==================== phy_rx_deframer_flat
**phy_rx_deframer_flat: M3 wires**

Scale bar: 20 µm.
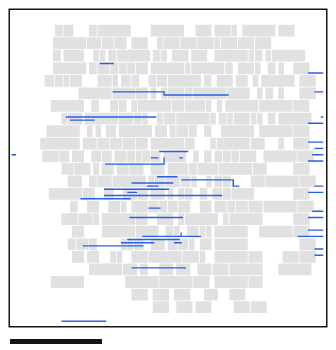

==> src/rtl/phy_rx_deframer_pkg.sv <==
// Shared definitions for the receive deframer: FSM states, preamble/SFD
// nibble codes, widths and the 24-bit end-of-frame control word.
package phy_rx_deframer_pkg;

  localparam int unsigned NIB_W      = 4;
  localparam int unsigned BYTE_W     = 8;
  localparam int unsigned LEN_W      = 13;
  localparam int unsigned CTRL_LEN_W = 12;
  localparam int unsigned CTRL_W     = 2 * CTRL_LEN_W;
  localparam int unsigned PRE_CNT_W  = 4;

  localparam logic [NIB_W-1:0]     NIB_PRE = 4'h5;
  localparam logic [NIB_W-1:0]     NIB_SFD = 4'hD;
  localparam logic [LEN_W-1:0]     LEN_SAT = 13'd4095;
  localparam logic [PRE_CNT_W-1:0] PRE_SAT = 4'd15;

  typedef enum logic [1:0] {
    ST_IDLE = 2'd0,
    ST_PRE  = 2'd1,
    ST_DATA = 2'd2,
    ST_DROP = 2'd3
  } rx_state_e;

  // [23:12] and [11:0] both carry the byte count
  typedef struct packed {
    logic [CTRL_LEN_W-1:0] len_hi;
    logic [CTRL_LEN_W-1:0] len_lo;
  } rx_ctrl_t;

  function automatic rx_ctrl_t make_ctrl(input logic [CTRL_LEN_W-1:0] len);
    rx_ctrl_t c;
    c.len_hi = len;
    c.len_lo = len;
    return c;
  endfunction

endpackage

==> src/rtl/phy_rx_deframer_if.sv <==
// PHY nibble input and receive-buffer output bundle of the deframer.
interface phy_rx_deframer_if;
  import phy_rx_deframer_pkg::*;

  logic [NIB_W-1:0]  phy_data_in;
  logic              phy_rx_dv;
  logic [BYTE_W-1:0] r_data_out;
  logic              r_data_valid;
  logic              r_frame_valid;
  logic [CTRL_W-1:0] r_ctrl_out;
  logic              r_hi_priority;
  logic              r_frame_err;

  modport master (
    output phy_data_in, phy_rx_dv,
    input  r_data_out, r_data_valid, r_frame_valid, r_ctrl_out, r_hi_priority, r_frame_err
  );

  modport slave (
    input  phy_data_in, phy_rx_dv,
    output r_data_out, r_data_valid, r_frame_valid, r_ctrl_out, r_hi_priority, r_frame_err
  );
endinterface

==> src/rtl/phy_rx_nibble_packer.sv <==
// Packs low-nibble-first nibble pairs into bytes; registered byte and strobe,
// plus the current phase (odd) and a same-cycle byte-complete indication.
module phy_rx_nibble_packer
  import phy_rx_deframer_pkg::*;
(
  input  logic              clk,
  input  logic              reset,
  input  logic              clr,
  input  logic              nib_valid,
  input  logic [NIB_W-1:0]  nib,
  output logic [BYTE_W-1:0] byte_data,
  output logic              byte_stb,
  output logic              odd,
  output logic              byte_done_c
);

  logic [NIB_W-1:0] low_q;

  assign byte_done_c = nib_valid & odd;

  always_ff @(posedge clk) begin
    if (reset) begin
      odd       <= 1'b0;
      low_q     <= '0;
      byte_data <= '0;
      byte_stb  <= 1'b0;
    end else begin
      byte_stb <= 1'b0;
      if (clr) begin
        odd   <= 1'b0;
        low_q <= '0;
      end else if (nib_valid) begin
        if (odd) begin
          byte_data <= {nib, low_q};
          byte_stb  <= 1'b1;
          odd       <= 1'b0;
        end else begin
          low_q <= nib;
          odd   <= 1'b1;
        end
      end
    end
  end

endmodule

==> src/rtl/phy_rx_deframer.sv <==
// Receive deframer: strips preamble/SFD, hands bytes to the buffer and
// reports length, priority and error status at the end of each frame.
module phy_rx_deframer
  import phy_rx_deframer_pkg::*;
#(
  parameter int unsigned PRE_MIN = 7,
  parameter int unsigned MIN_LEN = 64,
  parameter int unsigned MAX_LEN = 1518
) (
  input  logic               clk_phy,
  input  logic               reset,
  phy_rx_deframer_if.slave   rx
);

  rx_state_e            state;
  logic [PRE_CNT_W-1:0] pre_cnt;
  logic [LEN_W-1:0]     len;
  logic                 drop_report;
  logic                 frame_valid;
  logic                 frame_err;
  logic                 hi_priority;
  rx_ctrl_t             ctrl;

  logic                 dv;
  logic [NIB_W-1:0]     nib;
  logic                 sfd_ok_c;
  logic                 nib_valid_c;
  logic                 byte_done_c;
  logic                 odd;

  assign dv          = rx.phy_rx_dv;
  assign nib         = rx.phy_data_in;
  assign sfd_ok_c    = (state == ST_PRE) && dv && (nib == NIB_SFD)
                       && (pre_cnt >= PRE_CNT_W'(PRE_MIN));
  assign nib_valid_c = (state == ST_DATA) && dv;

  phy_rx_nibble_packer u_packer (
    .clk         (clk_phy),
    .reset       (reset),
    .clr         (sfd_ok_c),
    .nib_valid   (nib_valid_c),
    .nib         (nib),
    .byte_data   (rx.r_data_out),
    .byte_stb    (rx.r_data_valid),
    .odd         (odd),
    .byte_done_c (byte_done_c)
  );

  always_ff @(posedge clk_phy) begin
    if (reset) begin
      state       <= ST_IDLE;
      pre_cnt     <= '0;
      len         <= '0;
      drop_report <= 1'b0;
      frame_valid <= 1'b0;
      frame_err   <= 1'b0;
      hi_priority <= 1'b0;
      ctrl        <= '0;
    end else begin
      frame_valid <= 1'b0;

      // byte completes this cycle: count it, sample priority from byte 0
      if (byte_done_c) begin
        if (len == '0) hi_priority <= nib[3];
        if (len != LEN_SAT) len <= len + LEN_W'(1);
      end

      case (state)
        ST_IDLE: begin
          if (dv) begin
            if (nib == NIB_PRE) begin
              state   <= ST_PRE;
              pre_cnt <= PRE_CNT_W'(1);
            end else begin
              state       <= ST_DROP;
              drop_report <= 1'b0;
            end
          end
        end

        ST_PRE: begin
          if (!dv) begin
            state <= ST_IDLE;
          end else if (nib == NIB_PRE) begin
            if (pre_cnt != PRE_SAT) pre_cnt <= pre_cnt + PRE_CNT_W'(1);
          end else if (sfd_ok_c) begin
            state <= ST_DATA;
            len   <= '0;
          end else begin
            state       <= ST_DROP;
            drop_report <= 1'b1;
          end
        end

        ST_DATA: begin
          if (!dv) begin
            frame_valid <= 1'b1;
            frame_err   <= odd || (len < LEN_W'(MIN_LEN)) || (len > LEN_W'(MAX_LEN));
            ctrl        <= make_ctrl(CTRL_LEN_W'(len));
            state       <= ST_IDLE;
          end
        end

        ST_DROP: begin
          if (!dv) begin
            if (drop_report) begin
              frame_valid <= 1'b1;
              frame_err   <= 1'b1;
              ctrl        <= '0;
            end
            len   <= '0;
            state <= ST_IDLE;
          end
        end

        default: state <= ST_IDLE;
      endcase
    end
  end

  assign rx.r_frame_valid = frame_valid;
  assign rx.r_frame_err   = frame_err;
  assign rx.r_hi_priority = hi_priority;
  assign rx.r_ctrl_out    = ctrl;

endmodule
==> src/flat_wrapper.sv <==
// flat-port wrapper written by rule: the top's interface ports become plain ports
module phy_rx_deframer_flat import phy_rx_deframer_pkg::*;
#(
  parameter int unsigned PRE_MIN = 7,
  parameter int unsigned MIN_LEN = 64,
  parameter int unsigned MAX_LEN = 1518
)
  (clk_phy, reset, rx_phy_data_in, rx_phy_rx_dv, rx_r_data_out, rx_r_data_valid, rx_r_frame_valid, rx_r_ctrl_out, rx_r_hi_priority, rx_r_frame_err);
  phy_rx_deframer_if rx_i ();
  input  logic clk_phy;
  input  logic reset;
  input wire logic [$bits(rx_i.phy_data_in)-1:0] rx_phy_data_in;
  input wire logic [$bits(rx_i.phy_rx_dv)-1:0] rx_phy_rx_dv;
  output wire logic [$bits(rx_i.r_data_out)-1:0] rx_r_data_out;
  output wire logic [$bits(rx_i.r_data_valid)-1:0] rx_r_data_valid;
  output wire logic [$bits(rx_i.r_frame_valid)-1:0] rx_r_frame_valid;
  output wire logic [$bits(rx_i.r_ctrl_out)-1:0] rx_r_ctrl_out;
  output wire logic [$bits(rx_i.r_hi_priority)-1:0] rx_r_hi_priority;
  output wire logic [$bits(rx_i.r_frame_err)-1:0] rx_r_frame_err;
  assign rx_i.phy_data_in = rx_phy_data_in;
  assign rx_i.phy_rx_dv = rx_phy_rx_dv;
  assign rx_r_data_out = rx_i.r_data_out;
  assign rx_r_data_valid = rx_i.r_data_valid;
  assign rx_r_frame_valid = rx_i.r_frame_valid;
  assign rx_r_ctrl_out = rx_i.r_ctrl_out;
  assign rx_r_hi_priority = rx_i.r_hi_priority;
  assign rx_r_frame_err = rx_i.r_frame_err;
  phy_rx_deframer #(.PRE_MIN(PRE_MIN), .MIN_LEN(MIN_LEN), .MAX_LEN(MAX_LEN)) u_core (.clk_phy(clk_phy), .reset(reset), .rx(rx_i));
endmodule
==> config.mk <==
export PLATFORM = sky130hd
export DESIGN_NAME = phy_rx_deframer_flat
export DESIGN_NICKNAME = d
export VERILOG_FILES = /design/src/rtl/phy_rx_deframer_pkg.sv /design/src/rtl/phy_rx_deframer_if.sv /design/src/rtl/phy_rx_nibble_packer.sv /design/src/rtl/phy_rx_deframer.sv /design/src/flat_wrapper.sv
export SDC_FILE = /design/constraint.sdc
export NUM_CORES = 1
export LEC_CHECK = 0
export CORE_MARGIN = 2
export CORE_UTILIZATION = 53
export CTS_BUF_LIST = sky130_fd_sc_hd__clkbuf_8
export DETAILED_ROUTE_END_ITERATION = 10
export HOLD_SLACK_MARGIN = 0.08
export PLACE_DENSITY = 0.92
export SLEW_MARGIN = 10
export SYNTH_ARGS = -nofsm -noshare
export SYNTH_HDL_FRONTEND = slang
export SYNTH_SLANG_ARGS = --single-unit
==> constraint.sdc <==
create_clock -name clk_phy -period 2.15 [get_ports clk_phy]
set_input_delay 0.43 -clock clk_phy [delete_from_list [all_inputs] [get_ports clk_phy]]
set_output_delay 0.43 -clock clk_phy [all_outputs]
set_load 0.005 [all_outputs]
==================== int_action_table
File: config.mk
export PLATFORM = sky130hd
export DESIGN_NAME = int_action_table
export DESIGN_NICKNAME = d
export VERILOG_FILES = /design/src/rtl/int_action_table.sv
export SDC_FILE = /design/constraint.sdc
export NUM_CORES = 1
export LEC_CHECK = 0
export CAP_MARGIN = 5
export CORE_MARGIN = 2
export CORE_UTILIZATION = 50
export DETAILED_ROUTE_END_ITERATION = 8
export HOLD_SLACK_MARGIN = 0.02
export PLACE_DENSITY = 0.72
export RECOVER_POWER = 25
export SLEW_MARGIN = 10
export SYNTH_ARGS = -nofsm -noshare
export SYNTH_HDL_FRONTEND = slang
export SYNTH_SLANG_ARGS = --single-unit
File: constraint.sdc
create_clock -name CLK -period 1.66 [get_ports CLK]
set_clock_uncertainty 0.15 [all_clocks]
set_input_delay 0.332 -clock CLK [delete_from_list [all_inputs] [get_ports CLK]]
set_output_delay 0.332 -clock CLK [all_outputs]
set_load 0.01 [all_outputs]
File: src/rtl/int_action_table.sv
`default_nettype none
// ============================================================================
// Module   : int_action_table
// Purpose  : Runtime-programmable interrupt action table for the layer
//            controller. Latches interrupt requests into a pending set,
//            picks one winner at a time and presents its function ID,
//            3-word payload and command length over a valid/ack handshake.
// Options  : LC_INT_RR_ARB_EN - when defined, arbitration is round-robin
//            (search starts after the last served index); otherwise fixed
//            priority, lowest index wins.
// Ports    : CLK, RESETn (async, active-low)
//            INT_REQ      - per-entry interrupt requests
//            CFG_*        - config write port (payload words 0..2, control 3)
//            ACT_*        - presented action + ACT_ACK from the consumer
//            INT_PENDING  - pending set
//            INT_OVF      - sticky overflow per entry
// Revision : 1.0 - initial release
// ============================================================================
module int_action_table #(
    parameter int LC_INT_DEPTH = 8,
    parameter int IDX_WIDTH    = 3,
    parameter int FUNC_WIDTH   = 4,
    parameter int DATA_WIDTH   = 32
) (
    input  logic                      CLK,
    input  logic                      RESETn,
    input  logic [LC_INT_DEPTH-1:0]   INT_REQ,
    input  logic                      CFG_WR_EN,
    input  logic [IDX_WIDTH-1:0]      CFG_IDX,
    input  logic [1:0]                CFG_WORD_SEL,
    input  logic [DATA_WIDTH-1:0]     CFG_WDATA,
    output logic                      ACT_VALID,
    output logic [IDX_WIDTH-1:0]      ACT_IDX,
    output logic [FUNC_WIDTH-1:0]     ACT_FUNC_ID,
    output logic [3*DATA_WIDTH-1:0]   ACT_PAYLOAD,
    output logic [1:0]                ACT_CMD_LEN,
    input  logic                      ACT_ACK,
    output logic [LC_INT_DEPTH-1:0]   INT_PENDING,
    output logic [LC_INT_DEPTH-1:0]   INT_OVF
);

    localparam int c_PAYLOAD_W = 3 * DATA_WIDTH;

    typedef enum logic [0:0] {
        ST_IDLE     = 1'b0,
        ST_WAIT_ACK = 1'b1
    } state_t;

    state_t state_q;

    // Action table storage
    logic [FUNC_WIDTH-1:0]   func_q    [LC_INT_DEPTH];
    logic [1:0]              len_q     [LC_INT_DEPTH];
    logic [c_PAYLOAD_W-1:0]  payload_q [LC_INT_DEPTH];
    logic [LC_INT_DEPTH-1:0] en_q;

    logic [LC_INT_DEPTH-1:0] pending_q, pending_d;
    logic [LC_INT_DEPTH-1:0] ovf_q, ovf_d;

    logic [LC_INT_DEPTH-1:0] w_ack_clr;
    logic [LC_INT_DEPTH-1:0] w_req_set;
    logic [LC_INT_DEPTH-1:0] w_ctrl_wr;
    logic [IDX_WIDTH-1:0]    w_win_idx;
    logic                    w_cfg_en;
    logic                    w_cfg_unused;

    assign INT_PENDING  = pending_q;
    assign INT_OVF      = ovf_q;
    assign w_cfg_en     = CFG_WDATA[DATA_WIDTH-1];
    // Reserved control-word bits between cmd_len and enable
    assign w_cfg_unused = ^CFG_WDATA[DATA_WIDTH-2:FUNC_WIDTH+2];

    // ------------------------------------------------------------------------
    // Per-entry event decode
    // ------------------------------------------------------------------------
    for (genvar gi = 0; gi < LC_INT_DEPTH; gi++) begin : g_entry
        assign w_ack_clr[gi] = (state_q == ST_WAIT_ACK) && ACT_ACK &&
                               (ACT_IDX == IDX_WIDTH'(gi));
        assign w_req_set[gi] = INT_REQ[gi] && en_q[gi];
        assign w_ctrl_wr[gi] = CFG_WR_EN && (CFG_WORD_SEL == 2'd3) &&
                               (CFG_IDX == IDX_WIDTH'(gi));
    end

    // Pending / overflow next state. A new request beats a same-edge ack
    // clear; a control write beats both requests and overflow events.
    always_comb begin
        pending_d = pending_q;
        ovf_d     = ovf_q;
        for (int i = 0; i < LC_INT_DEPTH; i++) begin
            if (w_req_set[i] && pending_q[i] && !w_ack_clr[i]) begin
                ovf_d[i] = 1'b1;
            end
            pending_d[i] = (pending_q[i] && !w_ack_clr[i]) || w_req_set[i];
            if (w_ctrl_wr[i]) begin
                ovf_d[i] = 1'b0;
                if (!w_cfg_en) begin
                    pending_d[i] = 1'b0;
                end
            end
        end
    end

    // ------------------------------------------------------------------------
    // Arbitration
    // ------------------------------------------------------------------------
`ifdef LC_INT_RR_ARB_EN
    logic [IDX_WIDTH-1:0] rr_ptr_q;
    logic                 w_rr_found;
    int                   w_rr_pos;

    // Search from the pointer upwards, wrapping at LC_INT_DEPTH.
    always_comb begin
        w_win_idx  = '0;
        w_rr_found = 1'b0;
        w_rr_pos   = 0;
        for (int k = 0; k < LC_INT_DEPTH; k++) begin
            w_rr_pos = int'(rr_ptr_q) + k;
            if (w_rr_pos >= LC_INT_DEPTH) begin
                w_rr_pos = w_rr_pos - LC_INT_DEPTH;
            end
            if (!w_rr_found && pending_q[IDX_WIDTH'(w_rr_pos)]) begin
                w_win_idx  = IDX_WIDTH'(w_rr_pos);
                w_rr_found = 1'b1;
            end
        end
    end
`else
    // Descending scan so the lowest pending index is the last assignment.
    always_comb begin
        w_win_idx = '0;
        for (int i = LC_INT_DEPTH - 1; i >= 0; i--) begin
            if (pending_q[IDX_WIDTH'(i)]) begin
                w_win_idx = IDX_WIDTH'(i);
            end
        end
    end
`endif

    // ------------------------------------------------------------------------
    // Config table
    // ------------------------------------------------------------------------
    always_ff @(posedge CLK or negedge RESETn) begin
        if (!RESETn) begin
            for (int i = 0; i < LC_INT_DEPTH; i++) begin
                func_q[i]    <= '0;
                len_q[i]     <= '0;
                payload_q[i] <= '0;
            end
            en_q <= '0;
        end else if (CFG_WR_EN) begin
            case (CFG_WORD_SEL)
                2'd0: payload_q[CFG_IDX][c_PAYLOAD_W-1 -: DATA_WIDTH]  <= CFG_WDATA;
                2'd1: payload_q[CFG_IDX][2*DATA_WIDTH-1 -: DATA_WIDTH] <= CFG_WDATA;
                2'd2: payload_q[CFG_IDX][DATA_WIDTH-1:0]               <= CFG_WDATA;
                default: begin
                    func_q[CFG_IDX] <= CFG_WDATA[FUNC_WIDTH-1:0];
                    len_q[CFG_IDX]  <= CFG_WDATA[FUNC_WIDTH+1:FUNC_WIDTH];
                    en_q[CFG_IDX]   <= w_cfg_en;
                end
            endcase
        end
    end

    always_ff @(posedge CLK or negedge RESETn) begin
        if (!RESETn) begin
            pending_q <= '0;
            ovf_q     <= '0;
        end else begin
            pending_q <= pending_d;
            ovf_q     <= ovf_d;
        end
    end

    // ------------------------------------------------------------------------
    // Presentation FSM: ACT_* are captured once in IDLE and then frozen, so
    // table rewrites during WAIT_ACK never disturb the presented action.
    // ------------------------------------------------------------------------
    always_ff @(posedge CLK or negedge RESETn) begin
        if (!RESETn) begin
            state_q     <= ST_IDLE;
            ACT_VALID   <= 1'b0;
            ACT_IDX     <= '0;
            ACT_FUNC_ID <= '0;
            ACT_PAYLOAD <= '0;
            ACT_CMD_LEN <= '0;
`ifdef LC_INT_RR_ARB_EN
            rr_ptr_q    <= '0;
`endif
        end else begin
            case (state_q)
                ST_IDLE: begin
                    if (|pending_q) begin
                        ACT_VALID   <= 1'b1;
                        ACT_IDX     <= w_win_idx;
                        ACT_FUNC_ID <= func_q[w_win_idx];
                        ACT_PAYLOAD <= payload_q[w_win_idx];
                        ACT_CMD_LEN <= len_q[w_win_idx];
                        state_q     <= ST_WAIT_ACK;
                    end
                end
                ST_WAIT_ACK: begin
                    if (ACT_ACK) begin
                        ACT_VALID <= 1'b0;
                        state_q   <= ST_IDLE;
`ifdef LC_INT_RR_ARB_EN
                        rr_ptr_q  <= (ACT_IDX == IDX_WIDTH'(LC_INT_DEPTH - 1)) ?
                                     '0 : ACT_IDX + IDX_WIDTH'(1);
`endif
                    end
                end
            endcase
        end
    end

endmodule
`default_nettype wire

==================== dc_download_regs
**config.mk**
```make
export PLATFORM = sky130hd
export DESIGN_NAME = dc_download_regs
export DESIGN_NICKNAME = d
export VERILOG_FILES = /design/src/rtl/dc_download_regs.sv
export SDC_FILE = /design/constraint.sdc
export NUM_CORES = 1
export LEC_CHECK = 0
export CORE_MARGIN = 4
export CORE_UTILIZATION = 45
export CTS_CLUSTER_SIZE = 40
export DETAILED_ROUTE_END_ITERATION = 16
export PLACE_DENSITY_LB_ADDON = 0.15
export SYNTH_ARGS = -nofsm -noshare
export SYNTH_HDL_FRONTEND = slang
export SYNTH_SLANG_ARGS = --single-unit
```
**constraint.sdc**
```tcl
create_clock -name clk -period 5.5 [get_ports clk]
set_clock_uncertainty 0.1 [all_clocks]
set_input_delay 0.825 -clock clk [delete_from_list [all_inputs] [get_ports clk]]
set_output_delay 0.825 -clock clk [all_outputs]
set_load 0.05 [all_outputs]
```
**src/rtl/dc_download_regs.sv**
```systemverilog
`default_nettype none
// ============================================================================
// Module   : dc_download_regs
// Brief    : Data-cache download flit collector. Assembles one head-to-tail
//            message from the IN-node arbiter stream into a flat register,
//            holds it for the data cache until acknowledged, and reports
//            idle/busy/rdy back to the arbiter for flow control.
// Revision : 1.0 - initial release
// ============================================================================
module dc_download_regs #(
    parameter int MAX_FLITS = 11,
    parameter int CNT_W     = 4
) (
    input  logic                    clk,
    input  logic                    rst,
    input  logic                    v_dc,
    input  logic [15:0]             flit_dc,
    input  logic [1:0]              ctrl_dc,
    input  logic                    dc_done_access,
    output logic [1:0]              dc_download_state,
    output logic                    v_dc_download,
    output logic [16*MAX_FLITS-1:0] dc_download_flits,
    output logic [CNT_W-1:0]        dc_flit_cnt
);

    localparam logic [1:0]       c_CTRL_HEAD = 2'b01;
    localparam logic [1:0]       c_CTRL_BODY = 2'b10;
    localparam logic [1:0]       c_CTRL_TAIL = 2'b11;
    localparam logic [CNT_W-1:0] c_CNT_MAX   = CNT_W'(MAX_FLITS);
    localparam logic [CNT_W-1:0] c_CNT_ONE   = CNT_W'(1);

    typedef enum logic [1:0] {
        ST_IDLE = 2'b00,
        ST_BUSY = 2'b01,
        ST_RDY  = 2'b10
    } state_t;

    state_t           r_state;
    state_t           w_state_nxt;
    logic             w_load_head;   // clear slots, store head in slot 0
    logic             w_store_flit;  // store body/tail at slot r_cnt
    logic [15:0]      r_slot [MAX_FLITS];
    logic [CNT_W-1:0] r_cnt;

    // Next-state and datapath-control decode; depends only on current state and inputs
    always_comb begin
        w_state_nxt  = r_state;
        w_load_head  = 1'b0;
        w_store_flit = 1'b0;
        case (r_state)
            ST_IDLE: begin
                if (v_dc && ctrl_dc == c_CTRL_HEAD) begin
                    w_load_head = 1'b1;
                    w_state_nxt = ST_BUSY;
                end
            end
            ST_BUSY: begin
                if (v_dc) begin
                    case (ctrl_dc)
                        // A second head resynchronises onto the new message
                        c_CTRL_HEAD: w_load_head = 1'b1;
                        c_CTRL_BODY: w_store_flit = (r_cnt < c_CNT_MAX);
                        c_CTRL_TAIL: begin
                            // Tail completes the message even when its payload is dropped
                            w_store_flit = (r_cnt < c_CNT_MAX);
                            w_state_nxt  = ST_RDY;
                        end
                        default: ;
                    endcase
                end
            end
            ST_RDY: begin
                if (dc_done_access) begin
                    w_state_nxt = ST_IDLE;
                end
            end
            default: w_state_nxt = ST_IDLE;
        endcase
    end

    // State register
    always_ff @(posedge clk) begin
        if (rst) begin
            r_state <= ST_IDLE;
        end else begin
            r_state <= w_state_nxt;
        end
    end

    // Slot storage and flit counter; contents persist through rdy->idle until the next head
    always_ff @(posedge clk) begin
        if (rst) begin
            for (int k = 0; k < MAX_FLITS; k++) begin
                r_slot[k] <= 16'h0000;
            end
            r_cnt <= '0;
        end else if (w_load_head) begin
            for (int k = 1; k < MAX_FLITS; k++) begin
                r_slot[k] <= 16'h0000;
            end
            r_slot[0] <= flit_dc;
            r_cnt     <= c_CNT_ONE;
        end else if (w_store_flit) begin
            for (int k = 0; k < MAX_FLITS; k++) begin
                if (r_cnt == CNT_W'(k)) begin
                    r_slot[k] <= flit_dc;
                end
            end
            r_cnt <= r_cnt + c_CNT_ONE;
        end
    end

    // Flatten slots so slot 0 (the head) lands in the MSBs
    generate
        for (genvar k = 0; k < MAX_FLITS; k++) begin : g_pack
            assign dc_download_flits[16*(MAX_FLITS-k)-1 -: 16] = r_slot[k];
        end
    endgenerate

    assign dc_download_state = r_state;
    assign v_dc_download     = (r_state == ST_RDY);
    assign dc_flit_cnt       = r_cnt;

endmodule
`default_nettype wire

```
==================== playlist_sequencer
File: src/rtl/music_pkg.sv
`default_nettype none
// ============================================================================
//  Module      : music_pkg
//  Description : Shared definitions for the music player sequencing logic.
//                Sequencer state encoding, play-mode codes, and the shuffle
//                LFSR seed, taps and feedback helper.
//  Revision    : 1.0 - initial release
// ============================================================================
package music_pkg;

  typedef enum logic [1:0] {
    ST_INIT    = 2'd0,
    ST_PAUSED  = 2'd1,
    ST_PLAYING = 2'd2,
    ST_GAP     = 2'd3
  } state_t;

  localparam logic [1:0] MODE_SEQ        = 2'd0;
  localparam logic [1:0] MODE_REPEAT_ALL = 2'd1;
  localparam logic [1:0] MODE_REPEAT_ONE = 2'd2;
  localparam logic [1:0] MODE_SHUFFLE    = 2'd3;

  // x^8 + x^6 + x^5 + x^4 + 1, shifting towards the MSB: taps on bits 7,5,4,3.
  localparam logic [7:0] LFSR_SEED = 8'h5A;
  localparam logic [7:0] LFSR_TAPS = 8'hB8;

  function automatic logic lfsr_feedback(input logic [7:0] state);
    return ^(state & LFSR_TAPS);
  endfunction

endpackage
`default_nettype wire

File: src/rtl/shuffle_lfsr.sv
`default_nettype none
// ============================================================================
//  Module      : shuffle_lfsr
//  Description : 8-bit Fibonacci LFSR used as the random source for shuffle
//                play. Holds the seed while reset is asserted.
//  Ports       : clk, reset (async, active-high), en_i (step enable),
//                lfsr_o (current LFSR state).
//  Revision    : 1.0 - initial release
// ============================================================================
module shuffle_lfsr
  import music_pkg::*;
(
  input  logic       clk,
  input  logic       reset,
  input  logic       en_i,
  output logic [7:0] lfsr_o
);

  logic [7:0] lfsr_q;

  always_ff @(posedge clk or posedge reset) begin
    if (reset) begin
      lfsr_q <= LFSR_SEED;
    end else if (en_i) begin
      lfsr_q <= {lfsr_q[6:0], lfsr_feedback(lfsr_q)};
    end
  end

  assign lfsr_o = lfsr_q;

endmodule
`default_nettype wire

File: src/rtl/playlist_sequencer.sv
`default_nettype none
// ============================================================================
//  Module      : playlist_sequencer
//  Description : Playback sequencer. Owns play / song / reset_play, advances
//                through the playlist on song_done according to the play
//                mode with a beat-timed silent gap, and handles next/prev
//                navigation with wrap-around.
//  Ports       : clk, reset (async, active-high); play_pause, next, prev,
//                song_done, beat (one-cycle pulses); mode (play mode);
//                play, song, reset_play, gap_active, playlist_done (registered).
//  Config      : define SHUFFLE_EN to include the LFSR and real shuffle play;
//                otherwise mode 3 behaves as repeat-all.
//  Revision    : 1.0 - initial release
// ============================================================================
module playlist_sequencer
  import music_pkg::*;
#(
  parameter int SONG_BITS = 2,
  parameter int GAP_BEATS = 8,
  parameter int GAP_BITS  = 4
) (
  input  logic                 clk,
  input  logic                 reset,
  input  logic                 play_pause,
  input  logic                 next,
  input  logic                 prev,
  input  logic [1:0]           mode,
  input  logic                 song_done,
  input  logic                 beat,
  output logic                 play,
  output logic [SONG_BITS-1:0] song,
  output logic                 reset_play,
  output logic                 gap_active,
  output logic                 playlist_done
);

  localparam logic [SONG_BITS-1:0] SONG_ONE  = SONG_BITS'(1);
  localparam logic [SONG_BITS-1:0] SONG_LAST = '1;
  localparam logic [GAP_BITS-1:0]  GAP_END   = GAP_BITS'(GAP_BEATS);
  localparam logic [GAP_BITS-1:0]  GAP_ONE   = GAP_BITS'(1);

  state_t                 state_q, state_d;
  logic                   resume_q, resume_d;
  logic [SONG_BITS-1:0]   song_q, song_d;
  logic                   done_q, done_d;
  logic [GAP_BITS-1:0]    cnt_q, cnt_d;
  logic                   play_q, reset_play_q, gap_active_q;

  // Mode-driven choice of the song that follows the current one.
  logic [SONG_BITS-1:0]   sel_song;
  logic                   sel_resume;
  logic                   sel_done;

`ifdef SHUFFLE_EN
  logic [7:0]             lfsr;
  logic [SONG_BITS-1:0]   cand;

  shuffle_lfsr u_lfsr (
    .clk    (clk),
    .reset  (reset),
    .en_i   (1'b1),
    .lfsr_o (lfsr)
  );

  assign cand = lfsr[SONG_BITS-1:0];
`endif

  always_comb begin
    sel_song   = song_q + SONG_ONE;
    sel_resume = 1'b1;
    sel_done   = 1'b0;
    case (mode)
      MODE_SEQ: begin
        if (song_q == SONG_LAST) begin
          sel_song   = '0;
          sel_resume = 1'b0;
          sel_done   = 1'b1;
        end
      end
      MODE_REPEAT_ONE: sel_song = song_q;
`ifdef SHUFFLE_EN
      // Never replay the song that just finished.
      MODE_SHUFFLE: sel_song = (cand == song_q) ? cand + SONG_ONE : cand;
`endif
      default: ;
    endcase
  end

  always_comb begin
    state_d  = state_q;
    resume_d = resume_q;
    song_d   = song_q;
    done_d   = done_q;
    cnt_d    = cnt_q;
    case (state_q)
      ST_INIT: state_d = resume_q ? ST_PLAYING : ST_PAUSED;
      ST_PAUSED: begin
        if (next) begin
          song_d = song_q + SONG_ONE; resume_d = 1'b0; state_d = ST_INIT;
        end else if (prev) begin
          song_d = song_q - SONG_ONE; resume_d = 1'b0; state_d = ST_INIT;
        end else if (play_pause) begin
          state_d = ST_PLAYING; done_d = 1'b0;
        end
      end
      ST_PLAYING: begin
        if (next) begin
          song_d = song_q + SONG_ONE; resume_d = 1'b1; state_d = ST_INIT;
        end else if (prev) begin
          song_d = song_q - SONG_ONE; resume_d = 1'b1; state_d = ST_INIT;
        end else if (song_done) begin
          cnt_d = '0; state_d = ST_GAP;
        end else if (play_pause) begin
          state_d = ST_PAUSED;
        end
      end
      ST_GAP: begin
        if (next) begin
          song_d = song_q + SONG_ONE; resume_d = 1'b1; state_d = ST_INIT;
        end else if (prev) begin
          song_d = song_q - SONG_ONE; resume_d = 1'b1; state_d = ST_INIT;
        end else if (play_pause) begin
          // Skip ahead but land paused on the selected song.
          song_d = sel_song; resume_d = 1'b0; done_d = done_q | sel_done;
          state_d = ST_INIT;
        end else if (cnt_q == GAP_END) begin
          song_d = sel_song; resume_d = sel_resume; done_d = done_q | sel_done;
          state_d = ST_INIT;
        end else if (beat) begin
          cnt_d = cnt_q + GAP_ONE;
        end
      end
      default: state_d = ST_INIT;
    endcase
  end

  always_ff @(posedge clk or posedge reset) begin
    if (reset) begin
      state_q      <= ST_INIT;
      resume_q     <= 1'b0;
      song_q       <= '0;
      done_q       <= 1'b0;
      cnt_q        <= '0;
      play_q       <= 1'b0;
      reset_play_q <= 1'b1;
      gap_active_q <= 1'b0;
    end else begin
      state_q      <= state_d;
      resume_q     <= resume_d;
      song_q       <= song_d;
      done_q       <= done_d;
      cnt_q        <= cnt_d;
      // Status outputs are registered from the next state so they line up
      // with the state register.
      play_q       <= (state_d == ST_PLAYING);
      reset_play_q <= (state_d == ST_INIT);
      gap_active_q <= (state_d == ST_GAP);
    end
  end

  assign play          = play_q;
  assign song          = song_q;
  assign reset_play    = reset_play_q;
  assign gap_active    = gap_active_q;
  assign playlist_done = done_q;

endmodule
`default_nettype wire

File: config.mk
export PLATFORM = sky130hd
export DESIGN_NAME = playlist_sequencer
export DESIGN_NICKNAME = d
export VERILOG_FILES = /design/src/rtl/music_pkg.sv /design/src/rtl/shuffle_lfsr.sv /design/src/rtl/playlist_sequencer.sv
export SDC_FILE = /design/constraint.sdc
export NUM_CORES = 1
export LEC_CHECK = 0
export CAP_MARGIN = 0
export CORE_MARGIN = 10
export CORE_UTILIZATION = 54
export DETAILED_ROUTE_END_ITERATION = 6
export HOLD_SLACK_MARGIN = 0.08
export PLACE_DENSITY = 0.82
export RECOVER_POWER = 25
export SETUP_SLACK_MARGIN = 0.5
export SYNTH_ARGS = -nofsm -noshare
export SYNTH_HDL_FRONTEND = slang
export SYNTH_SLANG_ARGS = --single-unit
File: constraint.sdc
create_clock -name clk -period 2.6 [get_ports clk]
set_input_delay 0.26 -clock clk [delete_from_list [all_inputs] [get_ports clk]]
set_output_delay 0.26 -clock clk [all_outputs]
set_load 0.005 [all_outputs]
**playlist_sequencer: M3 wires**

Scale bar: 20 µm.
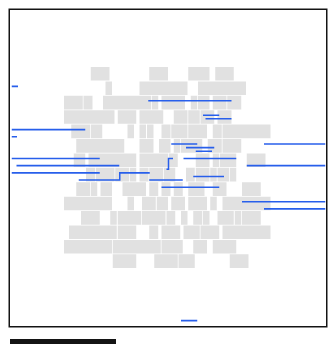
The layer holds 10% of the routed length. The layer carries 207 µm of wire.

==> GITHUB_STEP_SUMMARY, playlist_sequencer <==
## Implementation flow summary

| Metric | Value |
|---|---|
| # diodes | 0 |
| Multi-input gates | around 64 |
| DP HPWL | 1.504 mm |
| Post-CTS sizing | 0 |
| Hold_ws | 0.4250 ns |
| # rows | 14 |
| WL met2 | 935 µm |
| Psw | 0.4173 mW |
| DP Cell Count | 117 |
| Syn Nets | 104 |
| Yosys simple share | between 10% and 20% |
| Outcome | finished clean |
| Switch share | 39.26% |
| Slew headroom | 66.96% |
| Final Critical Period | 1.940 ns |
| Mux share | 6.047% |
## playlist_sequencer: Yosys cell counts, types with 2 or more instances
cell type / number
nand3_1: 2
mux2i_1: 4
o21a_1: 3
nand2b_1: 2
nand3b_1: 2
a21oi_1: 2
nor2_1: 4
nor3_1: 2
a31oi_1: 2
a22oi_1: 2
o21ai_0: 6
nor3b_1: 2
dfrtp_1: 12
nor2b_1: 2
inv_1: 9
nand2_1: 4
ha_1: 7
## playlist_sequencer: layer usage
metal	up-vias	GRT usage (%)
li1	352	-
met1	350	12.95
met2	37	17.24
met3	4	6.867
met4	0	6.410
met5	-	0
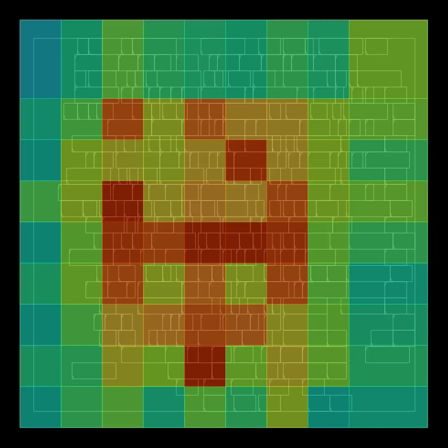
**Above:** phy_rx_deframer_flat (routing congestion).
Final Util: 68.22%
wire per inst: 14.20 µm
grt peak-use layer: met2

About 'M3 wires' of phy_rx_deframer_flat:
The wires run mostly horizontal. The layer carries 274 µm of wire.

==> GITHUB_STEP_SUMMARY, phy_rx_deframer_flat <==
## Implementation flow summary

| Metric | Value |
|---|---|
| Final clock-cell share | about 3% |
| CP Buf/Inv Count | 2 |
| Final WS setup | 0.1986 ns |
| WP data arrival | between 2 and 2.5 ns |
| Slew headroom | between 40% and 50% |
| Initial antenna violation count | 0 |
| Critical path cell sequence | clkdlybuf4s50_1, buf_4, or2b_1, a21oi_1, nor2_1, a22o_1 |
| Max Cap Viol | 0 |
| Clk. pwr | approximately 0.52 mW |
| P_leak | ~0.95 nW |
| First-pass GRT wire length | approximately 8 mm |
| Final Critical Period | between 1.5 and 2 ns |
| # hold bufs at CTS | 0 |
| Max incr delay on CP | 0.65 ns |
| Final Hold Viols | 0 |
| Seq/total area | 35.95% |
| Final #Nets | 299 |
| Die X | slightly below 70 µm |
| Fraction of area in non-clock buffers | 19.81% |
| Core ar. | 4000 µm² |
| Yosys stat cell total | 251 |
| Top-Level Pins | 43 |
| Period utilization | 90.76% |
| Outcome | finished clean |
| DP HPWL | roughly 3.5 mm |
| Layout cell share with drive strength beyond 1 | 8.304% |
## phy_rx_deframer_flat: path summary, 6_finish.rpt
kind | slack, ns | depth (start not counted) | start | end
hold reg to reg | 0.46 | 2 | u_core.u_packer.byte_data[6] | u_core.u_packer.byte_data[6]
setup reg to reg | 0.33 | 6 | u_core.len[1] | u_core.len[5]
setup / recovery | 0.20 | 6 | rx_phy_rx_dv | u_core.rx.r_ctrl_out[6]
hold / removal | 0.46 | 2 | u_core.u_packer.byte_data[6] | u_core.u_packer.byte_data[6]
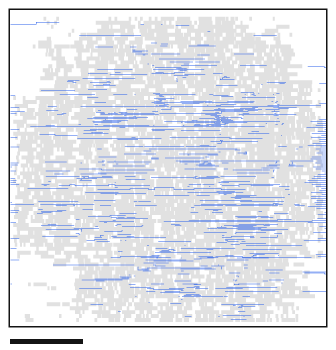
**Above:** int_action_table (M3 wires).
Scale bar: 50 µm.
The layer holds 9.2% of the routed length. 384 nets have wire on it. The layer carries 6950 µm of wire. The longest straight run is 161 µm. The wires run mostly horizontal.
Vias: 18040
final WL: 75.62 mm
met3 Use GR: 5.814%

==> GITHUB_STEP_SUMMARY, int_action_table <==
## Implementation flow summary

| Metric | Value |
|---|---|
| Final Critical Period | around 2.1 ns |
| Clock buffer depth | 3 |
| Final Non-Filler Cells | 2820 |
| Clock Sinks | 538 |
| Worst setup path end | ACT_PAYLOAD[9] |
| Clk pwr share | 33.2% |
| P_leak | 14.44 nW |
| Top logic family | AND-OR/OR-AND gates |
| Outcome | finished, violations left |
| Slew @ Worst Pin | 0.9642 ns |
| DRC errors left | 0 |
| Final WS setup | -0.4643 ns |
| Biggest regs | payload_q x384, ACT_PAYLOAD x96, func_q x16 |
| Largest cell class | flip-flops and latches |
| R2r worst-path depth | 6 |
| Pre-Place Util | 50.88% |
| Comb power | 11.7 mW |
| # clk buffers | ~84 |
| Int Power | approximately 28 mW |
| Top cells excl fill/tap | dfrtp_1 (535), buf_4 (217), o2bb2ai_2 (212) |
| CP required | 1.98 ns |
| Failing checks | negative setup slack |
| RSZ-0062 raised after global routing | yes |
| Final Power | between 40 and 50 mW |
| Final setup fails | 115 |
| Crit path launch type | flop |
[int_action_table: worst min-delay path, stage by stage]
cell           delay, ns
dlygate4sd3_1       0.56
buf_8               0.18
clkbuf_1            0.30
[int_action_table: layer usage]
| layer | track usage [%] | vias to the layer above | wire (µm) |
|---|---|---|---|
| met2 | 47.97 | 1053 | 34800 |
| met4 | 12.63 | 0 | 3085 |
| met3 | 5.814 | 178 | 6948 |
| met1 | 44.22 | 9295 | 30780 |
| met5 | 0 | - | 0 |
| li1 | - | 7518 | - |
**dc_download_regs: M3 wires**

Scale bar: 50 µm.
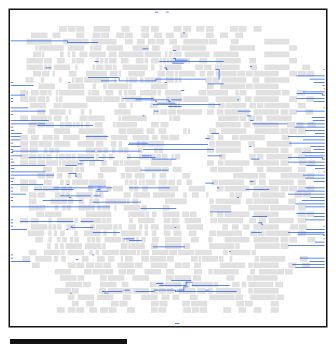
The layer holds 7.5% of the routed length. 147 nets have wire on it. The layer carries 1550 µm of wire. The wires run mostly horizontal. The longest straight run is 42.1 µm.

**dc_download_regs: signal wires on met4**

Scale bar: 50 µm.
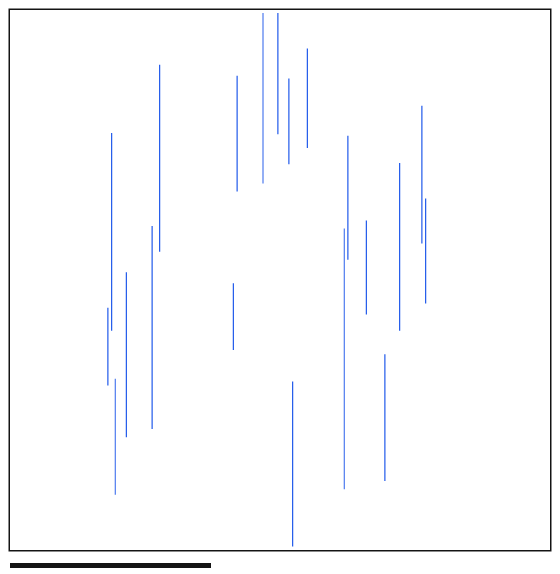
15 nets have wire on it. The layer carries 688 µm of wire. The layer holds 3.3% of the routed length. The longest straight run is 64.6 µm.

==> GITHUB_STEP_SUMMARY, dc_download_regs <==
## Implementation flow summary

| Metric | Value |
|---|---|
| Outcome | finished clean |
| Final Non-Filler Cells | 976 |
| Final #Nets | 778 |
| Final Util | between 60 and 70% |
| Met1 usage in global routing | 28.80% |
| Yosys aoi share | a little over a tenth |
| Comb power | 0.284 mW |
| WL met2 | approximately 9.9 mm |
| Synth Area in Adders | less than 1% |
| Setup_tns | 0 ns |
| H-tree depth | 4 |
| Worst vdd ir | 0.0002012 V |
| Area Growth Syn to Fin | 35.49% |
| CTS tree | built |
| Vias | 5603 |
| Pre-Place Util | 46.68% |
-- dc_download_regs: cell usage in the layout, fill, tap and decap left out, types with 2 or more instances in the layout --
cell	count
clkdlybuf4s50_1	204
dfxtp_1	102
edfxtp_1	80
and4_1	50
nand3_1	37
a21oi_1	34
a22o_1	32
nand4_1	32
mux2i_1	32
nand2_1	19
o21ai_0	19
nor2_1	18
clkbuf_16	17
and2_1	16
o211ai_1	16
buf_4	6
ha_1	4
clkinv_1	4
inv_1	3
a21o_1	3
clkbuf_1	3
and3_1	2
a311oi_4	2
nand3b_1	2
nand3_2	2
clkinvlp_2	2
clkinv_2	2
bufinv_16	2

==> notes/layouts.md <==
Pictures saved along the way, in no particular order.

Signal wires on met1.
panel A
Scale bar: 50 µm.
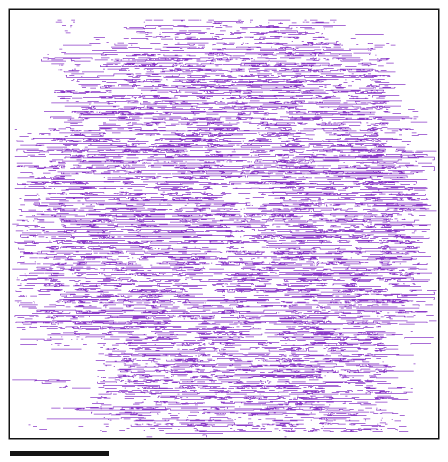
panel B
Scale bar: 50 µm.
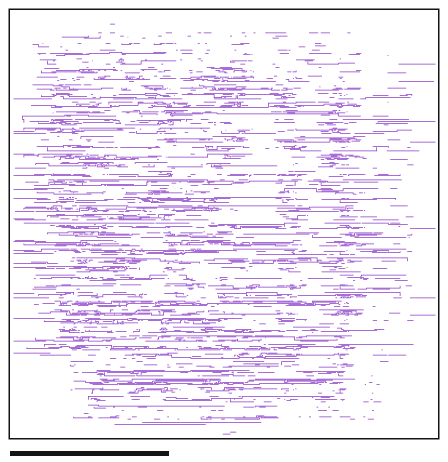
panel C
Scale bar: 20 µm.
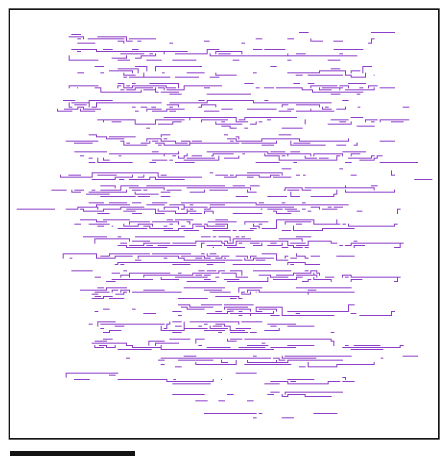
panel D
Scale bar: 20 µm.
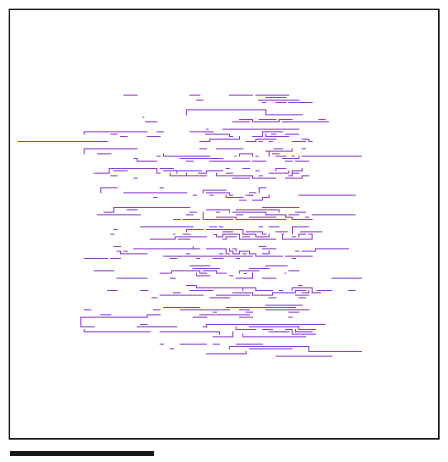
- dc_download_regs = panel B
- playlist_sequencer = panel D
- phy_rx_deframer_flat = panel C
- int_action_table = panel A

Key to panel A:
The layer holds 41% of the routed length. 2080 nets have wire on it.


==================== rv32_writeback_stage
**rv32_writeback_stage: M3 wires**

Scale bar: 50 µm.
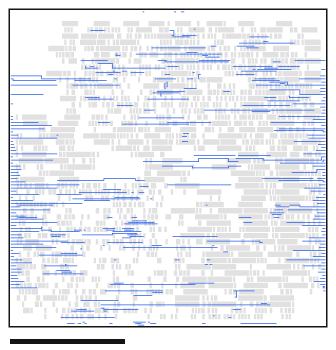

===== config.mk =====
export PLATFORM = sky130hd
export DESIGN_NAME = rv32_writeback_stage
export DESIGN_NICKNAME = d
export VERILOG_FILES = /design/src/rtl/rv32_types_pkg.sv /design/src/rtl/rv32_load_align.sv /design/src/rtl/rv32_writeback_stage.sv
export SDC_FILE = /design/constraint.sdc
export NUM_CORES = 1
export LEC_CHECK = 0
export ABC_AREA = 1
export CAP_MARGIN = 20
export CORE_MARGIN = 2
export CORE_UTILIZATION = 55
export DETAILED_ROUTE_END_ITERATION = 8
export DONT_BUFFER_PORTS = 1
export HOLD_SLACK_MARGIN = 0.12
export PLACE_DENSITY = 0.81
export SLEW_MARGIN = 20
export SYNTH_ARGS = -nofsm -noshare
export SYNTH_HDL_FRONTEND = slang
export SYNTH_HIERARCHICAL = 1
export SYNTH_SLANG_ARGS = --single-unit

===== constraint.sdc =====
create_clock -name clk -period 11.2 [get_ports clk]
set_clock_uncertainty 0.1 [all_clocks]
set_input_delay 2.24 -clock clk [delete_from_list [all_inputs] [get_ports clk]]
set_output_delay 2.24 -clock clk [all_outputs]
set_load 0.02 [all_outputs]

===== src/rtl/rv32_types_pkg.sv =====
// Shared RV32 types for the writeback path: register ids, data words,
// writeback source select and load-type encodings.
package rv32_types;

    typedef logic [4:0]  rv_reg_id_t;
    typedef logic [31:0] rv32_word;

    typedef enum logic [1:0] {
        WB_NONE = 2'd0,
        WB_ALU  = 2'd1,
        WB_LOAD = 2'd2,
        WB_PC4  = 2'd3
    } rv_wb_sel_t;

    // Encodings follow the load funct3 field
    typedef enum logic [2:0] {
        LD_LB  = 3'b000,
        LD_LH  = 3'b001,
        LD_LW  = 3'b010,
        LD_LBU = 3'b100,
        LD_LHU = 3'b101
    } rv_load_t;

    function automatic logic wb_writes(input rv_wb_sel_t sel, input rv_reg_id_t rd);
        return (sel != WB_NONE) && (rd != 5'd0);
    endfunction

endpackage


===== src/rtl/rv32_load_align.sv =====
// Combinational load formatter: picks the addressed byte/half of an aligned
// memory word and sign- or zero-extends it to 32 bits.
module rv32_load_align
    import rv32_types::*;
(
    input  rv32_word   load_data,
    input  rv_load_t   load_type,
    input  logic [1:0] addr_lo,
    output rv32_word   result
);

    logic [7:0]  byte_sel;
    logic [15:0] half_sel;

    always_comb begin
        byte_sel = load_data[7:0];
        case (addr_lo)
            2'd0: byte_sel = load_data[7:0];
            2'd1: byte_sel = load_data[15:8];
            2'd2: byte_sel = load_data[23:16];
            2'd3: byte_sel = load_data[31:24];
            default: byte_sel = load_data[7:0];
        endcase
        // Half selection ignores addr_lo[0]; misaligned halves are not split
        half_sel = addr_lo[1] ? load_data[31:16] : load_data[15:0];
    end

    always_comb begin
        result = load_data;
        case (load_type)
            LD_LB:   result = {{24{byte_sel[7]}}, byte_sel};
            LD_LBU:  result = {24'd0, byte_sel};
            LD_LH:   result = {{16{half_sel[15]}}, half_sel};
            LD_LHU:  result = {16'd0, half_sel};
            LD_LW:   result = load_data;
            default: result = load_data;
        endcase
    end

endmodule


===== src/rtl/rv32_writeback_stage.sv =====
// RV32 writeback stage: a small in-order result queue that drains into the
// register-file write port, exposes every queued entry for bypassing and
// counts retired instructions.
module rv32_writeback_stage
    import rv32_types::*;
#(
    parameter int DEPTH = 2
) (
    input  logic                   clk,
    input  logic                   reset,
    input  logic                   in_valid,
    output logic                   in_ready,
    input  rv_reg_id_t             in_rd,
    input  rv_wb_sel_t             in_wb_sel,
    input  rv32_word               in_alu_result,
    input  rv32_word               in_pc,
    input  rv32_word               in_load_data,
    input  rv_load_t               in_load_type,
    input  logic [1:0]             in_addr_lo,
    input  logic                   rf_grant,
    output logic                   rf_write,
    output rv_reg_id_t             rf_rw,
    output rv32_word               rf_d,
    output logic [DEPTH-1:0]       fwd_valid,
    output logic [DEPTH-1:0][4:0]  fwd_rd,
    output logic [DEPTH-1:0][31:0] fwd_data,
    output logic [63:0]            instret
);

    localparam int PTR_W = (DEPTH > 1) ? $clog2(DEPTH) : 1;
    localparam int CNT_W = PTR_W + 1;

    rv_reg_id_t rd_q   [DEPTH];
    rv32_word   data_q [DEPTH];
    logic [DEPTH-1:0] writes_q;

    logic [PTR_W-1:0] rd_ptr;
    logic [PTR_W-1:0] wr_ptr;
    logic [CNT_W-1:0] count;
    logic [63:0]      instret_q;

    logic     head_valid;
    logic     head_writes;
    logic     push;
    logic     pop;
    rv32_word load_value;
    rv32_word wb_data;

    rv32_load_align u_load_align (
        .load_data (in_load_data),
        .load_type (in_load_type),
        .addr_lo   (in_addr_lo),
        .result    (load_value)
    );

    // in_ready depends only on registered occupancy, so a full queue refuses
    // a push even in a cycle where the head is draining.
    assign in_ready    = (count < CNT_W'(DEPTH));
    assign head_valid  = (count != '0);
    assign head_writes = writes_q[rd_ptr];
    assign push        = in_valid && in_ready;
    assign pop         = head_valid && (!head_writes || rf_grant);

    always_comb begin
        wb_data = in_alu_result;
        case (in_wb_sel)
            WB_ALU:  wb_data = in_alu_result;
            WB_PC4:  wb_data = in_pc + 32'd4;
            WB_LOAD: wb_data = load_value;
            default: wb_data = in_alu_result;
        endcase
    end

    assign rf_write = head_valid && head_writes && rf_grant && !reset;
    assign rf_rw    = rf_write ? rd_q[rd_ptr]   : '0;
    assign rf_d     = rf_write ? data_q[rd_ptr] : '0;
    assign instret  = instret_q;

    always_ff @(posedge clk) begin
        if (reset) begin
            rd_ptr    <= '0;
            wr_ptr    <= '0;
            count     <= '0;
            instret_q <= '0;
        end else begin
            if (push) wr_ptr <= wr_ptr + 1'b1;
            if (pop)  rd_ptr <= rd_ptr + 1'b1;
            if (push && !pop)      count <= count + 1'b1;
            else if (pop && !push) count <= count - 1'b1;
            if (pop) instret_q <= instret_q + 64'd1;
        end
    end

    always_ff @(posedge clk) begin
        if (push && !reset) begin
            rd_q[wr_ptr]     <= in_rd;
            data_q[wr_ptr]   <= wb_data;
            writes_q[wr_ptr] <= wb_writes(in_wb_sel, in_rd);
        end
    end

    // Bypass slot i is the i-th oldest entry, counted from the read pointer
    always_comb begin
        logic [PTR_W-1:0] idx;
        idx = '0;
        for (int i = 0; i < DEPTH; i++) begin
            idx          = rd_ptr + PTR_W'(i);
            fwd_valid[i] = (CNT_W'(i) < count) && writes_q[idx];
            fwd_rd[i]    = rd_q[idx];
            fwd_data[i]  = data_q[idx];
        end
    end

endmodule


==================== sw_debounce
===== src/rtl/sw_debounce.sv =====
// sw_debounce: two-flop synchroniser plus independent per-bit debounce, change strobe.
// Optional sticky per-bit change mask (evt_o) built when SW_DEBOUNCE_EVT_EN is defined.
module sw_debounce_bit #(
   parameter int DB_CYCLES = 4,
   parameter int CNT_W     = 2
) (
   input  logic clk_clk,
   input  logic reset_reset_n,
   input  logic i_raw,
   output logic o_lvl,
   output logic o_tgl
);
   logic             r_sync1, r_sync2, r_lvl;
   logic [CNT_W-1:0] r_cnt;
   logic             w_mis, w_done;

   assign w_mis  = r_sync2 ^ r_lvl;
   assign w_done = w_mis && (r_cnt == CNT_W'(DB_CYCLES-1));

   always_ff @(posedge clk_clk or negedge reset_reset_n) begin
      if (!reset_reset_n) begin
         r_sync1 <= 1'b0;
         r_sync2 <= 1'b0;
         r_lvl   <= 1'b0;
         r_cnt   <= '0;
      end else begin
         r_sync1 <= i_raw;
         r_sync2 <= r_sync1;
         // Any brief return to agreement restarts the count.
         if (!w_mis) begin
            r_cnt <= '0;
         end else if (w_done) begin
            r_lvl <= r_sync2;
            r_cnt <= '0;
         end else begin
            r_cnt <= r_cnt + CNT_W'(1);
         end
      end
   end

   assign o_lvl = r_lvl;
   assign o_tgl = w_done;
endmodule

module sw_debounce #(
   parameter int N_SW      = 10,
   parameter int DB_CYCLES = 500000,
   parameter int CNT_W     = $clog2(DB_CYCLES)
) (
   input  logic            clk_clk,
   input  logic            reset_reset_n,
   input  logic [N_SW-1:0] sw_raw_i,
   output logic [N_SW-1:0] sw_o,
   output logic            sw_chg_o,
   output logic [N_SW-1:0] evt_o,
   input  logic            evt_clr_i
);
   logic [N_SW-1:0] w_lvl, w_tgl;
   logic            r_chg;

   for (genvar g = 0; g < N_SW; g++) begin : g_bit
      sw_debounce_bit #(.DB_CYCLES(DB_CYCLES), .CNT_W(CNT_W)) u_bit (
         .clk_clk       (clk_clk),
         .reset_reset_n (reset_reset_n),
         .i_raw         (sw_raw_i[g]),
         .o_lvl         (w_lvl[g]),
         .o_tgl         (w_tgl[g])
      );
   end

   always_ff @(posedge clk_clk or negedge reset_reset_n) begin
      if (!reset_reset_n) r_chg <= 1'b0;
      else                r_chg <= |w_tgl;
   end

   assign sw_o     = w_lvl;
   assign sw_chg_o = r_chg;

`ifdef SW_DEBOUNCE_EVT_EN
   logic [N_SW-1:0] r_evt;

   // Set beats clear on the same edge so no toggle is ever lost.
   always_ff @(posedge clk_clk or negedge reset_reset_n) begin
      if (!reset_reset_n) r_evt <= '0;
      else                r_evt <= (evt_clr_i ? '0 : r_evt) | w_tgl;
   end

   assign evt_o = r_evt;
`else
   logic w_unused_clr;
   assign w_unused_clr = evt_clr_i;
   assign evt_o        = '0;
`endif
endmodule

===== config.mk =====
export PLATFORM = sky130hd
export DESIGN_NAME = sw_debounce
export DESIGN_NICKNAME = d
export VERILOG_FILES = /design/src/rtl/sw_debounce.sv
export SDC_FILE = /design/constraint.sdc
export NUM_CORES = 1
export LEC_CHECK = 0
export CAP_MARGIN = 20
export CORE_MARGIN = 2
export CORE_UTILIZATION = 55
export CTS_BUF_LIST = sky130_fd_sc_hd__clkbuf_8
export DETAILED_ROUTE_END_ITERATION = 12
export GPL_ROUTABILITY_DRIVEN = 0
export PLACE_DENSITY = 0.76
export SYNTH_ARGS = -nofsm -noshare
export SYNTH_HDL_FRONTEND = slang
export SYNTH_SLANG_ARGS = --single-unit

===== constraint.sdc =====
create_clock -name clk_clk -period 1.92 [get_ports clk_clk]
set_input_delay 0.48 -clock clk_clk [delete_from_list [all_inputs] [get_ports clk_clk]]
set_output_delay 0.48 -clock clk_clk [all_outputs]
set_load 0.005 [all_outputs]

==================== demux_frame_router_flat
$ cat src/rtl/demux_pkg.sv
// rtl/demux_pkg.sv - shared types and frame constants for the demux frame router
// Contents:
//   state_t   : receive/drive FSM states
//   FRAME_LEN : bits per serial frame (start, S1, S0, D, stop)
//   PAYLOAD_W : payload bits captured into the shadow register
//   START_BIT, STOP_BIT : line levels that open and close a frame
package demux_pkg;

    typedef enum logic [2:0] {
        IDLE,
        GET_S1,
        GET_S0,
        GET_D,
        GET_STOP,
        DRIVE
    } state_t;

    localparam int   FRAME_LEN = 5;
    localparam int   PAYLOAD_W = FRAME_LEN - 2;
    localparam logic START_BIT = 1'b1;
    localparam logic STOP_BIT  = 1'b0;

endpackage

$ cat src/rtl/demux_frame_router_if.sv
// rtl/demux_frame_router_if.sv - serial input and demux-facing outputs of the frame router
// Signals:
//   sin        : serial frame input, one bit per clock
//   Sel0, Sel1 : demux selects (LSB, MSB)
//   Inp        : demux data input
//   busy       : frame being received or driven
//   frame_done : one-cycle pulse on a committed good frame
//   frame_err  : one-cycle pulse on a bad stop bit
//   frame_cnt  : count of committed good frames (wraps)
// Modports: master = router side, slave = line source / demux side.
interface demux_frame_router_if #(
    parameter int CNT_W = 8
);
    logic             sin;
    logic             Sel0;
    logic             Sel1;
    logic             Inp;
    logic             busy;
    logic             frame_done;
    logic             frame_err;
    logic [CNT_W-1:0] frame_cnt;

    modport master (
        input  sin,
        output Sel0, Sel1, Inp, busy, frame_done, frame_err, frame_cnt
    );

    modport slave (
        output sin,
        input  Sel0, Sel1, Inp, busy, frame_done, frame_err, frame_cnt
    );
endinterface

$ cat src/rtl/hold_timer.sv
// rtl/hold_timer.sv - loadable down-counter timing the demux drive window
// Ports:
//   clk, rst : clock, synchronous active-high reset
//   load     : load HOLD (takes priority over en)
//   en       : count down while nonzero
//   last     : high during the final cycle of the window
module hold_timer #(
    parameter int HOLD = 4
) (
    input  logic clk,
    input  logic rst,
    input  logic load,
    input  logic en,
    output logic last
);
    localparam int W = $clog2(HOLD + 1);

    logic [W-1:0] cnt;

    // The window is loaded with HOLD, so the count reads 1 in its final cycle.
    assign last = (cnt == W'(1));

    always_ff @(posedge clk) begin
        if (rst) begin
            cnt <= '0;
        end else if (load) begin
            cnt <= W'(HOLD);
        end else if (en && (cnt != '0)) begin
            cnt <= cnt - W'(1);
        end
    end
endmodule

$ cat src/rtl/demux_frame_router.sv
// rtl/demux_frame_router.sv - serial frame decoder driving a 1:4 demux select/data
// Ports:
//   clk, rst : clock, synchronous active-high reset
//   bus      : demux_frame_router_if.master (sin in; Sel0/Sel1/Inp, busy,
//              frame_done, frame_err, frame_cnt out)
// Parameters:
//   HOLD  : cycles Inp is driven per frame (1..255)
//   CNT_W : width of the delivered-frame counter
module demux_frame_router
    import demux_pkg::*;
#(
    parameter int HOLD  = 4,
    parameter int CNT_W = 8
) (
    input  logic                        clk,
    input  logic                        rst,
    demux_frame_router_if.master        bus
);
    state_t               state;
    logic [PAYLOAD_W-1:0] shadow;
    logic                 sel0_q;
    logic                 sel1_q;
    logic                 inp_q;
    logic                 done_q;
    logic                 err_q;
    logic [CNT_W-1:0]     cnt_q;
    logic                 good_stop;
    logic                 timer_last;

    assign good_stop = (state == GET_STOP) && (bus.sin == STOP_BIT);

    hold_timer #(
        .HOLD (HOLD)
    ) u_hold_timer (
        .clk  (clk),
        .rst  (rst),
        .load (good_stop),
        .en   (state == DRIVE),
        .last (timer_last)
    );

    always_ff @(posedge clk) begin
        if (rst) begin
            state  <= IDLE;
            shadow <= '0;
            sel0_q <= 1'b0;
            sel1_q <= 1'b0;
            inp_q  <= 1'b0;
            done_q <= 1'b0;
            err_q  <= 1'b0;
            cnt_q  <= '0;
        end else begin
            done_q <= 1'b0;
            err_q  <= 1'b0;
            case (state)
                IDLE: begin
                    if (bus.sin == START_BIT) state <= GET_S1;
                end
                // Payload collects in the shadow only; live selects stay put
                // until the stop bit proves the frame good.
                GET_S1: begin
                    shadow <= {shadow[PAYLOAD_W-2:0], bus.sin};
                    state  <= GET_S0;
                end
                GET_S0: begin
                    shadow <= {shadow[PAYLOAD_W-2:0], bus.sin};
                    state  <= GET_D;
                end
                GET_D: begin
                    shadow <= {shadow[PAYLOAD_W-2:0], bus.sin};
                    state  <= GET_STOP;
                end
                GET_STOP: begin
                    if (good_stop) begin
                        // Both selects and data update on one edge: no glitch.
                        sel1_q <= shadow[2];
                        sel0_q <= shadow[1];
                        inp_q  <= shadow[0];
                        done_q <= 1'b1;
                        cnt_q  <= cnt_q + CNT_W'(1);
                        state  <= DRIVE;
                    end else begin
                        // The bad stop bit is consumed, never reused as a start.
                        err_q <= 1'b1;
                        state <= IDLE;
                    end
                end
                DRIVE: begin
                    if (timer_last) begin
                        inp_q <= 1'b0;
                        state <= IDLE;
                    end
                end
                default: state <= IDLE;
            endcase
        end
    end

    assign bus.Sel0       = sel0_q;
    assign bus.Sel1       = sel1_q;
    assign bus.Inp        = inp_q;
    assign bus.busy       = (state != IDLE);
    assign bus.frame_done = done_q;
    assign bus.frame_err  = err_q;
    assign bus.frame_cnt  = cnt_q;
endmodule

$ cat src/flat_wrapper.sv
// flat-port wrapper written by rule: the top's interface ports become plain ports
module demux_frame_router_flat import demux_pkg::*;
#(
    parameter int HOLD  = 4,
    parameter int CNT_W = 8
)
  (clk, rst, bus_sin, bus_Sel0, bus_Sel1, bus_Inp, bus_busy, bus_frame_done, bus_frame_err, bus_frame_cnt);
  demux_frame_router_if #(.CNT_W(CNT_W)) bus_i ();
  input  logic clk;
  input  logic rst;
  input wire logic [$bits(bus_i.sin)-1:0] bus_sin;
  output wire logic [$bits(bus_i.Sel0)-1:0] bus_Sel0;
  output wire logic [$bits(bus_i.Sel1)-1:0] bus_Sel1;
  output wire logic [$bits(bus_i.Inp)-1:0] bus_Inp;
  output wire logic [$bits(bus_i.busy)-1:0] bus_busy;
  output wire logic [$bits(bus_i.frame_done)-1:0] bus_frame_done;
  output wire logic [$bits(bus_i.frame_err)-1:0] bus_frame_err;
  output wire logic [$bits(bus_i.frame_cnt)-1:0] bus_frame_cnt;
  assign bus_i.sin = bus_sin;
  assign bus_Sel0 = bus_i.Sel0;
  assign bus_Sel1 = bus_i.Sel1;
  assign bus_Inp = bus_i.Inp;
  assign bus_busy = bus_i.busy;
  assign bus_frame_done = bus_i.frame_done;
  assign bus_frame_err = bus_i.frame_err;
  assign bus_frame_cnt = bus_i.frame_cnt;
  demux_frame_router #(.HOLD(HOLD), .CNT_W(CNT_W)) u_core (.clk(clk), .rst(rst), .bus(bus_i));
endmodule
$ cat config.mk
export PLATFORM = sky130hd
export DESIGN_NAME = demux_frame_router_flat
export DESIGN_NICKNAME = d
export VERILOG_FILES = /design/src/rtl/demux_pkg.sv /design/src/rtl/demux_frame_router_if.sv /design/src/rtl/hold_timer.sv /design/src/rtl/demux_frame_router.sv /design/src/flat_wrapper.sv
export SDC_FILE = /design/constraint.sdc
export NUM_CORES = 1
export LEC_CHECK = 0
export CAP_MARGIN = 10
export CORE_ASPECT_RATIO = 1.25
export CORE_MARGIN = 2
export CORE_UTILIZATION = 50
export DETAILED_ROUTE_END_ITERATION = 8
export MAX_ROUTING_LAYER = met4
export PLACE_DENSITY = 0.73
export SYNTH_ARGS = -nofsm -noshare
export SYNTH_HDL_FRONTEND = slang
export SYNTH_SLANG_ARGS = --single-unit
$ cat constraint.sdc
create_clock -name clk -period 2.1 [get_ports clk]
set_input_delay 0.42 -clock clk [delete_from_list [all_inputs] [get_ports clk]]
set_output_delay 0.42 -clock clk [all_outputs]
set_load 0.02 [all_outputs]

## Gallery

M2 wires.
picture 1
Scale bar: 10 µm.
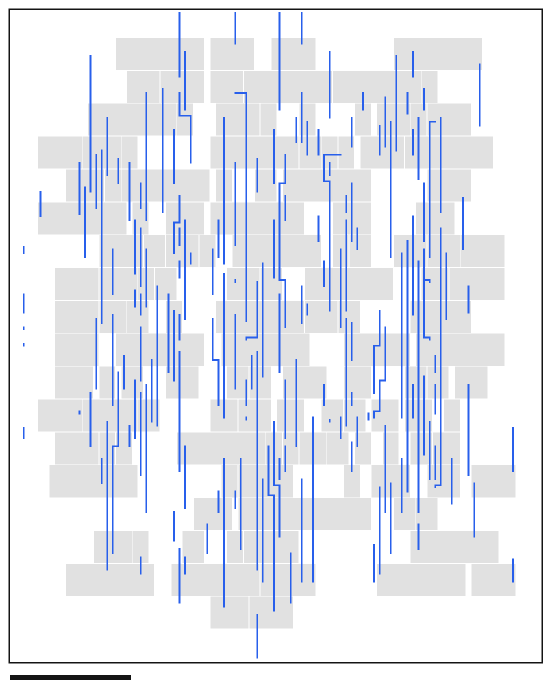
picture 2
Scale bar: 50 µm.
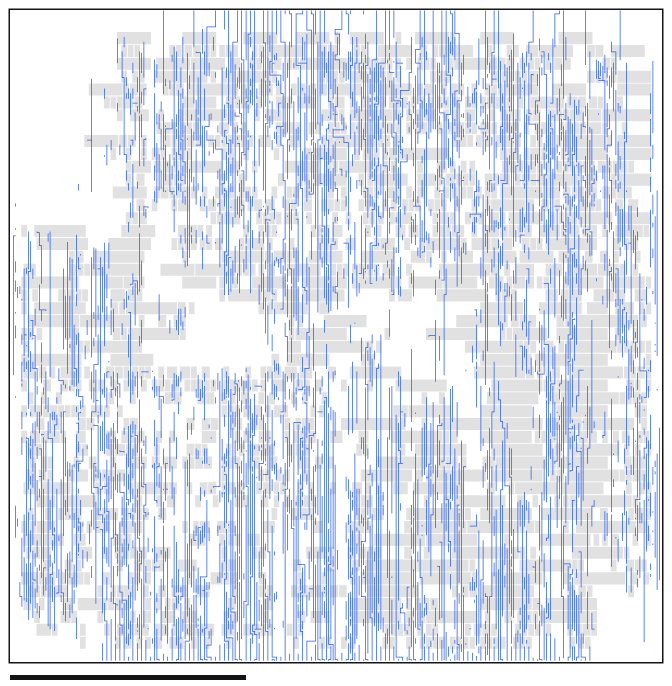
picture 3
Scale bar: 50 µm.
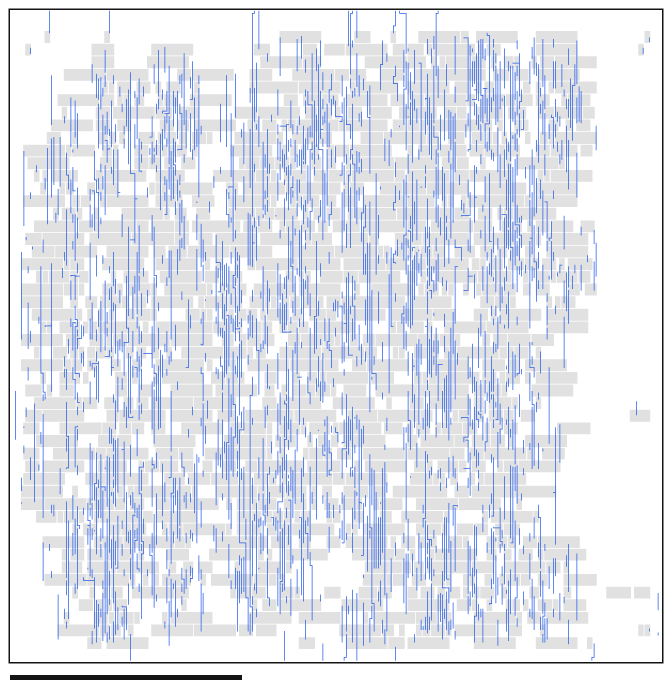
sw_debounce: picture 3
demux_frame_router_flat: picture 1
rv32_writeback_stage: picture 2
The one with the smallest die is picture 1.

**demux_frame_router_flat: M3 wires**

Scale bar: 10 µm.
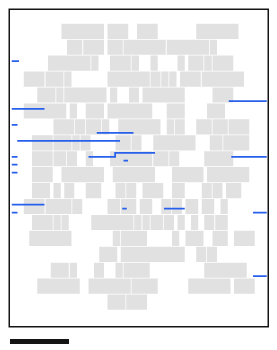
The layer holds 3.8% of the routed length. The layer carries 69.7 µm of wire. 16 nets have wire on it. The wires run mostly horizontal. The longest straight run is 17.2 µm.
met3 Use GR: 2.013%
final WL: 1.826 mm
Vias: 808

==> GITHUB_STEP_SUMMARY, demux_frame_router_flat <==
## Implementation flow summary

| Metric | Value |
|---|---|
| Yosys xor share | 7.018% |
| Synth Seq Share | 44.11% |
| Starting DRC count in detailed routing | 10 |
| Clk ins delay skew pair | 0.31 ns |
| Tool warnings | 28 |
| Outcome | finished clean |
| Syn. warnings | 0 |
| Top cells excl fill/tap | dfxtp_1 (22), nor2_1 (16), clkdlybuf4s50_1 (15) |
| Period utilization | 85.23% |
| First-pass GRT wire length | 3.042 mm |
| Hold_ws | 0.4746 ns |
| Die height | 53.96 µm |
| Unique cell types | 28 |
| Setup Buffers After CTS | 0 |
| Final #Nets | around 140 |
| Core ar. | 1937 µm² |
| Highest metal used | met4 |
| Number of global-route vias before repair | 737 |
[demux_frame_router_flat: final timing paths]
path / start / endpoint / depth (start not counted)
setup / recovery: u_core.bus.frame_cnt[2] / bus_frame_cnt[2] / 1
hold / removal: u_core.bus.Sel0 / u_core.bus.Sel0 / 2
setup reg to reg: u_core.u_hold_timer.cnt[0] / u_core.u_hold_timer.cnt[1] / 6
hold reg to reg: u_core.bus.Sel0 / u_core.bus.Sel0 / 2
[demux_frame_router_flat: power breakdown]
group          internal [mW]  switching [mW]
logic                 0.0426          0.0411
registers              0.428          0.0159
clock network          0.193           0.132
total                  0.664           0.189
**sw_debounce: signal wires on met1**

Scale bar: 50 µm.
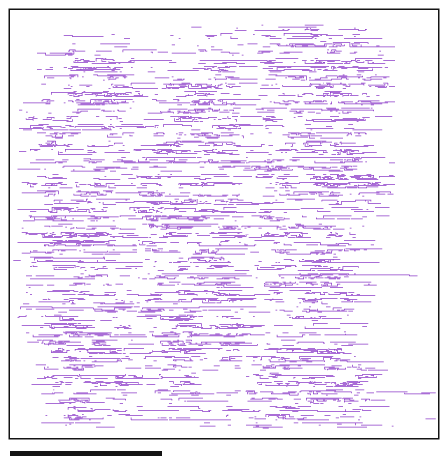
1053 nets have wire on it. The wires run mostly horizontal. The layer carries 8660 µm of wire. The layer holds 46% of the routed length.

**sw_debounce: signal wires on met4**

Scale bar: 50 µm.
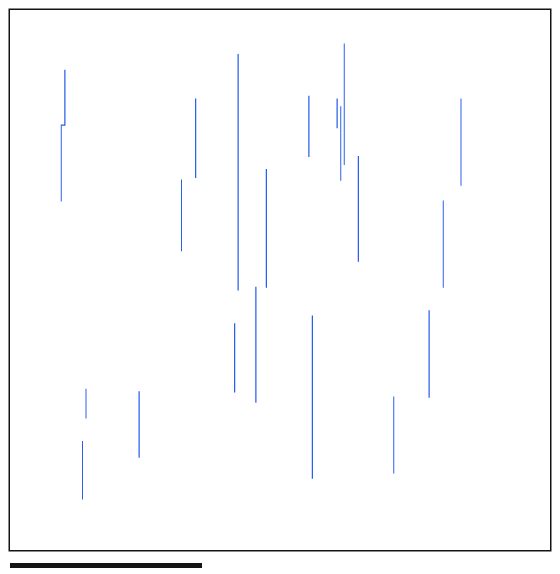
11 nets have wire on it. The wires run mostly vertical. The longest straight run is 61.2 µm.

==> GITHUB_STEP_SUMMARY, sw_debounce <==
## Implementation flow summary

| Metric | Value |
|---|---|
| Max Cap Viol | 0 |
| Failing checks | negative setup slack |
| Ys async rst share | 100.0% |
| Final Non-Filler Cells | 1360 |
| Met2 Usage GRT | 33.28% |
| First-pass GRT wire length | about 33 mm |
| Cell type contributing the most total cell area after synthesis | dfrtp_1 |
| Final setup fails | 2 |
| Clock buffer depth | 3 |
| Number of global-route vias before repair | ~7400 |
| Post-CTS sizing | 8 |
| Die height | 140.5 µm |
| Starting DRC count in detailed routing | 343 |
| Drt first pass iters | 4 |
| Crit path launch type | flop |
| Dominant cell area share | between 50% and 60% |
| Max incr delay on CP | about 0.48 ns |
| CP required | around 2.3 ns |
| R2r worst-path depth | 5 |
| CP Depth | 5 |
| Placed instance area | 11150 µm² |
| Outcome | finished, violations left |
| Top cell excl fill/tap | nor2_1 |
| Final WS setup | -0.02904 ns |
| Yosys simple share | 24.47% |
| Count of pins over their slew limit | 0 |
| CTS tree | built |
| Area Growth Syn to Fin | 17.37% |
| Yosys synthesis chip area | a little over 10000 µm² |
sw_debounce: sequential cells by signal, indices dropped and copies added, names as in the netlist:
register and flops:
g_bit.u_bit.r_sync2 10, sw_chg_o 1, g_bit.u_bit.r_cnt 190, g_bit.u_bit.r_sync1 10
g_bit.u_bit.o_lvl 10
sw_debounce: cell type report:
type	instances	area, µm²
Inverter	17	63.81
Sequential cell	221	5530
Clock buffer	43	591.8
Fill cell	1395	6066
Clock inverter	14	82.58
Tap cell	229	286.5
Multi-Input combinational cell	732	4544
Timing Repair Buffer	104	920.9
**rv32_writeback_stage: signal wires on met4**

Scale bar: 50 µm.
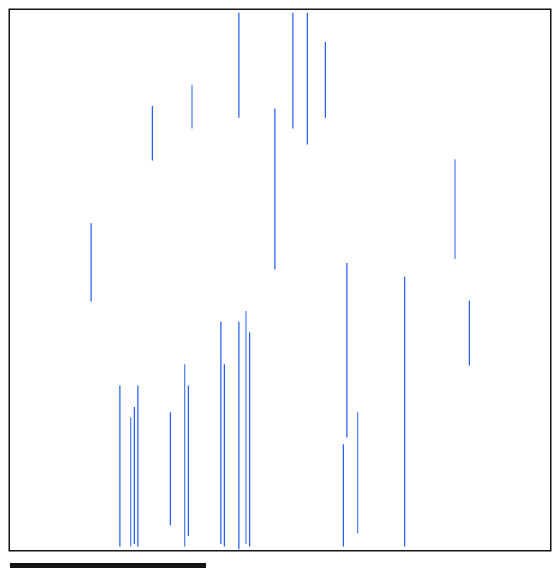
The layer holds 3.1% of the routed length. The wires run mostly vertical. The longest straight run is 68.7 µm. 22 nets have wire on it.
Vias: 9691
final WL: 30.19 mm

About 'M3 wires' of rv32_writeback_stage:
The layer carries 2770 µm of wire. The wires run mostly horizontal. The layer holds 9.2% of the routed length.
met3 Use GR: 7.383%

==> GITHUB_STEP_SUMMARY, rv32_writeback_stage <==
## Implementation flow summary

| Metric | Value |
|---|---|
| Hold WC Path Type | reg2reg |
| Core ar. | about 17000 µm² |
| Yosys simple share | between 30% and 40% |
| Finished layout cell area | between 10000 and 15000 µm² |
| CP Depth | 4 |
| Gate Area | 5117 µm² |
| Final Util | 60.37% |
| Met2 Usage GRT | 50.28% |
| Final Critical Period | 6.238 ns |
| Grt ovf | 0 |
| PortBufs | 0 |
| Min-delay src | wr_ptr |
| Maximum fanout along the worst path | 37 |
| Dominant flop cell | edfxtp_1 |
| Starting DRC count in detailed routing | 904 |
| Final Non-Filler Cells | 1728 |
| Int Power | roughly 1.0 mW |
| FF/Latch Area | 3666 µm² |
| Number of global-route vias before repair | 8544 |
| Initial antenna violation count | 0 |
| Sequential power share | 35.3% |
| Slowest cell on crit path | nor3_1 |
| Tool warnings | 27 |
| Clk ins delay skew pair | 0.43 ns |
| Synth cell count leaders | nand2_1 (430), nor2_1 (245), inv_1 (204), nand3_1 (131), o21ai_0 (113) |
| Outcome | finished clean |
rv32_writeback_stage: area by class of cell:
class,count,share of cell area (%)
multi-input cells,1111,48.67
flip-flops and latches,145,34.87
inverters,209,7.509
clock buffers,17,4.046
clock inverters,15,1.797
repair buffers,6,0.4284
well taps,225,2.678
rv32_writeback_stage: sequential cells by signal, indices dropped and copies added (netlist names), named ones only:
name	count
data_q	64
rd_ptr	1
wr_ptr	1
instret	64
rd_q	10
writes_q	2
count	2

==================== mips_fetch_stage
**mips_fetch_stage: signal wires on met1**

Scale bar: 50 µm.
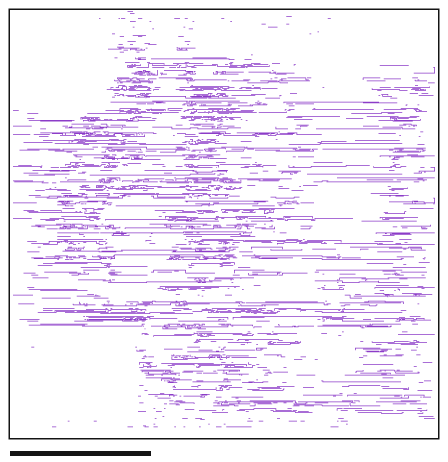

===== src/rtl/mips_fetch_pkg.sv =====
// Shared types and constants for the MIPS instruction-fetch stage.
package mips_fetch_pkg;

  typedef enum logic {
    BOOT = 1'b0,
    RUN  = 1'b1
  } fetch_state_t;

  localparam logic [31:0] NOP_INSTR = 32'h0000_0000;
  localparam logic [31:0] PC_STEP   = 32'd4;

  // Word-scaled branch offset added to the branch's PC+4, wrapping mod 2^32.
  function automatic logic [31:0] branch_target(input logic [31:0] pc4,
                                                input logic [31:0] imm);
    return pc4 + (imm << 2);
  endfunction

endpackage


===== src/rtl/mips_pc_next.sv =====
// Combinational next-PC selection: taken branch beats stall beats sequential.
module mips_pc_next
  import mips_fetch_pkg::*;
(
  input  logic [31:0] pc_i,
  input  logic        br_taken_i,
  input  logic [31:0] br_pc4_i,
  input  logic [31:0] br_imm_i,
  input  logic        stall_i,
  output logic [31:0] pc_next_o,
  output logic [31:0] pc_plus4_o
);

  logic [31:0] target;

  assign pc_plus4_o = pc_i + PC_STEP;
  assign target     = branch_target(br_pc4_i, br_imm_i);

  always_comb begin
    pc_next_o = pc_plus4_o;
    if (br_taken_i)   pc_next_o = target;
    else if (stall_i) pc_next_o = pc_i;
  end

endmodule


===== src/rtl/mips_fetch_stage.sv =====
// MIPS fetch stage: PC, BOOT/RUN sequencing and the IF/ID register.
// Optional perf counters are built when FETCH_PERF_CNT_EN is defined.
module mips_fetch_stage
  import mips_fetch_pkg::*;
#(
  parameter logic [31:0] RESET_PC = 32'h0000_0000,
  parameter int          IMEM_AW  = 5
) (
  input  logic               clk,
  input  logic               rst,
  input  logic               stall,
  input  logic               br_taken,
  input  logic [31:0]        br_pc4,
  input  logic [31:0]        br_imm,
  output logic [IMEM_AW-1:0] imem_addr,
  input  logic [31:0]        imem_instr,
  output logic [31:0]        if_id_instr,
  output logic [31:0]        if_id_pc4,
  output logic               if_id_valid,
  output logic [31:0]        fetch_cnt,
  output logic [31:0]        stall_cnt
);

  fetch_state_t state_q;
  logic [31:0]  pc_q, pc_d, pc_plus4;
  logic [31:0]  instr_q, pc4_q;
  logic         valid_q;

  mips_pc_next u_pc_next (
    .pc_i       (pc_q),
    .br_taken_i (br_taken),
    .br_pc4_i   (br_pc4),
    .br_imm_i   (br_imm),
    .stall_i    (stall),
    .pc_next_o  (pc_d),
    .pc_plus4_o (pc_plus4)
  );

  // Memory index drops the byte offset and aliases above the memory depth.
  assign imem_addr = pc_q[IMEM_AW+1:2];

  always_ff @(posedge clk or posedge rst) begin
    if (rst) begin
      state_q <= BOOT;
      pc_q    <= RESET_PC;
      instr_q <= NOP_INSTR;
      pc4_q   <= 32'h0;
      valid_q <= 1'b0;
    end else begin
      case (state_q)
        BOOT: state_q <= RUN;
        RUN: begin
          pc_q <= pc_d;
          if (br_taken) begin
            instr_q <= NOP_INSTR;
            valid_q <= 1'b0;
          end else if (!stall) begin
            instr_q <= imem_instr;
            pc4_q   <= pc_plus4;
            valid_q <= 1'b1;
          end
        end
        default: state_q <= BOOT;
      endcase
    end
  end

  assign if_id_instr = instr_q;
  assign if_id_pc4   = pc4_q;
  assign if_id_valid = valid_q;

`ifdef FETCH_PERF_CNT_EN
  logic [31:0] fetch_cnt_q, stall_cnt_q;

  always_ff @(posedge clk or posedge rst) begin
    if (rst) begin
      fetch_cnt_q <= 32'h0;
      stall_cnt_q <= 32'h0;
    end else if (state_q == RUN) begin
      if (!br_taken && !stall) fetch_cnt_q <= fetch_cnt_q + 32'd1;
      if (!br_taken && stall)  stall_cnt_q <= stall_cnt_q + 32'd1;
    end
  end

  assign fetch_cnt = fetch_cnt_q;
  assign stall_cnt = stall_cnt_q;
`else
  assign fetch_cnt = 32'h0;
  assign stall_cnt = 32'h0;
`endif

endmodule


===== config.mk =====
export PLATFORM = sky130hd
export DESIGN_NAME = mips_fetch_stage
export DESIGN_NICKNAME = d
export VERILOG_FILES = /design/src/rtl/mips_fetch_pkg.sv /design/src/rtl/mips_pc_next.sv /design/src/rtl/mips_fetch_stage.sv
export SDC_FILE = /design/constraint.sdc
export NUM_CORES = 1
export LEC_CHECK = 0
export CORE_UTILIZATION = 30
export DETAILED_ROUTE_END_ITERATION = 12
export GPL_ROUTABILITY_DRIVEN = 0
export SYNTH_ARGS = -nofsm -noshare
export SYNTH_HDL_FRONTEND = slang
export SYNTH_SLANG_ARGS = --single-unit

===== constraint.sdc =====
create_clock -name clk -period 4.5 [get_ports clk]
set_input_delay 1.125 -clock clk [delete_from_list [all_inputs] [get_ports clk]]
set_output_delay 1.125 -clock clk [all_outputs]
set_load 0.01 [all_outputs]

==================== addr_freelist_mgr_v0_3
===== config.mk =====
export PLATFORM = sky130hd
export DESIGN_NAME = addr_freelist_mgr_v0_3
export DESIGN_NICKNAME = d
export VERILOG_FILES = /design/src/rtl/addr_freelist_mgr_v0_3.sv
export SDC_FILE = /design/constraint.sdc
export NUM_CORES = 1
export LEC_CHECK = 0
export CAP_MARGIN = 20
export CORE_MARGIN = 10
export CORE_UTILIZATION = 56
export DETAILED_ROUTE_END_ITERATION = 10
export GPL_TIMING_DRIVEN = 0
export PLACE_DENSITY = 0.88
export SLEW_MARGIN = 20
export SYNTH_ARGS = -nofsm -noshare
export SYNTH_HDL_FRONTEND = slang
export SYNTH_SLANG_ARGS = --single-unit

===== constraint.sdc =====
create_clock -name clk -period 5.1 [get_ports clk]
set_input_delay 1.02 -clock clk [delete_from_list [all_inputs] [get_ports clk]]
set_output_delay 1.02 -clock clk [all_outputs]
set_load 0.02 [all_outputs]

===== src/rtl/addr_freelist_mgr_v0_3.sv =====
// addr_freelist_mgr_v0_3
// Free-list address manager for the packet buffer. Free addresses are kept as a
// singly linked list (head -> link[head] -> ... -> tail). Allocation pops the head
// and release appends at the tail. The link table is a register array, so reset
// restores the full 0..DEPTH-1 chain without any preloaded memory.
// Also tracks occupancy, a peak-occupancy watermark and sticky misuse flags.
module addr_freelist_mgr_v0_3 #(
  parameter int ADDR_WIDTH            = 6,
  parameter int DEPTH                 = 64,
  parameter int THRESHOLD_ALMOST_FULL = 8
) (
  input  logic                  clk,
  input  logic                  rstn,
  output logic [ADDR_WIDTH-1:0] m_axis_alloc_addr,
  output logic                  m_axis_alloc_valid,
  input  logic                  s_axis_alloc_en,
  input  logic                  s_axis_free_en,
  input  logic [ADDR_WIDTH-1:0] s_axis_free_addr,
  input  logic                  s_axis_clr_stats,
  output logic [ADDR_WIDTH:0]   m_axis_used_count,
  output logic [ADDR_WIDTH:0]   m_axis_free_count,
  output logic                  m_axis_almost_full,
  output logic                  m_axis_is_empty,
  output logic [ADDR_WIDTH:0]   m_axis_peak_used,
  output logic                  m_axis_err_underflow,
  output logic                  m_axis_err_overflow
);

  localparam logic [ADDR_WIDTH:0] DEPTH_C    = (ADDR_WIDTH+1)'(DEPTH);
  localparam logic [ADDR_WIDTH:0] ONE_C      = (ADDR_WIDTH+1)'(1);
  localparam logic [ADDR_WIDTH:0] AF_LEVEL_C = (ADDR_WIDTH+1)'(DEPTH - THRESHOLD_ALMOST_FULL);

  logic [ADDR_WIDTH-1:0] link_q [DEPTH];
  logic [ADDR_WIDTH-1:0] head_q, head_d;
  logic [ADDR_WIDTH-1:0] tail_q, tail_d;
  logic [ADDR_WIDTH:0]   used_q, used_d;
  logic [ADDR_WIDTH:0]   peak_q, peak_d;
  logic                  err_uf_q, err_uf_d;
  logic                  err_of_q, err_of_d;

  logic                  alloc_valid;
  logic                  alloc_ok;
  logic                  free_ok;
  logic                  free_in_range;
  logic                  uf_event;
  logic                  of_event;
  logic                  link_we;

  // A free address exists whenever not every address is allocated.
  assign alloc_valid   = (used_q != DEPTH_C);
  assign free_in_range = ({1'b0, s_axis_free_addr} < DEPTH_C);
  assign alloc_ok      = s_axis_alloc_en & alloc_valid;
  assign free_ok       = s_axis_free_en & (used_q != '0) & free_in_range;
  assign uf_event      = s_axis_alloc_en & ~alloc_valid;
  assign of_event      = s_axis_free_en & ((used_q == '0) | ~free_in_range);

  // Next-state for list pointers, occupancy, watermark and sticky errors.
  always_comb begin
    head_d  = head_q;
    tail_d  = tail_q;
    used_d  = used_q;
    link_we = 1'b0;
    unique case ({alloc_ok, free_ok})
      2'b10: begin
        head_d = link_q[head_q];
        used_d = used_q + ONE_C;
      end
      2'b01: begin
        tail_d = s_axis_free_addr;
        used_d = used_q - ONE_C;
        // An empty free list has no tail entry to link from: the returned address becomes the whole list.
        if (used_q == DEPTH_C) head_d = s_axis_free_addr;
        else                   link_we = 1'b1;
      end
      2'b11: begin
        tail_d = s_axis_free_addr;
        // With a single free entry, the head being popped is also the tail being linked from.
        if (used_q == DEPTH_C - ONE_C) begin
          head_d = s_axis_free_addr;
        end else begin
          head_d  = link_q[head_q];
          link_we = 1'b1;
        end
      end
      default: ;
    endcase

    if (s_axis_clr_stats) peak_d = used_d;
    else                  peak_d = (used_d > peak_q) ? used_d : peak_q;

    // An error seen in the same cycle as a clear still leaves the flag set.
    err_uf_d = (err_uf_q & ~s_axis_clr_stats) | uf_event;
    err_of_d = (err_of_q & ~s_axis_clr_stats) | of_event;
  end

  // Pointer, counter and flag registers.
  always_ff @(posedge clk or negedge rstn) begin
    if (!rstn) begin
      head_q   <= '0;
      tail_q   <= ADDR_WIDTH'(DEPTH - 1);
      used_q   <= '0;
      peak_q   <= '0;
      err_uf_q <= 1'b0;
      err_of_q <= 1'b0;
    end else begin
      head_q   <= head_d;
      tail_q   <= tail_d;
      used_q   <= used_d;
      peak_q   <= peak_d;
      err_uf_q <= err_uf_d;
      err_of_q <= err_of_d;
    end
  end

  // Link table: each entry resets to the next address (last wraps to 0) and is rewritten when it is the tail.
  for (genvar gi = 0; gi < DEPTH; gi++) begin : g_link
    always_ff @(posedge clk or negedge rstn) begin
      if (!rstn) begin
        link_q[gi] <= (gi == DEPTH - 1) ? '0 : ADDR_WIDTH'(gi + 1);
      end else if (link_we && (tail_q == ADDR_WIDTH'(gi))) begin
        link_q[gi] <= s_axis_free_addr;
      end
    end
  end

  assign m_axis_alloc_addr    = head_q;
  assign m_axis_alloc_valid   = alloc_valid;
  assign m_axis_used_count    = used_q;
  assign m_axis_free_count    = DEPTH_C - used_q;
  assign m_axis_almost_full   = (used_q >= AF_LEVEL_C);
  assign m_axis_is_empty      = (used_q == '0);
  assign m_axis_peak_used     = peak_q;
  assign m_axis_err_underflow = err_uf_q;
  assign m_axis_err_overflow  = err_of_q;

endmodule


==================== if_id_fetch_queue
$ cat src/rtl/if_id_fetch_queue.sv
// IF/ID boundary: pairs synchronous-read instruction data with its fetch PC,
// buffers the pairs in a small FIFO, and drives the PC hold and flush handling.
module if_id_fetch_queue #(
  parameter int WIDTH = 32,
  parameter int DEPTH = 2
) (
  input  logic             clk,
  input  logic             reset,
  input  logic [WIDTH-1:0] pc_in,
  input  logic             fetch_valid,
  input  logic [WIDTH-1:0] imem_rdata,
  input  logic             stall,
  input  logic             flush,
  output logic [WIDTH-1:0] instr_out,
  output logic [WIDTH-1:0] pc_plus4_out,
  output logic             valid_out,
  output logic             pc_hold,
  output logic             overflow_err
);

  localparam int PW = (DEPTH > 1) ? $clog2(DEPTH) : 1;
  localparam int CW = $clog2(DEPTH + 1);

  typedef struct packed {
    logic [WIDTH-1:0] pc;
    logic [WIDTH-1:0] instr;
  } entry_t;

  entry_t           mem [DEPTH];
  logic [PW-1:0]    rd_ptr, wr_ptr;
  logic [CW-1:0]    count;
  logic             inflight;
  logic [WIDTH-1:0] inflight_pc;

  logic             pop, push, accept, full, drop, push_ok;
  logic [CW:0]      occupancy;

  function automatic logic [PW-1:0] next_ptr(input logic [PW-1:0] p);
    return (p == PW'(DEPTH - 1)) ? '0 : p + PW'(1);
  endfunction

  assign valid_out    = (count != '0);
  assign instr_out    = valid_out ? mem[rd_ptr].instr : '0;
  assign pc_plus4_out = valid_out ? mem[rd_ptr].pc + WIDTH'(4) : '0;

  assign pop     = valid_out & ~stall & ~flush;
  assign push    = inflight & ~flush;
  assign full    = (count == CW'(DEPTH));
  assign drop    = push & ~pop & full;
  assign push_ok = push & ~drop;

  // Occupancy after this edge if the PC were allowed to issue nothing new;
  // holding once it reaches DEPTH guarantees room for every in-flight response.
  assign occupancy = {1'b0, count} + (CW+1)'(inflight) - (CW+1)'(pop);
  assign pc_hold   = ~flush & (occupancy >= (CW+1)'(DEPTH));
  assign accept    = fetch_valid & ~pc_hold;

  always_ff @(posedge clk) begin
    if (reset) begin
      count        <= '0;
      rd_ptr       <= '0;
      wr_ptr       <= '0;
      inflight     <= 1'b0;
      inflight_pc  <= '0;
      overflow_err <= 1'b0;
    end else begin
      inflight <= accept & ~flush;
      if (accept) inflight_pc <= pc_in;
      if (flush) begin
        count  <= '0;
        rd_ptr <= '0;
        wr_ptr <= '0;
      end else begin
        if (push_ok) wr_ptr <= next_ptr(wr_ptr);
        if (pop)     rd_ptr <= next_ptr(rd_ptr);
        case ({push_ok, pop})
          2'b10:   count <= count + CW'(1);
          2'b01:   count <= count - CW'(1);
          default: count <= count;
        endcase
        if (drop) overflow_err <= 1'b1;
      end
    end
  end

  // NOTE: storage is deliberately not reset; count gates every read, so stale
  // contents are never visible and the array can map onto plain registers/RAM.
  always_ff @(posedge clk) begin
    if (!reset && push_ok) mem[wr_ptr] <= '{pc: inflight_pc, instr: imem_rdata};
  end

endmodule

$ cat config.mk
export PLATFORM = sky130hd
export DESIGN_NAME = if_id_fetch_queue
export DESIGN_NICKNAME = d
export VERILOG_FILES = /design/src/rtl/if_id_fetch_queue.sv
export SDC_FILE = /design/constraint.sdc
export NUM_CORES = 1
export LEC_CHECK = 0
export CAP_MARGIN = 40
export CORE_MARGIN = 4
export CORE_UTILIZATION = 47
export CTS_CLUSTER_SIZE = 8
export DETAILED_ROUTE_END_ITERATION = 8
export GPL_ROUTABILITY_DRIVEN = 0
export GPL_TIMING_DRIVEN = 0
export PLACE_DENSITY_LB_ADDON = 0.1
export SLEW_MARGIN = 15
export SYNTH_ARGS = -nofsm -noshare
export SYNTH_HDL_FRONTEND = slang
export SYNTH_SLANG_ARGS = --single-unit
$ cat constraint.sdc
create_clock -name clk -period 6.9 [get_ports clk]
set_clock_uncertainty 0.2 [all_clocks]
set_input_delay 1.38 -clock clk [delete_from_list [all_inputs] [get_ports clk]]
set_output_delay 1.38 -clock clk [all_outputs]
set_load 0.01 [all_outputs]
==================== kyber_host_loader
[config.mk]
export PLATFORM = sky130hd
export DESIGN_NAME = kyber_host_loader
export DESIGN_NICKNAME = d
export VERILOG_FILES = /design/src/rtl/kyber_pkg.sv /design/src/rtl/kyber_ct_capture.sv /design/src/rtl/kyber_host_loader.sv
export SDC_FILE = /design/constraint.sdc
export NUM_CORES = 1
export LEC_CHECK = 0
export CAP_MARGIN = 20
export CORE_ASPECT_RATIO = 0.8
export CORE_MARGIN = 3
export CORE_UTILIZATION = 43
export CTS_CLUSTER_DIAMETER = 200
export DETAILED_ROUTE_END_ITERATION = 7
export GPL_TIMING_DRIVEN = 0
export PLACE_DENSITY = 0.83
export RECOVER_POWER = 25
export SYNTH_ARGS = -nofsm -noshare
export SYNTH_HDL_FRONTEND = slang
export SYNTH_HIERARCHICAL = 1
export SYNTH_SLANG_ARGS = --single-unit
[constraint.sdc]
create_clock -name clk -period 2.9 [get_ports clk]
set_clock_uncertainty 0.15 [all_clocks]
set_input_delay 0.58 -clock clk [delete_from_list [all_inputs] [get_ports clk]]
set_output_delay 0.58 -clock clk [all_outputs]
set_load 0.01 [all_outputs]
[src/rtl/kyber_pkg.sv]
// Shared definitions for the Kyber host loader: request type codes, per-type
// block geometry in source memory, ciphertext index limit and the loader FSM states.
package kyber_pkg;

  localparam logic [3:0] TYPE_NONE = 4'd0;
  localparam logic [3:0] TYPE_R    = 4'd1;
  localparam logic [3:0] TYPE_EK   = 4'd2;
  localparam logic [3:0] TYPE_MSG  = 4'd3;
  localparam logic [3:0] TYPE_AUX  = 4'd4;

  localparam logic [10:0] LEN_R    = 11'd32;
  localparam logic [10:0] LEN_EK   = 11'd1184;
  localparam logic [10:0] LEN_MSG  = 11'd32;
  localparam logic [10:0] LEN_AUX  = 11'd32;

  localparam logic [10:0] BASE_R   = 11'd0;
  localparam logic [10:0] BASE_EK  = 11'd32;
  localparam logic [10:0] BASE_MSG = 11'd1216;
  localparam logic [10:0] BASE_AUX = 11'd1248;

  localparam logic [15:0] CT_INDEX_LIMIT = 16'd272;

  typedef enum logic [2:0] {
    IDLE, WAIT_REQ, FETCH, LOAD, STREAM, FULL, COLLECT, FINISHED
  } state_t;

  function automatic logic is_load_type(input logic [3:0] t);
    return (t >= TYPE_R) && (t <= TYPE_AUX);
  endfunction

  function automatic logic [10:0] block_len(input logic [3:0] t);
    case (t)
      TYPE_R:   return LEN_R;
      TYPE_EK:  return LEN_EK;
      TYPE_MSG: return LEN_MSG;
      TYPE_AUX: return LEN_AUX;
      default:  return 11'd1;
    endcase
  endfunction

  function automatic logic [10:0] src_base(input logic [3:0] t);
    case (t)
      TYPE_R:   return BASE_R;
      TYPE_EK:  return BASE_EK;
      TYPE_MSG: return BASE_MSG;
      TYPE_AUX: return BASE_AUX;
      default:  return 11'd0;
    endcase
  endfunction

  // One served-flag bit per loadable type, bit 0 = R coins.
  function automatic logic [3:0] type_mask(input logic [3:0] t);
    case (t)
      TYPE_R:   return 4'b0001;
      TYPE_EK:  return 4'b0010;
      TYPE_MSG: return 4'b0100;
      TYPE_AUX: return 4'b1000;
      default:  return 4'b0000;
    endcase
  endfunction

endpackage

[src/rtl/kyber_ct_capture.sv]
// Ciphertext capture: forwards in-range coefficient pairs from the encryptor
// into the ciphertext buffer write port; out-of-range indices are dropped.
module kyber_ct_capture
  import kyber_pkg::*;
(
  input  logic        en,
  input  logic [15:0] out_index,
  input  logic [15:0] dout_1,
  input  logic [15:0] dout_2,
  output logic        c_we,
  output logic [8:0]  c_addr,
  output logic [31:0] c_wdata
);

  assign c_we    = en && (out_index < CT_INDEX_LIMIT);
  assign c_addr  = c_we ? out_index[8:0] : 9'd0;
  assign c_wdata = c_we ? {dout_2, dout_1} : 32'd0;

endmodule

[src/rtl/kyber_host_loader.sv]
// Host-side loader for a Kyber encryptor: serves requested input blocks byte by
// byte from source memory, then captures the produced ciphertext.
module kyber_host_loader
  import kyber_pkg::*;
(
  input  logic        clk,
  input  logic        reset,
  input  logic        start,
  input  logic [3:0]  input_type,
  input  logic        readin_ok,
  input  logic        done,
  input  logic [15:0] kyber_dout_1,
  input  logic [15:0] kyber_dout_2,
  input  logic [15:0] kyber_out_index,
  output logic [3:0]  data_type,
  output logic        readin,
  output logic        full_in,
  output logic [7:0]  kyber_din,
  output logic [15:0] kyber_in_index,
  output logic [10:0] src_addr,
  input  logic [7:0]  src_rdata,
  output logic        c_we,
  output logic [8:0]  c_addr,
  output logic [31:0] c_wdata,
  output logic        busy,
  output logic        finished,
  output logic        err
);

  state_t      state_reg, state_next;
  logic [3:0]  t_reg, t_next;
  logic [3:0]  last_reg, last_next;
  logic [3:0]  served_reg, served_next;
  logic [10:0] count_reg, count_next;
  logic [7:0]  din_reg, din_next;
  logic        err_reg, err_next;
  logic        serving;
  logic        collect_en;

  always_ff @(posedge clk or posedge reset) begin
    if (reset) begin
      state_reg  <= IDLE;
      t_reg      <= TYPE_NONE;
      last_reg   <= TYPE_NONE;
      served_reg <= 4'd0;
      count_reg  <= 11'd0;
      din_reg    <= 8'd0;
      err_reg    <= 1'b0;
    end else begin
      state_reg  <= state_next;
      t_reg      <= t_next;
      last_reg   <= last_next;
      served_reg <= served_next;
      count_reg  <= count_next;
      din_reg    <= din_next;
      err_reg    <= err_next;
    end
  end

  always_comb begin
    state_next  = state_reg;
    t_next      = t_reg;
    last_next   = last_reg;
    served_next = served_reg;
    count_next  = count_reg;
    din_next    = din_reg;
    err_next    = err_reg;
    case (state_reg)
      IDLE, FINISHED: begin
        if (start) begin
          state_next  = WAIT_REQ;
          served_next = 4'd0;
          last_next   = TYPE_NONE;
          err_next    = 1'b0;
        end
      end
      WAIT_REQ: begin
        // The encryptor may keep presenting the type just served; that is not a new request.
        if (&served_reg) begin
          state_next = COLLECT;
        end else if (is_load_type(input_type) && (input_type != last_reg)) begin
          if (|(served_reg & type_mask(input_type))) begin
            err_next = 1'b1;
          end else begin
            t_next     = input_type;
            count_next = 11'd0;
            state_next = FETCH;
          end
        end
      end
      FETCH, LOAD, STREAM: begin
        if (input_type != t_reg) begin
          err_next   = 1'b1;
          state_next = WAIT_REQ;
        end else if (state_reg == FETCH) begin
          state_next = LOAD;
        end else if (state_reg == LOAD) begin
          din_next   = src_rdata;
          state_next = STREAM;
        end else if (readin_ok) begin
          if (count_reg == block_len(t_reg) - 11'd1) begin
            state_next = FULL;
          end else begin
            count_next = count_reg + 11'd1;
            state_next = FETCH;
          end
        end
      end
      FULL: begin
        served_next = served_reg | type_mask(t_reg);
        last_next   = t_reg;
        state_next  = WAIT_REQ;
      end
      COLLECT: begin
        if (done) state_next = FINISHED;
      end
      default: state_next = IDLE;
    endcase
  end

  assign serving        = (state_reg == FETCH) || (state_reg == LOAD) ||
                          (state_reg == STREAM) || (state_reg == FULL);
  assign data_type      = serving ? t_reg : TYPE_NONE;
  assign readin         = (state_reg == STREAM);
  assign full_in        = (state_reg == FULL);
  assign kyber_din      = din_reg;
  assign kyber_in_index = {5'd0, count_reg};
  assign src_addr       = (state_reg == FETCH) ? (src_base(t_reg) + count_reg) : 11'd0;
  assign busy           = (state_reg != IDLE) && (state_reg != FINISHED);
  assign finished       = (state_reg == FINISHED);
  assign err            = err_reg;
  assign collect_en     = (state_reg == COLLECT);

  kyber_ct_capture u_ct_capture (
    .en        (collect_en),
    .out_index (kyber_out_index),
    .dout_1    (kyber_dout_1),
    .dout_2    (kyber_dout_2),
    .c_we      (c_we),
    .c_addr    (c_addr),
    .c_wdata   (c_wdata)
  );

endmodule


==> layout pictures side by side <==
Routing congestion.
(a)
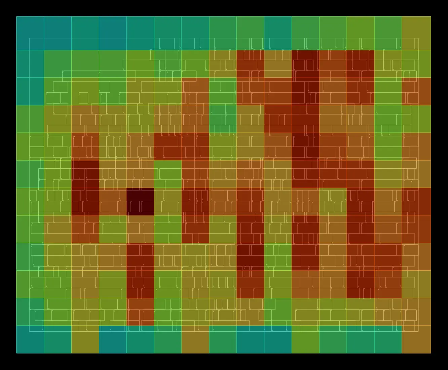
(b)
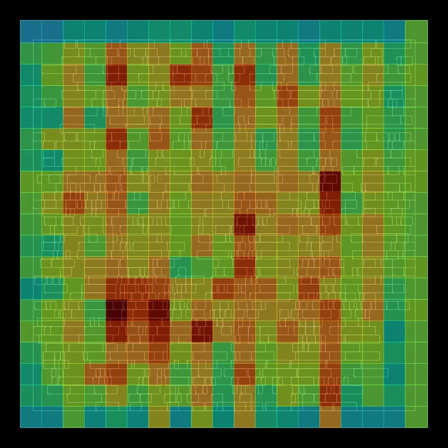
(c)
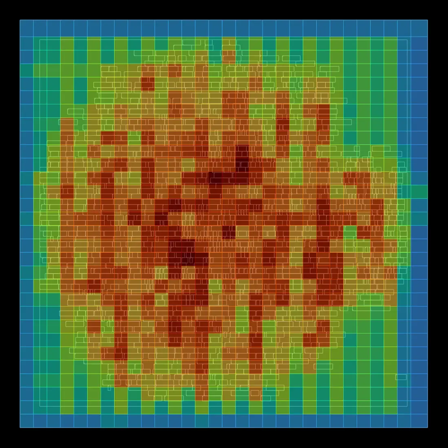
(d)
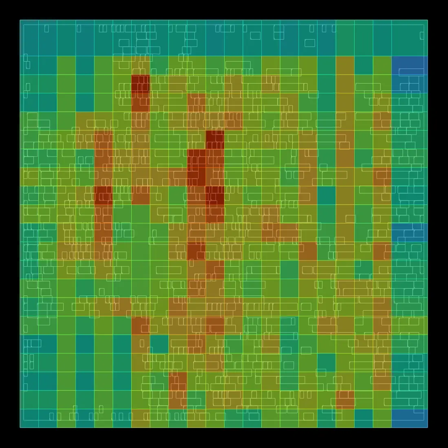
Of these, most wire per cell: (c)
Of these, highest utilization: (a)
For mips_fetch_stage, see (d).
For if_id_fetch_queue, see (b).
For addr_freelist_mgr_v0_3, see (c).
For kyber_host_loader, see (a).

**mips_fetch_stage: M3 wires**

Scale bar: 50 µm.
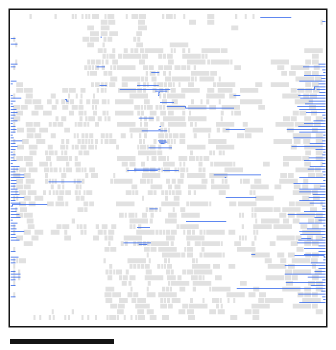
The layer carries 1180 µm of wire. 176 nets have wire on it. The longest straight run is 42.2 µm. The layer holds 6.6% of the routed length.

About 'signal wires on met1' of mips_fetch_stage:
The wires run mostly horizontal. The layer carries 8840 µm of wire. The layer holds 50% of the routed length.
final WL: 17.84 mm
Vias: 5866

==> GITHUB_STEP_SUMMARY, mips_fetch_stage <==
## Implementation flow summary

| Metric | Value |
|---|---|
| P_leak | 3.797 nW |
| Crit. End Element | flop |
| Top power group | registers |
| Clock root buffer | clkbuf_16 |
| DP HPWL | roughly 14 mm |
| CTS tree | built |
| Min-delay src | pc_q[1] |
| Top-Level Pins | between 200 and 250 |
| Mapped cell area | 6694 µm² |
| Wire per inst | around 15 µm |
| Post-synthesis cell count | about 770 |
| Placed instance area | 8441 µm² |
| Internal reg-to-reg setup slack | 1.89 ns |
| Outcome | finished clean |
| Worst setup path end | pc_q[30] |
| Final Hold Viols | 0 |
| Slowest cell on crit path | fa_1 |
| PortBufs | 167 |
| Ys async rst share | 100.0% |
| WP data arrival | 3.99 ns |
## mips_fetch_stage: cell type report
class | instances | share of cell area (%)
Clock buffer | 10 | 2.617
Clock inverter | 5 | 0.9152
Inverter | 13 | 0.5863
Multi-Input combinational cell | 620 | 43.43
Sequential cell | 98 | 28.03
Tap cell | 280 | 4.004
Timing Repair Buffer | 179 | 20.42
## mips_fetch_stage: worst min-delay path, delay by kind of cell, from the launching register on
kind	cells	cell delay [ns]
and+or+nand+nor	2	0.10
DFF	1	0.35
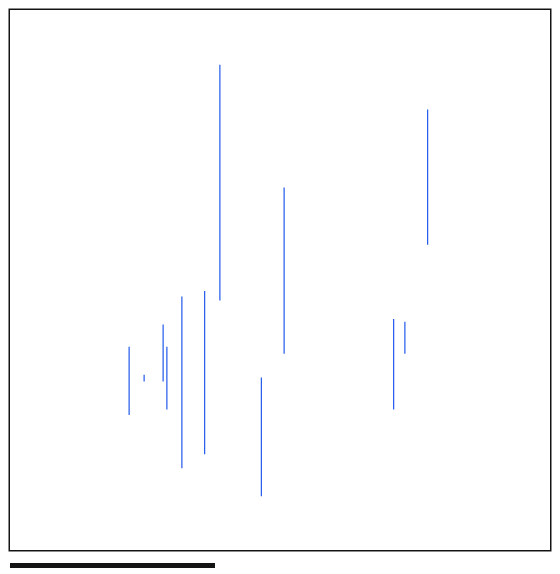
**Above:** if_id_fetch_queue (signal wires on met4).
Scale bar: 50 µm.
The layer carries 315 µm of wire. 10 nets have wire on it. The layer holds 1.8% of the routed length. The longest straight run is 57.1 µm.
final WL: 17.18 mm
Vias: 5191

**if_id_fetch_queue: M3 wires**

Scale bar: 50 µm.
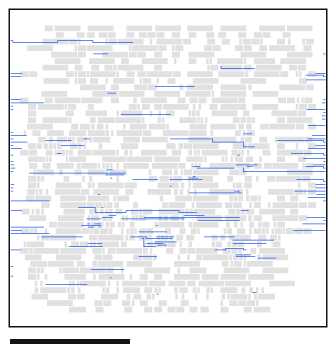
The layer holds 6.1% of the routed length. The layer carries 1050 µm of wire. 109 nets have wire on it. The longest straight run is 40.0 µm.

==> GITHUB_STEP_SUMMARY, if_id_fetch_queue <==
## Implementation flow summary

| Metric | Value |
|---|---|
| Outcome | finished clean |
| Syn. warnings | 0 |
| R2r worst-path depth | 13 |
| Post-synth EDFFs | 128 |
| Pre-Place Util | between 40% and 50% |
| WP data arrival | 4.98 ns |
| # hold bufs at CTS | 0 |
| Top cells excl fill/tap | clkdlybuf4s50_1 (133), edfxtp_1 (128), nand2_1 (92) |
| Yosys simple share | 14.36% |
| Invs w/o clock | 5 |
| Final setup fails | 0 |
| Clock root buffer | clkbuf_16 |
| Drt first pass iters | 9 |
| Finished layout cell area | between 9000 and 10000 µm² |
| Maximum fanout along the worst path | 10 |
| Comb power | slightly below 0.1 mW |
| Metal3 WL | between 1 and 1.5 mm |
| Top post-synthesis cells by area | edfxtp_1 (54%), dfxtp_1 (11%), mux2i_1 (8.1%) |
| Final Non-Filler Cells | 949 |
| Top logic family | simple AND/OR/NAND/NOR gates |
| Post-CTS sizing | 0 |
if_id_fetch_queue: worst max-delay path, cell delays in order (launching register included):
cell	delay, ns
dfxtp_1	0.47
buf_2	0.31
buf_2	0.29
buf_2	0.35
buf_2	0.39
mux2_2	0.24
ha_1	0.16
inv_1	0.08
a211oi_2	0.57
and3_1	0.26
clkbuf_1	0.36
a31oi_1	0.17
a311oi_1	0.32
clkdlybuf4s50_1	0.61
**kyber_host_loader: M2 wires**

Scale bar: 20 µm.
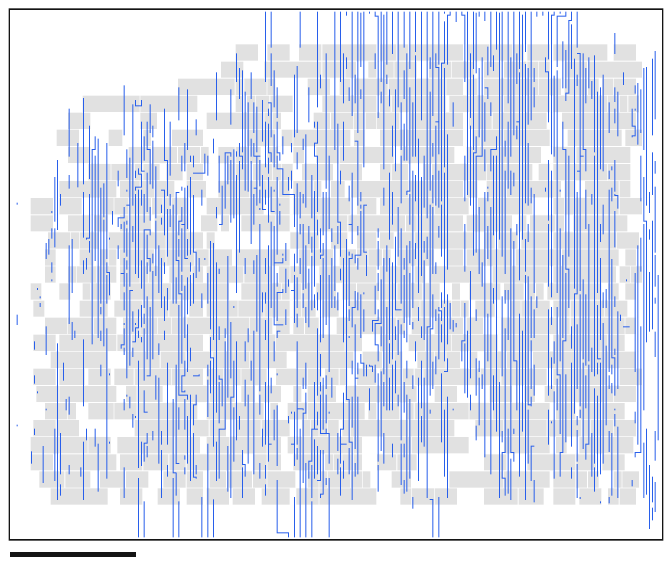
The longest straight run is 43.9 µm. The layer carries 6500 µm of wire. The layer holds 50% of the routed length.

==> GITHUB_STEP_SUMMARY, kyber_host_loader <==
## Implementation flow summary

| Metric | Value |
|---|---|
| # rows | 27 |
| # clk buffers | 5 |
| Final WS setup | -0.1435 ns |
| WL met2 | roughly 6.5 mm |
| Crit path launch type | flop |
| Final clock-cell share | 2.020% |
| Die area | 8758 µm² |
| Hold EP | kyber_din[6] |
| Largest register FFs | 11 |
| Top-Level Pins | 151 |
| Drt first pass iters | 4 |
| Outcome | finished, violations left |
| Core ar. | 7162 µm² |
| Final Util | between 80% and 90% |
| Area Growth Syn to Fin | 74.79% |
| Final setup fails | 13 |
| RSZ-0062 raised after global routing | yes |
| Count leader, synth | dfrtp_1 |
| Grt peak-use layer | met2 |
| Failing checks | negative setup slack |
| Hold WC Path Type | reg2reg |
| Reg2reg start | state_reg[1] |
| Final Hold Viols | 0 |
| Synth cell count leaders | dfrtp_1 (35), nor4b_2 (34), nor2_1 (26), nand2_1 (25), inv_1 (13) |
-- kyber_host_loader: power by group --
| part | internal, mW | leakage (nW) | switching (mW) |
|---|---|---|---|
| combinational | 1.08 | 2.21 | 0.991 |
| sequential | 0.658 | 0.449 | 0.185 |
| clock | 0.261 | 0.0588 | 0.202 |
-- kyber_host_loader: worst max-delay path, delay by kind of cell, from the launching register on --
kind / cells / cell delay [ns]
AND-OR/OR-AND: 3 / 0.57
XOR/XNOR: 1 / 0.12
adder cells (fa/ha/maj): 1 / 0.26
buffers and inverters: 2 / 0.28
flip-flops: 1 / 0.45
AND/OR/NAND/NOR: 3 / 0.32
**addr_freelist_mgr_v0_3: signal wires on met4**

Scale bar: 50 µm.
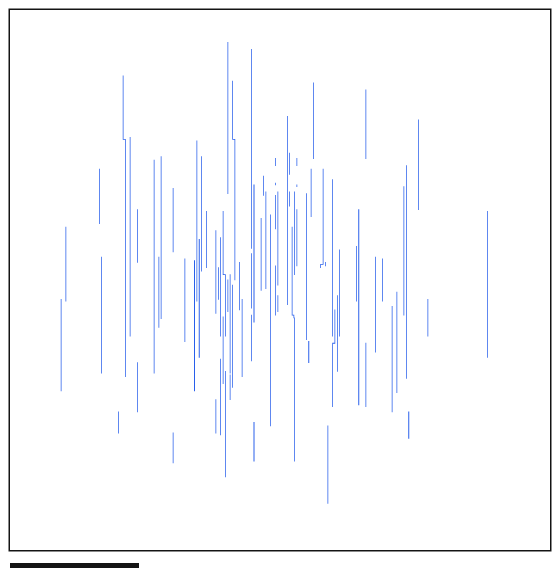
The longest straight run is 91.7 µm. The layer carries 2880 µm of wire. 61 nets have wire on it. The wires run mostly vertical.
Vias: 12800
final WL: 53.14 mm

**addr_freelist_mgr_v0_3: M3 wires**

Scale bar: 50 µm.
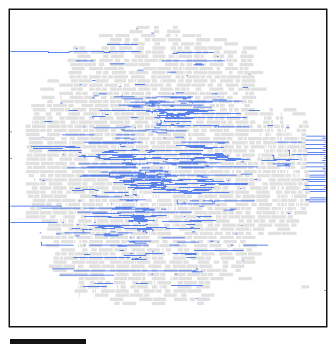
The layer carries 4600 µm of wire. 234 nets have wire on it. The layer holds 8.7% of the routed length. The longest straight run is 84.1 µm.
met3 Use GR: 5.383%

==> GITHUB_STEP_SUMMARY, addr_freelist_mgr_v0_3 <==
## Implementation flow summary

| Metric | Value |
|---|---|
| Final Power | 11.33 mW |
| PwrDens | 503.2 nW/µm² |
| First-pass GRT wire length | 81.65 mm |
| Critical path type | reg2reg |
| Cell type contributing the most total cell area after synthesis | dfrtp_1 |
| Clk pwr share | 27.2% |
| Top logic family | multiplexers |
| Outcome | finished clean |
| Syn Area/Cell | 14.56 µm² |
| Count of pins over their slew limit | 0 |
| Gr usage total | 24.01% |
| TritonCTS Buffers | 42 |
| Clock Sinks | a little over 400 |
| Crit. End Element | flop |
| Final setup fails | 0 |
| Period utilization | 96.45% |
| Area Growth Syn to Fin | 12.92% |
| Max incr delay on CP | 0.51 ns |
| Ys async rst share | 100.0% |
| Number of global-route vias before repair | 13470 |
| WL met2 | 25.29 mm |
| Yosys xor share | 0.3514% |
| Yosys simple share | 5.384% |
| DP HPWL | 36.85 mm |
| Yosys stat cell total | about 1400 |
[addr_freelist_mgr_v0_3: per-stage QoR]
stage	instances	instance area, µm²	worst slack [ns]
global route	1953	22510	0.0003602
floorplan	1369	19940	0.08374
global placement	1865	20870	-13.79
CTS	1950	22460	0.06470
detailed placement	1870	21010	-0.7973
finish	1953	22510	0.1812
[addr_freelist_mgr_v0_3: registers in the layout, indices dropped and copies added, names as in the netlist]
register              count
link_q                  384
m_axis_alloc_addr         6
m_axis_err_overflow       1
m_axis_err_underflow      1
m_axis_peak_used          7
m_axis_used_count         7
tail_q                    6

==================== gbdmg_vgm_player
**gbdmg_vgm_player: M2 wires**

Scale bar: 20 µm.
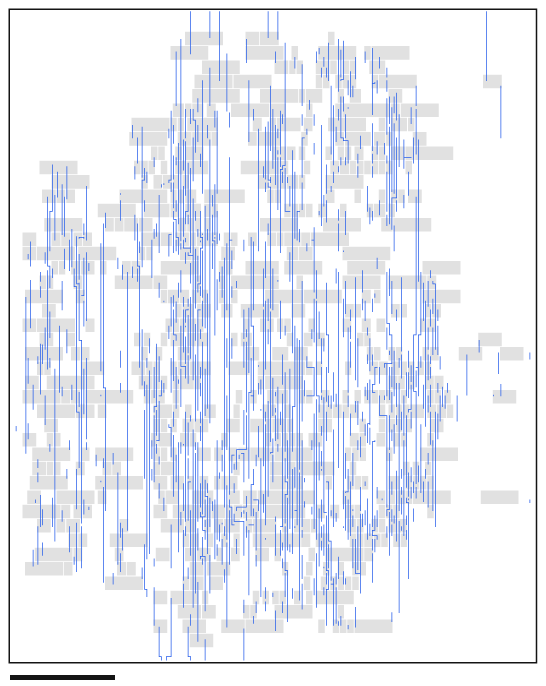

[config.mk]
export PLATFORM = sky130hd
export DESIGN_NAME = gbdmg_vgm_player
export DESIGN_NICKNAME = d
export VERILOG_FILES = /design/src/rtl/gbdmg_vgm_player.sv
export SDC_FILE = /design/constraint.sdc
export NUM_CORES = 1
export LEC_CHECK = 0
export ABC_AREA = 1
export CAP_MARGIN = 20
export CORE_ASPECT_RATIO = 1.25
export CORE_MARGIN = 2
export CORE_UTILIZATION = 30
export CTS_CLUSTER_SIZE = 8
export DETAILED_ROUTE_END_ITERATION = 12
export PLACE_DENSITY = 0.51
export SYNTH_ARGS = -nofsm -noshare
export SYNTH_HDL_FRONTEND = slang
export SYNTH_SLANG_ARGS = --single-unit
[constraint.sdc]
create_clock -name in_clk -period 2.2 [get_ports in_clk]
set_input_delay 0.66 -clock in_clk [delete_from_list [all_inputs] [get_ports in_clk]]
set_output_delay 0.66 -clock in_clk [all_outputs]
set_load 0.1 [all_outputs]
[src/rtl/gbdmg_vgm_player.sv]
// VGM (DMG subset) byte-stream player: decodes register writes and waits for the DMG sound block.
// Optional GBDMG_VGM_PAUSE_EN adds in_pause, which freezes sample time and stream intake.
module gbdmg_vgm_player #(
   parameter logic [15:0] CLKS_PER_SAMPLE = 16'd544
) (
   input  logic       in_clk,
   input  logic       in_rst,
`ifdef GBDMG_VGM_PAUSE_EN
   input  logic       in_pause,
`endif
   input  logic [7:0] in_data,
   input  logic       in_valid,
   output logic       out_ready,
   output logic [5:0] out_reg,
   output logic [7:0] out_val,
   output logic       out_wr,
   output logic       out_busy,
   output logic       out_done,
   output logic       out_error
);

   // state       | meaning
   // FETCH_CMD   | waiting for a command byte
   // FETCH_ARG1  | waiting for aa (write) or count[7:0] (0x61)
   // FETCH_ARG2  | waiting for dd (write) or count[15:8] (0x61)
   // WRITE       | reg/val presented; strobe rises on leaving this state
   // WRITE_GAP   | strobe high for this clock, low again on exit
   // WAIT        | counting sample ticks down to zero
   // DONE        | 0x66 seen, terminal
   // ERROR       | unsupported command seen, terminal
   typedef enum logic [2:0] {
      S_FETCH_CMD,
      S_FETCH_ARG1,
      S_FETCH_ARG2,
      S_WRITE,
      S_WRITE_GAP,
      S_WAIT,
      S_DONE,
      S_ERROR
   } state_t;

   state_t      state_q, state_d;
   logic [15:0] div_q, div_d;
   logic [15:0] count_q, count_d;
   logic [7:0]  addr_q, addr_d;
   logic        op_wr_q, op_wr_d;
   logic [5:0]  reg_q, reg_d;
   logic [7:0]  val_q, val_d;
   logic        wr_q, wr_d;

   logic pause;
   logic tick;
   logic fetch;
   logic ready;
   logic accept;

`ifdef GBDMG_VGM_PAUSE_EN
   assign pause = in_pause;
`else
   assign pause = 1'b0;
`endif

   assign tick   = (div_q == 16'd0) && !pause;
   assign fetch  = (state_q == S_FETCH_CMD) || (state_q == S_FETCH_ARG1) ||
                   (state_q == S_FETCH_ARG2);
   assign ready  = fetch && !pause;
   assign accept = in_valid && ready;

   always_comb begin
      state_d = state_q;
      count_d = count_q;
      addr_d  = addr_q;
      op_wr_d = op_wr_q;
      reg_d   = reg_q;
      val_d   = val_q;
      wr_d    = 1'b0;

      if (pause)
         div_d = div_q;
      else if (div_q == 16'd0)
         div_d = CLKS_PER_SAMPLE - 16'd1;
      else
         div_d = div_q - 16'd1;

      case (state_q)
         S_FETCH_CMD: begin
            if (accept) begin
               case (in_data)
                  8'hB3: begin
                     op_wr_d = 1'b1;
                     state_d = S_FETCH_ARG1;
                  end
                  8'h61: begin
                     op_wr_d = 1'b0;
                     state_d = S_FETCH_ARG1;
                  end
                  8'h62: begin
                     count_d = 16'd735;
                     state_d = S_WAIT;
                  end
                  8'h63: begin
                     count_d = 16'd882;
                     state_d = S_WAIT;
                  end
                  8'h66:   state_d = S_DONE;
                  default: begin
                     if (in_data[7:4] == 4'h7) begin
                        count_d = {12'd0, in_data[3:0]} + 16'd1;
                        state_d = S_WAIT;
                     end else begin
                        state_d = S_ERROR;
                     end
                  end
               endcase
            end
         end
         S_FETCH_ARG1: begin
            if (accept) begin
               if (op_wr_q)
                  addr_d = in_data;
               else
                  count_d = {count_q[15:8], in_data};
               state_d = S_FETCH_ARG2;
            end
         end
         S_FETCH_ARG2: begin
            if (accept) begin
               if (op_wr_q) begin
                  // Addresses beyond the sound block's register window are dropped silently.
                  if (addr_q <= 8'h3F) begin
                     reg_d   = addr_q[5:0];
                     val_d   = in_data;
                     state_d = S_WRITE;
                  end else begin
                     state_d = S_FETCH_CMD;
                  end
               end else begin
                  count_d = {in_data, count_q[7:0]};
                  state_d = ({in_data, count_q[7:0]} == 16'd0) ? S_FETCH_CMD : S_WAIT;
               end
            end
         end
         S_WRITE: begin
            wr_d    = 1'b1;
            state_d = S_WRITE_GAP;
         end
         S_WRITE_GAP: state_d = S_FETCH_CMD;
         S_WAIT: begin
            if (tick) begin
               count_d = count_q - 16'd1;
               if (count_q <= 16'd1)
                  state_d = S_FETCH_CMD;
            end
         end
         S_DONE:  state_d = S_DONE;
         S_ERROR: state_d = S_ERROR;
         default: state_d = S_FETCH_CMD;
      endcase
   end

   always_ff @(posedge in_clk) begin
      if (in_rst) begin
         state_q <= S_FETCH_CMD;
         div_q   <= 16'd0;
         count_q <= 16'd0;
         addr_q  <= 8'd0;
         op_wr_q <= 1'b0;
         reg_q   <= 6'd0;
         val_q   <= 8'd0;
         wr_q    <= 1'b0;
      end else begin
         state_q <= state_d;
         div_q   <= div_d;
         count_q <= count_d;
         addr_q  <= addr_d;
         op_wr_q <= op_wr_d;
         reg_q   <= reg_d;
         val_q   <= val_d;
         wr_q    <= wr_d;
      end
   end

   assign out_ready = ready;
   assign out_reg   = reg_q;
   assign out_val   = val_q;
   assign out_wr    = wr_q;
   assign out_busy  = (state_q == S_WAIT);
   assign out_done  = (state_q == S_DONE);
   assign out_error = (state_q == S_ERROR);

endmodule

==================== ofdm_frame_sequencer
==> config.mk <==
export PLATFORM = sky130hd
export DESIGN_NAME = ofdm_frame_sequencer
export DESIGN_NICKNAME = d
export VERILOG_FILES = /design/src/rtl/ofdm_frame_sequencer_pkg.sv /design/src/rtl/ofdm_frame_sequencer_sat_counter.sv /design/src/rtl/ofdm_frame_sequencer.sv
export SDC_FILE = /design/constraint.sdc
export NUM_CORES = 1
export LEC_CHECK = 0
export CAP_MARGIN = 20
export CELL_PAD_IN_SITES_DETAIL_PLACEMENT = 0
export CELL_PAD_IN_SITES_GLOBAL_PLACEMENT = 1
export CORE_ASPECT_RATIO = 1.5
export CORE_MARGIN = 8
export CORE_UTILIZATION = 34
export DETAILED_ROUTE_END_ITERATION = 6
export PLACE_DENSITY = 0.86
export SETUP_SLACK_MARGIN = 0.4
export SYNTH_ARGS = -nofsm -noshare
export SYNTH_HDL_FRONTEND = slang
export SYNTH_SLANG_ARGS = --single-unit
export TNS_END_PERCENT = 30
==> constraint.sdc <==
create_clock -name clk -period 9.1 [get_ports clk]
set_input_delay 2.73 -clock clk [delete_from_list [all_inputs] [get_ports clk]]
set_output_delay 2.73 -clock clk [all_outputs]
set_load 0.05 [all_outputs]
==> src/rtl/ofdm_frame_sequencer_pkg.sv <==
// ofdm_pkg: shared state encoding, payload width and marker byte for the OFDM receive chain.
package ofdm_pkg;
   typedef enum logic [2:0] {
      S_IDLE     = 3'd0,
      S_FFT_KICK = 3'd1,
      S_FFT_WAIT = 3'd2,
      S_DEM_KICK = 3'd3,
      S_DEM_WAIT = 3'd4,
      S_RELEASE  = 3'd5
   } state_e;
   localparam int RES_W = 96;
   localparam logic [7:0] MARKER = 8'h55;
endpackage

==> src/rtl/ofdm_frame_sequencer_sat_counter.sv <==
// sat_counter: event counter that sticks at all-ones instead of wrapping.
module sat_counter #(
   parameter int CNT_W = 16
) (
   input  logic             clk,
   input  logic             rst,
   input  logic             inc,
   output logic [CNT_W-1:0] q
);
   always_ff @(posedge clk or posedge rst)
      if (rst) q <= '0;
      else if (inc && !(&q)) q <= q + 1'b1;
endmodule

==> src/rtl/ofdm_frame_sequencer.sv <==
// ofdm_frame_sequencer: runs FFT then demod for one captured frame, with per-stage
// timeouts, a single-slot valid/ready payload register and saturating statistics.
module ofdm_frame_sequencer #(
   parameter int TIMEOUT_CYCLES = 65535,
   parameter int CNT_W          = 16,
   parameter int RES_W          = ofdm_pkg::RES_W
) (
   input  logic             clk,
   input  logic             rst,
   input  logic             enable,
   input  logic             buf_full,
   output logic             buf_release,
   output logic             fft_start,
   input  logic             fft_done,
   output logic             demod_start,
   input  logic             demod_finish,
   input  logic             demod_success,
   input  logic [RES_W-1:0] demod_res,
   output logic [RES_W-1:0] res_data,
   output logic             res_valid,
   input  logic             res_ready,
   output logic             busy,
   output logic [CNT_W-1:0] frame_cnt,
   output logic [CNT_W-1:0] err_cnt,
   output logic [CNT_W-1:0] timeout_cnt,
   output logic [CNT_W-1:0] ovf_cnt
);
   import ofdm_pkg::*;
   localparam int TW = $clog2(TIMEOUT_CYCLES + 1);
   localparam logic [TW-1:0] T_LAST = TW'(TIMEOUT_CYCLES - 1);
   state_e           state_q;
   logic [TW-1:0]    timer_q;
   logic             fft_start_q, demod_start_q, buf_release_q, res_valid_q;
   logic [RES_W-1:0] res_data_q;
   logic             fft_wait, dem_wait, finish, slot_busy, expired;
   logic             inc_frame, inc_err, inc_to, inc_ovf;
   assign fft_wait  = state_q == S_FFT_WAIT;
   assign dem_wait  = state_q == S_DEM_WAIT;
   assign finish    = dem_wait && demod_finish;
   assign slot_busy = res_valid_q && !res_ready;
   assign expired   = timer_q == T_LAST;
   assign inc_frame = finish && demod_success && !slot_busy;
   assign inc_ovf   = finish && demod_success && slot_busy;
   assign inc_err   = finish && !demod_success;
   // a completion on the final wait cycle takes priority over the timeout
   assign inc_to    = expired && ((fft_wait && !fft_done) || (dem_wait && !demod_finish));
   always_ff @(posedge clk or posedge rst)
      if (rst) begin
         state_q       <= S_IDLE;
         timer_q       <= '0;
         fft_start_q   <= 1'b0;
         demod_start_q <= 1'b0;
         buf_release_q <= 1'b0;
         res_valid_q   <= 1'b0;
         res_data_q    <= '0;
      end else begin
         fft_start_q   <= 1'b0;
         demod_start_q <= 1'b0;
         buf_release_q <= 1'b0;
         if (inc_frame) res_data_q <= demod_res;
         res_valid_q <= inc_frame || slot_busy;
         case (state_q)
            S_IDLE:
               if (enable && buf_full) begin
                  state_q     <= S_FFT_KICK;
                  fft_start_q <= 1'b1;
               end
            S_FFT_KICK: begin
               timer_q <= '0;
               state_q <= S_FFT_WAIT;
            end
            S_FFT_WAIT:
               if (fft_done) begin
                  state_q       <= S_DEM_KICK;
                  demod_start_q <= 1'b1;
               end else if (expired) begin
                  state_q       <= S_RELEASE;
                  buf_release_q <= 1'b1;
               end else timer_q <= timer_q + 1'b1;
            S_DEM_KICK: begin
               timer_q <= '0;
               state_q <= S_DEM_WAIT;
            end
            S_DEM_WAIT:
               if (demod_finish || expired) begin
                  state_q       <= S_RELEASE;
                  buf_release_q <= 1'b1;
               end else timer_q <= timer_q + 1'b1;
            default: state_q <= S_IDLE;
         endcase
      end
   assign fft_start   = fft_start_q;
   assign demod_start = demod_start_q;
   assign buf_release = buf_release_q;
   assign res_valid   = res_valid_q;
   assign res_data    = res_data_q;
   assign busy        = state_q != S_IDLE;
   sat_counter #(.CNT_W(CNT_W)) u_frame (.clk(clk), .rst(rst), .inc(inc_frame), .q(frame_cnt));
   sat_counter #(.CNT_W(CNT_W)) u_err   (.clk(clk), .rst(rst), .inc(inc_err),   .q(err_cnt));
   sat_counter #(.CNT_W(CNT_W)) u_to    (.clk(clk), .rst(rst), .inc(inc_to),    .q(timeout_cnt));
   sat_counter #(.CNT_W(CNT_W)) u_ovf   (.clk(clk), .rst(rst), .inc(inc_ovf),   .q(ovf_cnt));
endmodule

**gbdmg_vgm_player: routing congestion**

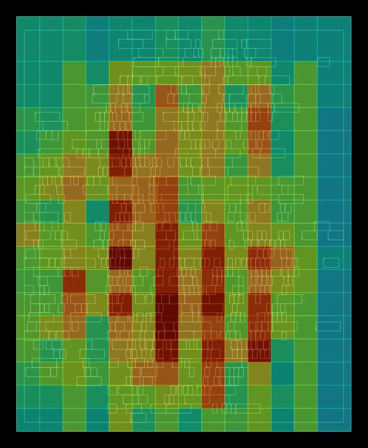
Final Util: 40.97%
met2 Usage GRT: 31.88%
met3 Use GR: 3.760%
wire per inst: 13.57 µm

**gbdmg_vgm_player: M3 wires**

Scale bar: 20 µm.
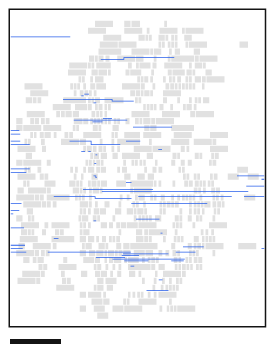
The wires run mostly horizontal. 41 nets have wire on it.

## Picture notes: 'M2 wires' of gbdmg_vgm_player
495 nets have wire on it. The wires run mostly vertical. The layer carries 5100 µm of wire.

==> GITHUB_STEP_SUMMARY, gbdmg_vgm_player <==
## Implementation flow summary

| Metric | Value |
|---|---|
| Signal buffers | 73 |
| Met1 wire length | 4.345 mm |
| Final Critical Period | between 2 and 2.5 ns |
| Top post-synthesis cells by area | dfxtp_1 (34%), nand2_1 (15%), nor2_1 (12%) |
| Slew @ Worst Pin | ~0.35 ns |
| # diodes | 0 |
| Tool warnings | 33 |
| PwrDens | 1419 nW/µm² |
| Outcome | finished clean |
| Maximum fanout along the worst path | 7 |
| Seq pwr | 1.63 mW |
| Period utilization | 94.54% |
| Grt ovf | 0 |
| H-tree depth | 3 |
| Most Frequent Cell on Critical Path | inv_2 |
| Syn Area/Cell | 6.302 µm² |
| Hold_ws | 0.4854 ns |
| Die height | about 120 µm |
-- gbdmg_vgm_player: path summary, 6_finish.rpt --
path         cells after the start          to
max                              4    out_busy
min                              2  out_reg[1]
min reg2reg                      2  out_reg[1]
max reg2reg                      8  state_q[1]
-- gbdmg_vgm_player: cells by family after synthesis --
| kind of cell | Yosys count | share of synthesized area [%] |
|---|---|---|
| AND/OR/NAND/NOR | 309 | 37.89 |
| AND-OR/OR-AND | 88 | 13.82 |
| buffers and inverters | 74 | 8.909 |
| flip-flops | 59 | 34.33 |
| adder cells (fa/ha/maj) | 9 | 3.273 |
| XOR/XNOR | 7 | 1.782 |
**ofdm_frame_sequencer: signal wires on met4**

Scale bar: 50 µm.
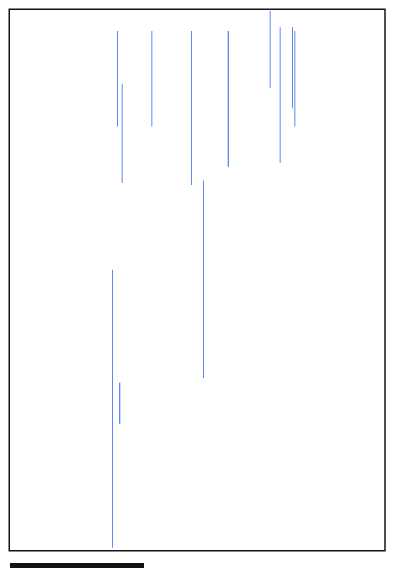
The longest straight run is 103 µm. The layer holds 2.4% of the routed length. 10 nets have wire on it. The wires run mostly vertical.

**ofdm_frame_sequencer: routing congestion**

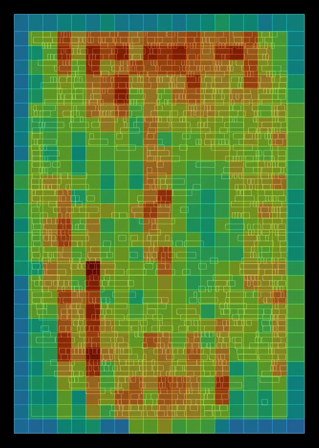
gr usage total: 16.72%
wire per inst: 17.01 µm

==> GITHUB_STEP_SUMMARY, ofdm_frame_sequencer <==
## Implementation flow summary

| Metric | Value |
|---|---|
| Hold Crit Depth | 2 |
| Starting DRC count in detailed routing | 315 |
| DP HPWL | 16.96 mm |
| Unique cell types | 48 |
| Yosys simple share | about a quarter |
| Grt ovf | 0 |
| Top cells excl fill/tap | nand2_1 (325), clkdlybuf4s50_1 (268), dfrtp_1 (183) |
| Count leader, synth | nand2_1 |
| Post-synth EDFFs | 0 |
| DP Cell Count | ~1300 |
| Dominant flop cell | dfrtp_1 |
| Gate Area | 3073 µm² |
| Outcome | finished clean |
| Crit path launch type | primary input |
| Comb power frac | 45.5% |
| Finished layout cell area | 11330 µm² |
| Fraction of area in non-clock buffers | 23.95% |
| Slew headroom | between 20% and 30% |
| Registers | 183 |
| Final setup fails | 0 |
| R2r worst-path depth | 6 |
| Final Critical Period | 4.900 ns |
| Final #Nets | 1180 |
==> ofdm_frame_sequencer: worst paths after layout <==
kind                              start       endpoint
max                        demod_finish  u_frame.q[12]
min                        res_data[25]   res_data[25]
max reg2reg                  state_q[0]  u_frame.q[12]
min reg2reg                res_data[25]   res_data[25]
max in group asynchronous           rst   res_data[39]
min in group asynchronous           rst     u_to.q[11]
==> ofdm_frame_sequencer: sequential cells by signal, indices dropped and copies added (netlist names) <==
signal,flops
u_frame.q,16
timer_q,16
state_q,3
demod_start,1
buf_release,1
u_to.q,16
res_valid,1
res_data,96
fft_start,1
u_ovf.q,16
u_err.q,16

==================== irq_controller
**irq_controller: M3 wires**

Scale bar: 20 µm.
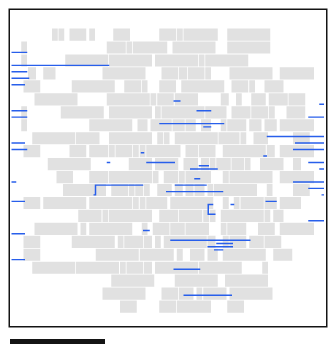

==> src/rtl/irq_controller.sv <==
// Interrupt request stage: synchronises external lines, latches rising edges as
// pending, gates them by mask and the PSR enable bit, and handshakes with the core.
`timescale 1ns/1ps
module irq_controller #(
    parameter int NUM_IRQ = 8,
    parameter int IE_BIT  = 4,
    parameter int IDX_W   = 4
) (
    input  logic               clk,
    input  logic               rst_n,
    input  logic [NUM_IRQ-1:0] irq_in,
    input  logic [15:0]        psr_in,
    output logic               ir_req,
    input  logic               ir_ack,
    input  logic               reg_wen,
    input  logic [1:0]         reg_addr,
    input  logic [15:0]        reg_wdata,
    output logic [15:0]        reg_rdata
);

    typedef enum logic [1:0] {
        ST_IDLE = 2'd0,
        ST_REQ  = 2'd1,
        ST_HOLD = 2'd2
    } state_t;

    localparam logic [1:0] ADDR_PENDING = 2'd0;
    localparam logic [1:0] ADDR_MASK    = 2'd1;
    localparam logic [1:0] ADDR_CAUSE   = 2'd2;

    logic [NUM_IRQ-1:0] r_s1, r_s2, r_s3;
    logic [NUM_IRQ-1:0] r_pending;
    logic [NUM_IRQ-1:0] r_mask;
    logic [IDX_W-1:0]   r_cause_idx;
    logic               r_cause_vld;
    state_t             r_state;

    logic [NUM_IRQ-1:0] w_edge;
    logic [NUM_IRQ-1:0] w_active;
    logic [NUM_IRQ-1:0] w_winner_oh;
    logic [IDX_W-1:0]   w_winner;
    logic [NUM_IRQ-1:0] w_pending_nxt;
    logic               w_eligible;
    logic               w_take;
    logic               w_wr_pending;
    logic               w_wr_mask;
    logic               w_wr_cause;
    state_t             w_state_nxt;
    logic               w_unused;

    // Only the IE bit of the PSR and the low NUM_IRQ data bits are meaningful here.
    assign w_unused = ^{psr_in, reg_wdata};

    assign w_edge       = r_s2 & ~r_s3;
    assign w_active     = r_pending & r_mask;
    assign w_winner_oh  = w_active & (~w_active + NUM_IRQ'(1));
    assign w_eligible   = psr_in[IE_BIT] & (|w_active);
    assign ir_req       = (r_state == ST_REQ) & w_eligible;
    assign w_take       = ir_ack & ir_req;
    assign w_wr_pending = reg_wen & (reg_addr == ADDR_PENDING);
    assign w_wr_mask    = reg_wen & (reg_addr == ADDR_MASK);
    assign w_wr_cause   = reg_wen & (reg_addr == ADDR_CAUSE);

    always_comb begin
        w_winner = '0;
        for (int i = NUM_IRQ - 1; i >= 0; i--) begin
            if (w_active[i]) w_winner = IDX_W'(i);
        end
    end

    // An edge always wins over an ack capture or a write-1-to-clear in the same cycle.
    always_comb begin
        w_pending_nxt = r_pending;
        if (w_wr_pending) w_pending_nxt = w_pending_nxt & ~reg_wdata[NUM_IRQ-1:0];
        if (w_take)       w_pending_nxt = w_pending_nxt & ~w_winner_oh;
        w_pending_nxt = w_pending_nxt | w_edge;
    end

    // NOTE: state registers use non-blocking assignments and the asynchronous
    // reset branch so every flop clears the instant rst_n falls.
    always_ff @(posedge clk or negedge rst_n) begin
        if (!rst_n) begin
            r_s1      <= '0;
            r_s2      <= '0;
            r_s3      <= '0;
            r_pending <= '0;
            r_mask    <= '0;
        end else begin
            r_s1      <= irq_in;
            r_s2      <= r_s1;
            r_s3      <= r_s2;
            r_pending <= w_pending_nxt;
            if (w_wr_mask) r_mask <= reg_wdata[NUM_IRQ-1:0];
        end
    end

    always_ff @(posedge clk or negedge rst_n) begin
        if (!rst_n) begin
            r_cause_idx <= '0;
            r_cause_vld <= 1'b0;
        end else if (w_take) begin
            r_cause_idx <= w_winner;
            r_cause_vld <= 1'b1;
        end else if (w_wr_cause) begin
            r_cause_vld <= 1'b0;
        end
    end

    always_ff @(posedge clk or negedge rst_n) begin
        if (!rst_n) r_state <= ST_IDLE;
        else        r_state <= w_state_nxt;
    end

    // NOTE: every combinational output gets a default first so no latch is inferred.
    always_comb begin
        w_state_nxt = r_state;
        case (r_state)
            ST_IDLE: if (w_eligible) w_state_nxt = ST_REQ;
            ST_REQ: begin
                if (w_take)           w_state_nxt = ST_HOLD;
                else if (!w_eligible) w_state_nxt = ST_IDLE;
            end
            // HOLD spans the cycle in which the core clears the PSR enable bit.
            ST_HOLD: w_state_nxt = ST_IDLE;
            default: w_state_nxt = ST_IDLE;
        endcase
    end

    always_comb begin
        reg_rdata = '0;
        case (reg_addr)
            ADDR_PENDING: reg_rdata[NUM_IRQ-1:0] = r_pending;
            ADDR_MASK:    reg_rdata[NUM_IRQ-1:0] = r_mask;
            ADDR_CAUSE: begin
                reg_rdata[IDX_W-1:0] = r_cause_idx;
                reg_rdata[15]        = r_cause_vld;
            end
            default:      reg_rdata = '0;
        endcase
    end

endmodule

==> config.mk <==
export PLATFORM = sky130hd
export DESIGN_NAME = irq_controller
export DESIGN_NICKNAME = d
export VERILOG_FILES = /design/src/rtl/irq_controller.sv
export SDC_FILE = /design/constraint.sdc
export NUM_CORES = 1
export LEC_CHECK = 0
export ABC_CLOCK_PERIOD_IN_PS = 2500
export CAP_MARGIN = 30
export CORE_MARGIN = 2
export CORE_UTILIZATION = 48
export DETAILED_ROUTE_END_ITERATION = 6
export PLACE_DENSITY = 0.93
export SLEW_MARGIN = 30
export SYNTH_ARGS = -nofsm -noshare
export SYNTH_HDL_FRONTEND = slang
export SYNTH_SLANG_ARGS = --single-unit
==> constraint.sdc <==
create_clock -name clk -period 2.5 [get_ports clk]
set_input_delay 0.75 -clock clk [delete_from_list [all_inputs] [get_ports clk]]
set_output_delay 0.75 -clock clk [all_outputs]
set_load 0.05 [all_outputs]
==================== sap_controller
**config.mk**
```make
export PLATFORM = sky130hd
export DESIGN_NAME = sap_controller
export DESIGN_NICKNAME = d
export VERILOG_FILES = /design/src/rtl/sap_controller.sv
export SDC_FILE = /design/constraint.sdc
export NUM_CORES = 1
export LEC_CHECK = 0
export CAP_MARGIN = 15
export CORE_AREA = 4 4 41 43
export DETAILED_ROUTE_END_ITERATION = 8
export DIE_AREA = 0 0 45 47
export PLACE_DENSITY_LB_ADDON = 0.15
export SLEW_MARGIN = 20
export SYNTH_ARGS = -nofsm -noshare
export SYNTH_HDL_FRONTEND = slang
export SYNTH_SLANG_ARGS = --single-unit
```
**constraint.sdc**
```tcl
create_clock -name clk -period 1.85 [get_ports clk]
set_clock_uncertainty 0.1 [all_clocks]
set_input_delay 0.185 -clock clk [delete_from_list [all_inputs] [get_ports clk]]
set_output_delay 0.185 -clock clk [all_outputs]
set_load 0.005 [all_outputs]
```
**src/rtl/sap_controller.sv**
```systemverilog
// SAP-1 controller-sequencer: one-hot T1..T6 ring with a halt flag, opcode decode to the 12-bit control word.
// Optional build macro SAP_VAR_CYCLE_EN shortens instructions by returning to T1 after their last useful state.
module sap_controller (
  input  logic        clk,
  input  logic        clr_n,
  input  logic [3:0]  ir_op,
  output logic [11:0] con,
  output logic [5:0]  t_state,
  output logic        demux_sel,
  output logic        halted
);

  localparam logic [5:0] T1 = 6'b000001;
  localparam logic [5:0] T2 = 6'b000010;
  localparam logic [5:0] T3 = 6'b000100;
  localparam logic [5:0] T4 = 6'b001000;
  localparam logic [5:0] T5 = 6'b010000;
  localparam logic [5:0] T6 = 6'b100000;

  localparam logic [3:0] OP_LDA = 4'b0000;
  localparam logic [3:0] OP_ADD = 4'b0001;
  localparam logic [3:0] OP_SUB = 4'b0010;
  localparam logic [3:0] OP_OUT = 4'b1110;
  localparam logic [3:0] OP_HLT = 4'b1111;

  localparam logic [11:0] CP = 12'h800;
  localparam logic [11:0] EP = 12'h400;
  localparam logic [11:0] LM = 12'h200;
  localparam logic [11:0] CE = 12'h100;
  localparam logic [11:0] LI = 12'h080;
  localparam logic [11:0] EI = 12'h040;
  localparam logic [11:0] LA = 12'h020;
  localparam logic [11:0] EA = 12'h010;
  localparam logic [11:0] SU = 12'h008;
  localparam logic [11:0] EU = 12'h004;
  localparam logic [11:0] LB = 12'h002;
  localparam logic [11:0] LO = 12'h001;

  logic [5:0] t_reg;
  logic [5:0] t_next;
  logic       halt_reg;
  logic       halt_next;
  logic       is_mem_op;

  assign is_mem_op = (ir_op == OP_LDA) || (ir_op == OP_ADD) || (ir_op == OP_SUB);

  always_comb begin
    t_next    = {t_reg[4:0], t_reg[5]};
    halt_next = halt_reg;
`ifdef SAP_VAR_CYCLE_EN
    // Early return to fetch once the instruction has no further useful work.
    if (t_reg[3] && ((ir_op == OP_OUT) || (!is_mem_op && (ir_op != OP_HLT))))
      t_next = T1;
    if (t_reg[4] && (ir_op == OP_LDA))
      t_next = T1;
`endif
    if (t_reg[3] && (ir_op == OP_HLT)) begin
      t_next    = '0;
      halt_next = 1'b1;
    end
    if (halt_reg) begin
      t_next    = '0;
      halt_next = 1'b1;
    end
  end

  always_ff @(posedge clk) begin
    if (!clr_n) begin
      t_reg    <= T1;
      halt_reg <= 1'b0;
    end else begin
      t_reg    <= t_next;
      halt_reg <= halt_next;
    end
  end

  always_comb begin
    con = '0;
    if (!halt_reg) begin
      if (t_reg[0]) con = EP | LM;
      if (t_reg[1]) con = CP;
      if (t_reg[2]) con = CE | LI;
      if (t_reg[3]) begin
        if (is_mem_op)            con = EI | LM;
        else if (ir_op == OP_OUT) con = EA | LO;
      end
      if (t_reg[4]) begin
        if (ir_op == OP_LDA)                             con = CE | LA;
        else if ((ir_op == OP_ADD) || (ir_op == OP_SUB)) con = CE | LB;
      end
      if (t_reg[5]) begin
        if (ir_op == OP_ADD)      con = LA | EU;
        else if (ir_op == OP_SUB) con = LA | SU | EU;
      end
    end
  end

  assign t_state   = t_reg;
  assign demux_sel = ~con[6];
  assign halted    = halt_reg;

endmodule

```
==================== keypad_scan
$ cat src/rtl/keypad_scan.sv
// 4x4 matrix keypad scanner: drives rows active-low one-hot, synchronises and debounces
// the columns, and reports each accepted press as a one-cycle key_valid plus a held flag.
module keypad_scan #(
   parameter int SCAN_DIV       = 50000,
   parameter int DEBOUNCE_SCANS = 4
) (
   input  logic       clk,
   input  logic       resetn,
   input  logic [3:0] col,
   output logic [3:0] row,
   output logic       key_valid,
   output logic [3:0] key_code,
   output logic       key_down
);

   localparam int DW = (SCAN_DIV > 1) ? $clog2(SCAN_DIV) : 1;
   localparam int CW = $clog2(DEBOUNCE_SCANS + 1);
   localparam logic [DW-1:0] DIV_LAST = DW'(SCAN_DIV - 1);
   localparam logic [CW-1:0] CNT_DONE = CW'(DEBOUNCE_SCANS);

   typedef enum logic [1:0] {
      ST_SCAN,
      ST_DEBOUNCE,
      ST_HELD
   } state_t;

   state_t        state_q, state_d;
   logic [3:0]    col_meta_q, csync_q;
   logic [DW-1:0] div_q;
   logic [3:0]    row_q, row_d;
   logic [CW-1:0] cnt_q, cnt_d;
   logic [3:0]    cand_q, cand_d;
   logic [3:0]    code_q, code_d;
   logic          valid_q, valid_d;
   logic          down_q, down_d;

   logic          tick;
   logic          single_zero;
   logic [1:0]    col_idx;
   logic [1:0]    row_idx;
   logic [3:0]    hit_code;
   logic [3:0]    row_rot;
   logic [CW-1:0] cnt_inc;

   assign tick        = (div_q == DIV_LAST);
   assign single_zero = $onehot(~csync_q);
   assign hit_code    = {row_idx, col_idx};
   assign row_rot     = {row_q[2:0], row_q[3]};
   assign cnt_inc     = cnt_q + CW'(1);

   always_comb begin
      col_idx = 2'd0;
      row_idx = 2'd0;
      for (int i = 0; i < 4; i++) begin
         if (!csync_q[i]) col_idx = 2'(i);
         if (!row_q[i])   row_idx = 2'(i);
      end
   end

   always_ff @(posedge clk) begin
      if (!resetn) begin
         col_meta_q <= 4'b1111;
         csync_q    <= 4'b1111;
         div_q      <= '0;
         state_q    <= ST_SCAN;
         row_q      <= 4'b1110;
         cnt_q      <= '0;
         cand_q     <= 4'd0;
         code_q     <= 4'd0;
         valid_q    <= 1'b0;
         down_q     <= 1'b0;
      end else begin
         col_meta_q <= col;
         csync_q    <= col_meta_q;
         div_q      <= tick ? '0 : div_q + DW'(1);
         state_q    <= state_d;
         row_q      <= row_d;
         cnt_q      <= cnt_d;
         cand_q     <= cand_d;
         code_q     <= code_d;
         valid_q    <= valid_d;
         down_q     <= down_d;
      end
   end

   always_comb begin
      state_d = state_q;
      row_d   = row_q;
      cnt_d   = cnt_q;
      cand_d  = cand_q;
      code_d  = code_q;
      valid_d = 1'b0;
      down_d  = down_q;
      if (tick) begin
         case (state_q)
            ST_SCAN: begin
               // Multi-zero patterns are ghosting or chords; skip them and keep scanning.
               if (single_zero) begin
                  cand_d = hit_code;
                  if (CNT_DONE == CW'(1)) begin
                     code_d  = hit_code;
                     valid_d = 1'b1;
                     down_d  = 1'b1;
                     cnt_d   = '0;
                     state_d = ST_HELD;
                  end else begin
                     cnt_d   = CW'(1);
                     state_d = ST_DEBOUNCE;
                  end
               end else begin
                  row_d = row_rot;
               end
            end
            ST_DEBOUNCE: begin
               if (single_zero && hit_code == cand_q) begin
                  if (cnt_inc == CNT_DONE) begin
                     code_d  = cand_q;
                     valid_d = 1'b1;
                     down_d  = 1'b1;
                     cnt_d   = '0;
                     state_d = ST_HELD;
                  end else begin
                     cnt_d = cnt_inc;
                  end
               end else begin
                  cnt_d   = '0;
                  row_d   = row_rot;
                  state_d = ST_SCAN;
               end
            end
            ST_HELD: begin
               if (csync_q == 4'b1111) begin
                  if (cnt_inc == CNT_DONE) begin
                     down_d  = 1'b0;
                     cnt_d   = '0;
                     row_d   = row_rot;
                     state_d = ST_SCAN;
                  end else begin
                     cnt_d = cnt_inc;
                  end
               end else begin
                  cnt_d = '0;
               end
            end
            default: begin
               cnt_d   = '0;
               state_d = ST_SCAN;
            end
         endcase
      end
   end

   assign row       = row_q;
   assign key_valid = valid_q;
   assign key_code  = code_q;
   assign key_down  = down_q;

endmodule

$ cat config.mk
export PLATFORM = sky130hd
export DESIGN_NAME = keypad_scan
export DESIGN_NICKNAME = d
export VERILOG_FILES = /design/src/rtl/keypad_scan.sv
export SDC_FILE = /design/constraint.sdc
export NUM_CORES = 1
export LEC_CHECK = 0
export CAP_MARGIN = 25
export CORE_MARGIN = 2
export CORE_UTILIZATION = 40
export CTS_CLUSTER_DIAMETER = 30
export DETAILED_ROUTE_END_ITERATION = 10
export PLACE_DENSITY = 0.69
export RECOVER_POWER = 50
export SYNTH_ARGS = -nofsm -noshare
export SYNTH_HDL_FRONTEND = slang
export SYNTH_SLANG_ARGS = --single-unit
$ cat constraint.sdc
create_clock -name clk -period 6.9 [get_ports clk]
set_input_delay 1.38 -clock clk [delete_from_list [all_inputs] [get_ports clk]]
set_output_delay 1.38 -clock clk [all_outputs]
set_load 0.005 [all_outputs]
**sap_controller: routing congestion**

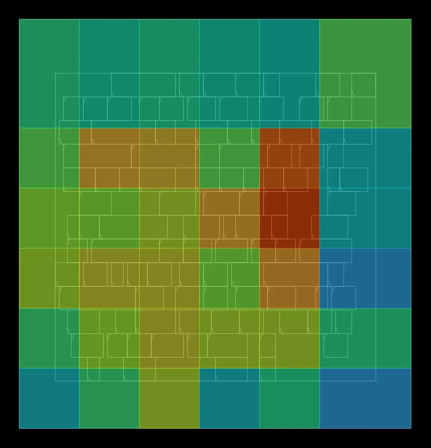
grt peak-use layer: met2
gr usage total: 15.28%

==> GITHUB_STEP_SUMMARY, sap_controller <==
## Implementation flow summary

| Metric | Value |
|---|---|
| Outcome | finished clean |
| Crit path max-delay family | AND-OR/OR-AND gates |
| Post-synth EDFFs | 0 |
| Slew headroom | 79.75% |
| Multi-input gates | ~41 |
| Post-synthesis cell count | 53 |
| Final clock-cell share | 2.749% |
| First-pass GRT wire length | 2.387 mm |
| Number of global-route vias before repair | about 560 |
| CP Depth | 4 |
| Sequential power share | 39.9% |
| Slowest cell on crit path | or3b_4 |
| Setup_tns | 0 ns |
| Wire per inst | between 10 and 15 µm |
| Grt ovf | 0 |
| Top cells excl fill/tap | buf_4 (25), clkdlybuf4s50_1 (11), and2_1 (6), dlygate4sd2_1 (6) |
| Synth cell count leaders | dfxtp_1 (7), and2_1 (6), and3_1 (3), nor2_1 (3), nor3_1 (3) |
| Syn Area/Cell | 8.758 µm² |
| Final Power | 0.3957 mW |
| Gpl congestion | approximately 0.72 |
| Largest cell class | non-clock buffers |
| Largest register FFs | 6 |
| Yosys stat cell total | 53 |
| DP Cell Count | 111 |
| Largest net degree at the start of global routing | 9 |
sap_controller: metal layers:
metal | routed length, µm | up-vias | track usage [%]
li1 | - | 310 | -
met1 | 689 | 278 | 20.14
met2 | 776 | 13 | 24.29
met3 | 77 | 0 | 2.682
met4 | 0 | 0 | 7.018
met5 | 0 | - | 0
sap_controller: logic make-up after synthesis:
family | Yosys count | share of synthesized area [%]
XOR/XNOR | 1 | 1.887
AND/OR/NAND/NOR | 25 | 33.96
buffers and inverters | 5 | 5.929
flip-flops | 7 | 30.19
AND-OR/OR-AND | 14 | 25.88
multiplexers | 1 | 2.156
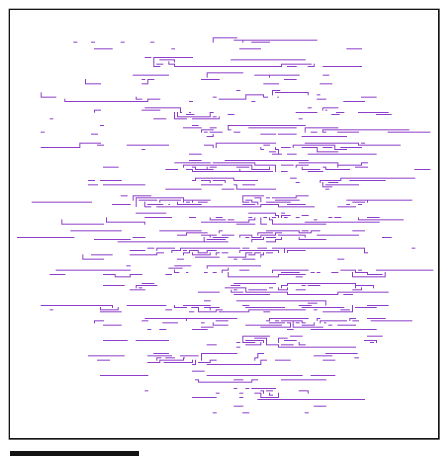
**Above:** irq_controller (signal wires on met1).
Scale bar: 20 µm.
186 nets have wire on it. The wires run mostly horizontal. The longest straight run is 17.0 µm. The layer holds 38% of the routed length.
final WL: 3.996 mm
Vias: 1369
met1 usage in global routing: 22.21%

## Picture notes: 'M3 wires' of irq_controller
The layer carries 209 µm of wire. The longest straight run is 20.2 µm. The wires run mostly horizontal. 39 nets have wire on it. The layer holds 5.2% of the routed length.
met3 Use GR: 3.918%

==> GITHUB_STEP_SUMMARY, irq_controller <==
## Implementation flow summary

| Metric | Value |
|---|---|
| Invs w/o clock | 9 |
| First-pass GRT wire length | around 6.4 mm |
| Crit path max-delay family | simple AND/OR/NAND/NOR gates |
| Max Cap Viol | 0 |
| Int Power | 1.286 mW |
| DP Cell Count | about 240 |
| FF/Latch Area | 1151 µm² |
| Seq pwr | roughly 0.92 mW |
| Top-Level Pins | approximately 63 |
| RSZ-0062 raised after global routing | yes |
| Top cell excl fill/tap | dfrtp_1 |
| Comb power | just under 0.5 mW |
| Yosys stat cell total | around 160 |
| Post-synthesis cell count | 157 |
| Final Non-Filler Cells | around 250 |
| Gr usage total | slightly above 20% |
| Clock root buffer | clkbuf_8 |
| Yosys reg bits | 46 |
| Final Util | 68.08% |
| Outcome | finished clean |
| Cell type contributing the most total cell area after synthesis | dfrtp_1 |
| Synth cell count leaders | dfrtp_1 (46), nand2_1 (26) |
| Final Hold Viols | 0 |
| CP Depth | 4 |
| Pre-Place Util | approximately half |
| Synth Seq Share | approximately three fifths |
-- irq_controller: routing by layer --
layer | vias up | wire length [µm]
li1 | 633 | -
met1 | 662 | 1526
met2 | 61 | 2148
met3 | 13 | 208
met4 | 0 | 112
met5 | - | 0
-- irq_controller: cell families (layout without fill, tap and decap cells) --
| family | count (synthesis) | in the layout | synth area share, % |
|---|---|---|---|
| and+or+nand+nor | 49 | 49 | 12.40 |
| DFF | 46 | 46 | 61.66 |
| AOI/OAI and AO/OA | 27 | 27 | 11.53 |
| buffers and inverters | 18 | 57 | 5.093 |
| muxes | 16 | 16 | 9.116 |
| other | 1 | 7 | 0.2009 |
**keypad_scan: M3 wires**

Scale bar: 20 µm.
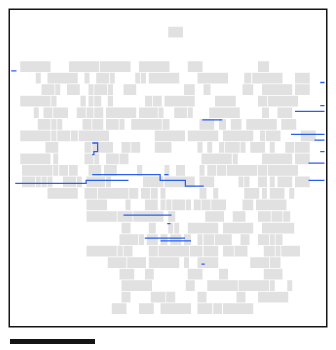
14 nets have wire on it. The wires run mostly horizontal. The layer carries 120 µm of wire. The layer holds 3.2% of the routed length.

==> GITHUB_STEP_SUMMARY, keypad_scan <==
## Implementation flow summary

| Metric | Value |
|---|---|
| Post-synthesis cell count | around 220 |
| Final WL | 3.732 mm |
| Yosys aoi share | 9.925% |
| Yosys reg bits | ~43 |
| Drt via density | 5.139 |
| Mapped cell area | about 2000 µm² |
| Final #Nets | around 250 |
| Slew @ Worst Pin | 0.6913 ns |
| Crit. End Element | flop |
| # rows | 25 |
| Vias | about 1600 |
| Hold_ws | 0.4054 ns |
| Metal3 WL | 119 µm |
| Area Growth Syn to Fin | 14.82% |
| Critical path type | reg2reg |
| Top logic family | simple AND/OR/NAND/NOR gates |
| Min-delay src | col_meta_q[2] |
| # clk buffers | 5 |
| Critical path cell sequence | fa_1, inv_1, ha_1, ha_1, nor3b_1, nand4bb_1, or4_1, a31oi_1 |
| Top power group | registers |
| Yosys xor share | 5.716% |
| Syn. warnings | 0 |
| Yosys stat cell total | 218 |
| Outcome | finished clean |
| Final Util | 48.11% |
| Clk slew on worst S/H paths | 0.09 ns |
| Fmax | a little over 300 MHz |
-- keypad_scan: flip-flops by register name, indices dropped and copies added, names as in the netlist --
register / count
cand_q: 4
cnt_q: 3
col_meta_q: 4
csync_q: 4
div_q: 16
key_code: 4
key_down: 1
key_valid: 1
row: 4
state_q: 2
-- keypad_scan: path summary, 6_finish.rpt --
kind         cells after the start    endpoint  slack, ns
max                              8    cnt_q[0]       3.68
min                              1  csync_q[2]       0.41
max reg2reg                      8    cnt_q[0]       3.68
min reg2reg                      1  csync_q[2]       0.41

==> gallery <==
M2 wires.
Plate I
Scale bar: 20 µm.
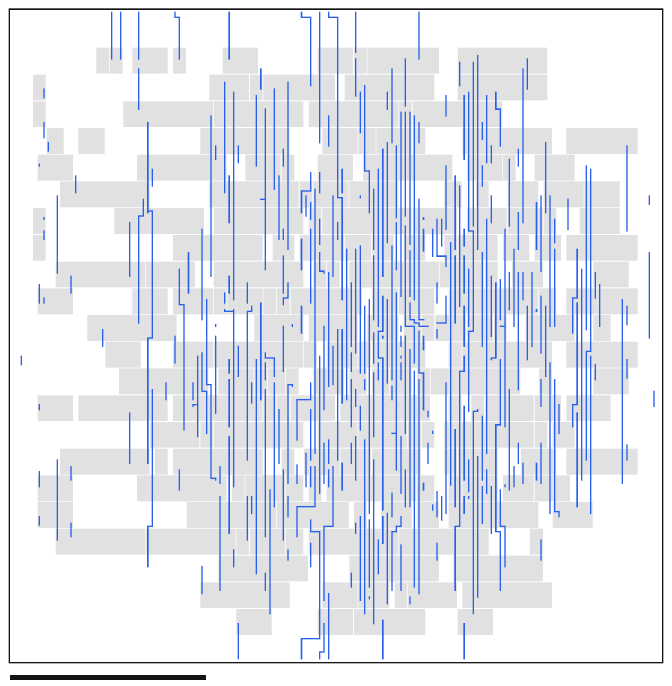
Plate II
Scale bar: 20 µm.
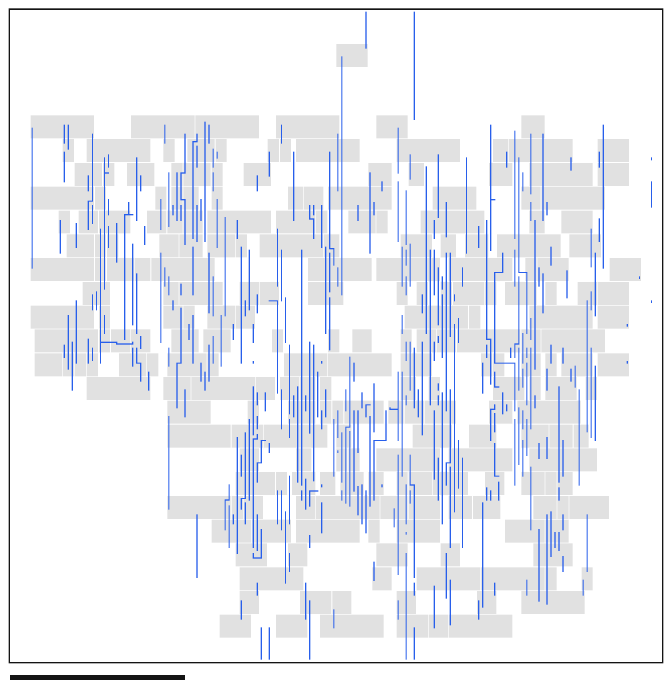
Plate III
Scale bar: 10 µm.
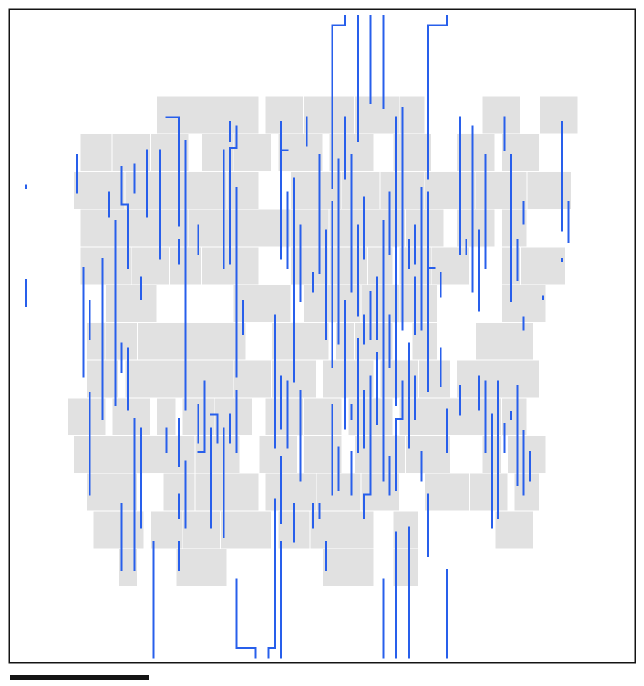
Plate III is sap_controller.
Plate II is keypad_scan.
Plate I is irq_controller.
Of these, largest die: Plate II
Of these, smallest die: Plate III

Key to Plate I:
The longest straight run is 26.9 µm. The wires run mostly vertical. The layer holds 54% of the routed length. The layer carries 2150 µm of wire. 206 nets have wire on it.


==================== tick_serial_tx
File: config.mk
export PLATFORM = sky130hd
export DESIGN_NAME = tick_serial_tx
export DESIGN_NICKNAME = d
export VERILOG_FILES = /design/src/rtl/tx_pkg.sv /design/src/rtl/tx_shreg.sv /design/src/rtl/tick_serial_tx.sv
export SDC_FILE = /design/constraint.sdc
export NUM_CORES = 1
export LEC_CHECK = 0
export ABC_AREA = 1
export ABC_CLOCK_PERIOD_IN_PS = 1900
export CAP_MARGIN = 20
export CORE_MARGIN = 3
export CORE_UTILIZATION = 40
export CTS_BUF_LIST = sky130_fd_sc_hd__clkbuf_16
export CTS_CLUSTER_SIZE = 14
export DETAILED_ROUTE_END_ITERATION = 10
export HOLD_SLACK_MARGIN = 0.15
export PLACE_DENSITY_LB_ADDON = 0.15
export SYNTH_ARGS = -nofsm -noshare
export SYNTH_HDL_FRONTEND = slang
export SYNTH_SLANG_ARGS = --single-unit
File: constraint.sdc
create_clock -name clk -period 1.9 [get_ports clk]
set_input_delay 0.475 -clock clk [delete_from_list [all_inputs] [get_ports clk]]
set_output_delay 0.475 -clock clk [all_outputs]
set_load 0.005 [all_outputs]
File: src/rtl/tx_pkg.sv
// tx_pkg: state encoding and stop-bit range shared by the tick-paced serial transmitter.
package tx_pkg;
    typedef enum logic [2:0] {
        IDLE   = 3'd0,
        ALIGN  = 3'd1,
        START  = 3'd2,
        DATA   = 3'd3,
        PARITY = 3'd4,
        STOP   = 3'd5
    } state_e;
    localparam int STOP_MIN = 1;
    localparam int STOP_MAX = 2;
endpackage

File: src/rtl/tx_shreg.sv
// tx_shreg: W-bit load/shift-right register; only the LSB leaves the block, feeding the txd mux.
module tx_shreg #(
    parameter int W = 8
) (
    input  logic         clk,
    input  logic         rst,
    input  logic         clr,
    input  logic         ld,
    input  logic         sh,
    input  logic [W-1:0] d,
    output logic         q0
);
    logic [W-1:0] data_q, data_d;
    always_comb data_d = clr ? '0 : ld ? d : sh ? data_q >> 1 : data_q;
    always_ff @(posedge clk or posedge rst) begin
        if (rst) data_q <= '0;
        else     data_q <= data_d;
    end
    assign q0 = data_q[0];
endmodule

File: src/rtl/tick_serial_tx.sv
// tick_serial_tx: tick-paced async-serial transmitter (start, W data LSB first, optional even parity, stop bits).
module tick_serial_tx
    import tx_pkg::*;
#(
    parameter int W         = 8,
    parameter int PARITY_EN = 1,
    parameter int STOP_BITS = 1
) (
    input  logic         clk,
    input  logic         rst,
    input  logic         tick,
    input  logic         clr,
    input  logic         tx_valid,
    input  logic [W-1:0] tx_data,
    output logic         tx_ready,
    output logic         txd,
    output logic         busy,
    output logic         done
);
    localparam int CW = $clog2(W + 1);
    localparam int SB = (STOP_BITS > STOP_MAX) ? STOP_MAX : (STOP_BITS < STOP_MIN) ? STOP_MIN : STOP_BITS;
    localparam logic [CW-1:0] LAST = CW'(W - 1);
    localparam logic STP_LAST = 1'(SB - 1);

    state_e        state_q, state_d;
    logic [CW-1:0] cnt_q, cnt_d;
    logic          stp_q, stp_d;
    logic          par_q, par_d;
    logic          txd_q, txd_d;
    logic          rdy_q, rdy_d;
    logic          busy_q, busy_d;
    logic          done_q, done_d;
    logic          ld, sh, sr0;

    tx_shreg #(.W(W)) u_shreg (
        .clk(clk),
        .rst(rst),
        .clr(clr),
        .ld (ld),
        .sh (sh),
        .d  (tx_data),
        .q0 (sr0)
    );

    // Each data bit is launched into txd_q and shifted out of the register on the same tick.
    always_comb begin
        state_d = state_q;
        cnt_d   = cnt_q;
        stp_d   = stp_q;
        par_d   = par_q;
        txd_d   = txd_q;
        rdy_d   = rdy_q;
        busy_d  = busy_q;
        done_d  = 1'b0;
        ld      = 1'b0;
        sh      = 1'b0;
        if (clr) begin
            state_d = IDLE;
            cnt_d   = '0;
            stp_d   = 1'b0;
            txd_d   = 1'b1;
            rdy_d   = 1'b1;
            busy_d  = 1'b0;
        end else begin
            case (state_q)
                IDLE: begin
                    txd_d = 1'b1;
                    rdy_d = 1'b1;
                    if (tx_valid && rdy_q) begin
                        ld      = 1'b1;
                        par_d   = ^tx_data;
                        state_d = ALIGN;
                        rdy_d   = 1'b0;
                        busy_d  = 1'b1;
                    end
                end
                ALIGN: if (tick) begin
                    state_d = START;
                    txd_d   = 1'b0;
                end
                START: if (tick) begin
                    state_d = DATA;
                    cnt_d   = '0;
                    txd_d   = sr0;
                    sh      = 1'b1;
                end
                DATA: if (tick) begin
                    if (cnt_q == LAST) begin
                        state_d = (PARITY_EN != 0) ? PARITY : STOP;
                        txd_d   = (PARITY_EN != 0) ? par_q : 1'b1;
                        stp_d   = 1'b0;
                    end else begin
                        cnt_d = cnt_q + 1'b1;
                        txd_d = sr0;
                        sh    = 1'b1;
                    end
                end
                PARITY: if (tick) begin
                    state_d = STOP;
                    txd_d   = 1'b1;
                    stp_d   = 1'b0;
                end
                STOP: if (tick) begin
                    if (stp_q == STP_LAST) begin
                        state_d = IDLE;
                        done_d  = 1'b1;
                        busy_d  = 1'b0;
                    end else begin
                        stp_d = 1'b1;
                    end
                end
                default: begin
                    state_d = IDLE;
                    txd_d   = 1'b1;
                    busy_d  = 1'b0;
                end
            endcase
        end
    end

    always_ff @(posedge clk or posedge rst) begin
        if (rst) begin
            state_q <= IDLE;
            cnt_q   <= '0;
            stp_q   <= 1'b0;
            par_q   <= 1'b0;
            txd_q   <= 1'b1;
            rdy_q   <= 1'b1;
            busy_q  <= 1'b0;
            done_q  <= 1'b0;
        end else begin
            state_q <= state_d;
            cnt_q   <= cnt_d;
            stp_q   <= stp_d;
            par_q   <= par_d;
            txd_q   <= txd_d;
            rdy_q   <= rdy_d;
            busy_q  <= busy_d;
            done_q  <= done_d;
        end
    end

    assign tx_ready = rdy_q;
    assign txd      = txd_q;
    assign busy     = busy_q;
    assign done     = done_q;
endmodule

==================== jpeg_dec_reorder_buf_flat
$ cat config.mk
export PLATFORM = sky130hd
export DESIGN_NAME = jpeg_dec_reorder_buf_flat
export DESIGN_NICKNAME = d
export VERILOG_FILES = /design/src/rtl/jpeg_dec_reorder_buf_if.sv /design/src/rtl/jpeg_dec_reorder_buf.sv /design/src/flat_wrapper.sv
export SDC_FILE = /design/constraint.sdc
export NUM_CORES = 2
export LEC_CHECK = 0
export CELL_PAD_IN_SITES_DETAIL_PLACEMENT = 1
export CELL_PAD_IN_SITES_GLOBAL_PLACEMENT = 1
export CORE_MARGIN = 2
export CORE_UTILIZATION = 51
export DETAILED_ROUTE_END_ITERATION = 12
export DONT_BUFFER_PORTS = 1
export GPL_TIMING_DRIVEN = 0
export PLACE_DENSITY_LB_ADDON = 0.15
export SYNTH_ARGS = -nofsm -noshare
export SYNTH_HDL_FRONTEND = slang
export SYNTH_SLANG_ARGS = --single-unit
$ cat constraint.sdc
create_clock -name HCLK -period 4.07 [get_ports HCLK]
set_input_delay 1.0175 -clock HCLK [delete_from_list [all_inputs] [get_ports HCLK]]
set_output_delay 1.0175 -clock HCLK [all_outputs]
set_load 0.1 [all_outputs]
$ cat src/rtl/jpeg_dec_reorder_buf_if.sv
// Coefficient-in / raster-out bus of the JPEG decoder reorder buffer.
// master = entropy-decode + IDCT side driving the buffer, slave = the buffer itself.
interface jpeg_dec_reorder_buf_if #(
  parameter int DW = 12
) ();
  logic          PI_EN;
  logic [DW-1:0] PI;
  logic          PI_DC;
  logic          PI_LST;
  logic [3:0]    PI_ZR;
  logic          REORD_AFULL;
  logic          RO_STALL;
  logic          RO_EN;
  logic [DW-1:0] RO;
  logic          RO_SOB;
  logic          RO_EOB;
  logic          ERR;

  modport master (
    output PI_EN, PI, PI_DC, PI_LST, PI_ZR, RO_STALL,
    input  REORD_AFULL, RO_EN, RO, RO_SOB, RO_EOB, ERR
  );

  modport slave (
    input  PI_EN, PI, PI_DC, PI_LST, PI_ZR, RO_STALL,
    output REORD_AFULL, RO_EN, RO, RO_SOB, RO_EOB, ERR
  );
endinterface

$ cat src/rtl/jpeg_dec_reorder_buf.sv
// Two-bank zigzag-to-raster coefficient reorder buffer between entropy decode and IDCT.
// Define JPEG_DEC_REORD_ERR_EN to enable the sticky protocol-error flag ERR.
module jpeg_dec_reorder_buf #(
  parameter int DW = 12
) (
  input  logic                   HCLK,
  input  logic                   HRESETn,
  input  logic                   INIT,
  jpeg_dec_reorder_buf_if.slave  bus
);

  typedef enum logic [1:0] {B_EMPTY, B_FILLING, B_FULL, B_DRAINING} bank_state_t;

  // Zigzag position -> natural (raster) position
  localparam logic [5:0] ZZ [64] = '{
    6'd0,  6'd1,  6'd8,  6'd16, 6'd9,  6'd2,  6'd3,  6'd10,
    6'd17, 6'd24, 6'd32, 6'd25, 6'd18, 6'd11, 6'd4,  6'd5,
    6'd12, 6'd19, 6'd26, 6'd33, 6'd40, 6'd48, 6'd41, 6'd34,
    6'd27, 6'd20, 6'd13, 6'd6,  6'd7,  6'd14, 6'd21, 6'd28,
    6'd35, 6'd42, 6'd49, 6'd56, 6'd57, 6'd50, 6'd43, 6'd36,
    6'd29, 6'd22, 6'd15, 6'd23, 6'd30, 6'd37, 6'd44, 6'd51,
    6'd58, 6'd59, 6'd52, 6'd45, 6'd38, 6'd31, 6'd39, 6'd46,
    6'd53, 6'd60, 6'd61, 6'd54, 6'd47, 6'd55, 6'd62, 6'd63
  };

  bank_state_t   r_state [2];
  bank_state_t   w_state_next [2];
  logic [63:0]   r_mask [2];
  logic [63:0]   w_mask_next [2];
  logic          r_wb, w_wb_next;
  logic          r_rb, w_rb_next;
  logic [6:0]    r_k, w_k_next;
  logic [5:0]    r_n, w_n_next;

  logic [DW-1:0] r_mem [128];
  logic [DW-1:0] r_ro_raw;
  logic          r_ro_en;
  logic          r_sob;
  logic          r_eob;
  logic          r_ro_mask;

  logic [6:0]    w_tgt;
  logic [5:0]    w_zz_addr;
  logic          w_fill_ok;
  logic          w_wr;
  logic          w_restart;
  logic          w_rd;

  assign w_tgt     = bus.PI_DC ? 7'd0 : (r_k + {3'b000, bus.PI_ZR});
  assign w_zz_addr = ZZ[w_tgt[5:0]];
  assign w_fill_ok = bus.PI_EN &&
                     (r_state[r_wb] == B_EMPTY || r_state[r_wb] == B_FILLING);
  assign w_wr      = w_fill_ok && (w_tgt <= 7'd63);
  // A DC beat in mid-block restarts it, so the old mask must go too
  assign w_restart = w_fill_ok &&
                     (r_state[r_wb] == B_EMPTY || (bus.PI_DC && r_k != 7'd0));
  assign w_rd      = (r_state[r_rb] == B_DRAINING) && !bus.RO_STALL;

  always_comb begin
    w_state_next[0] = r_state[0];
    w_state_next[1] = r_state[1];
    w_mask_next[0]  = r_mask[0];
    w_mask_next[1]  = r_mask[1];
    w_wb_next       = r_wb;
    w_rb_next       = r_rb;
    w_k_next        = r_k;
    w_n_next        = r_n;

    if (w_fill_ok) begin
      if (w_restart) begin
        w_mask_next[r_wb] = '0;
      end
      if (w_wr) begin
        w_mask_next[r_wb][w_zz_addr] = 1'b1;
        w_k_next = w_tgt + 7'd1;
      end else begin
        w_k_next = 7'd64;
      end
      if (bus.PI_LST) begin
        w_state_next[r_wb] = B_FULL;
        w_k_next           = 7'd0;
        w_wb_next          = ~r_wb;
      end else begin
        w_state_next[r_wb] = B_FILLING;
      end
    end

    // Fill only touches EMPTY/FILLING banks and drain only FULL/DRAINING ones,
    // so both updates can land on the same edge without colliding.
    if (r_state[r_rb] == B_FULL) begin
      w_state_next[r_rb] = B_DRAINING;
      w_n_next           = 6'd0;
    end else if (w_rd) begin
      w_n_next = r_n + 6'd1;
      if (r_n == 6'd63) begin
        w_state_next[r_rb] = B_EMPTY;
        w_rb_next          = ~r_rb;
      end
    end
  end

  always_ff @(posedge HCLK or negedge HRESETn) begin
    if (!HRESETn) begin
      r_state[0] <= B_EMPTY;
      r_state[1] <= B_EMPTY;
      r_wb       <= 1'b0;
      r_rb       <= 1'b0;
      r_k        <= 7'd0;
      r_n        <= 6'd0;
      r_ro_en    <= 1'b0;
      r_sob      <= 1'b0;
      r_eob      <= 1'b0;
      r_ro_mask  <= 1'b0;
    end else if (INIT) begin
      r_state[0] <= B_EMPTY;
      r_state[1] <= B_EMPTY;
      r_wb       <= 1'b0;
      r_rb       <= 1'b0;
      r_k        <= 7'd0;
      r_n        <= 6'd0;
      r_ro_en    <= 1'b0;
      r_sob      <= 1'b0;
      r_eob      <= 1'b0;
      r_ro_mask  <= 1'b0;
    end else begin
      r_state[0] <= w_state_next[0];
      r_state[1] <= w_state_next[1];
      r_wb       <= w_wb_next;
      r_rb       <= w_rb_next;
      r_k        <= w_k_next;
      r_n        <= w_n_next;
      r_ro_en    <= w_rd;
      if (w_rd) begin
        r_sob     <= (r_n == 6'd0);
        r_eob     <= (r_n == 6'd63);
        r_ro_mask <= r_mask[r_rb][r_n];
      end
    end
  end

  // Masks need no reset: every block start clears its bank's mask
  always_ff @(posedge HCLK) begin
    r_mask[0] <= w_mask_next[0];
    r_mask[1] <= w_mask_next[1];
  end

  always_ff @(posedge HCLK) begin
    if (w_wr) begin
      r_mem[{r_wb, w_zz_addr}] <= bus.PI;
    end
    if (w_rd) begin
      r_ro_raw <= r_mem[{r_rb, r_n}];
    end
  end

  assign bus.REORD_AFULL = (r_state[0] != B_EMPTY) && (r_state[1] != B_EMPTY);
  assign bus.RO_EN       = r_ro_en;
  assign bus.RO          = r_ro_mask ? r_ro_raw : '0;
  assign bus.RO_SOB      = r_sob & r_ro_en;
  assign bus.RO_EOB      = r_eob & r_ro_en;

`ifdef JPEG_DEC_REORD_ERR_EN
  logic r_err;
  logic w_err_set;

  assign w_err_set = (bus.PI_EN && !w_fill_ok) ||
                     (w_fill_ok && !w_wr) ||
                     (w_fill_ok && bus.PI_DC && r_k != 7'd0);

  always_ff @(posedge HCLK or negedge HRESETn) begin
    if (!HRESETn) begin
      r_err <= 1'b0;
    end else if (INIT) begin
      r_err <= 1'b0;
    end else if (w_err_set) begin
      r_err <= 1'b1;
    end
  end

  assign bus.ERR = r_err;
`else
  assign bus.ERR = 1'b0;
`endif

endmodule

$ cat src/flat_wrapper.sv
// flat-port wrapper written by rule: the top's interface ports become plain ports
module jpeg_dec_reorder_buf_flat 
#(
  parameter int DW = 12
)
  (HCLK, HRESETn, INIT, bus_PI_EN, bus_PI, bus_PI_DC, bus_PI_LST, bus_PI_ZR, bus_RO_STALL, bus_REORD_AFULL, bus_RO_EN, bus_RO, bus_RO_SOB, bus_RO_EOB, bus_ERR);
  jpeg_dec_reorder_buf_if #(.DW(DW)) bus_i ();
  input  logic HCLK;
  input  logic HRESETn;
  input  logic INIT;
  input wire logic [$bits(bus_i.PI_EN)-1:0] bus_PI_EN;
  input wire logic [$bits(bus_i.PI)-1:0] bus_PI;
  input wire logic [$bits(bus_i.PI_DC)-1:0] bus_PI_DC;
  input wire logic [$bits(bus_i.PI_LST)-1:0] bus_PI_LST;
  input wire logic [$bits(bus_i.PI_ZR)-1:0] bus_PI_ZR;
  input wire logic [$bits(bus_i.RO_STALL)-1:0] bus_RO_STALL;
  output wire logic [$bits(bus_i.REORD_AFULL)-1:0] bus_REORD_AFULL;
  output wire logic [$bits(bus_i.RO_EN)-1:0] bus_RO_EN;
  output wire logic [$bits(bus_i.RO)-1:0] bus_RO;
  output wire logic [$bits(bus_i.RO_SOB)-1:0] bus_RO_SOB;
  output wire logic [$bits(bus_i.RO_EOB)-1:0] bus_RO_EOB;
  output wire logic [$bits(bus_i.ERR)-1:0] bus_ERR;
  assign bus_i.PI_EN = bus_PI_EN;
  assign bus_i.PI = bus_PI;
  assign bus_i.PI_DC = bus_PI_DC;
  assign bus_i.PI_LST = bus_PI_LST;
  assign bus_i.PI_ZR = bus_PI_ZR;
  assign bus_i.RO_STALL = bus_RO_STALL;
  assign bus_REORD_AFULL = bus_i.REORD_AFULL;
  assign bus_RO_EN = bus_i.RO_EN;
  assign bus_RO = bus_i.RO;
  assign bus_RO_SOB = bus_i.RO_SOB;
  assign bus_RO_EOB = bus_i.RO_EOB;
  assign bus_ERR = bus_i.ERR;
  jpeg_dec_reorder_buf #(.DW(DW)) u_core (.HCLK(HCLK), .HRESETn(HRESETn), .INIT(INIT), .bus(bus_i));
endmodule
==================== can_tx_mailbox_arbiter
--- config.mk ---
export PLATFORM = sky130hd
export DESIGN_NAME = can_tx_mailbox_arbiter
export DESIGN_NICKNAME = d
export VERILOG_FILES = /design/src/rtl/can_tx_arb_pkg.sv /design/src/rtl/can_tx_arb_min_tree.sv /design/src/rtl/can_tx_mailbox_arbiter.sv
export SDC_FILE = /design/constraint.sdc
export NUM_CORES = 1
export LEC_CHECK = 0
export ABC_AREA = 1
export CORE_MARGIN = 1.5
export CORE_UTILIZATION = 35
export DETAILED_ROUTE_END_ITERATION = 6
export SLEW_MARGIN = 20
export SYNTH_ARGS = -nofsm -noshare
export SYNTH_HDL_FRONTEND = slang
export SYNTH_HIERARCHICAL = 1
export SYNTH_SLANG_ARGS = --single-unit
export TNS_END_PERCENT = 10
--- constraint.sdc ---
create_clock -name i_sys_clk -period 7.8 [get_ports i_sys_clk]
set_input_delay 2.34 -clock i_sys_clk [delete_from_list [all_inputs] [get_ports i_sys_clk]]
set_output_delay 2.34 -clock i_sys_clk [all_outputs]
set_load 0.01 [all_outputs]
--- src/rtl/can_tx_arb_pkg.sv ---
// rtl/can_tx_arb_pkg.sv - shared types and defaults for the CAN Tx mailbox arbiter
package can_tx_arb_pkg;

  typedef enum logic [2:0] {
    IDLE = 3'd0,
    ARB  = 3'd1,
    SEND = 3'd2,
    WAIT = 3'd3,
    DONE = 3'd4
  } tx_state_e;

  typedef enum logic [1:0] {
    OK      = 2'd0,
    ABORTED = 2'd1,
    FAILED  = 2'd2
  } tx_stat_e;

  localparam int NUM_MB_DEF    = 4;
  localparam int MSG_W_DEF     = 128;
  localparam int ARB_W_DEF     = 32;
  localparam int MAX_RETRY_DEF = 3;

  // Index width for n sources, never narrower than one bit
  function automatic int idx_w(input int n);
    return (n > 1) ? $clog2(n) : 1;
  endfunction

endpackage

--- src/rtl/can_tx_arb_min_tree.sv ---
// rtl/can_tx_arb_min_tree.sv - combinational lowest-key finder, ties go to the lower index
module can_tx_arb_min_tree #(
  parameter int N     = 5,
  parameter int KEY_W = 32,
  parameter int IW    = 3
) (
  input  logic [N-1:0][KEY_W-1:0] i_key,
  input  logic [N-1:0]            i_valid,
  output logic [IW-1:0]           o_idx,
  output logic                    o_valid
);

  logic [KEY_W-1:0] best;

  // Scan upward; strict less-than keeps the earlier (lower) index on equal keys
  always_comb begin
    o_idx   = '0;
    o_valid = 1'b0;
    best    = '0;
    for (int i = 0; i < N; i++) begin
      if (i_valid[i] && (!o_valid || (i_key[i] < best))) begin
        o_valid = 1'b1;
        best    = i_key[i];
        o_idx   = IW'(i);
      end
    end
  end

endmodule

--- src/rtl/can_tx_mailbox_arbiter.sv ---
// rtl/can_tx_mailbox_arbiter.sv - Tx mailboxes plus FIFO head, priority pick, BSP handoff, abort and retry
module can_tx_mailbox_arbiter
  import can_tx_arb_pkg::*;
#(
  parameter int NUM_MB    = NUM_MB_DEF,
  parameter int MSG_W     = MSG_W_DEF,
  parameter int ARB_W     = ARB_W_DEF,
  parameter int MAX_RETRY = MAX_RETRY_DEF,
  localparam int MBW      = idx_w(NUM_MB),
  localparam int SW       = MBW + 1
) (
  input  logic              i_sys_clk,
  input  logic              i_reset_n,
  input  logic              i_cen,
  input  logic              i_mb_load,
  input  logic [MBW-1:0]    i_mb_sel,
  input  logic [MSG_W-1:0]  i_mb_data,
  input  logic [NUM_MB-1:0] i_mb_abort,
  output logic [NUM_MB-1:0] o_mb_full,
  output logic              o_load_err,
  input  logic              i_fifo_empty,
  input  logic [MSG_W-1:0]  i_fifo_data,
  output logic              o_fifo_r_en,
  output logic [MSG_W-1:0]  o_send_data,
  output logic              o_send_en,
  input  logic              i_busy_can,
  input  logic              i_txok,
  input  logic              i_arblst,
  input  logic              i_tx_error,
  output logic              o_done,
  output logic [SW-1:0]     o_done_src,
  output logic [1:0]        o_done_stat,
  output logic              o_busy
);

  tx_state_e              state, state_nxt;
  tx_stat_e               done_stat, stat_nxt;
  logic [NUM_MB-1:0]      mb_full;
  logic [NUM_MB-1:0]      abort_rpt;
  logic [MSG_W-1:0]       mb_data [NUM_MB];
  logic [SW-1:0]          cur_idx;
  logic                   cur_is_fifo;
  logic                   abort_hold;
  logic                   abort_eff;
  logic [7:0]             retry_cnt;
  logic                   retry_last;
  logic [NUM_MB-1:0]      inflight;
  logic [NUM_MB-1:0]      load_hit;
  logic                   load_ok;
  logic [NUM_MB:0]        cand_valid;
  logic [NUM_MB:0][ARB_W-1:0] cand_key;
  logic [SW-1:0]          win_idx;
  logic                   win_valid;
  logic [MSG_W-1:0]       win_data;
  logic                   rpt_pend;
  logic [SW-1:0]          rpt_idx;

  assign cur_is_fifo = (cur_idx == SW'(NUM_MB));
  assign rpt_pend    = |abort_rpt;
  assign abort_eff   = abort_hold | (|(i_mb_abort & inflight));
  assign retry_last  = (MAX_RETRY != 0) && ((retry_cnt + 8'd1) == 8'(MAX_RETRY));
  assign load_ok     = |(load_hit & ~mb_full);
  assign o_mb_full   = mb_full;

  // Candidate set: idle full mailboxes (minus same-cycle aborts while arbitrating) and the FIFO head
  always_comb begin
    inflight   = '0;
    load_hit   = '0;
    cand_valid = '0;
    cand_key   = '0;
    for (int i = 0; i < NUM_MB; i++) begin
      inflight[i]   = ((state == SEND) || (state == WAIT) || (state == DONE)) && (cur_idx == SW'(i));
      load_hit[i]   = i_mb_load && (i_mb_sel == MBW'(i));
      cand_valid[i] = mb_full[i] && !inflight[i] && !((state == ARB) && i_mb_abort[i]);
      cand_key[i]   = mb_data[i][MSG_W-1 -: ARB_W];
    end
    cand_valid[NUM_MB] = !i_fifo_empty;
    cand_key[NUM_MB]   = i_fifo_data[MSG_W-1 -: ARB_W];
  end

  can_tx_arb_min_tree #(
    .N     (NUM_MB + 1),
    .KEY_W (ARB_W),
    .IW    (SW)
  ) u_min_tree (
    .i_key   (cand_key),
    .i_valid (cand_valid),
    .o_idx   (win_idx),
    .o_valid (win_valid)
  );

  // Winner payload mux and lowest pending abort report
  always_comb begin
    win_data = i_fifo_data;
    rpt_idx  = '0;
    for (int i = 0; i < NUM_MB; i++) begin
      if (win_idx == SW'(i)) win_data = mb_data[i];
    end
    for (int i = NUM_MB - 1; i >= 0; i--) begin
      if (abort_rpt[i]) rpt_idx = SW'(i);
    end
  end

  // State register
  always_ff @(posedge i_sys_clk or negedge i_reset_n) begin
    if (!i_reset_n) state <= IDLE;
    else            state <= state_nxt;
  end

  // Next-state and completion status
  always_comb begin
    state_nxt = state;
    stat_nxt  = done_stat;
    case (state)
      IDLE: if (!rpt_pend && i_cen && win_valid) state_nxt = ARB;
      ARB:  state_nxt = win_valid ? SEND : IDLE;
      SEND: begin
        if (!i_cen)          state_nxt = IDLE;
        else if (i_busy_can) state_nxt = WAIT;
      end
      WAIT: begin
        if (i_txok) begin
          state_nxt = DONE;
          stat_nxt  = OK;
        end else if (i_arblst) begin
          if (abort_eff) begin
            state_nxt = DONE;
            stat_nxt  = ABORTED;
          end else begin
            state_nxt = IDLE;
          end
        end else if (i_tx_error) begin
          if (abort_eff) begin
            state_nxt = DONE;
            stat_nxt  = ABORTED;
          end else if (retry_last) begin
            state_nxt = DONE;
            stat_nxt  = FAILED;
          end else begin
            state_nxt = IDLE;
          end
        end
      end
      DONE:    state_nxt = IDLE;
      default: state_nxt = IDLE;
    endcase
  end

  // Outputs decoded from state; idle abort reports take the done port ahead of new arbitration
  always_comb begin
    o_send_en   = (state == SEND);
    o_busy      = (state != IDLE);
    o_fifo_r_en = (state == DONE) && cur_is_fifo;
    o_done      = 1'b0;
    o_done_src  = '0;
    o_done_stat = OK;
    if (state == DONE) begin
      o_done      = 1'b1;
      o_done_src  = cur_idx;
      o_done_stat = done_stat;
    end else if ((state == IDLE) && rpt_pend) begin
      o_done      = 1'b1;
      o_done_src  = rpt_idx;
      o_done_stat = ABORTED;
    end
  end

  // Mailbox contents, abort bookkeeping, selected message and retry count
  always_ff @(posedge i_sys_clk or negedge i_reset_n) begin
    if (!i_reset_n) begin
      mb_full     <= '0;
      abort_rpt   <= '0;
      cur_idx     <= '0;
      abort_hold  <= 1'b0;
      retry_cnt   <= '0;
      done_stat   <= OK;
      o_send_data <= '0;
      o_load_err  <= 1'b0;
      for (int i = 0; i < NUM_MB; i++) mb_data[i] <= '0;
    end else begin
      o_load_err <= i_mb_load && !load_ok;
      done_stat  <= stat_nxt;
      abort_hold <= ((state == SEND) || (state == WAIT)) &&
                    ((state_nxt == SEND) || (state_nxt == WAIT)) && abort_eff;
      for (int i = 0; i < NUM_MB; i++) begin
        if ((state == IDLE) && rpt_pend && (rpt_idx == SW'(i))) abort_rpt[i] <= 1'b0;
        if ((state == DONE) && inflight[i]) begin
          mb_full[i] <= 1'b0;
        end else if (i_mb_abort[i] && mb_full[i] && !inflight[i]) begin
          mb_full[i]   <= 1'b0;
          abort_rpt[i] <= 1'b1;
        end else if ((state == SEND) && !i_cen && abort_eff && inflight[i]) begin
          mb_full[i]   <= 1'b0;
          abort_rpt[i] <= 1'b1;
        end else if (load_hit[i] && !mb_full[i]) begin
          mb_full[i] <= 1'b1;
          mb_data[i] <= i_mb_data;
        end
      end
      if ((state == ARB) && win_valid) begin
        cur_idx     <= win_idx;
        o_send_data <= win_data;
      end
      if (state == DONE) begin
        retry_cnt <= '0;
      end else if ((state == WAIT) && !i_txok && !i_arblst && i_tx_error) begin
        retry_cnt <= retry_cnt + 8'd1;
      end
    end
  end

endmodule

==================== onehot_sweep_decoder_flat
File: src/rtl/onehot_sweep_decoder_if.sv
// onehot_sweep_decoder_if: request/response bundle; the abort port exists only with SWEEP_ABORT_EN
interface onehot_sweep_decoder_if #(parameter int IN_W = 6);
    localparam int OUT_W = 1 << IN_W;
    logic en;
    logic start;
    logic [IN_W-1:0] in;
    logic [OUT_W-1:0] out;
    logic [IN_W-1:0] idx;
    logic valid;
    logic busy;
    logic done;
`ifdef SWEEP_ABORT_EN
    logic abort;
`endif
    modport master (
`ifdef SWEEP_ABORT_EN
        output abort,
`endif
        output en, start, in,
        input out, idx, valid, busy, done
    );
    modport slave (
`ifdef SWEEP_ABORT_EN
        input abort,
`endif
        input en, start, in,
        output out, idx, valid, busy, done
    );
endinterface

File: src/rtl/onehot_sweep_decoder.sv
// onehot_sweep_decoder: registered one-hot decoder with a self-timed sweep of every code.
// Define SWEEP_ABORT_EN to add the abort input that cancels a running sweep.
module onehot_sweep_decoder #(
    parameter int IN_W  = 6,
    parameter int DWELL = 1
) (
    input logic clk,
    input logic rst,
    onehot_sweep_decoder_if.slave bus
);
    localparam int OUT_W = 1 << IN_W;
    localparam logic [OUT_W-1:0] ONE = {{(OUT_W-1){1'b0}}, 1'b1};
    typedef enum logic [1:0] {IDLE, SWEEP, DONE} state_t;
    state_t state, state_n;
    logic [7:0] cnt, cnt_n;
    logic [IN_W-1:0] idx_n;
    logic valid_n, done_n;
    always_comb begin
        state_n = state;
        cnt_n   = '0;
        idx_n   = '0;
        valid_n = 1'b0;
        done_n  = 1'b0;
        unique case (state)
            IDLE: begin
                if (bus.start) begin
                    state_n = SWEEP;
                    valid_n = 1'b1;
                end else if (bus.en) begin
                    idx_n   = bus.in;
                    valid_n = 1'b1;
                end
            end
            SWEEP: begin
`ifdef SWEEP_ABORT_EN
                if (bus.abort) state_n = IDLE;
                else
`endif
                if (cnt != 8'(DWELL - 1)) begin
                    idx_n   = bus.idx;
                    valid_n = 1'b1;
                    cnt_n   = cnt + 8'd1;
                end else if (&bus.idx) begin
                    state_n = DONE;
                    done_n  = 1'b1;
                end else begin
                    idx_n   = bus.idx + 1'b1;
                    valid_n = 1'b1;
                end
            end
            default: state_n = IDLE;
        endcase
    end
    always_ff @(posedge clk or posedge rst) begin
        if (rst) begin
            state     <= IDLE;
            cnt       <= '0;
            bus.out   <= '0;
            bus.idx   <= '0;
            bus.valid <= 1'b0;
            bus.done  <= 1'b0;
        end else begin
            state     <= state_n;
            cnt       <= cnt_n;
            bus.out   <= valid_n ? ONE << idx_n : '0;
            bus.idx   <= idx_n;
            bus.valid <= valid_n;
            bus.done  <= done_n;
        end
    end
    // busy depends only on the state register, so it stays free of input paths
    assign bus.busy = state != IDLE;
endmodule

File: src/flat_wrapper.sv
// flat-port wrapper written by rule: the top's interface ports become plain ports
module onehot_sweep_decoder_flat 
#(
    parameter int IN_W  = 6,
    parameter int DWELL = 1
)
  (clk, rst, bus_en, bus_start, bus_in, bus_out, bus_idx, bus_valid, bus_busy, bus_done);
  onehot_sweep_decoder_if #(.IN_W(IN_W)) bus_i ();
  input logic clk;
  input logic rst;
  input wire logic [$bits(bus_i.en)-1:0] bus_en;
  input wire logic [$bits(bus_i.start)-1:0] bus_start;
  input wire logic [$bits(bus_i.in)-1:0] bus_in;
  output wire logic [$bits(bus_i.out)-1:0] bus_out;
  output wire logic [$bits(bus_i.idx)-1:0] bus_idx;
  output wire logic [$bits(bus_i.valid)-1:0] bus_valid;
  output wire logic [$bits(bus_i.busy)-1:0] bus_busy;
  output wire logic [$bits(bus_i.done)-1:0] bus_done;
  assign bus_i.en = bus_en;
  assign bus_i.start = bus_start;
  assign bus_i.in = bus_in;
  assign bus_out = bus_i.out;
  assign bus_idx = bus_i.idx;
  assign bus_valid = bus_i.valid;
  assign bus_busy = bus_i.busy;
  assign bus_done = bus_i.done;
  onehot_sweep_decoder #(.IN_W(IN_W), .DWELL(DWELL)) u_core (.clk(clk), .rst(rst), .bus(bus_i));
endmodule
File: config.mk
export PLATFORM = sky130hd
export DESIGN_NAME = onehot_sweep_decoder_flat
export DESIGN_NICKNAME = d
export VERILOG_FILES = /design/src/rtl/onehot_sweep_decoder_if.sv /design/src/rtl/onehot_sweep_decoder.sv /design/src/flat_wrapper.sv
export SDC_FILE = /design/constraint.sdc
export NUM_CORES = 1
export LEC_CHECK = 0
export CAP_MARGIN = 30
export CORE_MARGIN = 4
export CORE_UTILIZATION = 43
export DETAILED_ROUTE_END_ITERATION = 10
export PLACE_DENSITY = 0.82
export SETUP_SLACK_MARGIN = 0.05
export SYNTH_ARGS = -nofsm -noshare
export SYNTH_HDL_FRONTEND = slang
export SYNTH_SLANG_ARGS = --single-unit
File: constraint.sdc
create_clock -name clk -period 2.8 [get_ports clk]
set_input_delay 0.7 -clock clk [delete_from_list [all_inputs] [get_ports clk]]
set_output_delay 0.7 -clock clk [all_outputs]
set_load 0.005 [all_outputs]
**onehot_sweep_decoder_flat: M2 wires**

Scale bar: 20 µm.
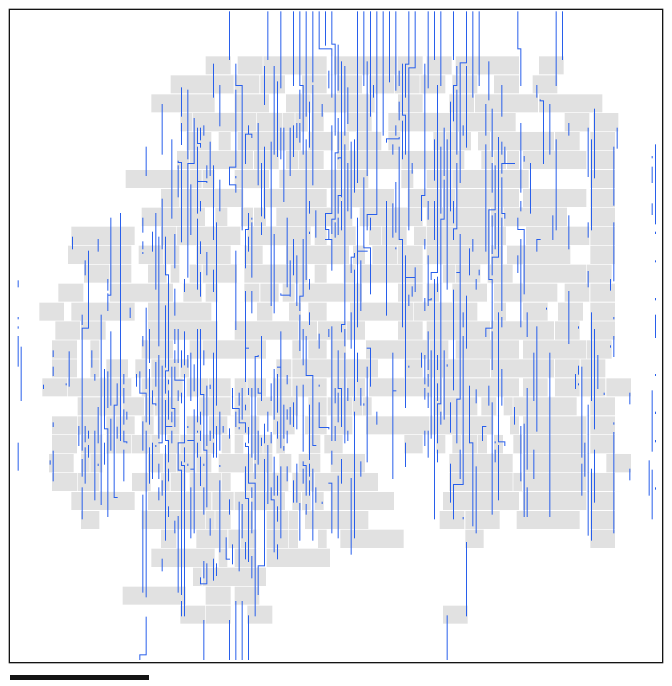
The layer carries 3600 µm of wire. The layer holds 48% of the routed length. The wires run mostly vertical. 314 nets have wire on it. The longest straight run is 34.3 µm.

==> GITHUB_STEP_SUMMARY, onehot_sweep_decoder_flat <==
## Implementation flow summary

| Metric | Value |
|---|---|
| # clk buffers | 11 |
| Setup Buffers After CTS | 0 |
| Ys async rst share | 100.0% |
| Clk pwr share | 25.7% |
| Seq pwr | 1.47 mW |
| Internal reg-to-reg setup slack | 0.21 ns |
| Combinational share of cell area | 22.62% |
| PwrDens | 945.1 nW/µm² |
| Final clock-cell share | 5.897% |
| Max incr delay on CP | ~0.66 ns |
| Synth cell count leaders | dfrtp_1 (82), nor3_1 (46), nor2_1 (25), nand2_1 (14), buf_2 (9) |
| Die area | a little under 9000 µm² |
| # rows | 30 |
| Highest metal used | met4 |
| Slowest cell on crit path | or4b_1 |
| Setup crit start | u_core.cnt[0] |
| Met2 Usage GRT | between 20 and 30% |
| PortBufs | 82 |
| Final Hold Viols | 0 |
| CP Buf/Inv Count | 1 |
| Outcome | finished clean |
| Core ar. | 6944 µm² |
| Fmax | 385.5 MHz |
| Yosys xor share | 1.667% |
| H-tree depth | 3 |
| Int Power | roughly 2.7 mW |
| Period utilization | roughly 93% |
==> onehot_sweep_decoder_flat: registers in the layout (all words and copies together) (netlist names) <==
| register | flops |
|---|---|
| u_core.bus.done | 1 |
| u_core.bus.idx | 6 |
| u_core.bus.out | 64 |
| u_core.bus.valid | 1 |
| u_core.cnt | 8 |
| u_core.state | 2 |
==> onehot_sweep_decoder_flat: through the flow <==
stage / setup WS, ns / total power, mW
global placement: 0.1060 / 3.031
CTS: 0.06061 / 4.144
detailed placement: 0.07914 / 3.064
global route: 0.08586 / 4.398
floorplan: 0.3557 / 2.415
finish: 0.2059 / 4.151
**jpeg_dec_reorder_buf_flat: signal wires on met1**

Scale bar: 100 µm.
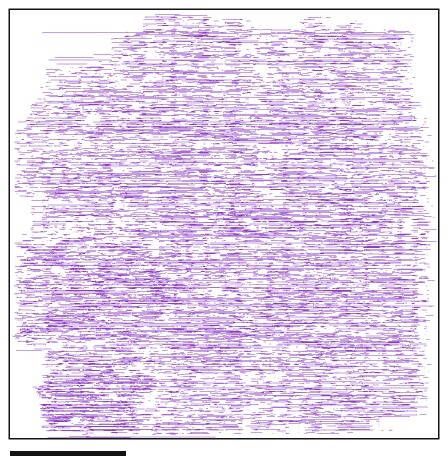
The longest straight run is 112 µm. The wires run mostly horizontal.
final WL: 187.8 mm
met1 usage in global routing: 40.55%
Vias: 35270

==> GITHUB_STEP_SUMMARY, jpeg_dec_reorder_buf_flat <==
## Implementation flow summary

| Metric | Value |
|---|---|
| Outcome | finished, violations left |
| Failing checks | negative setup slack |
| Final setup fails | 448 |
| Drt via density | 6.408 |
| Final WS setup | -0.09265 ns |
| Die area | 136200 µm² |
| Worst vdd ir | about 0.00039 V |
| Clock Sinks | 1699 |
| Largest register FFs | 1536 |
| Die height | 369.0 µm |
| Clk ins delay skew pair | just over 0.8 ns |
| Area Growth Syn to Fin | 19.57% |
| Psw | 7.726 mW |
| Core ar. | 131800 µm² |
| Pre-Place Util | 51.55% |
| Die X | 369.0 µm |
[jpeg_dec_reorder_buf_flat: worst paths after layout]
kind                                              to  slack, ns  depth (start not counted)
worst max-delay path             u_core.r_mem[33][0]      -0.09                         17
worst min-delay path            u_core.r_mem[115][9]       0.31                          0
worst max register to register   u_core.r_mem[33][0]      -0.09                         17
worst min register to register   u_core.r_mask[1][3]       0.55                          2
max in group asynchronous           u_core.r_ro_mask       3.24                          2
min in group asynchronous              u_core.r_k[5]       0.65                          2
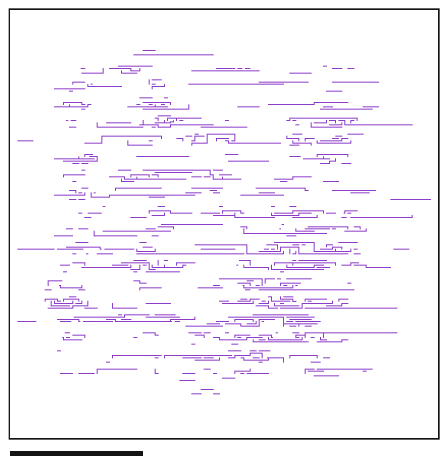
**Above:** tick_serial_tx (signal wires on met1).
Scale bar: 20 µm.
The wires run mostly horizontal. 210 nets have wire on it. The longest straight run is 16.1 µm. The layer carries 1270 µm of wire. The layer holds 47% of the routed length.

==> GITHUB_STEP_SUMMARY, tick_serial_tx <==
## Implementation flow summary

| Metric | Value |
|---|---|
| Final Critical Period | between 1.5 and 2 ns |
| Combinational share of cell area | between 40 and 50% |
| Grt ovf | 0 |
| WL met2 | between 1 and 1.5 mm |
| RSZ-0062 raised after global routing | no |
| Finished layout cell area | about 1700 µm² |
| Outcome | finished clean |
| Fillcell total | 335 |
| Clk slew on worst S/H paths | ~0.060 ns |
| Gr usage total | between 10 and 15% |
| Grt peak-use layer | met2 |
| Hold EP | txd |
| Crit path launch type | flop |
| Top power group | combinational logic |
| Comb power | about 0.63 mW |
| DRC errors left | 0 |
| Reg2reg start | cnt_q[0] |
| # diodes | 0 |
| Clock buffer depth | 2 |
| PwrDens | 1009 nW/µm² |
| Wire per inst | 10.53 µm |
[tick_serial_tx: logic make-up (layout without fill, tap and decap cells)]
group	after synthesis	count (layout)	synth area share, %
simple gates	123	123	41.56
flops	20	20	36.88
buf+inv	31	52	9.541
fa+ha+maj	1	1	0.9173
compound gates	15	15	8.440
xor+xnor	3	3	1.927
mux	1	1	0.7340
[tick_serial_tx: worst min-delay path, cell delays in order, from the launching register on]
cell and delay, ns:
dfstp_2 0.37, nand2_1 0.05, nand2_1 0.04
**can_tx_mailbox_arbiter: routing congestion**

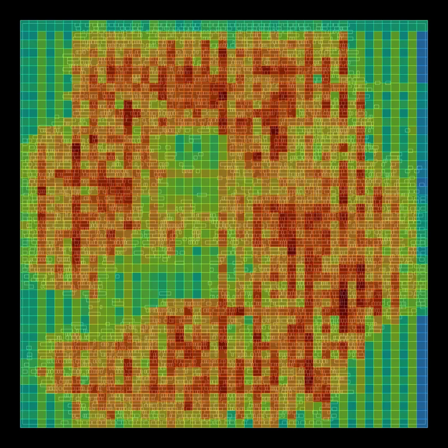
wire per inst: 23.55 µm
gr usage total: 28.95%
met3 Use GR: 5.949%
Final Util: 49.10%
grt peak-use layer: met2

==> GITHUB_STEP_SUMMARY, can_tx_mailbox_arbiter <==
## Implementation flow summary

| Metric | Value |
|---|---|
| Internal reg-to-reg setup slack | -1.85 ns |
| Met2 Usage GRT | 43.95% |
| Post-synthesis cell count | 4725 |
| Dominant flop cell | dfrtp_1 |
| CP Buf/Inv Count | 14 |
| Synth Area in Adders | 4.314% |
| Starting DRC count in detailed routing | 4384 |
| Post-synth EDFFs | 0 |
| Top cell excl fill/tap | nand2_1 |
| Cell type contributing the most total cell area after synthesis | dfrtp_1 |
| Reg2reg start | state[2] |
| Final setup fails | 131 |
| Failing checks | negative setup slack |
| Crit path max-delay family | simple AND/OR/NAND/NOR gates |
| Fillcell total | 9724 |
| Sequential power share | 19.5% |
| Outcome | finished, violations left |
| Multi-input gates | 3500 |
| Final WS setup | -2.775 ns |
-- can_tx_mailbox_arbiter: worst min path at each step --
stage,startpoint,endpoint,slack (ns),depth (start not counted)
after floorplan,mb_data[128],mb_data[128],0.43,2
after global placement,mb_data[130],mb_data[130],0.45,2
after detailed placement,mb_data[191],mb_data[191],0.45,2
after CTS,mb_data[210],mb_data[210],0.46,2
after global routing,mb_data[203],mb_data[203],0.48,2
final,mb_data[130],mb_data[130],0.46,2
-- can_tx_mailbox_arbiter: worst min-delay path, delay by kind of cell (launching register included) --
family        cells  cell delay [ns]
flops             1             0.33
simple gates      2             0.09

==================== count_seq_ctrl
**count_seq_ctrl: signal wires on met1**

Scale bar: 10 µm.
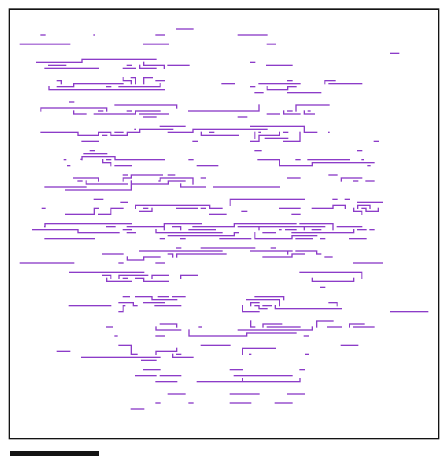

$ cat config.mk
export PLATFORM = sky130hd
export DESIGN_NAME = count_seq_ctrl
export DESIGN_NICKNAME = d
export VERILOG_FILES = /design/src/rtl/count_seq_ctrl_pkg.sv /design/src/rtl/count_seq_ctrl_count_core.sv /design/src/rtl/count_seq_ctrl.sv
export SDC_FILE = /design/constraint.sdc
export NUM_CORES = 1
export LEC_CHECK = 0
export ABC_AREA = 1
export CAP_MARGIN = 30
export CORE_UTILIZATION = 40
export CTS_CLUSTER_SIZE = 16
export DETAILED_ROUTE_END_ITERATION = 7
export PLACE_DENSITY_LB_ADDON = 0.2
export SLEW_MARGIN = 10
export SYNTH_ARGS = -nofsm -noshare
export SYNTH_HDL_FRONTEND = slang
export SYNTH_HIERARCHICAL = 1
export SYNTH_SLANG_ARGS = --single-unit
$ cat constraint.sdc
create_clock -name clk -period 3.4 [get_ports clk]
set_input_delay 0.68 -clock clk [delete_from_list [all_inputs] [get_ports clk]]
set_output_delay 0.68 -clock clk [all_outputs]
set_load 0.05 [all_outputs]
$ cat src/rtl/count_seq_ctrl_pkg.sv
// Shared definitions for the count sequencing controller: state encoding and default width.
package count_seq_ctrl_pkg;

   localparam int WIDTH_DEF = 4;

   typedef enum logic [1:0] {
      ST_IDLE  = 2'b00,
      ST_RUN   = 2'b01,
      ST_PAUSE = 2'b10,
      ST_DONE  = 2'b11
   } state_t;

endpackage

$ cat src/rtl/count_seq_ctrl_count_core.sv
// WIDTH-bit synchronous up-counter built as a T flip-flop chain; clr beats en.
// One-cycle latency from en/clr to q; no backpressure.
module count_core
   import count_seq_ctrl_pkg::*;
#(
   parameter int WIDTH = WIDTH_DEF
) (
   input  logic             clk,
   input  logic             reset,
   input  logic             en,
   input  logic             clr,
   output logic [WIDTH-1:0] q
);

   logic [WIDTH-1:0] q_q;
   logic [WIDTH-1:0] q_d;
   logic [WIDTH-1:0] tgl;

   // Each stage toggles only when every lower stage is 1, computed directly to avoid a comb chain.
   assign tgl[0] = en;
   for (genvar i = 1; i < WIDTH; i++) begin : g_tgl
      assign tgl[i] = en & (&q_q[i-1:0]);
   end

   always_comb begin
      q_d = q_q ^ tgl;
      if (clr) begin
         q_d = '0;
      end
   end

   always_ff @(posedge clk) begin
      if (!reset) begin
         q_q <= '0;
      end else begin
         q_q <= q_d;
      end
   end

   assign q = q_q;

endmodule

$ cat src/rtl/count_seq_ctrl.sv
// Programmable interval timer: start/pause/resume FSM around count_core, one-shot or periodic.
// done registered one cycle after terminal compare; no backpressure, commands act on the next edge.
module count_seq_ctrl
   import count_seq_ctrl_pkg::*;
#(
   parameter int WIDTH = WIDTH_DEF
) (
   input  logic             clk,
   input  logic             reset,
   input  logic             start,
   input  logic             pause,
   input  logic             resume,
   input  logic             periodic,
   input  logic [WIDTH-1:0] tc,
   output logic [WIDTH-1:0] q,
   output logic             busy,
   output logic             done,
   output logic [WIDTH-1:0] periods
);

   localparam logic [WIDTH-1:0] ONE = {{(WIDTH-1){1'b0}}, 1'b1};

   state_t           state_q, state_d;
   logic [WIDTH-1:0] tc_q, tc_d;
   logic             mode_q, mode_d;
   logic             done_q, done_d;
   logic [WIDTH-1:0] periods_q, periods_d;
   logic             cnt_en;
   logic             cnt_clr;
   logic             at_tc;

   count_core #(.WIDTH(WIDTH)) u_core (
      .clk   (clk),
      .reset (reset),
      .en    (cnt_en),
      .clr   (cnt_clr),
      .q     (q)
   );

   assign at_tc = (q == tc_q);

   always_comb begin
      state_d   = state_q;
      tc_d      = tc_q;
      mode_d    = mode_q;
      done_d    = 1'b0;
      periods_d = periods_q;
      cnt_en    = 1'b0;
      cnt_clr   = 1'b0;

      if (start) begin
         tc_d      = tc;
         mode_d    = periodic;
         cnt_clr   = 1'b1;
         periods_d = '0;
         state_d   = ST_RUN;
      end else begin
         unique case (state_q)
            ST_RUN: begin
               // Pause suppresses the terminal check; it is re-evaluated after resume.
               if (pause) begin
                  state_d = ST_PAUSE;
               end else if (!at_tc) begin
                  cnt_en = 1'b1;
               end else begin
                  done_d = 1'b1;
                  if (periods_q != '1) begin
                     periods_d = periods_q + ONE;
                  end
                  if (mode_q) begin
                     cnt_clr = 1'b1;
                  end else begin
                     state_d = ST_DONE;
                  end
               end
            end
            ST_PAUSE: begin
               if (!pause && resume) begin
                  state_d = ST_RUN;
               end
            end
            default: begin
            end
         endcase
      end
   end

   always_ff @(posedge clk) begin
      if (!reset) begin
         state_q   <= ST_IDLE;
         tc_q      <= '0;
         mode_q    <= 1'b0;
         done_q    <= 1'b0;
         periods_q <= '0;
      end else begin
         state_q   <= state_d;
         tc_q      <= tc_d;
         mode_q    <= mode_d;
         done_q    <= done_d;
         periods_q <= periods_d;
      end
   end

   assign busy    = (state_q == ST_RUN) || (state_q == ST_PAUSE);
   assign done    = done_q;
   assign periods = periods_q;

endmodule
==================== core_sequencer
$ cat config.mk
export PLATFORM = sky130hd
export DESIGN_NAME = core_sequencer
export DESIGN_NICKNAME = d
export VERILOG_FILES = /design/src/rtl/core_pkg.sv /design/src/rtl/perf_counter.sv /design/src/rtl/core_sequencer.sv
export SDC_FILE = /design/constraint.sdc
export NUM_CORES = 1
export LEC_CHECK = 0
export CAP_MARGIN = 20
export CORE_MARGIN = 2
export CORE_UTILIZATION = 38
export DETAILED_ROUTE_END_ITERATION = 8
export GPL_TIMING_DRIVEN = 0
export HOLD_SLACK_MARGIN = 0.15
export PLACE_DENSITY = 0.8
export SLEW_MARGIN = 10
export SYNTH_ARGS = -nofsm -noshare
export SYNTH_HDL_FRONTEND = slang
export SYNTH_SLANG_ARGS = --single-unit
$ cat constraint.sdc
create_clock -name i_clk -period 2.5 [get_ports i_clk]
set_clock_uncertainty 0.15 [all_clocks]
set_input_delay 0.5 -clock i_clk [delete_from_list [all_inputs] [get_ports i_clk]]
set_output_delay 0.5 -clock i_clk [all_outputs]
set_load 0.02 [all_outputs]
$ cat src/rtl/core_pkg.sv
// core_pkg: shared constants for the RV32I multi-cycle datapath.
// Holds the sequencer state encoding, the default memory-handshake
// timeout, the decoder's select-field constants and the decode-flag record.
package core_pkg;

    // Sequencer state encoding; also the value seen on the debug state port.
    localparam logic [2:0] ST_IDLE      = 3'd0;
    localparam logic [2:0] ST_FETCH     = 3'd1;
    localparam logic [2:0] ST_DECODE    = 3'd2;
    localparam logic [2:0] ST_EXECUTE   = 3'd3;
    localparam logic [2:0] ST_MEMORY    = 3'd4;
    localparam logic [2:0] ST_WRITEBACK = 3'd5;
    localparam logic [2:0] ST_HALT      = 3'd6;

    // Cycles a memory handshake may stall before it is treated as a bus error.
    localparam int unsigned WAIT_LIMIT_DEFAULT = 255;

    // Decoder pc_select field.
    localparam logic [1:0] PC_SEL_PLUS4  = 2'd0;
    localparam logic [1:0] PC_SEL_BRANCH = 2'd1;
    localparam logic [1:0] PC_SEL_JAL    = 2'd2;
    localparam logic [1:0] PC_SEL_JALR   = 2'd3;

    // Decoder writeback-source select field.
    localparam logic [1:0] WB_SEL_ALU  = 2'd0;
    localparam logic [1:0] WB_SEL_MEM  = 2'd1;
    localparam logic [1:0] WB_SEL_PC4  = 2'd2;
    localparam logic [1:0] WB_SEL_IMM  = 2'd3;

    // Decoder flags captured at the end of DECODE.
    typedef struct packed {
        logic is_load;
        logic is_store;
        logic write_enable;
    } dec_flags_t;

    // True for states in which an instruction is in flight.
    function automatic logic state_is_active(input logic [2:0] s);
        return (s != ST_IDLE) && (s != ST_HALT);
    endfunction

endpackage

$ cat src/rtl/perf_counter.sv
// perf_counter: WIDTH-bit wrapping event counter with increment enable and
// synchronous clear. Only instantiated by core_sequencer when
// CORE_SEQUENCER_PERF_COUNTERS_EN is defined.
module perf_counter
    import core_pkg::*;
#(
    parameter int unsigned WIDTH = 32
) (
    input  logic             i_clk,
    input  logic             i_clear,
    input  logic             i_inc,
    output logic [WIDTH-1:0] o_count
);

    logic [WIDTH-1:0] r_count;

    // Count enabled events, wrapping at 2^WIDTH; clear has priority.
    always_ff @(posedge i_clk) begin
        if (i_clear) begin
            r_count <= '0;
        end else if (i_inc) begin
            r_count <= r_count + WIDTH'(1);
        end
    end

    assign o_count = r_count;

endmodule

$ cat src/rtl/core_sequencer.sv
// core_sequencer: multi-cycle FETCH/DECODE/EXECUTE/MEMORY/WRITEBACK
// sequencer for the RV32I datapath. Runs the instruction and data memory
// handshakes, gates the decoder's write strobes and halts on an illegal
// opcode or a handshake timeout.
// Optional feature: CORE_SEQUENCER_PERF_COUNTERS_EN builds the cycle and
// retired-instruction counters; without it both counter ports read 0.
//
// state     | meaning
// IDLE      | waiting for run
// FETCH     | instruction request outstanding until imem_valid
// DECODE    | decoder flags captured
// EXECUTE   | ALU cycle; picks MEMORY or WRITEBACK
// MEMORY    | data request outstanding until dmem_ready
// WRITEBACK | register/PC write strobes fire
// HALT      | illegal opcode or bus error; left only by reset
module core_sequencer
    import core_pkg::*;
#(
    parameter int unsigned WAIT_LIMIT    = WAIT_LIMIT_DEFAULT,
    parameter int unsigned COUNTER_WIDTH = 32
) (
    input  logic                     i_clk,
    input  logic                     i_reset,
    input  logic                     i_run,
    output logic                     o_imem_req,
    input  logic                     i_imem_valid,
    output logic                     o_instruction_load,
    input  logic                     i_decode_is_load,
    input  logic                     i_decode_is_store,
    input  logic                     i_decode_write_enable,
    input  logic                     i_decode_illegal,
    output logic                     o_dmem_req,
    output logic                     o_dmem_write,
    input  logic                     i_dmem_ready,
    output logic                     o_register_write_enable,
    output logic                     o_pc_write_enable,
    output logic                     o_halted,
    output logic                     o_bus_error,
    output logic [2:0]               o_state,
    output logic [COUNTER_WIDTH-1:0] o_cycle_count,
    output logic [COUNTER_WIDTH-1:0] o_retired_count
);

    localparam int unsigned WAIT_W = (WAIT_LIMIT < 2) ? 1 : $clog2(WAIT_LIMIT + 1);
    // Count value during the last permitted stall cycle.
    localparam logic [WAIT_W-1:0] WAIT_TC = WAIT_W'(WAIT_LIMIT - 1);

    logic [2:0]        r_state;
    dec_flags_t        r_flags;
    logic [WAIT_W-1:0] r_wait_cnt;
    logic              r_bus_error;

    logic [2:0]        w_next_state;
    logic              w_timeout;
    logic              w_pending;
    logic              w_limit_cycle;

    assign w_limit_cycle = (WAIT_LIMIT != 0) && (r_wait_cnt == WAIT_TC);
    assign w_pending     = ((r_state == ST_FETCH)  && !i_imem_valid) ||
                           ((r_state == ST_MEMORY) && !i_dmem_ready);

    // Next-state selection; a handshake arriving in the limit cycle wins over the timeout.
    always_comb begin
        w_next_state = r_state;
        w_timeout    = 1'b0;
        case (r_state)
            ST_IDLE: begin
                if (i_run) w_next_state = ST_FETCH;
            end
            ST_FETCH: begin
                if (i_imem_valid) begin
                    w_next_state = ST_DECODE;
                end else if (w_limit_cycle) begin
                    w_next_state = ST_HALT;
                    w_timeout    = 1'b1;
                end
            end
            ST_DECODE: begin
                w_next_state = i_decode_illegal ? ST_HALT : ST_EXECUTE;
            end
            ST_EXECUTE: begin
                w_next_state = (r_flags.is_load || r_flags.is_store) ? ST_MEMORY : ST_WRITEBACK;
            end
            ST_MEMORY: begin
                if (i_dmem_ready) begin
                    w_next_state = ST_WRITEBACK;
                end else if (w_limit_cycle) begin
                    w_next_state = ST_HALT;
                    w_timeout    = 1'b1;
                end
            end
            ST_WRITEBACK: begin
                w_next_state = i_run ? ST_FETCH : ST_IDLE;
            end
            ST_HALT: begin
                w_next_state = ST_HALT;
            end
            default: begin
                w_next_state = ST_IDLE;
            end
        endcase
    end

    // State, captured decode flags, handshake wait counter and sticky bus error.
    always_ff @(posedge i_clk) begin
        if (i_reset) begin
            r_state     <= ST_IDLE;
            r_flags     <= '0;
            r_wait_cnt  <= '0;
            r_bus_error <= 1'b0;
        end else begin
            r_state <= w_next_state;
            if (r_state == ST_DECODE) begin
                r_flags.is_load      <= i_decode_is_load;
                r_flags.is_store     <= i_decode_is_store;
                r_flags.write_enable <= i_decode_write_enable;
            end
            if (w_next_state != r_state) begin
                r_wait_cnt <= '0;
            end else if (w_pending) begin
                r_wait_cnt <= r_wait_cnt + WAIT_W'(1);
            end
            if (w_timeout) begin
                r_bus_error <= 1'b1;
            end
        end
    end

    // instruction_load follows FETCH rather than imem_valid so no output
    // depends combinationally on a handshake input; the register keeps the
    // word presented in the final (valid) FETCH cycle.
    assign o_imem_req              = (r_state == ST_FETCH);
    assign o_instruction_load      = (r_state == ST_FETCH);
    assign o_dmem_req              = (r_state == ST_MEMORY);
    assign o_dmem_write            = (r_state == ST_MEMORY) && r_flags.is_store;
    assign o_register_write_enable = (r_state == ST_WRITEBACK) && r_flags.write_enable;
    assign o_pc_write_enable       = (r_state == ST_WRITEBACK);
    assign o_halted                = (r_state == ST_HALT);
    assign o_bus_error             = r_bus_error;
    assign o_state                 = r_state;

`ifdef CORE_SEQUENCER_PERF_COUNTERS_EN
    logic w_active;
    logic w_retire;

    assign w_active = state_is_active(r_state);
    assign w_retire = (r_state == ST_WRITEBACK);

    perf_counter #(.WIDTH(COUNTER_WIDTH)) u_cycle_counter (
        .i_clk   (i_clk),
        .i_clear (i_reset),
        .i_inc   (w_active),
        .o_count (o_cycle_count)
    );

    perf_counter #(.WIDTH(COUNTER_WIDTH)) u_retired_counter (
        .i_clk   (i_clk),
        .i_clear (i_reset),
        .i_inc   (w_retire),
        .o_count (o_retired_count)
    );
`else
    assign o_cycle_count   = '0;
    assign o_retired_count = '0;
`endif

endmodule

**count_seq_ctrl: placement density heat map**

The die is cut into 10 by 10 equal tiles; white is low, dark blue is high, 0 to 100% covered.
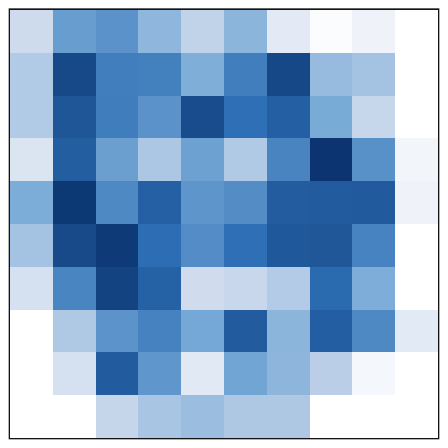
23% of the tiles are over 75% full. 13% of the tiles are nearly empty. The fullest tile reaches 98%. The mean over all tiles is 46%.
Pre-Place Util: 42.86%
Final Util: 55.87%
Core ar.: 1962 µm²

Notes on 'signal wires on met1' of count_seq_ctrl above:
145 nets have wire on it. The wires run mostly horizontal. The layer holds 47% of the routed length. The longest straight run is 12.9 µm.

==> GITHUB_STEP_SUMMARY, count_seq_ctrl <==
## Implementation flow summary

| Metric | Value |
|---|---|
| Outcome | finished clean |
| Gate Area | 436.7 µm² |
| DP Cell Count | 168 |
| Met3 Use GR | 6.792% |
| Grt ovf | 0 |
| # diodes | 0 |
| Post-CTS sizing | 0 |
| Wire per inst | 9.058 µm |
| Syn Nets | 137 |
| DRT antenna net count | 0 |
| Met1 wire length | 737 µm |
| Clk pwr share | 31.6% |
| Yosys xor share | 2.083% |
| Placed instance area | 1060 µm² |
| Most Frequent Cell on Critical Path | inv_1 |
| Final Hold Viols | 0 |
| Gr usage total | about 16% |
| # Taps | 27 |
| Cell type contributing the most total cell area after synthesis | dfxtp_1 |
| Met2 Usage GRT | 27.84% |
| # clk buffers | 4 |
| Max Cap Viol | 0 |
-- count_seq_ctrl: worst paths after layout --
path                            startpoint           to  slack (ns)
worst max-delay path            state_q[0]         busy        0.91
worst min register to register     tc_q[1]      tc_q[1]        0.48
worst max register to register  state_q[1]  u_core/q[2]        1.84
worst min-delay path               tc_q[1]      tc_q[1]        0.48
-- count_seq_ctrl: state kept, by name, indices dropped and copies added, names as in the netlist --
register  cells
periods       4
tc_q          4
u_core/q      4
state_q       2
done          1
mode_q        1
-- count_seq_ctrl: worst min-delay path, cell delays in order, from the launching register on --
cell and delay (ns):
dfxtp_1 0.32, inv_1 0.06, a21oi_1 0.06
**core_sequencer: placement density heat map**

The die is cut into 6 by 6 equal tiles; white is low, dark blue is high, 0 to 100% covered.
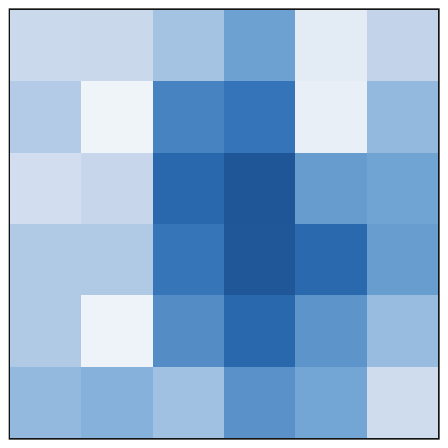
14% of the tiles are over 75% full. The mean over all tiles is 45%. The fullest tile reaches 85%.
Pre-Place Util: 38.76%
Final Util: 53.64%
Core ar.: 3606 µm²

==> GITHUB_STEP_SUMMARY, core_sequencer <==
## Implementation flow summary

| Metric | Value |
|---|---|
| Met3 Use GR | 3.125% |
| P_leak | a little under 1 nW |
| Final Hold Viols | 0 |
| Met1 wire length | 1.059 mm |
| Period utilization | 95.48% |
| Placed instance area | 1884 µm² |
| Seq/total area | 15.59% |
| Final Critical Period | 2.387 ns |
| Clock Sinks | 15 |
| Final WS setup | 0.1129 ns |
| Outcome | finished clean |
| CP Depth | 5 |
| First-pass GRT wire length | 4.008 mm |
| Post-placement setup slack | -0.04044 ns |
| Area Growth Syn to Fin | 38.41% |
[core_sequencer: what timing repair did]
action | in CTS | in global routing
pin swaps | 0 | 0
resized | 4 | 3
setup endpoints to repair | 7 | 3
gates cloned | 0 | 0
hold endpoints to repair | 0 | 0
setup buffers | 0 | 0
hold buffers | 0 | 0
[core_sequencer: power by group through the flow]
stage          Clock, mW  Sequential (mW)  Combinational, mW
2_1_floorplan          0            0.256              0.211
3_3_place_gp           0            0.255              0.248
3_5_place_dp           0            0.255              0.249
4_1_cts            0.204            0.251              0.250
5_1_grt            0.212            0.255              0.267
6_report           0.198            0.253              0.250

==================== lsu_mem_ctrl
**lsu_mem_ctrl: signal wires on met4**

Scale bar: 20 µm.
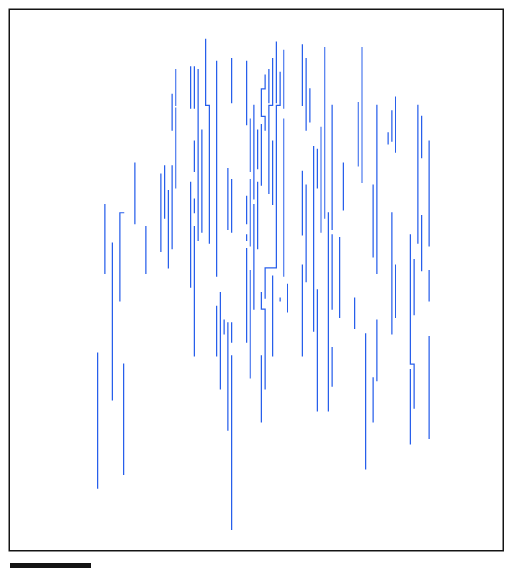

### config.mk
export PLATFORM = sky130hd
export DESIGN_NAME = lsu_mem_ctrl
export DESIGN_NICKNAME = d
export VERILOG_FILES = /design/src/rtl/lsu_mem_ctrl.sv
export SDC_FILE = /design/constraint.sdc
export NUM_CORES = 1
export LEC_CHECK = 0
export CAP_MARGIN = 25
export CORE_ASPECT_RATIO = 1.1
export CORE_MARGIN = 2
export CORE_UTILIZATION = 43
export DETAILED_ROUTE_END_ITERATION = 10
export PLACE_DENSITY = 0.89
export SYNTH_ARGS = -nofsm -noshare
export SYNTH_HDL_FRONTEND = slang
export SYNTH_SLANG_ARGS = --single-unit
### constraint.sdc
create_clock -name clk -period 1.6 [get_ports clk]
set_input_delay 0.32 -clock clk [delete_from_list [all_inputs] [get_ports clk]]
set_output_delay 0.32 -clock clk [all_outputs]
set_load 0.01 [all_outputs]
### src/rtl/lsu_mem_ctrl.sv
// ---------------------------------------------------------------------------
// lsu_mem_ctrl
//
// Load/store controller that sits between a core request port and a
// single-ported, combinational-read data memory of WORDS 32-bit words.
// Handles byte, halfword and word accesses. Sub-word stores are done as a
// read-modify-write. Misaligned, illegal-size and out-of-range requests are
// rejected without touching memory.
//
// Ports
//   clk, reset_n      : single clock, asynchronous active-low reset
//   req_valid/ready   : request handshake (ready only while idle)
//   req_write         : 1 = store, 0 = load
//   req_size          : 00 byte, 01 half, 10 word, 11 illegal
//   req_unsigned      : loads only, 1 = zero-extend, 0 = sign-extend
//   req_addr          : byte address
//   req_wdata         : store data, right-aligned
//   rsp_valid         : one-cycle completion pulse
//   rsp_rdata         : extended load data (0 for stores and errors)
//   rsp_error         : request was rejected
//   mem_address       : word-aligned memory address
//   mem_write_data    : full word to write
//   mem_write_enable  : one-cycle write strobe
//   mem_data          : combinational read data at mem_address
// ---------------------------------------------------------------------------
module lsu_mem_ctrl #(
    parameter int WORDS = 64
) (
    input  logic        clk,
    input  logic        reset_n,
    input  logic        req_valid,
    output logic        req_ready,
    input  logic        req_write,
    input  logic [1:0]  req_size,
    input  logic        req_unsigned,
    input  logic [31:0] req_addr,
    input  logic [31:0] req_wdata,
    output logic        rsp_valid,
    output logic [31:0] rsp_rdata,
    output logic        rsp_error,
    output logic [31:0] mem_address,
    output logic [31:0] mem_write_data,
    output logic        mem_write_enable,
    input  logic [31:0] mem_data
);

    typedef enum logic [2:0] {
        IDLE,
        READ,
        WRITE,
        RESP,
        ERR
    } state_t;

    localparam logic [1:0]  SZ_BYTE    = 2'b00;
    localparam logic [1:0]  SZ_HALF    = 2'b01;
    localparam logic [1:0]  SZ_WORD    = 2'b10;
    localparam logic [29:0] WORD_LIMIT = 30'(WORDS);

    state_t      state_q, state_d;
    logic [31:0] addr_q;
    logic [31:0] wdata_q;
    logic [1:0]  size_q;
    logic        write_q;
    logic        unsigned_q;
    logic [31:0] data_q;      // extracted load value or merged store word
    logic        handshake;
    logic        req_error;

    assign handshake = req_valid && req_ready;

    // Extract the addressed byte/half from a memory word and extend it.
    function automatic logic [31:0] load_extract(
        input logic [31:0] word,
        input logic [1:0]  size,
        input logic [1:0]  lane,
        input logic        is_unsigned
    );
        logic [7:0]  b;
        logic [15:0] h;
        logic [31:0] r;
        case (lane)
            2'd0:    b = word[7:0];
            2'd1:    b = word[15:8];
            2'd2:    b = word[23:16];
            default: b = word[31:24];
        endcase
        h = lane[1] ? word[31:16] : word[15:0];
        case (size)
            SZ_BYTE: r = is_unsigned ? {24'h0, b} : {{24{b[7]}}, b};
            SZ_HALF: r = is_unsigned ? {16'h0, h} : {{16{h[15]}}, h};
            default: r = word;
        endcase
        return r;
    endfunction

    // Drop the right-aligned store data into the addressed lane(s).
    function automatic logic [31:0] store_merge(
        input logic [31:0] word,
        input logic [1:0]  size,
        input logic [1:0]  lane,
        input logic [31:0] wdata
    );
        logic [31:0] r;
        r = word;
        if (size == SZ_BYTE) begin
            case (lane)
                2'd0:    r[7:0]   = wdata[7:0];
                2'd1:    r[15:8]  = wdata[7:0];
                2'd2:    r[23:16] = wdata[7:0];
                default: r[31:24] = wdata[7:0];
            endcase
        end else if (size == SZ_HALF) begin
            if (lane[1]) r[31:16] = wdata[15:0];
            else         r[15:0]  = wdata[15:0];
        end else begin
            r = wdata;
        end
        return r;
    endfunction

    // Request legality, evaluated on the live request fields at acceptance.
    always_comb begin
        // NOTE: every signal written in a combinational block gets a default
        // first, otherwise a missed branch infers a latch.
        req_error = 1'b0;
        case (req_size)
            SZ_HALF: req_error = req_addr[0];
            SZ_WORD: req_error = |req_addr[1:0];
            SZ_BYTE: req_error = 1'b0;
            default: req_error = 1'b1;
        endcase
        if (req_addr[31:2] >= WORD_LIMIT) req_error = 1'b1;
    end

    // State register.
    always_ff @(posedge clk or negedge reset_n) begin
        // NOTE: sequential state uses non-blocking assignments so every
        // register samples pre-edge values regardless of block ordering.
        if (!reset_n) state_q <= IDLE;
        else          state_q <= state_d;
    end

    // Next-state logic.
    always_comb begin
        state_d = state_q;
        case (state_q)
            IDLE: begin
                if (handshake) begin
                    if (req_error)                           state_d = ERR;
                    else if (req_write && req_size == SZ_WORD) state_d = WRITE;
                    else                                     state_d = READ;
                end
            end
            READ:    state_d = write_q ? WRITE : RESP;
            WRITE:   state_d = RESP;
            RESP:    state_d = IDLE;
            ERR:     state_d = IDLE;
            default: state_d = IDLE;
        endcase
    end

    // Request capture and READ-cycle data register.
    always_ff @(posedge clk or negedge reset_n) begin
        if (!reset_n) begin
            addr_q     <= 32'h0;
            wdata_q    <= 32'h0;
            size_q     <= 2'b00;
            write_q    <= 1'b0;
            unsigned_q <= 1'b0;
            data_q     <= 32'h0;
        end else begin
            if (handshake) begin
                addr_q     <= req_addr;
                wdata_q    <= req_wdata;
                size_q     <= req_size;
                write_q    <= req_write;
                unsigned_q <= req_unsigned;
            end
            if (state_q == READ) begin
                data_q <= write_q ? store_merge(mem_data, size_q, addr_q[1:0], wdata_q)
                                  : load_extract(mem_data, size_q, addr_q[1:0], unsigned_q);
            end
        end
    end

    // Output logic, purely a function of state and registered request.
    always_comb begin
        req_ready        = 1'b0;
        rsp_valid        = 1'b0;
        rsp_error        = 1'b0;
        rsp_rdata        = 32'h0;
        mem_address      = 32'h0;
        mem_write_data   = 32'h0;
        mem_write_enable = 1'b0;
        case (state_q)
            IDLE: req_ready = 1'b1;
            READ: mem_address = {addr_q[31:2], 2'b00};
            WRITE: begin
                mem_address      = {addr_q[31:2], 2'b00};
                mem_write_enable = 1'b1;
                // Word stores skip READ, so data_q is stale for them.
                mem_write_data   = (size_q == SZ_WORD) ? wdata_q : data_q;
            end
            RESP: begin
                rsp_valid = 1'b1;
                if (!write_q) rsp_rdata = data_q;
            end
            ERR: begin
                rsp_valid = 1'b1;
                rsp_error = 1'b1;
            end
            default: ;
        endcase
    end

endmodule

==================== mobo_bus_arbiter
--- config.mk ---
export PLATFORM = sky130hd
export DESIGN_NAME = mobo_bus_arbiter
export DESIGN_NICKNAME = d
export VERILOG_FILES = /design/src/rtl/mobo_bus_arbiter.sv
export SDC_FILE = /design/constraint.sdc
export NUM_CORES = 1
export LEC_CHECK = 0
export ABC_AREA = 1
export CORE_ASPECT_RATIO = 1.5
export CORE_MARGIN = 8
export CORE_UTILIZATION = 45
export CTS_CLUSTER_DIAMETER = 50
export DETAILED_ROUTE_END_ITERATION = 10
export DONT_BUFFER_PORTS = 1
export HOLD_SLACK_MARGIN = 0.15
export PLACE_DENSITY = 0.61
export SETUP_SLACK_MARGIN = 0.02
export SLEW_MARGIN = 20
export SYNTH_ARGS = -nofsm -noshare
export SYNTH_HDL_FRONTEND = slang
export SYNTH_SLANG_ARGS = --single-unit
--- constraint.sdc ---
create_clock -name clk -period 1.8 [get_ports clk]
set_clock_uncertainty 0.05 [all_clocks]
set_input_delay 0.36 -clock clk [delete_from_list [all_inputs] [get_ports clk]]
set_output_delay 0.36 -clock clk [all_outputs]
set_load 0.02 [all_outputs]
--- src/rtl/mobo_bus_arbiter.sv ---
// ---------------------------------------------------------------------------
// mobo_bus_arbiter
//   Shares the single motherboard memory port between two requesters:
//   port 0 (CPU read/write path) and port 1 (debug/DMA path).
//   Arbitration is round-robin with one transaction in flight. The block
//   sequences the mem_req/mem_ack handshake and returns read data, a
//   completion pulse and a timeout error flag per port.
//
// Parameters
//   WORD_WIDTH  width of address and data words
//   TIMEOUT     WAIT cycles allowed for mem_ack before aborting (1..2**TO_W-1)
//   TO_W        width of the timeout counter
//
// Ports
//   clk                 clock, all state changes on posedge
//   rst                 synchronous reset, active low
//   req0/req1           transaction request, held until done on that port
//   we0/we1             1 = write, 0 = read
//   addr0/addr1         request address
//   wdata0/wdata1       request write data
//   gnt0/gnt1           grant, from grant cycle through done cycle
//   done0/done1         one-cycle completion pulse
//   err0/err1           valid with done, 1 = timed out
//   rdata               read data, updated in done cycle, held until next done
//   mem_req             memory request, high until mem_ack sampled
//   mem_we              memory write strobe
//   mem_addr            memory address
//   mem_wdata           memory write data
//   mem_rdata           memory read data, valid with mem_ack
//   mem_ack             memory completion pulse
// ---------------------------------------------------------------------------
`ifndef WORD_WIDTH
`define WORD_WIDTH 16
`endif

module mobo_bus_arbiter #(
  parameter int WORD_WIDTH = `WORD_WIDTH,
  parameter int TIMEOUT    = 255,
  parameter int TO_W       = 8
) (
  input  logic                  clk,
  input  logic                  rst,
  input  logic                  req0,
  input  logic                  req1,
  input  logic                  we0,
  input  logic                  we1,
  input  logic [WORD_WIDTH-1:0] addr0,
  input  logic [WORD_WIDTH-1:0] addr1,
  input  logic [WORD_WIDTH-1:0] wdata0,
  input  logic [WORD_WIDTH-1:0] wdata1,
  output logic                  gnt0,
  output logic                  gnt1,
  output logic                  done0,
  output logic                  done1,
  output logic                  err0,
  output logic                  err1,
  output logic [WORD_WIDTH-1:0] rdata,
  output logic                  mem_req,
  output logic                  mem_we,
  output logic [WORD_WIDTH-1:0] mem_addr,
  output logic [WORD_WIDTH-1:0] mem_wdata,
  input  logic [WORD_WIDTH-1:0] mem_rdata,
  input  logic                  mem_ack
);

  typedef enum logic [1:0] {
    ST_IDLE  = 2'd0,
    ST_ISSUE = 2'd1,
    ST_WAIT  = 2'd2,
    ST_DONE  = 2'd3
  } state_t;

  // Counter value seen on the last allowed WAIT cycle: reaching it without
  // an ack means TIMEOUT WAIT cycles have elapsed.
  localparam logic [TO_W-1:0] TO_LAST = TO_W'(TIMEOUT - 1);
  localparam logic [TO_W-1:0] TO_ONE  = {{(TO_W-1){1'b0}}, 1'b1};

  state_t                state_r;
  logic [TO_W-1:0]       to_cnt_r;
  logic                  last_port_r;   // port served most recently
  logic                  cur_port_r;    // port owning the current transaction

  logic                  pick_port_s;
  logic                  sel_we_s;
  logic [WORD_WIDTH-1:0] sel_addr_s;
  logic [WORD_WIDTH-1:0] sel_wdata_s;
  logic                  timeout_hit_s;

  // Round-robin winner: a lone requester wins, a tie goes to the port not served last.
  always_comb begin
    pick_port_s = 1'b0;
    if (req0 && req1) begin
      pick_port_s = ~last_port_r;
    end else if (req1) begin
      pick_port_s = 1'b1;
    end else begin
      pick_port_s = 1'b0;
    end
  end

  // Request fields of the winning port, latched into the mem_* registers at grant.
  always_comb begin
    sel_we_s    = 1'b0;
    sel_addr_s  = '0;
    sel_wdata_s = '0;
    if (pick_port_s) begin
      sel_we_s    = we1;
      sel_addr_s  = addr1;
      sel_wdata_s = wdata1;
    end else begin
      sel_we_s    = we0;
      sel_addr_s  = addr0;
      sel_wdata_s = wdata0;
    end
  end

  // Timeout detection on the current WAIT cycle.
  always_comb begin
    timeout_hit_s = 1'b0;
    if (to_cnt_r == TO_LAST) begin
      timeout_hit_s = 1'b1;
    end else begin
      timeout_hit_s = 1'b0;
    end
  end

  // Transaction FSM with all outputs registered.
  always_ff @(posedge clk) begin
    if (!rst) begin
      state_r     <= ST_IDLE;
      to_cnt_r    <= '0;
      last_port_r <= 1'b1;
      cur_port_r  <= 1'b0;
      gnt0        <= 1'b0;
      gnt1        <= 1'b0;
      done0       <= 1'b0;
      done1       <= 1'b0;
      err0        <= 1'b0;
      err1        <= 1'b0;
      rdata       <= '0;
      mem_req     <= 1'b0;
      mem_we      <= 1'b0;
      mem_addr    <= '0;
      mem_wdata   <= '0;
    end else begin
      // done/err are single-cycle pulses; only the WAIT exit raises them.
      done0 <= 1'b0;
      done1 <= 1'b0;
      err0  <= 1'b0;
      err1  <= 1'b0;
      case (state_r)
        ST_IDLE: begin
          if (req0 || req1) begin
            cur_port_r  <= pick_port_s;
            last_port_r <= pick_port_s;
            gnt0        <= ~pick_port_s;
            gnt1        <= pick_port_s;
            mem_we      <= sel_we_s;
            mem_addr    <= sel_addr_s;
            mem_wdata   <= sel_wdata_s;
            state_r     <= ST_ISSUE;
          end else begin
            state_r <= ST_IDLE;
          end
        end
        ST_ISSUE: begin
          mem_req  <= 1'b1;
          to_cnt_r <= '0;
          state_r  <= ST_WAIT;
        end
        ST_WAIT: begin
          // An ack on the final allowed cycle still completes cleanly.
          if (mem_ack) begin
            if (!mem_we) begin
              rdata <= mem_rdata;
            end else begin
              rdata <= rdata;
            end
            mem_req <= 1'b0;
            done0   <= ~cur_port_r;
            done1   <= cur_port_r;
            state_r <= ST_DONE;
          end else if (timeout_hit_s) begin
            mem_req <= 1'b0;
            rdata   <= '0;
            done0   <= ~cur_port_r;
            done1   <= cur_port_r;
            err0    <= ~cur_port_r;
            err1    <= cur_port_r;
            state_r <= ST_DONE;
          end else begin
            to_cnt_r <= to_cnt_r + TO_ONE;
            state_r  <= ST_WAIT;
          end
        end
        ST_DONE: begin
          gnt0    <= 1'b0;
          gnt1    <= 1'b0;
          state_r <= ST_IDLE;
        end
        default: begin
          gnt0    <= 1'b0;
          gnt1    <= 1'b0;
          mem_req <= 1'b0;
          state_r <= ST_IDLE;
        end
      endcase
    end
  end

endmodule

==================== bcd_display_counter
[src/rtl/bcd_display_counter.sv]
// bcd_display_counter
//
// Multi-digit BCD up/down counter with a count prescaler and a time-multiplexed
// driver for an 8-digit, common-anode seven-segment display.
//
// Optional feature: define LEADING_ZERO_BLANK_EN to blank leading zero digits
// (digit 0 is never blanked). Without it every enabled digit shows its value.
//
// Parameters
//   DIGITS   : number of BCD digits counted and displayed (1..8)
//   TICK_DIV : clk cycles per count step
//   SCAN_DIV : clk cycles per display digit slot
//
// Ports
//   clk      in   system clock, rising edge
//   Resetn   in   asynchronous active-low reset
//   en       in   count enable (prescaler and counter hold while 0)
//   up_dn    in   1 = count up, 0 = count down (sampled on the tick cycle)
//   clr      in   synchronous clear (highest priority)
//   load     in   synchronous parallel load (nibbles above 9 stored as 9)
//   load_val in   BCD load value, digit 0 in [3:0]
//   count    out  current BCD count, digit 0 in [3:0]
//   carry    out  one-cycle pulse when the count wraps in either direction
//   AN       out  digit anodes, active low, one-hot low on the active digit
//   CX       out  segments {a,b,c,d,e,f,g,dp}, active low, dp always 1
//
// Handshake: none. Outputs are registered every cycle; AN and CX are captured
// in the same register stage so they always refer to the same digit.
module bcd_display_counter #(
  parameter int DIGITS   = 4,
  parameter int TICK_DIV = 100_000_000,
  parameter int SCAN_DIV = 100_000
) (
  input  logic                  clk,
  input  logic                  Resetn,
  input  logic                  en,
  input  logic                  up_dn,
  input  logic                  clr,
  input  logic                  load,
  input  logic [4*DIGITS-1:0]   load_val,
  output logic [4*DIGITS-1:0]   count,
  output logic                  carry,
  output logic [7:0]            AN,
  output logic [7:0]            CX
);

  localparam int PW = (TICK_DIV > 1) ? $clog2(TICK_DIV) : 1;
  localparam int SW = (SCAN_DIV > 1) ? $clog2(SCAN_DIV) : 1;
  localparam logic [PW-1:0] PRESC_MAX = PW'(TICK_DIV - 1);
  localparam logic [SW-1:0] SCAN_MAX  = SW'(SCAN_DIV - 1);
  localparam logic [2:0]    DIG_MAX   = 3'(DIGITS - 1);

  logic [4*DIGITS-1:0] count_q, count_d;
  logic                carry_q, carry_d;
  logic [PW-1:0]       presc_q, presc_d;
  logic [SW-1:0]       scan_q, scan_d;
  logic [2:0]          dig_q, dig_d;
  logic [7:0]          an_q, an_d;
  logic [7:0]          cx_q, cx_d;

  logic [4*DIGITS-1:0] step_val;
  logic [4*DIGITS-1:0] sat_val;
  logic                step_wrap;
  logic                rip;
  logic [3:0]          nib;
  logic [3:0]          cur_nib;
  logic                tick;
`ifdef LEADING_ZERO_BLANK_EN
  logic                upper_zero;
`endif

  function automatic logic [7:0] seg7(input logic [3:0] d);
    case (d)
      4'd0:    seg7 = 8'b00000011;
      4'd1:    seg7 = 8'b10011111;
      4'd2:    seg7 = 8'b00100101;
      4'd3:    seg7 = 8'b00001101;
      4'd4:    seg7 = 8'b10011001;
      4'd5:    seg7 = 8'b01001001;
      4'd6:    seg7 = 8'b01000001;
      4'd7:    seg7 = 8'b00011111;
      4'd8:    seg7 = 8'b00000001;
      4'd9:    seg7 = 8'b00001001;
      default: seg7 = 8'b11111111;
    endcase
  endfunction

  // Ripple BCD step: the ripple bit starts set and is cleared by the first
  // digit that does not roll over; if it survives every digit the count wrapped.
  always_comb begin
    step_val = count_q;
    rip      = 1'b1;
    nib      = 4'd0;
    for (int i = 0; i < DIGITS; i++) begin
      nib = count_q[4*i +: 4];
      if (rip) begin
        if (up_dn) begin
          if (nib >= 4'd9) begin
            step_val[4*i +: 4] = 4'd0;
          end else begin
            step_val[4*i +: 4] = nib + 4'd1;
            rip = 1'b0;
          end
        end else begin
          if (nib == 4'd0) begin
            step_val[4*i +: 4] = 4'd9;
          end else begin
            step_val[4*i +: 4] = nib - 4'd1;
            rip = 1'b0;
          end
        end
      end
    end
    step_wrap = rip;
  end

  // Load value with each nibble saturated to 9 so count stays valid BCD.
  always_comb begin
    sat_val = load_val;
    for (int i = 0; i < DIGITS; i++) begin
      if (load_val[4*i +: 4] > 4'd9) sat_val[4*i +: 4] = 4'd9;
    end
  end

  // With en low the prescaler holds, so a pending tick waits for en to return.
  assign tick = en && (presc_q == PRESC_MAX);

  always_comb begin
    count_d = count_q;
    carry_d = 1'b0;
    presc_d = presc_q;
    if (clr) begin
      count_d = '0;
      presc_d = '0;
    end else if (load) begin
      count_d = sat_val;
      presc_d = '0;
    end else if (en) begin
      if (tick) begin
        presc_d = '0;
        count_d = step_val;
        carry_d = step_wrap;
      end else begin
        presc_d = presc_q + PW'(1);
      end
    end
  end

  // Scan timing runs regardless of en.
  always_comb begin
    dig_d = dig_q;
    if (scan_q == SCAN_MAX) begin
      scan_d = '0;
      dig_d  = (dig_q == DIG_MAX) ? 3'd0 : dig_q + 3'd1;
    end else begin
      scan_d = scan_q + SW'(1);
    end
  end

  // Display capture: both AN and CX come from the current digit index.
  always_comb begin
    cur_nib = 4'd0;
    an_d    = 8'hFF;
    for (int i = 0; i < DIGITS; i++) begin
      if (dig_q == 3'(i)) begin
        cur_nib = count_q[4*i +: 4];
        an_d[i] = 1'b0;
      end
    end
    cx_d = seg7(cur_nib);
`ifdef LEADING_ZERO_BLANK_EN
    // Walk from the top digit down; a digit blanks while all digits at and
    // above it are zero. Digit 0 is never considered.
    upper_zero = 1'b1;
    for (int i = DIGITS - 1; i >= 1; i--) begin
      upper_zero = upper_zero & (count_q[4*i +: 4] == 4'd0);
      if ((dig_q == 3'(i)) && upper_zero) cx_d = 8'hFF;
    end
`endif
  end

  always_ff @(posedge clk or negedge Resetn) begin
    if (!Resetn) begin
      count_q <= '0;
      carry_q <= 1'b0;
      presc_q <= '0;
      scan_q  <= '0;
      dig_q   <= 3'd0;
      an_q    <= 8'b11111110;
      cx_q    <= 8'b00000011;
    end else begin
      count_q <= count_d;
      carry_q <= carry_d;
      presc_q <= presc_d;
      scan_q  <= scan_d;
      dig_q   <= dig_d;
      an_q    <= an_d;
      cx_q    <= cx_d;
    end
  end

  assign count = count_q;
  assign carry = carry_q;
  assign AN    = an_q;
  assign CX    = cx_q;

endmodule

[config.mk]
export PLATFORM = sky130hd
export DESIGN_NAME = bcd_display_counter
export DESIGN_NICKNAME = d
export VERILOG_FILES = /design/src/rtl/bcd_display_counter.sv
export SDC_FILE = /design/constraint.sdc
export NUM_CORES = 1
export LEC_CHECK = 0
export CAP_MARGIN = 0
export CORE_MARGIN = 2
export CORE_UTILIZATION = 40
export CTS_BUF_LIST = sky130_fd_sc_hd__clkbuf_2
export CTS_CLUSTER_DIAMETER = 100
export DETAILED_ROUTE_END_ITERATION = 6
export GPL_TIMING_DRIVEN = 0
export HOLD_SLACK_MARGIN = 0.08
export PLACE_DENSITY = 0.64
export SYNTH_ARGS = -nofsm -noshare
export SYNTH_HDL_FRONTEND = slang
export SYNTH_SLANG_ARGS = --single-unit
[constraint.sdc]
create_clock -name clk -period 3 [get_ports clk]
set_input_delay 0.3 -clock clk [delete_from_list [all_inputs] [get_ports clk]]
set_output_delay 0.3 -clock clk [all_outputs]
set_load 0.03 [all_outputs]
==================== adder_arbiter
==> src/rtl/adder_arbiter.sv <==
// adder_arbiter: round-robin sharing of one external adder between two requesters, with a one-entry response register; optional subtract mode under ADDER_ARBITER_SUB_EN
module adder_arbiter #(
    parameter int WIDTH = 32
) (
    input  logic             clk,
    input  logic             reset,
    input  logic             req0_valid,
    input  logic             req1_valid,
    input  logic [WIDTH-1:0] req0_a,
    input  logic [WIDTH-1:0] req0_b,
    input  logic [WIDTH-1:0] req1_a,
    input  logic [WIDTH-1:0] req1_b,
    input  logic             req0_cin,
    input  logic             req1_cin,
`ifdef ADDER_ARBITER_SUB_EN
    input  logic             req0_sub,
    input  logic             req1_sub,
`endif
    output logic             req0_ready,
    output logic             req1_ready,
    output logic [WIDTH-1:0] add_a,
    output logic [WIDTH-1:0] add_b,
    output logic             add_cin,
    input  logic [WIDTH-1:0] add_sum,
    input  logic             add_cout,
    output logic             rsp_valid,
    output logic             rsp_id,
    output logic [WIDTH-1:0] rsp_sum,
    output logic             rsp_cout,
    input  logic             rsp_ready
);
    logic             valid_q, valid_d;
    logic             id_q, id_d;
    logic [WIDTH-1:0] sum_q, sum_d;
    logic             cout_q, cout_d;
    logic             last_q, last_d;
    logic             accept, gnt0, gnt1, grant, sub;
    logic [WIDTH-1:0] b_sel;
    logic             cin_sel;

    // Grant: a tie goes to whichever requester was not granted last; no grant while reset is held
    always_comb begin
        accept = ~reset & (~valid_q | rsp_ready);
        gnt0   = accept & req0_valid & (~req1_valid | last_q);
        gnt1   = accept & req1_valid & (~req0_valid | ~last_q);
        grant  = gnt0 | gnt1;
    end

    // Operand steering: requester 0 is the idle default so the adder inputs stay stable
    always_comb begin
        b_sel   = gnt1 ? req1_b : req0_b;
        cin_sel = gnt1 ? req1_cin : req0_cin;
`ifdef ADDER_ARBITER_SUB_EN
        sub     = gnt1 ? req1_sub : req0_sub;
`else
        sub     = 1'b0;
`endif
        add_a   = gnt1 ? req1_a : req0_a;
        add_b   = sub ? ~b_sel : b_sel;
        add_cin = sub | cin_sel;
    end

    // Next state: load on grant, otherwise hold fields; empty once drained with nothing granted
    always_comb begin
        valid_d = grant | (valid_q & ~rsp_ready);
        id_d    = grant ? gnt1 : id_q;
        sum_d   = grant ? add_sum : sum_q;
        cout_d  = grant ? add_cout : cout_q;
        last_d  = grant ? gnt1 : last_q;
    end

    // Response and round-robin state; reset makes requester 0 win the first tie
    always_ff @(posedge clk or posedge reset) begin
        if (reset) begin
            valid_q <= 1'b0;
            id_q    <= 1'b0;
            sum_q   <= '0;
            cout_q  <= 1'b0;
            last_q  <= 1'b1;
        end else begin
            valid_q <= valid_d;
            id_q    <= id_d;
            sum_q   <= sum_d;
            cout_q  <= cout_d;
            last_q  <= last_d;
        end
    end

    assign req0_ready = gnt0;
    assign req1_ready = gnt1;
    assign rsp_valid  = valid_q;
    assign rsp_id     = id_q;
    assign rsp_sum    = sum_q;
    assign rsp_cout   = cout_q;
endmodule

==> config.mk <==
export PLATFORM = sky130hd
export DESIGN_NAME = adder_arbiter
export DESIGN_NICKNAME = d
export VERILOG_FILES = /design/src/rtl/adder_arbiter.sv
export SDC_FILE = /design/constraint.sdc
export NUM_CORES = 1
export LEC_CHECK = 0
export ABC_AREA = 1
export CORE_AREA = 2 2 106 108
export CTS_CLUSTER_SIZE = 28
export DETAILED_ROUTE_END_ITERATION = 8
export DIE_AREA = 0 0 108 110
export PLACE_DENSITY = 0.67
export RECOVER_POWER = 100
export SYNTH_ARGS = -nofsm -noshare
export SYNTH_HDL_FRONTEND = slang
export SYNTH_SLANG_ARGS = --single-unit
==> constraint.sdc <==
create_clock -name clk -period 4 [get_ports clk]
set_input_delay 0.4 -clock clk [delete_from_list [all_inputs] [get_ports clk]]
set_output_delay 0.4 -clock clk [all_outputs]
set_load 0.02 [all_outputs]
**lsu_mem_ctrl: signal wires on met1**

Scale bar: 20 µm.
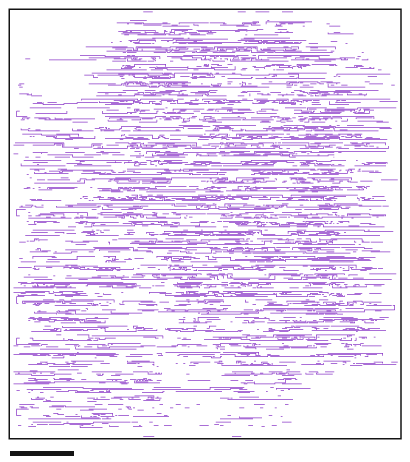
The layer holds 34% of the routed length. The layer carries 11000 µm of wire. 1013 nets have wire on it. The wires run mostly horizontal. The longest straight run is 40.9 µm.

**lsu_mem_ctrl: M3 wires**

Scale bar: 20 µm.
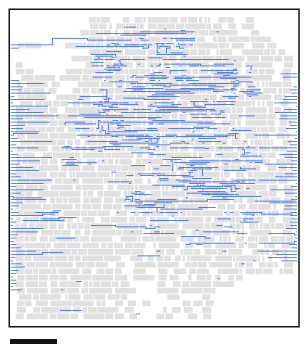
The wires run mostly horizontal. The longest straight run is 47.4 µm. The layer carries 3410 µm of wire. The layer holds 11% of the routed length.
final WL: 31.93 mm
met3 Use GR: 8.733%
Vias: 7821

## Picture notes: 'signal wires on met4' of lsu_mem_ctrl
The longest straight run is 53.0 µm. The layer carries 1980 µm of wire.

==> GITHUB_STEP_SUMMARY, lsu_mem_ctrl <==
## Implementation flow summary

| Metric | Value |
|---|---|
| Final Power | 8.961 mW |
| Pre-Place Util | 43.64% |
| Setup crit start | state_q[2] |
| Mapped cell area | 6544 µm² |
| Yosys synthesis chip area | 6544 µm² |
| Final WS setup | -0.6136 ns |
| Clock root buffer | clkbuf_16 |
| Clk slew on worst S/H paths | 0.08 ns |
| Final setup fails | 201 |
| Met2 Usage GRT | 57.99% |
| Reg2reg start | size_q[1] |
| Syn Area/Cell | 9.402 µm² |
| Outcome | finished, violations left |
| Failing checks | negative setup slack |
| Top cells excl fill/tap | buf_6 (117), clkdlybuf4s50_1 (101), dfrtp_1 (98) |
lsu_mem_ctrl: layout make-up:
class | instances | area (µm²) | share of cell area (%)
diodes | 1 | 2.502 | 0.02095
clock buffers | 10 | 239.0 | 2.001
clock inverters | 6 | 91.34 | 0.7647
inverters | 4 | 15.01 | 0.1257
multi-input cells | 529 | 4682 | 39.20
flip-flops and latches | 103 | 2584 | 21.63
well taps | 196 | 245.2 | 2.053
repair buffers | 386 | 4085 | 34.20
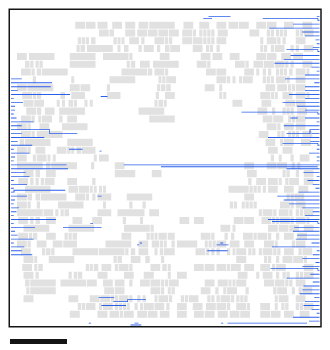
**Above:** adder_arbiter (M3 wires).
Scale bar: 20 µm.
The longest straight run is 67.8 µm. The wires run mostly horizontal.
final WL: 11.45 mm
met3 Use GR: 4.997%

**adder_arbiter: signal wires on met4**

Scale bar: 20 µm.
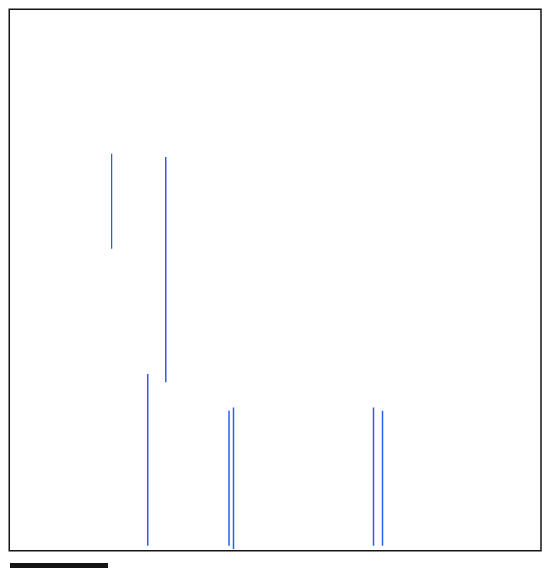
The layer holds 1.8% of the routed length. 7 nets have wire on it. The longest straight run is 45.6 µm. The wires run mostly vertical. The layer carries 210 µm of wire.
Vias: 3307

==> GITHUB_STEP_SUMMARY, adder_arbiter <==
## Implementation flow summary

| Metric | Value |
|---|---|
| # hold bufs at CTS | 0 |
| Mapped cell area | approximately 2300 µm² |
| Failing checks | max-capacitance violations, max-slew violations |
| Yosys reg bits | 36 |
| Max incr delay on CP | 0.70 ns |
| Critical path cell sequence | dlygate4sd3_1, a21oi_1, nand2_4, inv_2, buf_12, nand2_1, nand2_1, dlygate4sd3_1 |
| Setup Buffers After CTS | 0 |
| Clk_skew | 0.008474 ns |
| Int Power | 1.054 mW |
| Top cell excl fill/tap | nand2_1 |
| Largest net degree at the start of global routing | 102 |
| Count of pins over their slew limit | 75 |
| Area Growth Syn to Fin | 122.6% |
| Clock Sinks | 36 |
| R2r worst-path depth | 4 |
| DRC errors left | 0 |
| Slew @ Worst Pin | 1.972 ns |
| Placed instance area | roughly 5100 µm² |
| Sequential power share | a little under a third |
| Outcome | finished, violations left |
| Period utilization | 81.55% |
| Seq pwr | 0.513 mW |
| Met1 wire length | 4.446 mm |
| PortBufs | 269 |
| Fraction of area in non-clock buffers | 53.19% |
| Max Cap Viol | 2 |
| Reg2reg start | rsp_valid |
| Final clock-cell share | approximately 1.7% |
| Dominant cell area share | 43.94% |
## adder_arbiter: synth_stat cells (all sizes together)
cell type  instances
a21boi             1
a21oi              2
buf               24
dfrtp             35
dfstp              1
inv                6
nand2            273
nand3             34
## adder_arbiter: cell families after synthesis
| logic type | share of synthesized area, % |
|---|---|
| buffers and inverters | 8.723 |
| AND-OR/OR-AND | 0.9154 |
| flip-flops | 38.83 |
| AND/OR/NAND/NOR | 51.53 |
## adder_arbiter: metal layers
metal  vias to the layer above  global-route usage, %
li1                       1655                      -
met1                      1480                  21.12
met2                       156                  31.00
met3                        16                  4.997
met4                         0                  6.777
met5                         -                      0
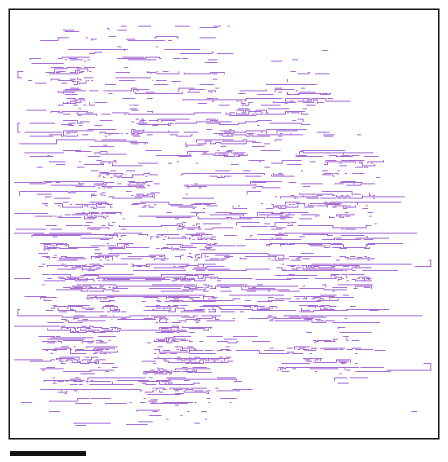
**Above:** bcd_display_counter (signal wires on met1).
Scale bar: 20 µm.
The layer holds 46% of the routed length. 579 nets have wire on it. The layer carries 5190 µm of wire. The longest straight run is 35.0 µm.
final WL: 11.26 mm
met1 usage in global routing: 25.03%
Vias: 4050

**bcd_display_counter: M3 wires**

Scale bar: 20 µm.
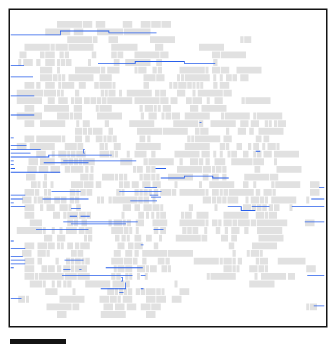
The wires run mostly horizontal. The longest straight run is 26.2 µm. 56 nets have wire on it. The layer holds 5.0% of the routed length. The layer carries 564 µm of wire.
met3 Use GR: 4.212%

==> GITHUB_STEP_SUMMARY, bcd_display_counter <==
## Implementation flow summary

| Metric | Value |
|---|---|
| PwrDens | between 400 and 500 nW/µm² |
| Mapped cell area | 4712 µm² |
| Initial antenna violation count | 0 |
| Yosys stat cell total | 531 |
| Final Critical Period | 2.598 ns |
| Count leader, synth | dfrtp_1 |
| Outcome | finished clean |
| Clk_skew | 0.04578 ns |
| # hold bufs at CTS | 2 |
| Final Power | 2.259 mW |
| # clk buffers | 10 |
| CP Buf/Inv Count | 1 |
| Final WS setup | 0.4018 ns |
| Unique cell types | 70 |
| Multi-input gates | slightly above 400 |
| Fmax | ~380 MHz |
| Clock root buffer | clkbuf_2 |
| Cell type contributing the most total cell area after synthesis | dfrtp_1 |
| Clock buffer depth | 2 |
| DP Cell Count | about 730 |
| Die area | 12660 µm² |
| WP data arrival | around 3.1 ns |
| Post-placement setup slack | ~0.28 ns |
| FF/Latch Area | between 1500 and 2000 µm² |
| Comb power | around 0.57 mW |
## bcd_display_counter: routing by layer
layer	global-route usage (%)	wire, µm	up-vias
met3	4.212	563	15
met5	0	0	-
li1	-	-	2001
met1	25.03	5187	1934
met2	30.20	5330	100
met4	6.098	174	0
## bcd_display_counter: state kept, by name, indices dropped and copies added (netlist names)
name / count
carry: 1
CX: 7
count: 16
dig_q: 3
scan_q: 17
presc_q: 27
AN: 4
**mobo_bus_arbiter: signal wires on met4**

Scale bar: 20 µm.
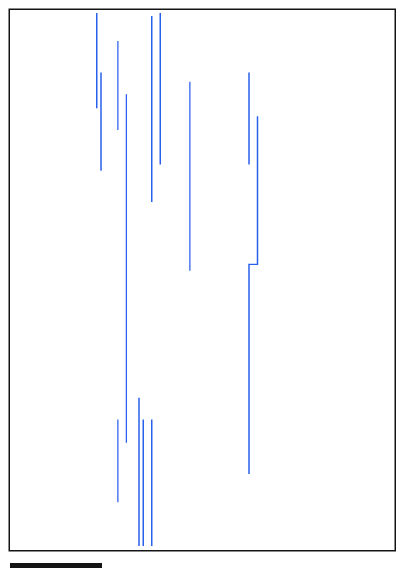
12 nets have wire on it. The wires run mostly vertical. The longest straight run is 75.5 µm.
Vias: 3085
final WL: 9.577 mm

==> GITHUB_STEP_SUMMARY, mobo_bus_arbiter <==
## Implementation flow summary

| Metric | Value |
|---|---|
| Syn Nets | approximately 530 |
| Yosys synthesis chip area | 3085 µm² |
| Synth cell count leaders | nand2_1 (144), dfxtp_1 (68), o21ai_0 (40), inv_1 (36), a31oi_1 (33) |
| Count of pins over their slew limit | 0 |
| Drt first pass iters | 5 |
| FF/Latch Area | 1361 µm² |
| Period utilization | around nine tenths |
| Critical path cell sequence | inv_1, ha_1, inv_1, nor2_4, buf_12, o21ai_0, a31oi_1 |
| DRT antenna net count | 0 |
| Synth Seq Share | 44.12% |
| Max Cap Viol | 0 |
| Crit path max-delay family | buffers and inverters |
| Setup crit start | state_r[0] |
| Slew @ Worst Pin | around 0.35 ns |
| Clk ins delay skew pair | 0.35 ns |
| Syn Area/Cell | 7.077 µm² |
| Outcome | finished clean |
| Hold_ws | approximately 0.18 ns |
| Die area | ~9800 µm² |
| Layout cell share with drive strength beyond 1 | under 10% |
| Combinational share of cell area | 36.34% |
| Gpl congestion | 0.7916 |
| Gr usage total | 19.29% |
| Final #Nets | 592 |
mobo_bus_arbiter: repair_timing:
| action | 4_1_cts | 5_1_grt |
|---|---|---|
| hold endpoints to repair | 53 | 0 |
| hold buffers | 68 | 0 |
| resized | 0 | 2 |
| endpoints found under the setup margin | 0 | 7 |
mobo_bus_arbiter: state kept, by name, indices dropped and copies added (netlist names):
name and cells:
mem_addr 16, to_cnt_r 8, done1 1, mem_wdata 16
mem_req 1, gnt1 1, state_r 2, err0 1
err1 1, mem_we 1, gnt0 1, rdata 16
cur_port_r 1, done0 1, last_port_r 1


## Gallery

M3 wires.
shot_01.png
Scale bar: 100 µm.
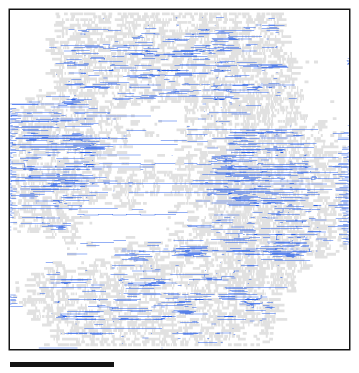
shot_02.png
Scale bar: 20 µm.
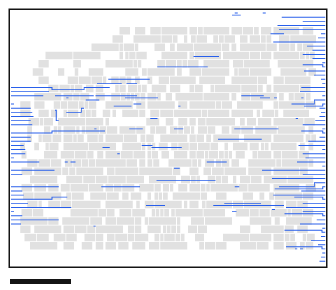
shot_03.png
Scale bar: 50 µm.
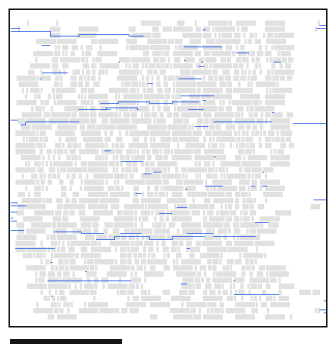
shot_04.png
Scale bar: 100 µm.
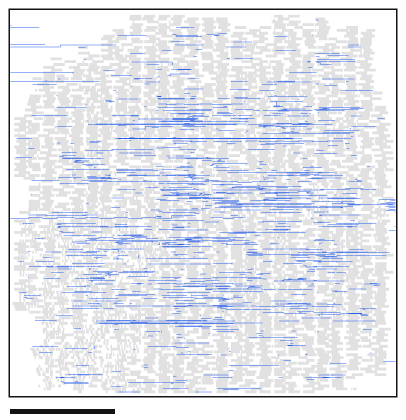
shot_05.png
Scale bar: 10 µm.
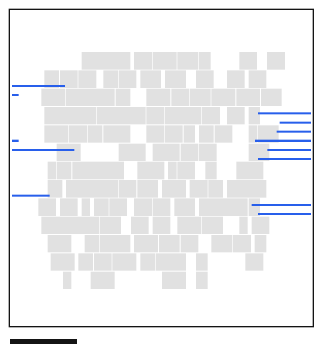
shot_06.png
Scale bar: 20 µm.
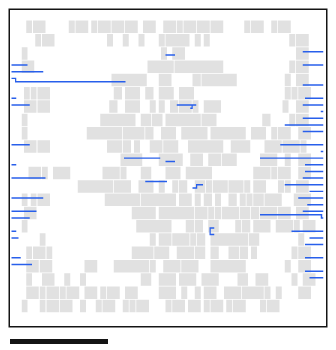
sw_debounce -> shot_03.png
kyber_host_loader -> shot_02.png
jpeg_dec_reorder_buf_flat -> shot_04.png
core_sequencer -> shot_06.png
can_tx_mailbox_arbiter -> shot_01.png
sap_controller -> shot_05.png


==> layout pictures side by side <==
Signal wires on met1.
image #1
Scale bar: 50 µm.
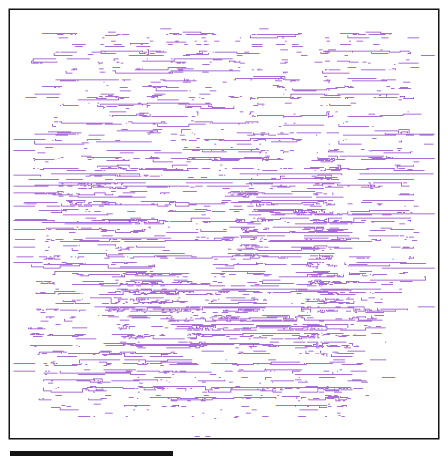
image #2
Scale bar: 100 µm.
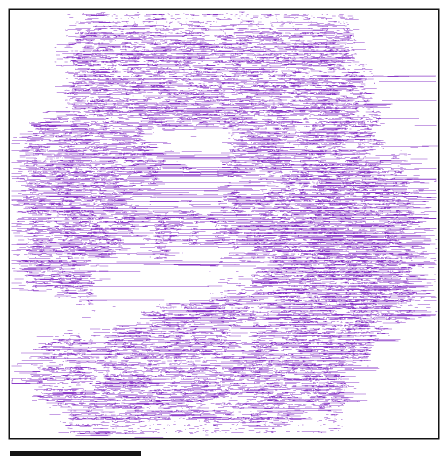
image #3
Scale bar: 20 µm.
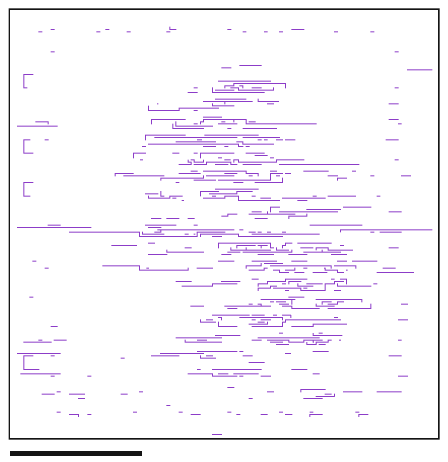
image #4
Scale bar: 20 µm.
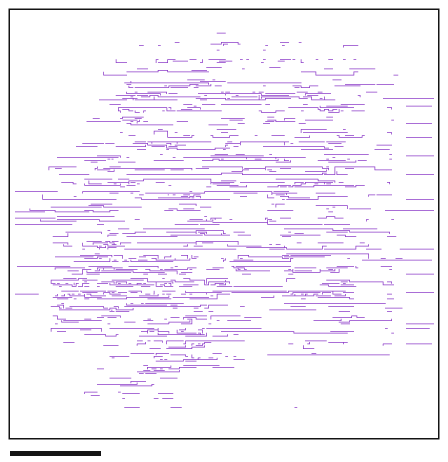
image #5
Scale bar: 50 µm.
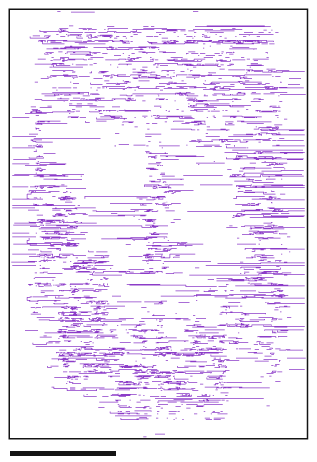
image #6
Scale bar: 10 µm.
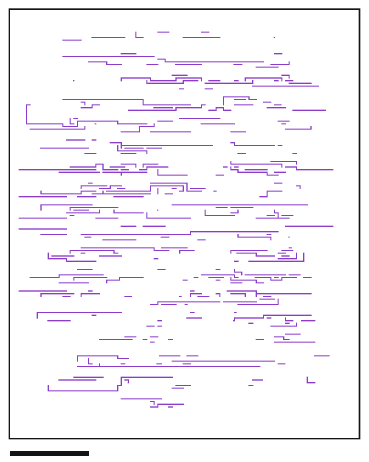
Image #6 comes from demux_frame_router_flat.
Image #2 comes from can_tx_mailbox_arbiter.
Image #3 comes from core_sequencer.
Image #1 comes from if_id_fetch_queue.
Image #4 comes from onehot_sweep_decoder_flat.
Image #5 comes from ofdm_frame_sequencer.
The one with the largest die is image #2.
The one with the smallest die is image #6.

Key to image #6:
127 nets have wire on it. The layer carries 855 µm of wire. The longest straight run is 23.0 µm. The wires run mostly horizontal. The layer holds 47% of the routed length.

No activity file was given, so power comes from the tool's default toggle rates.
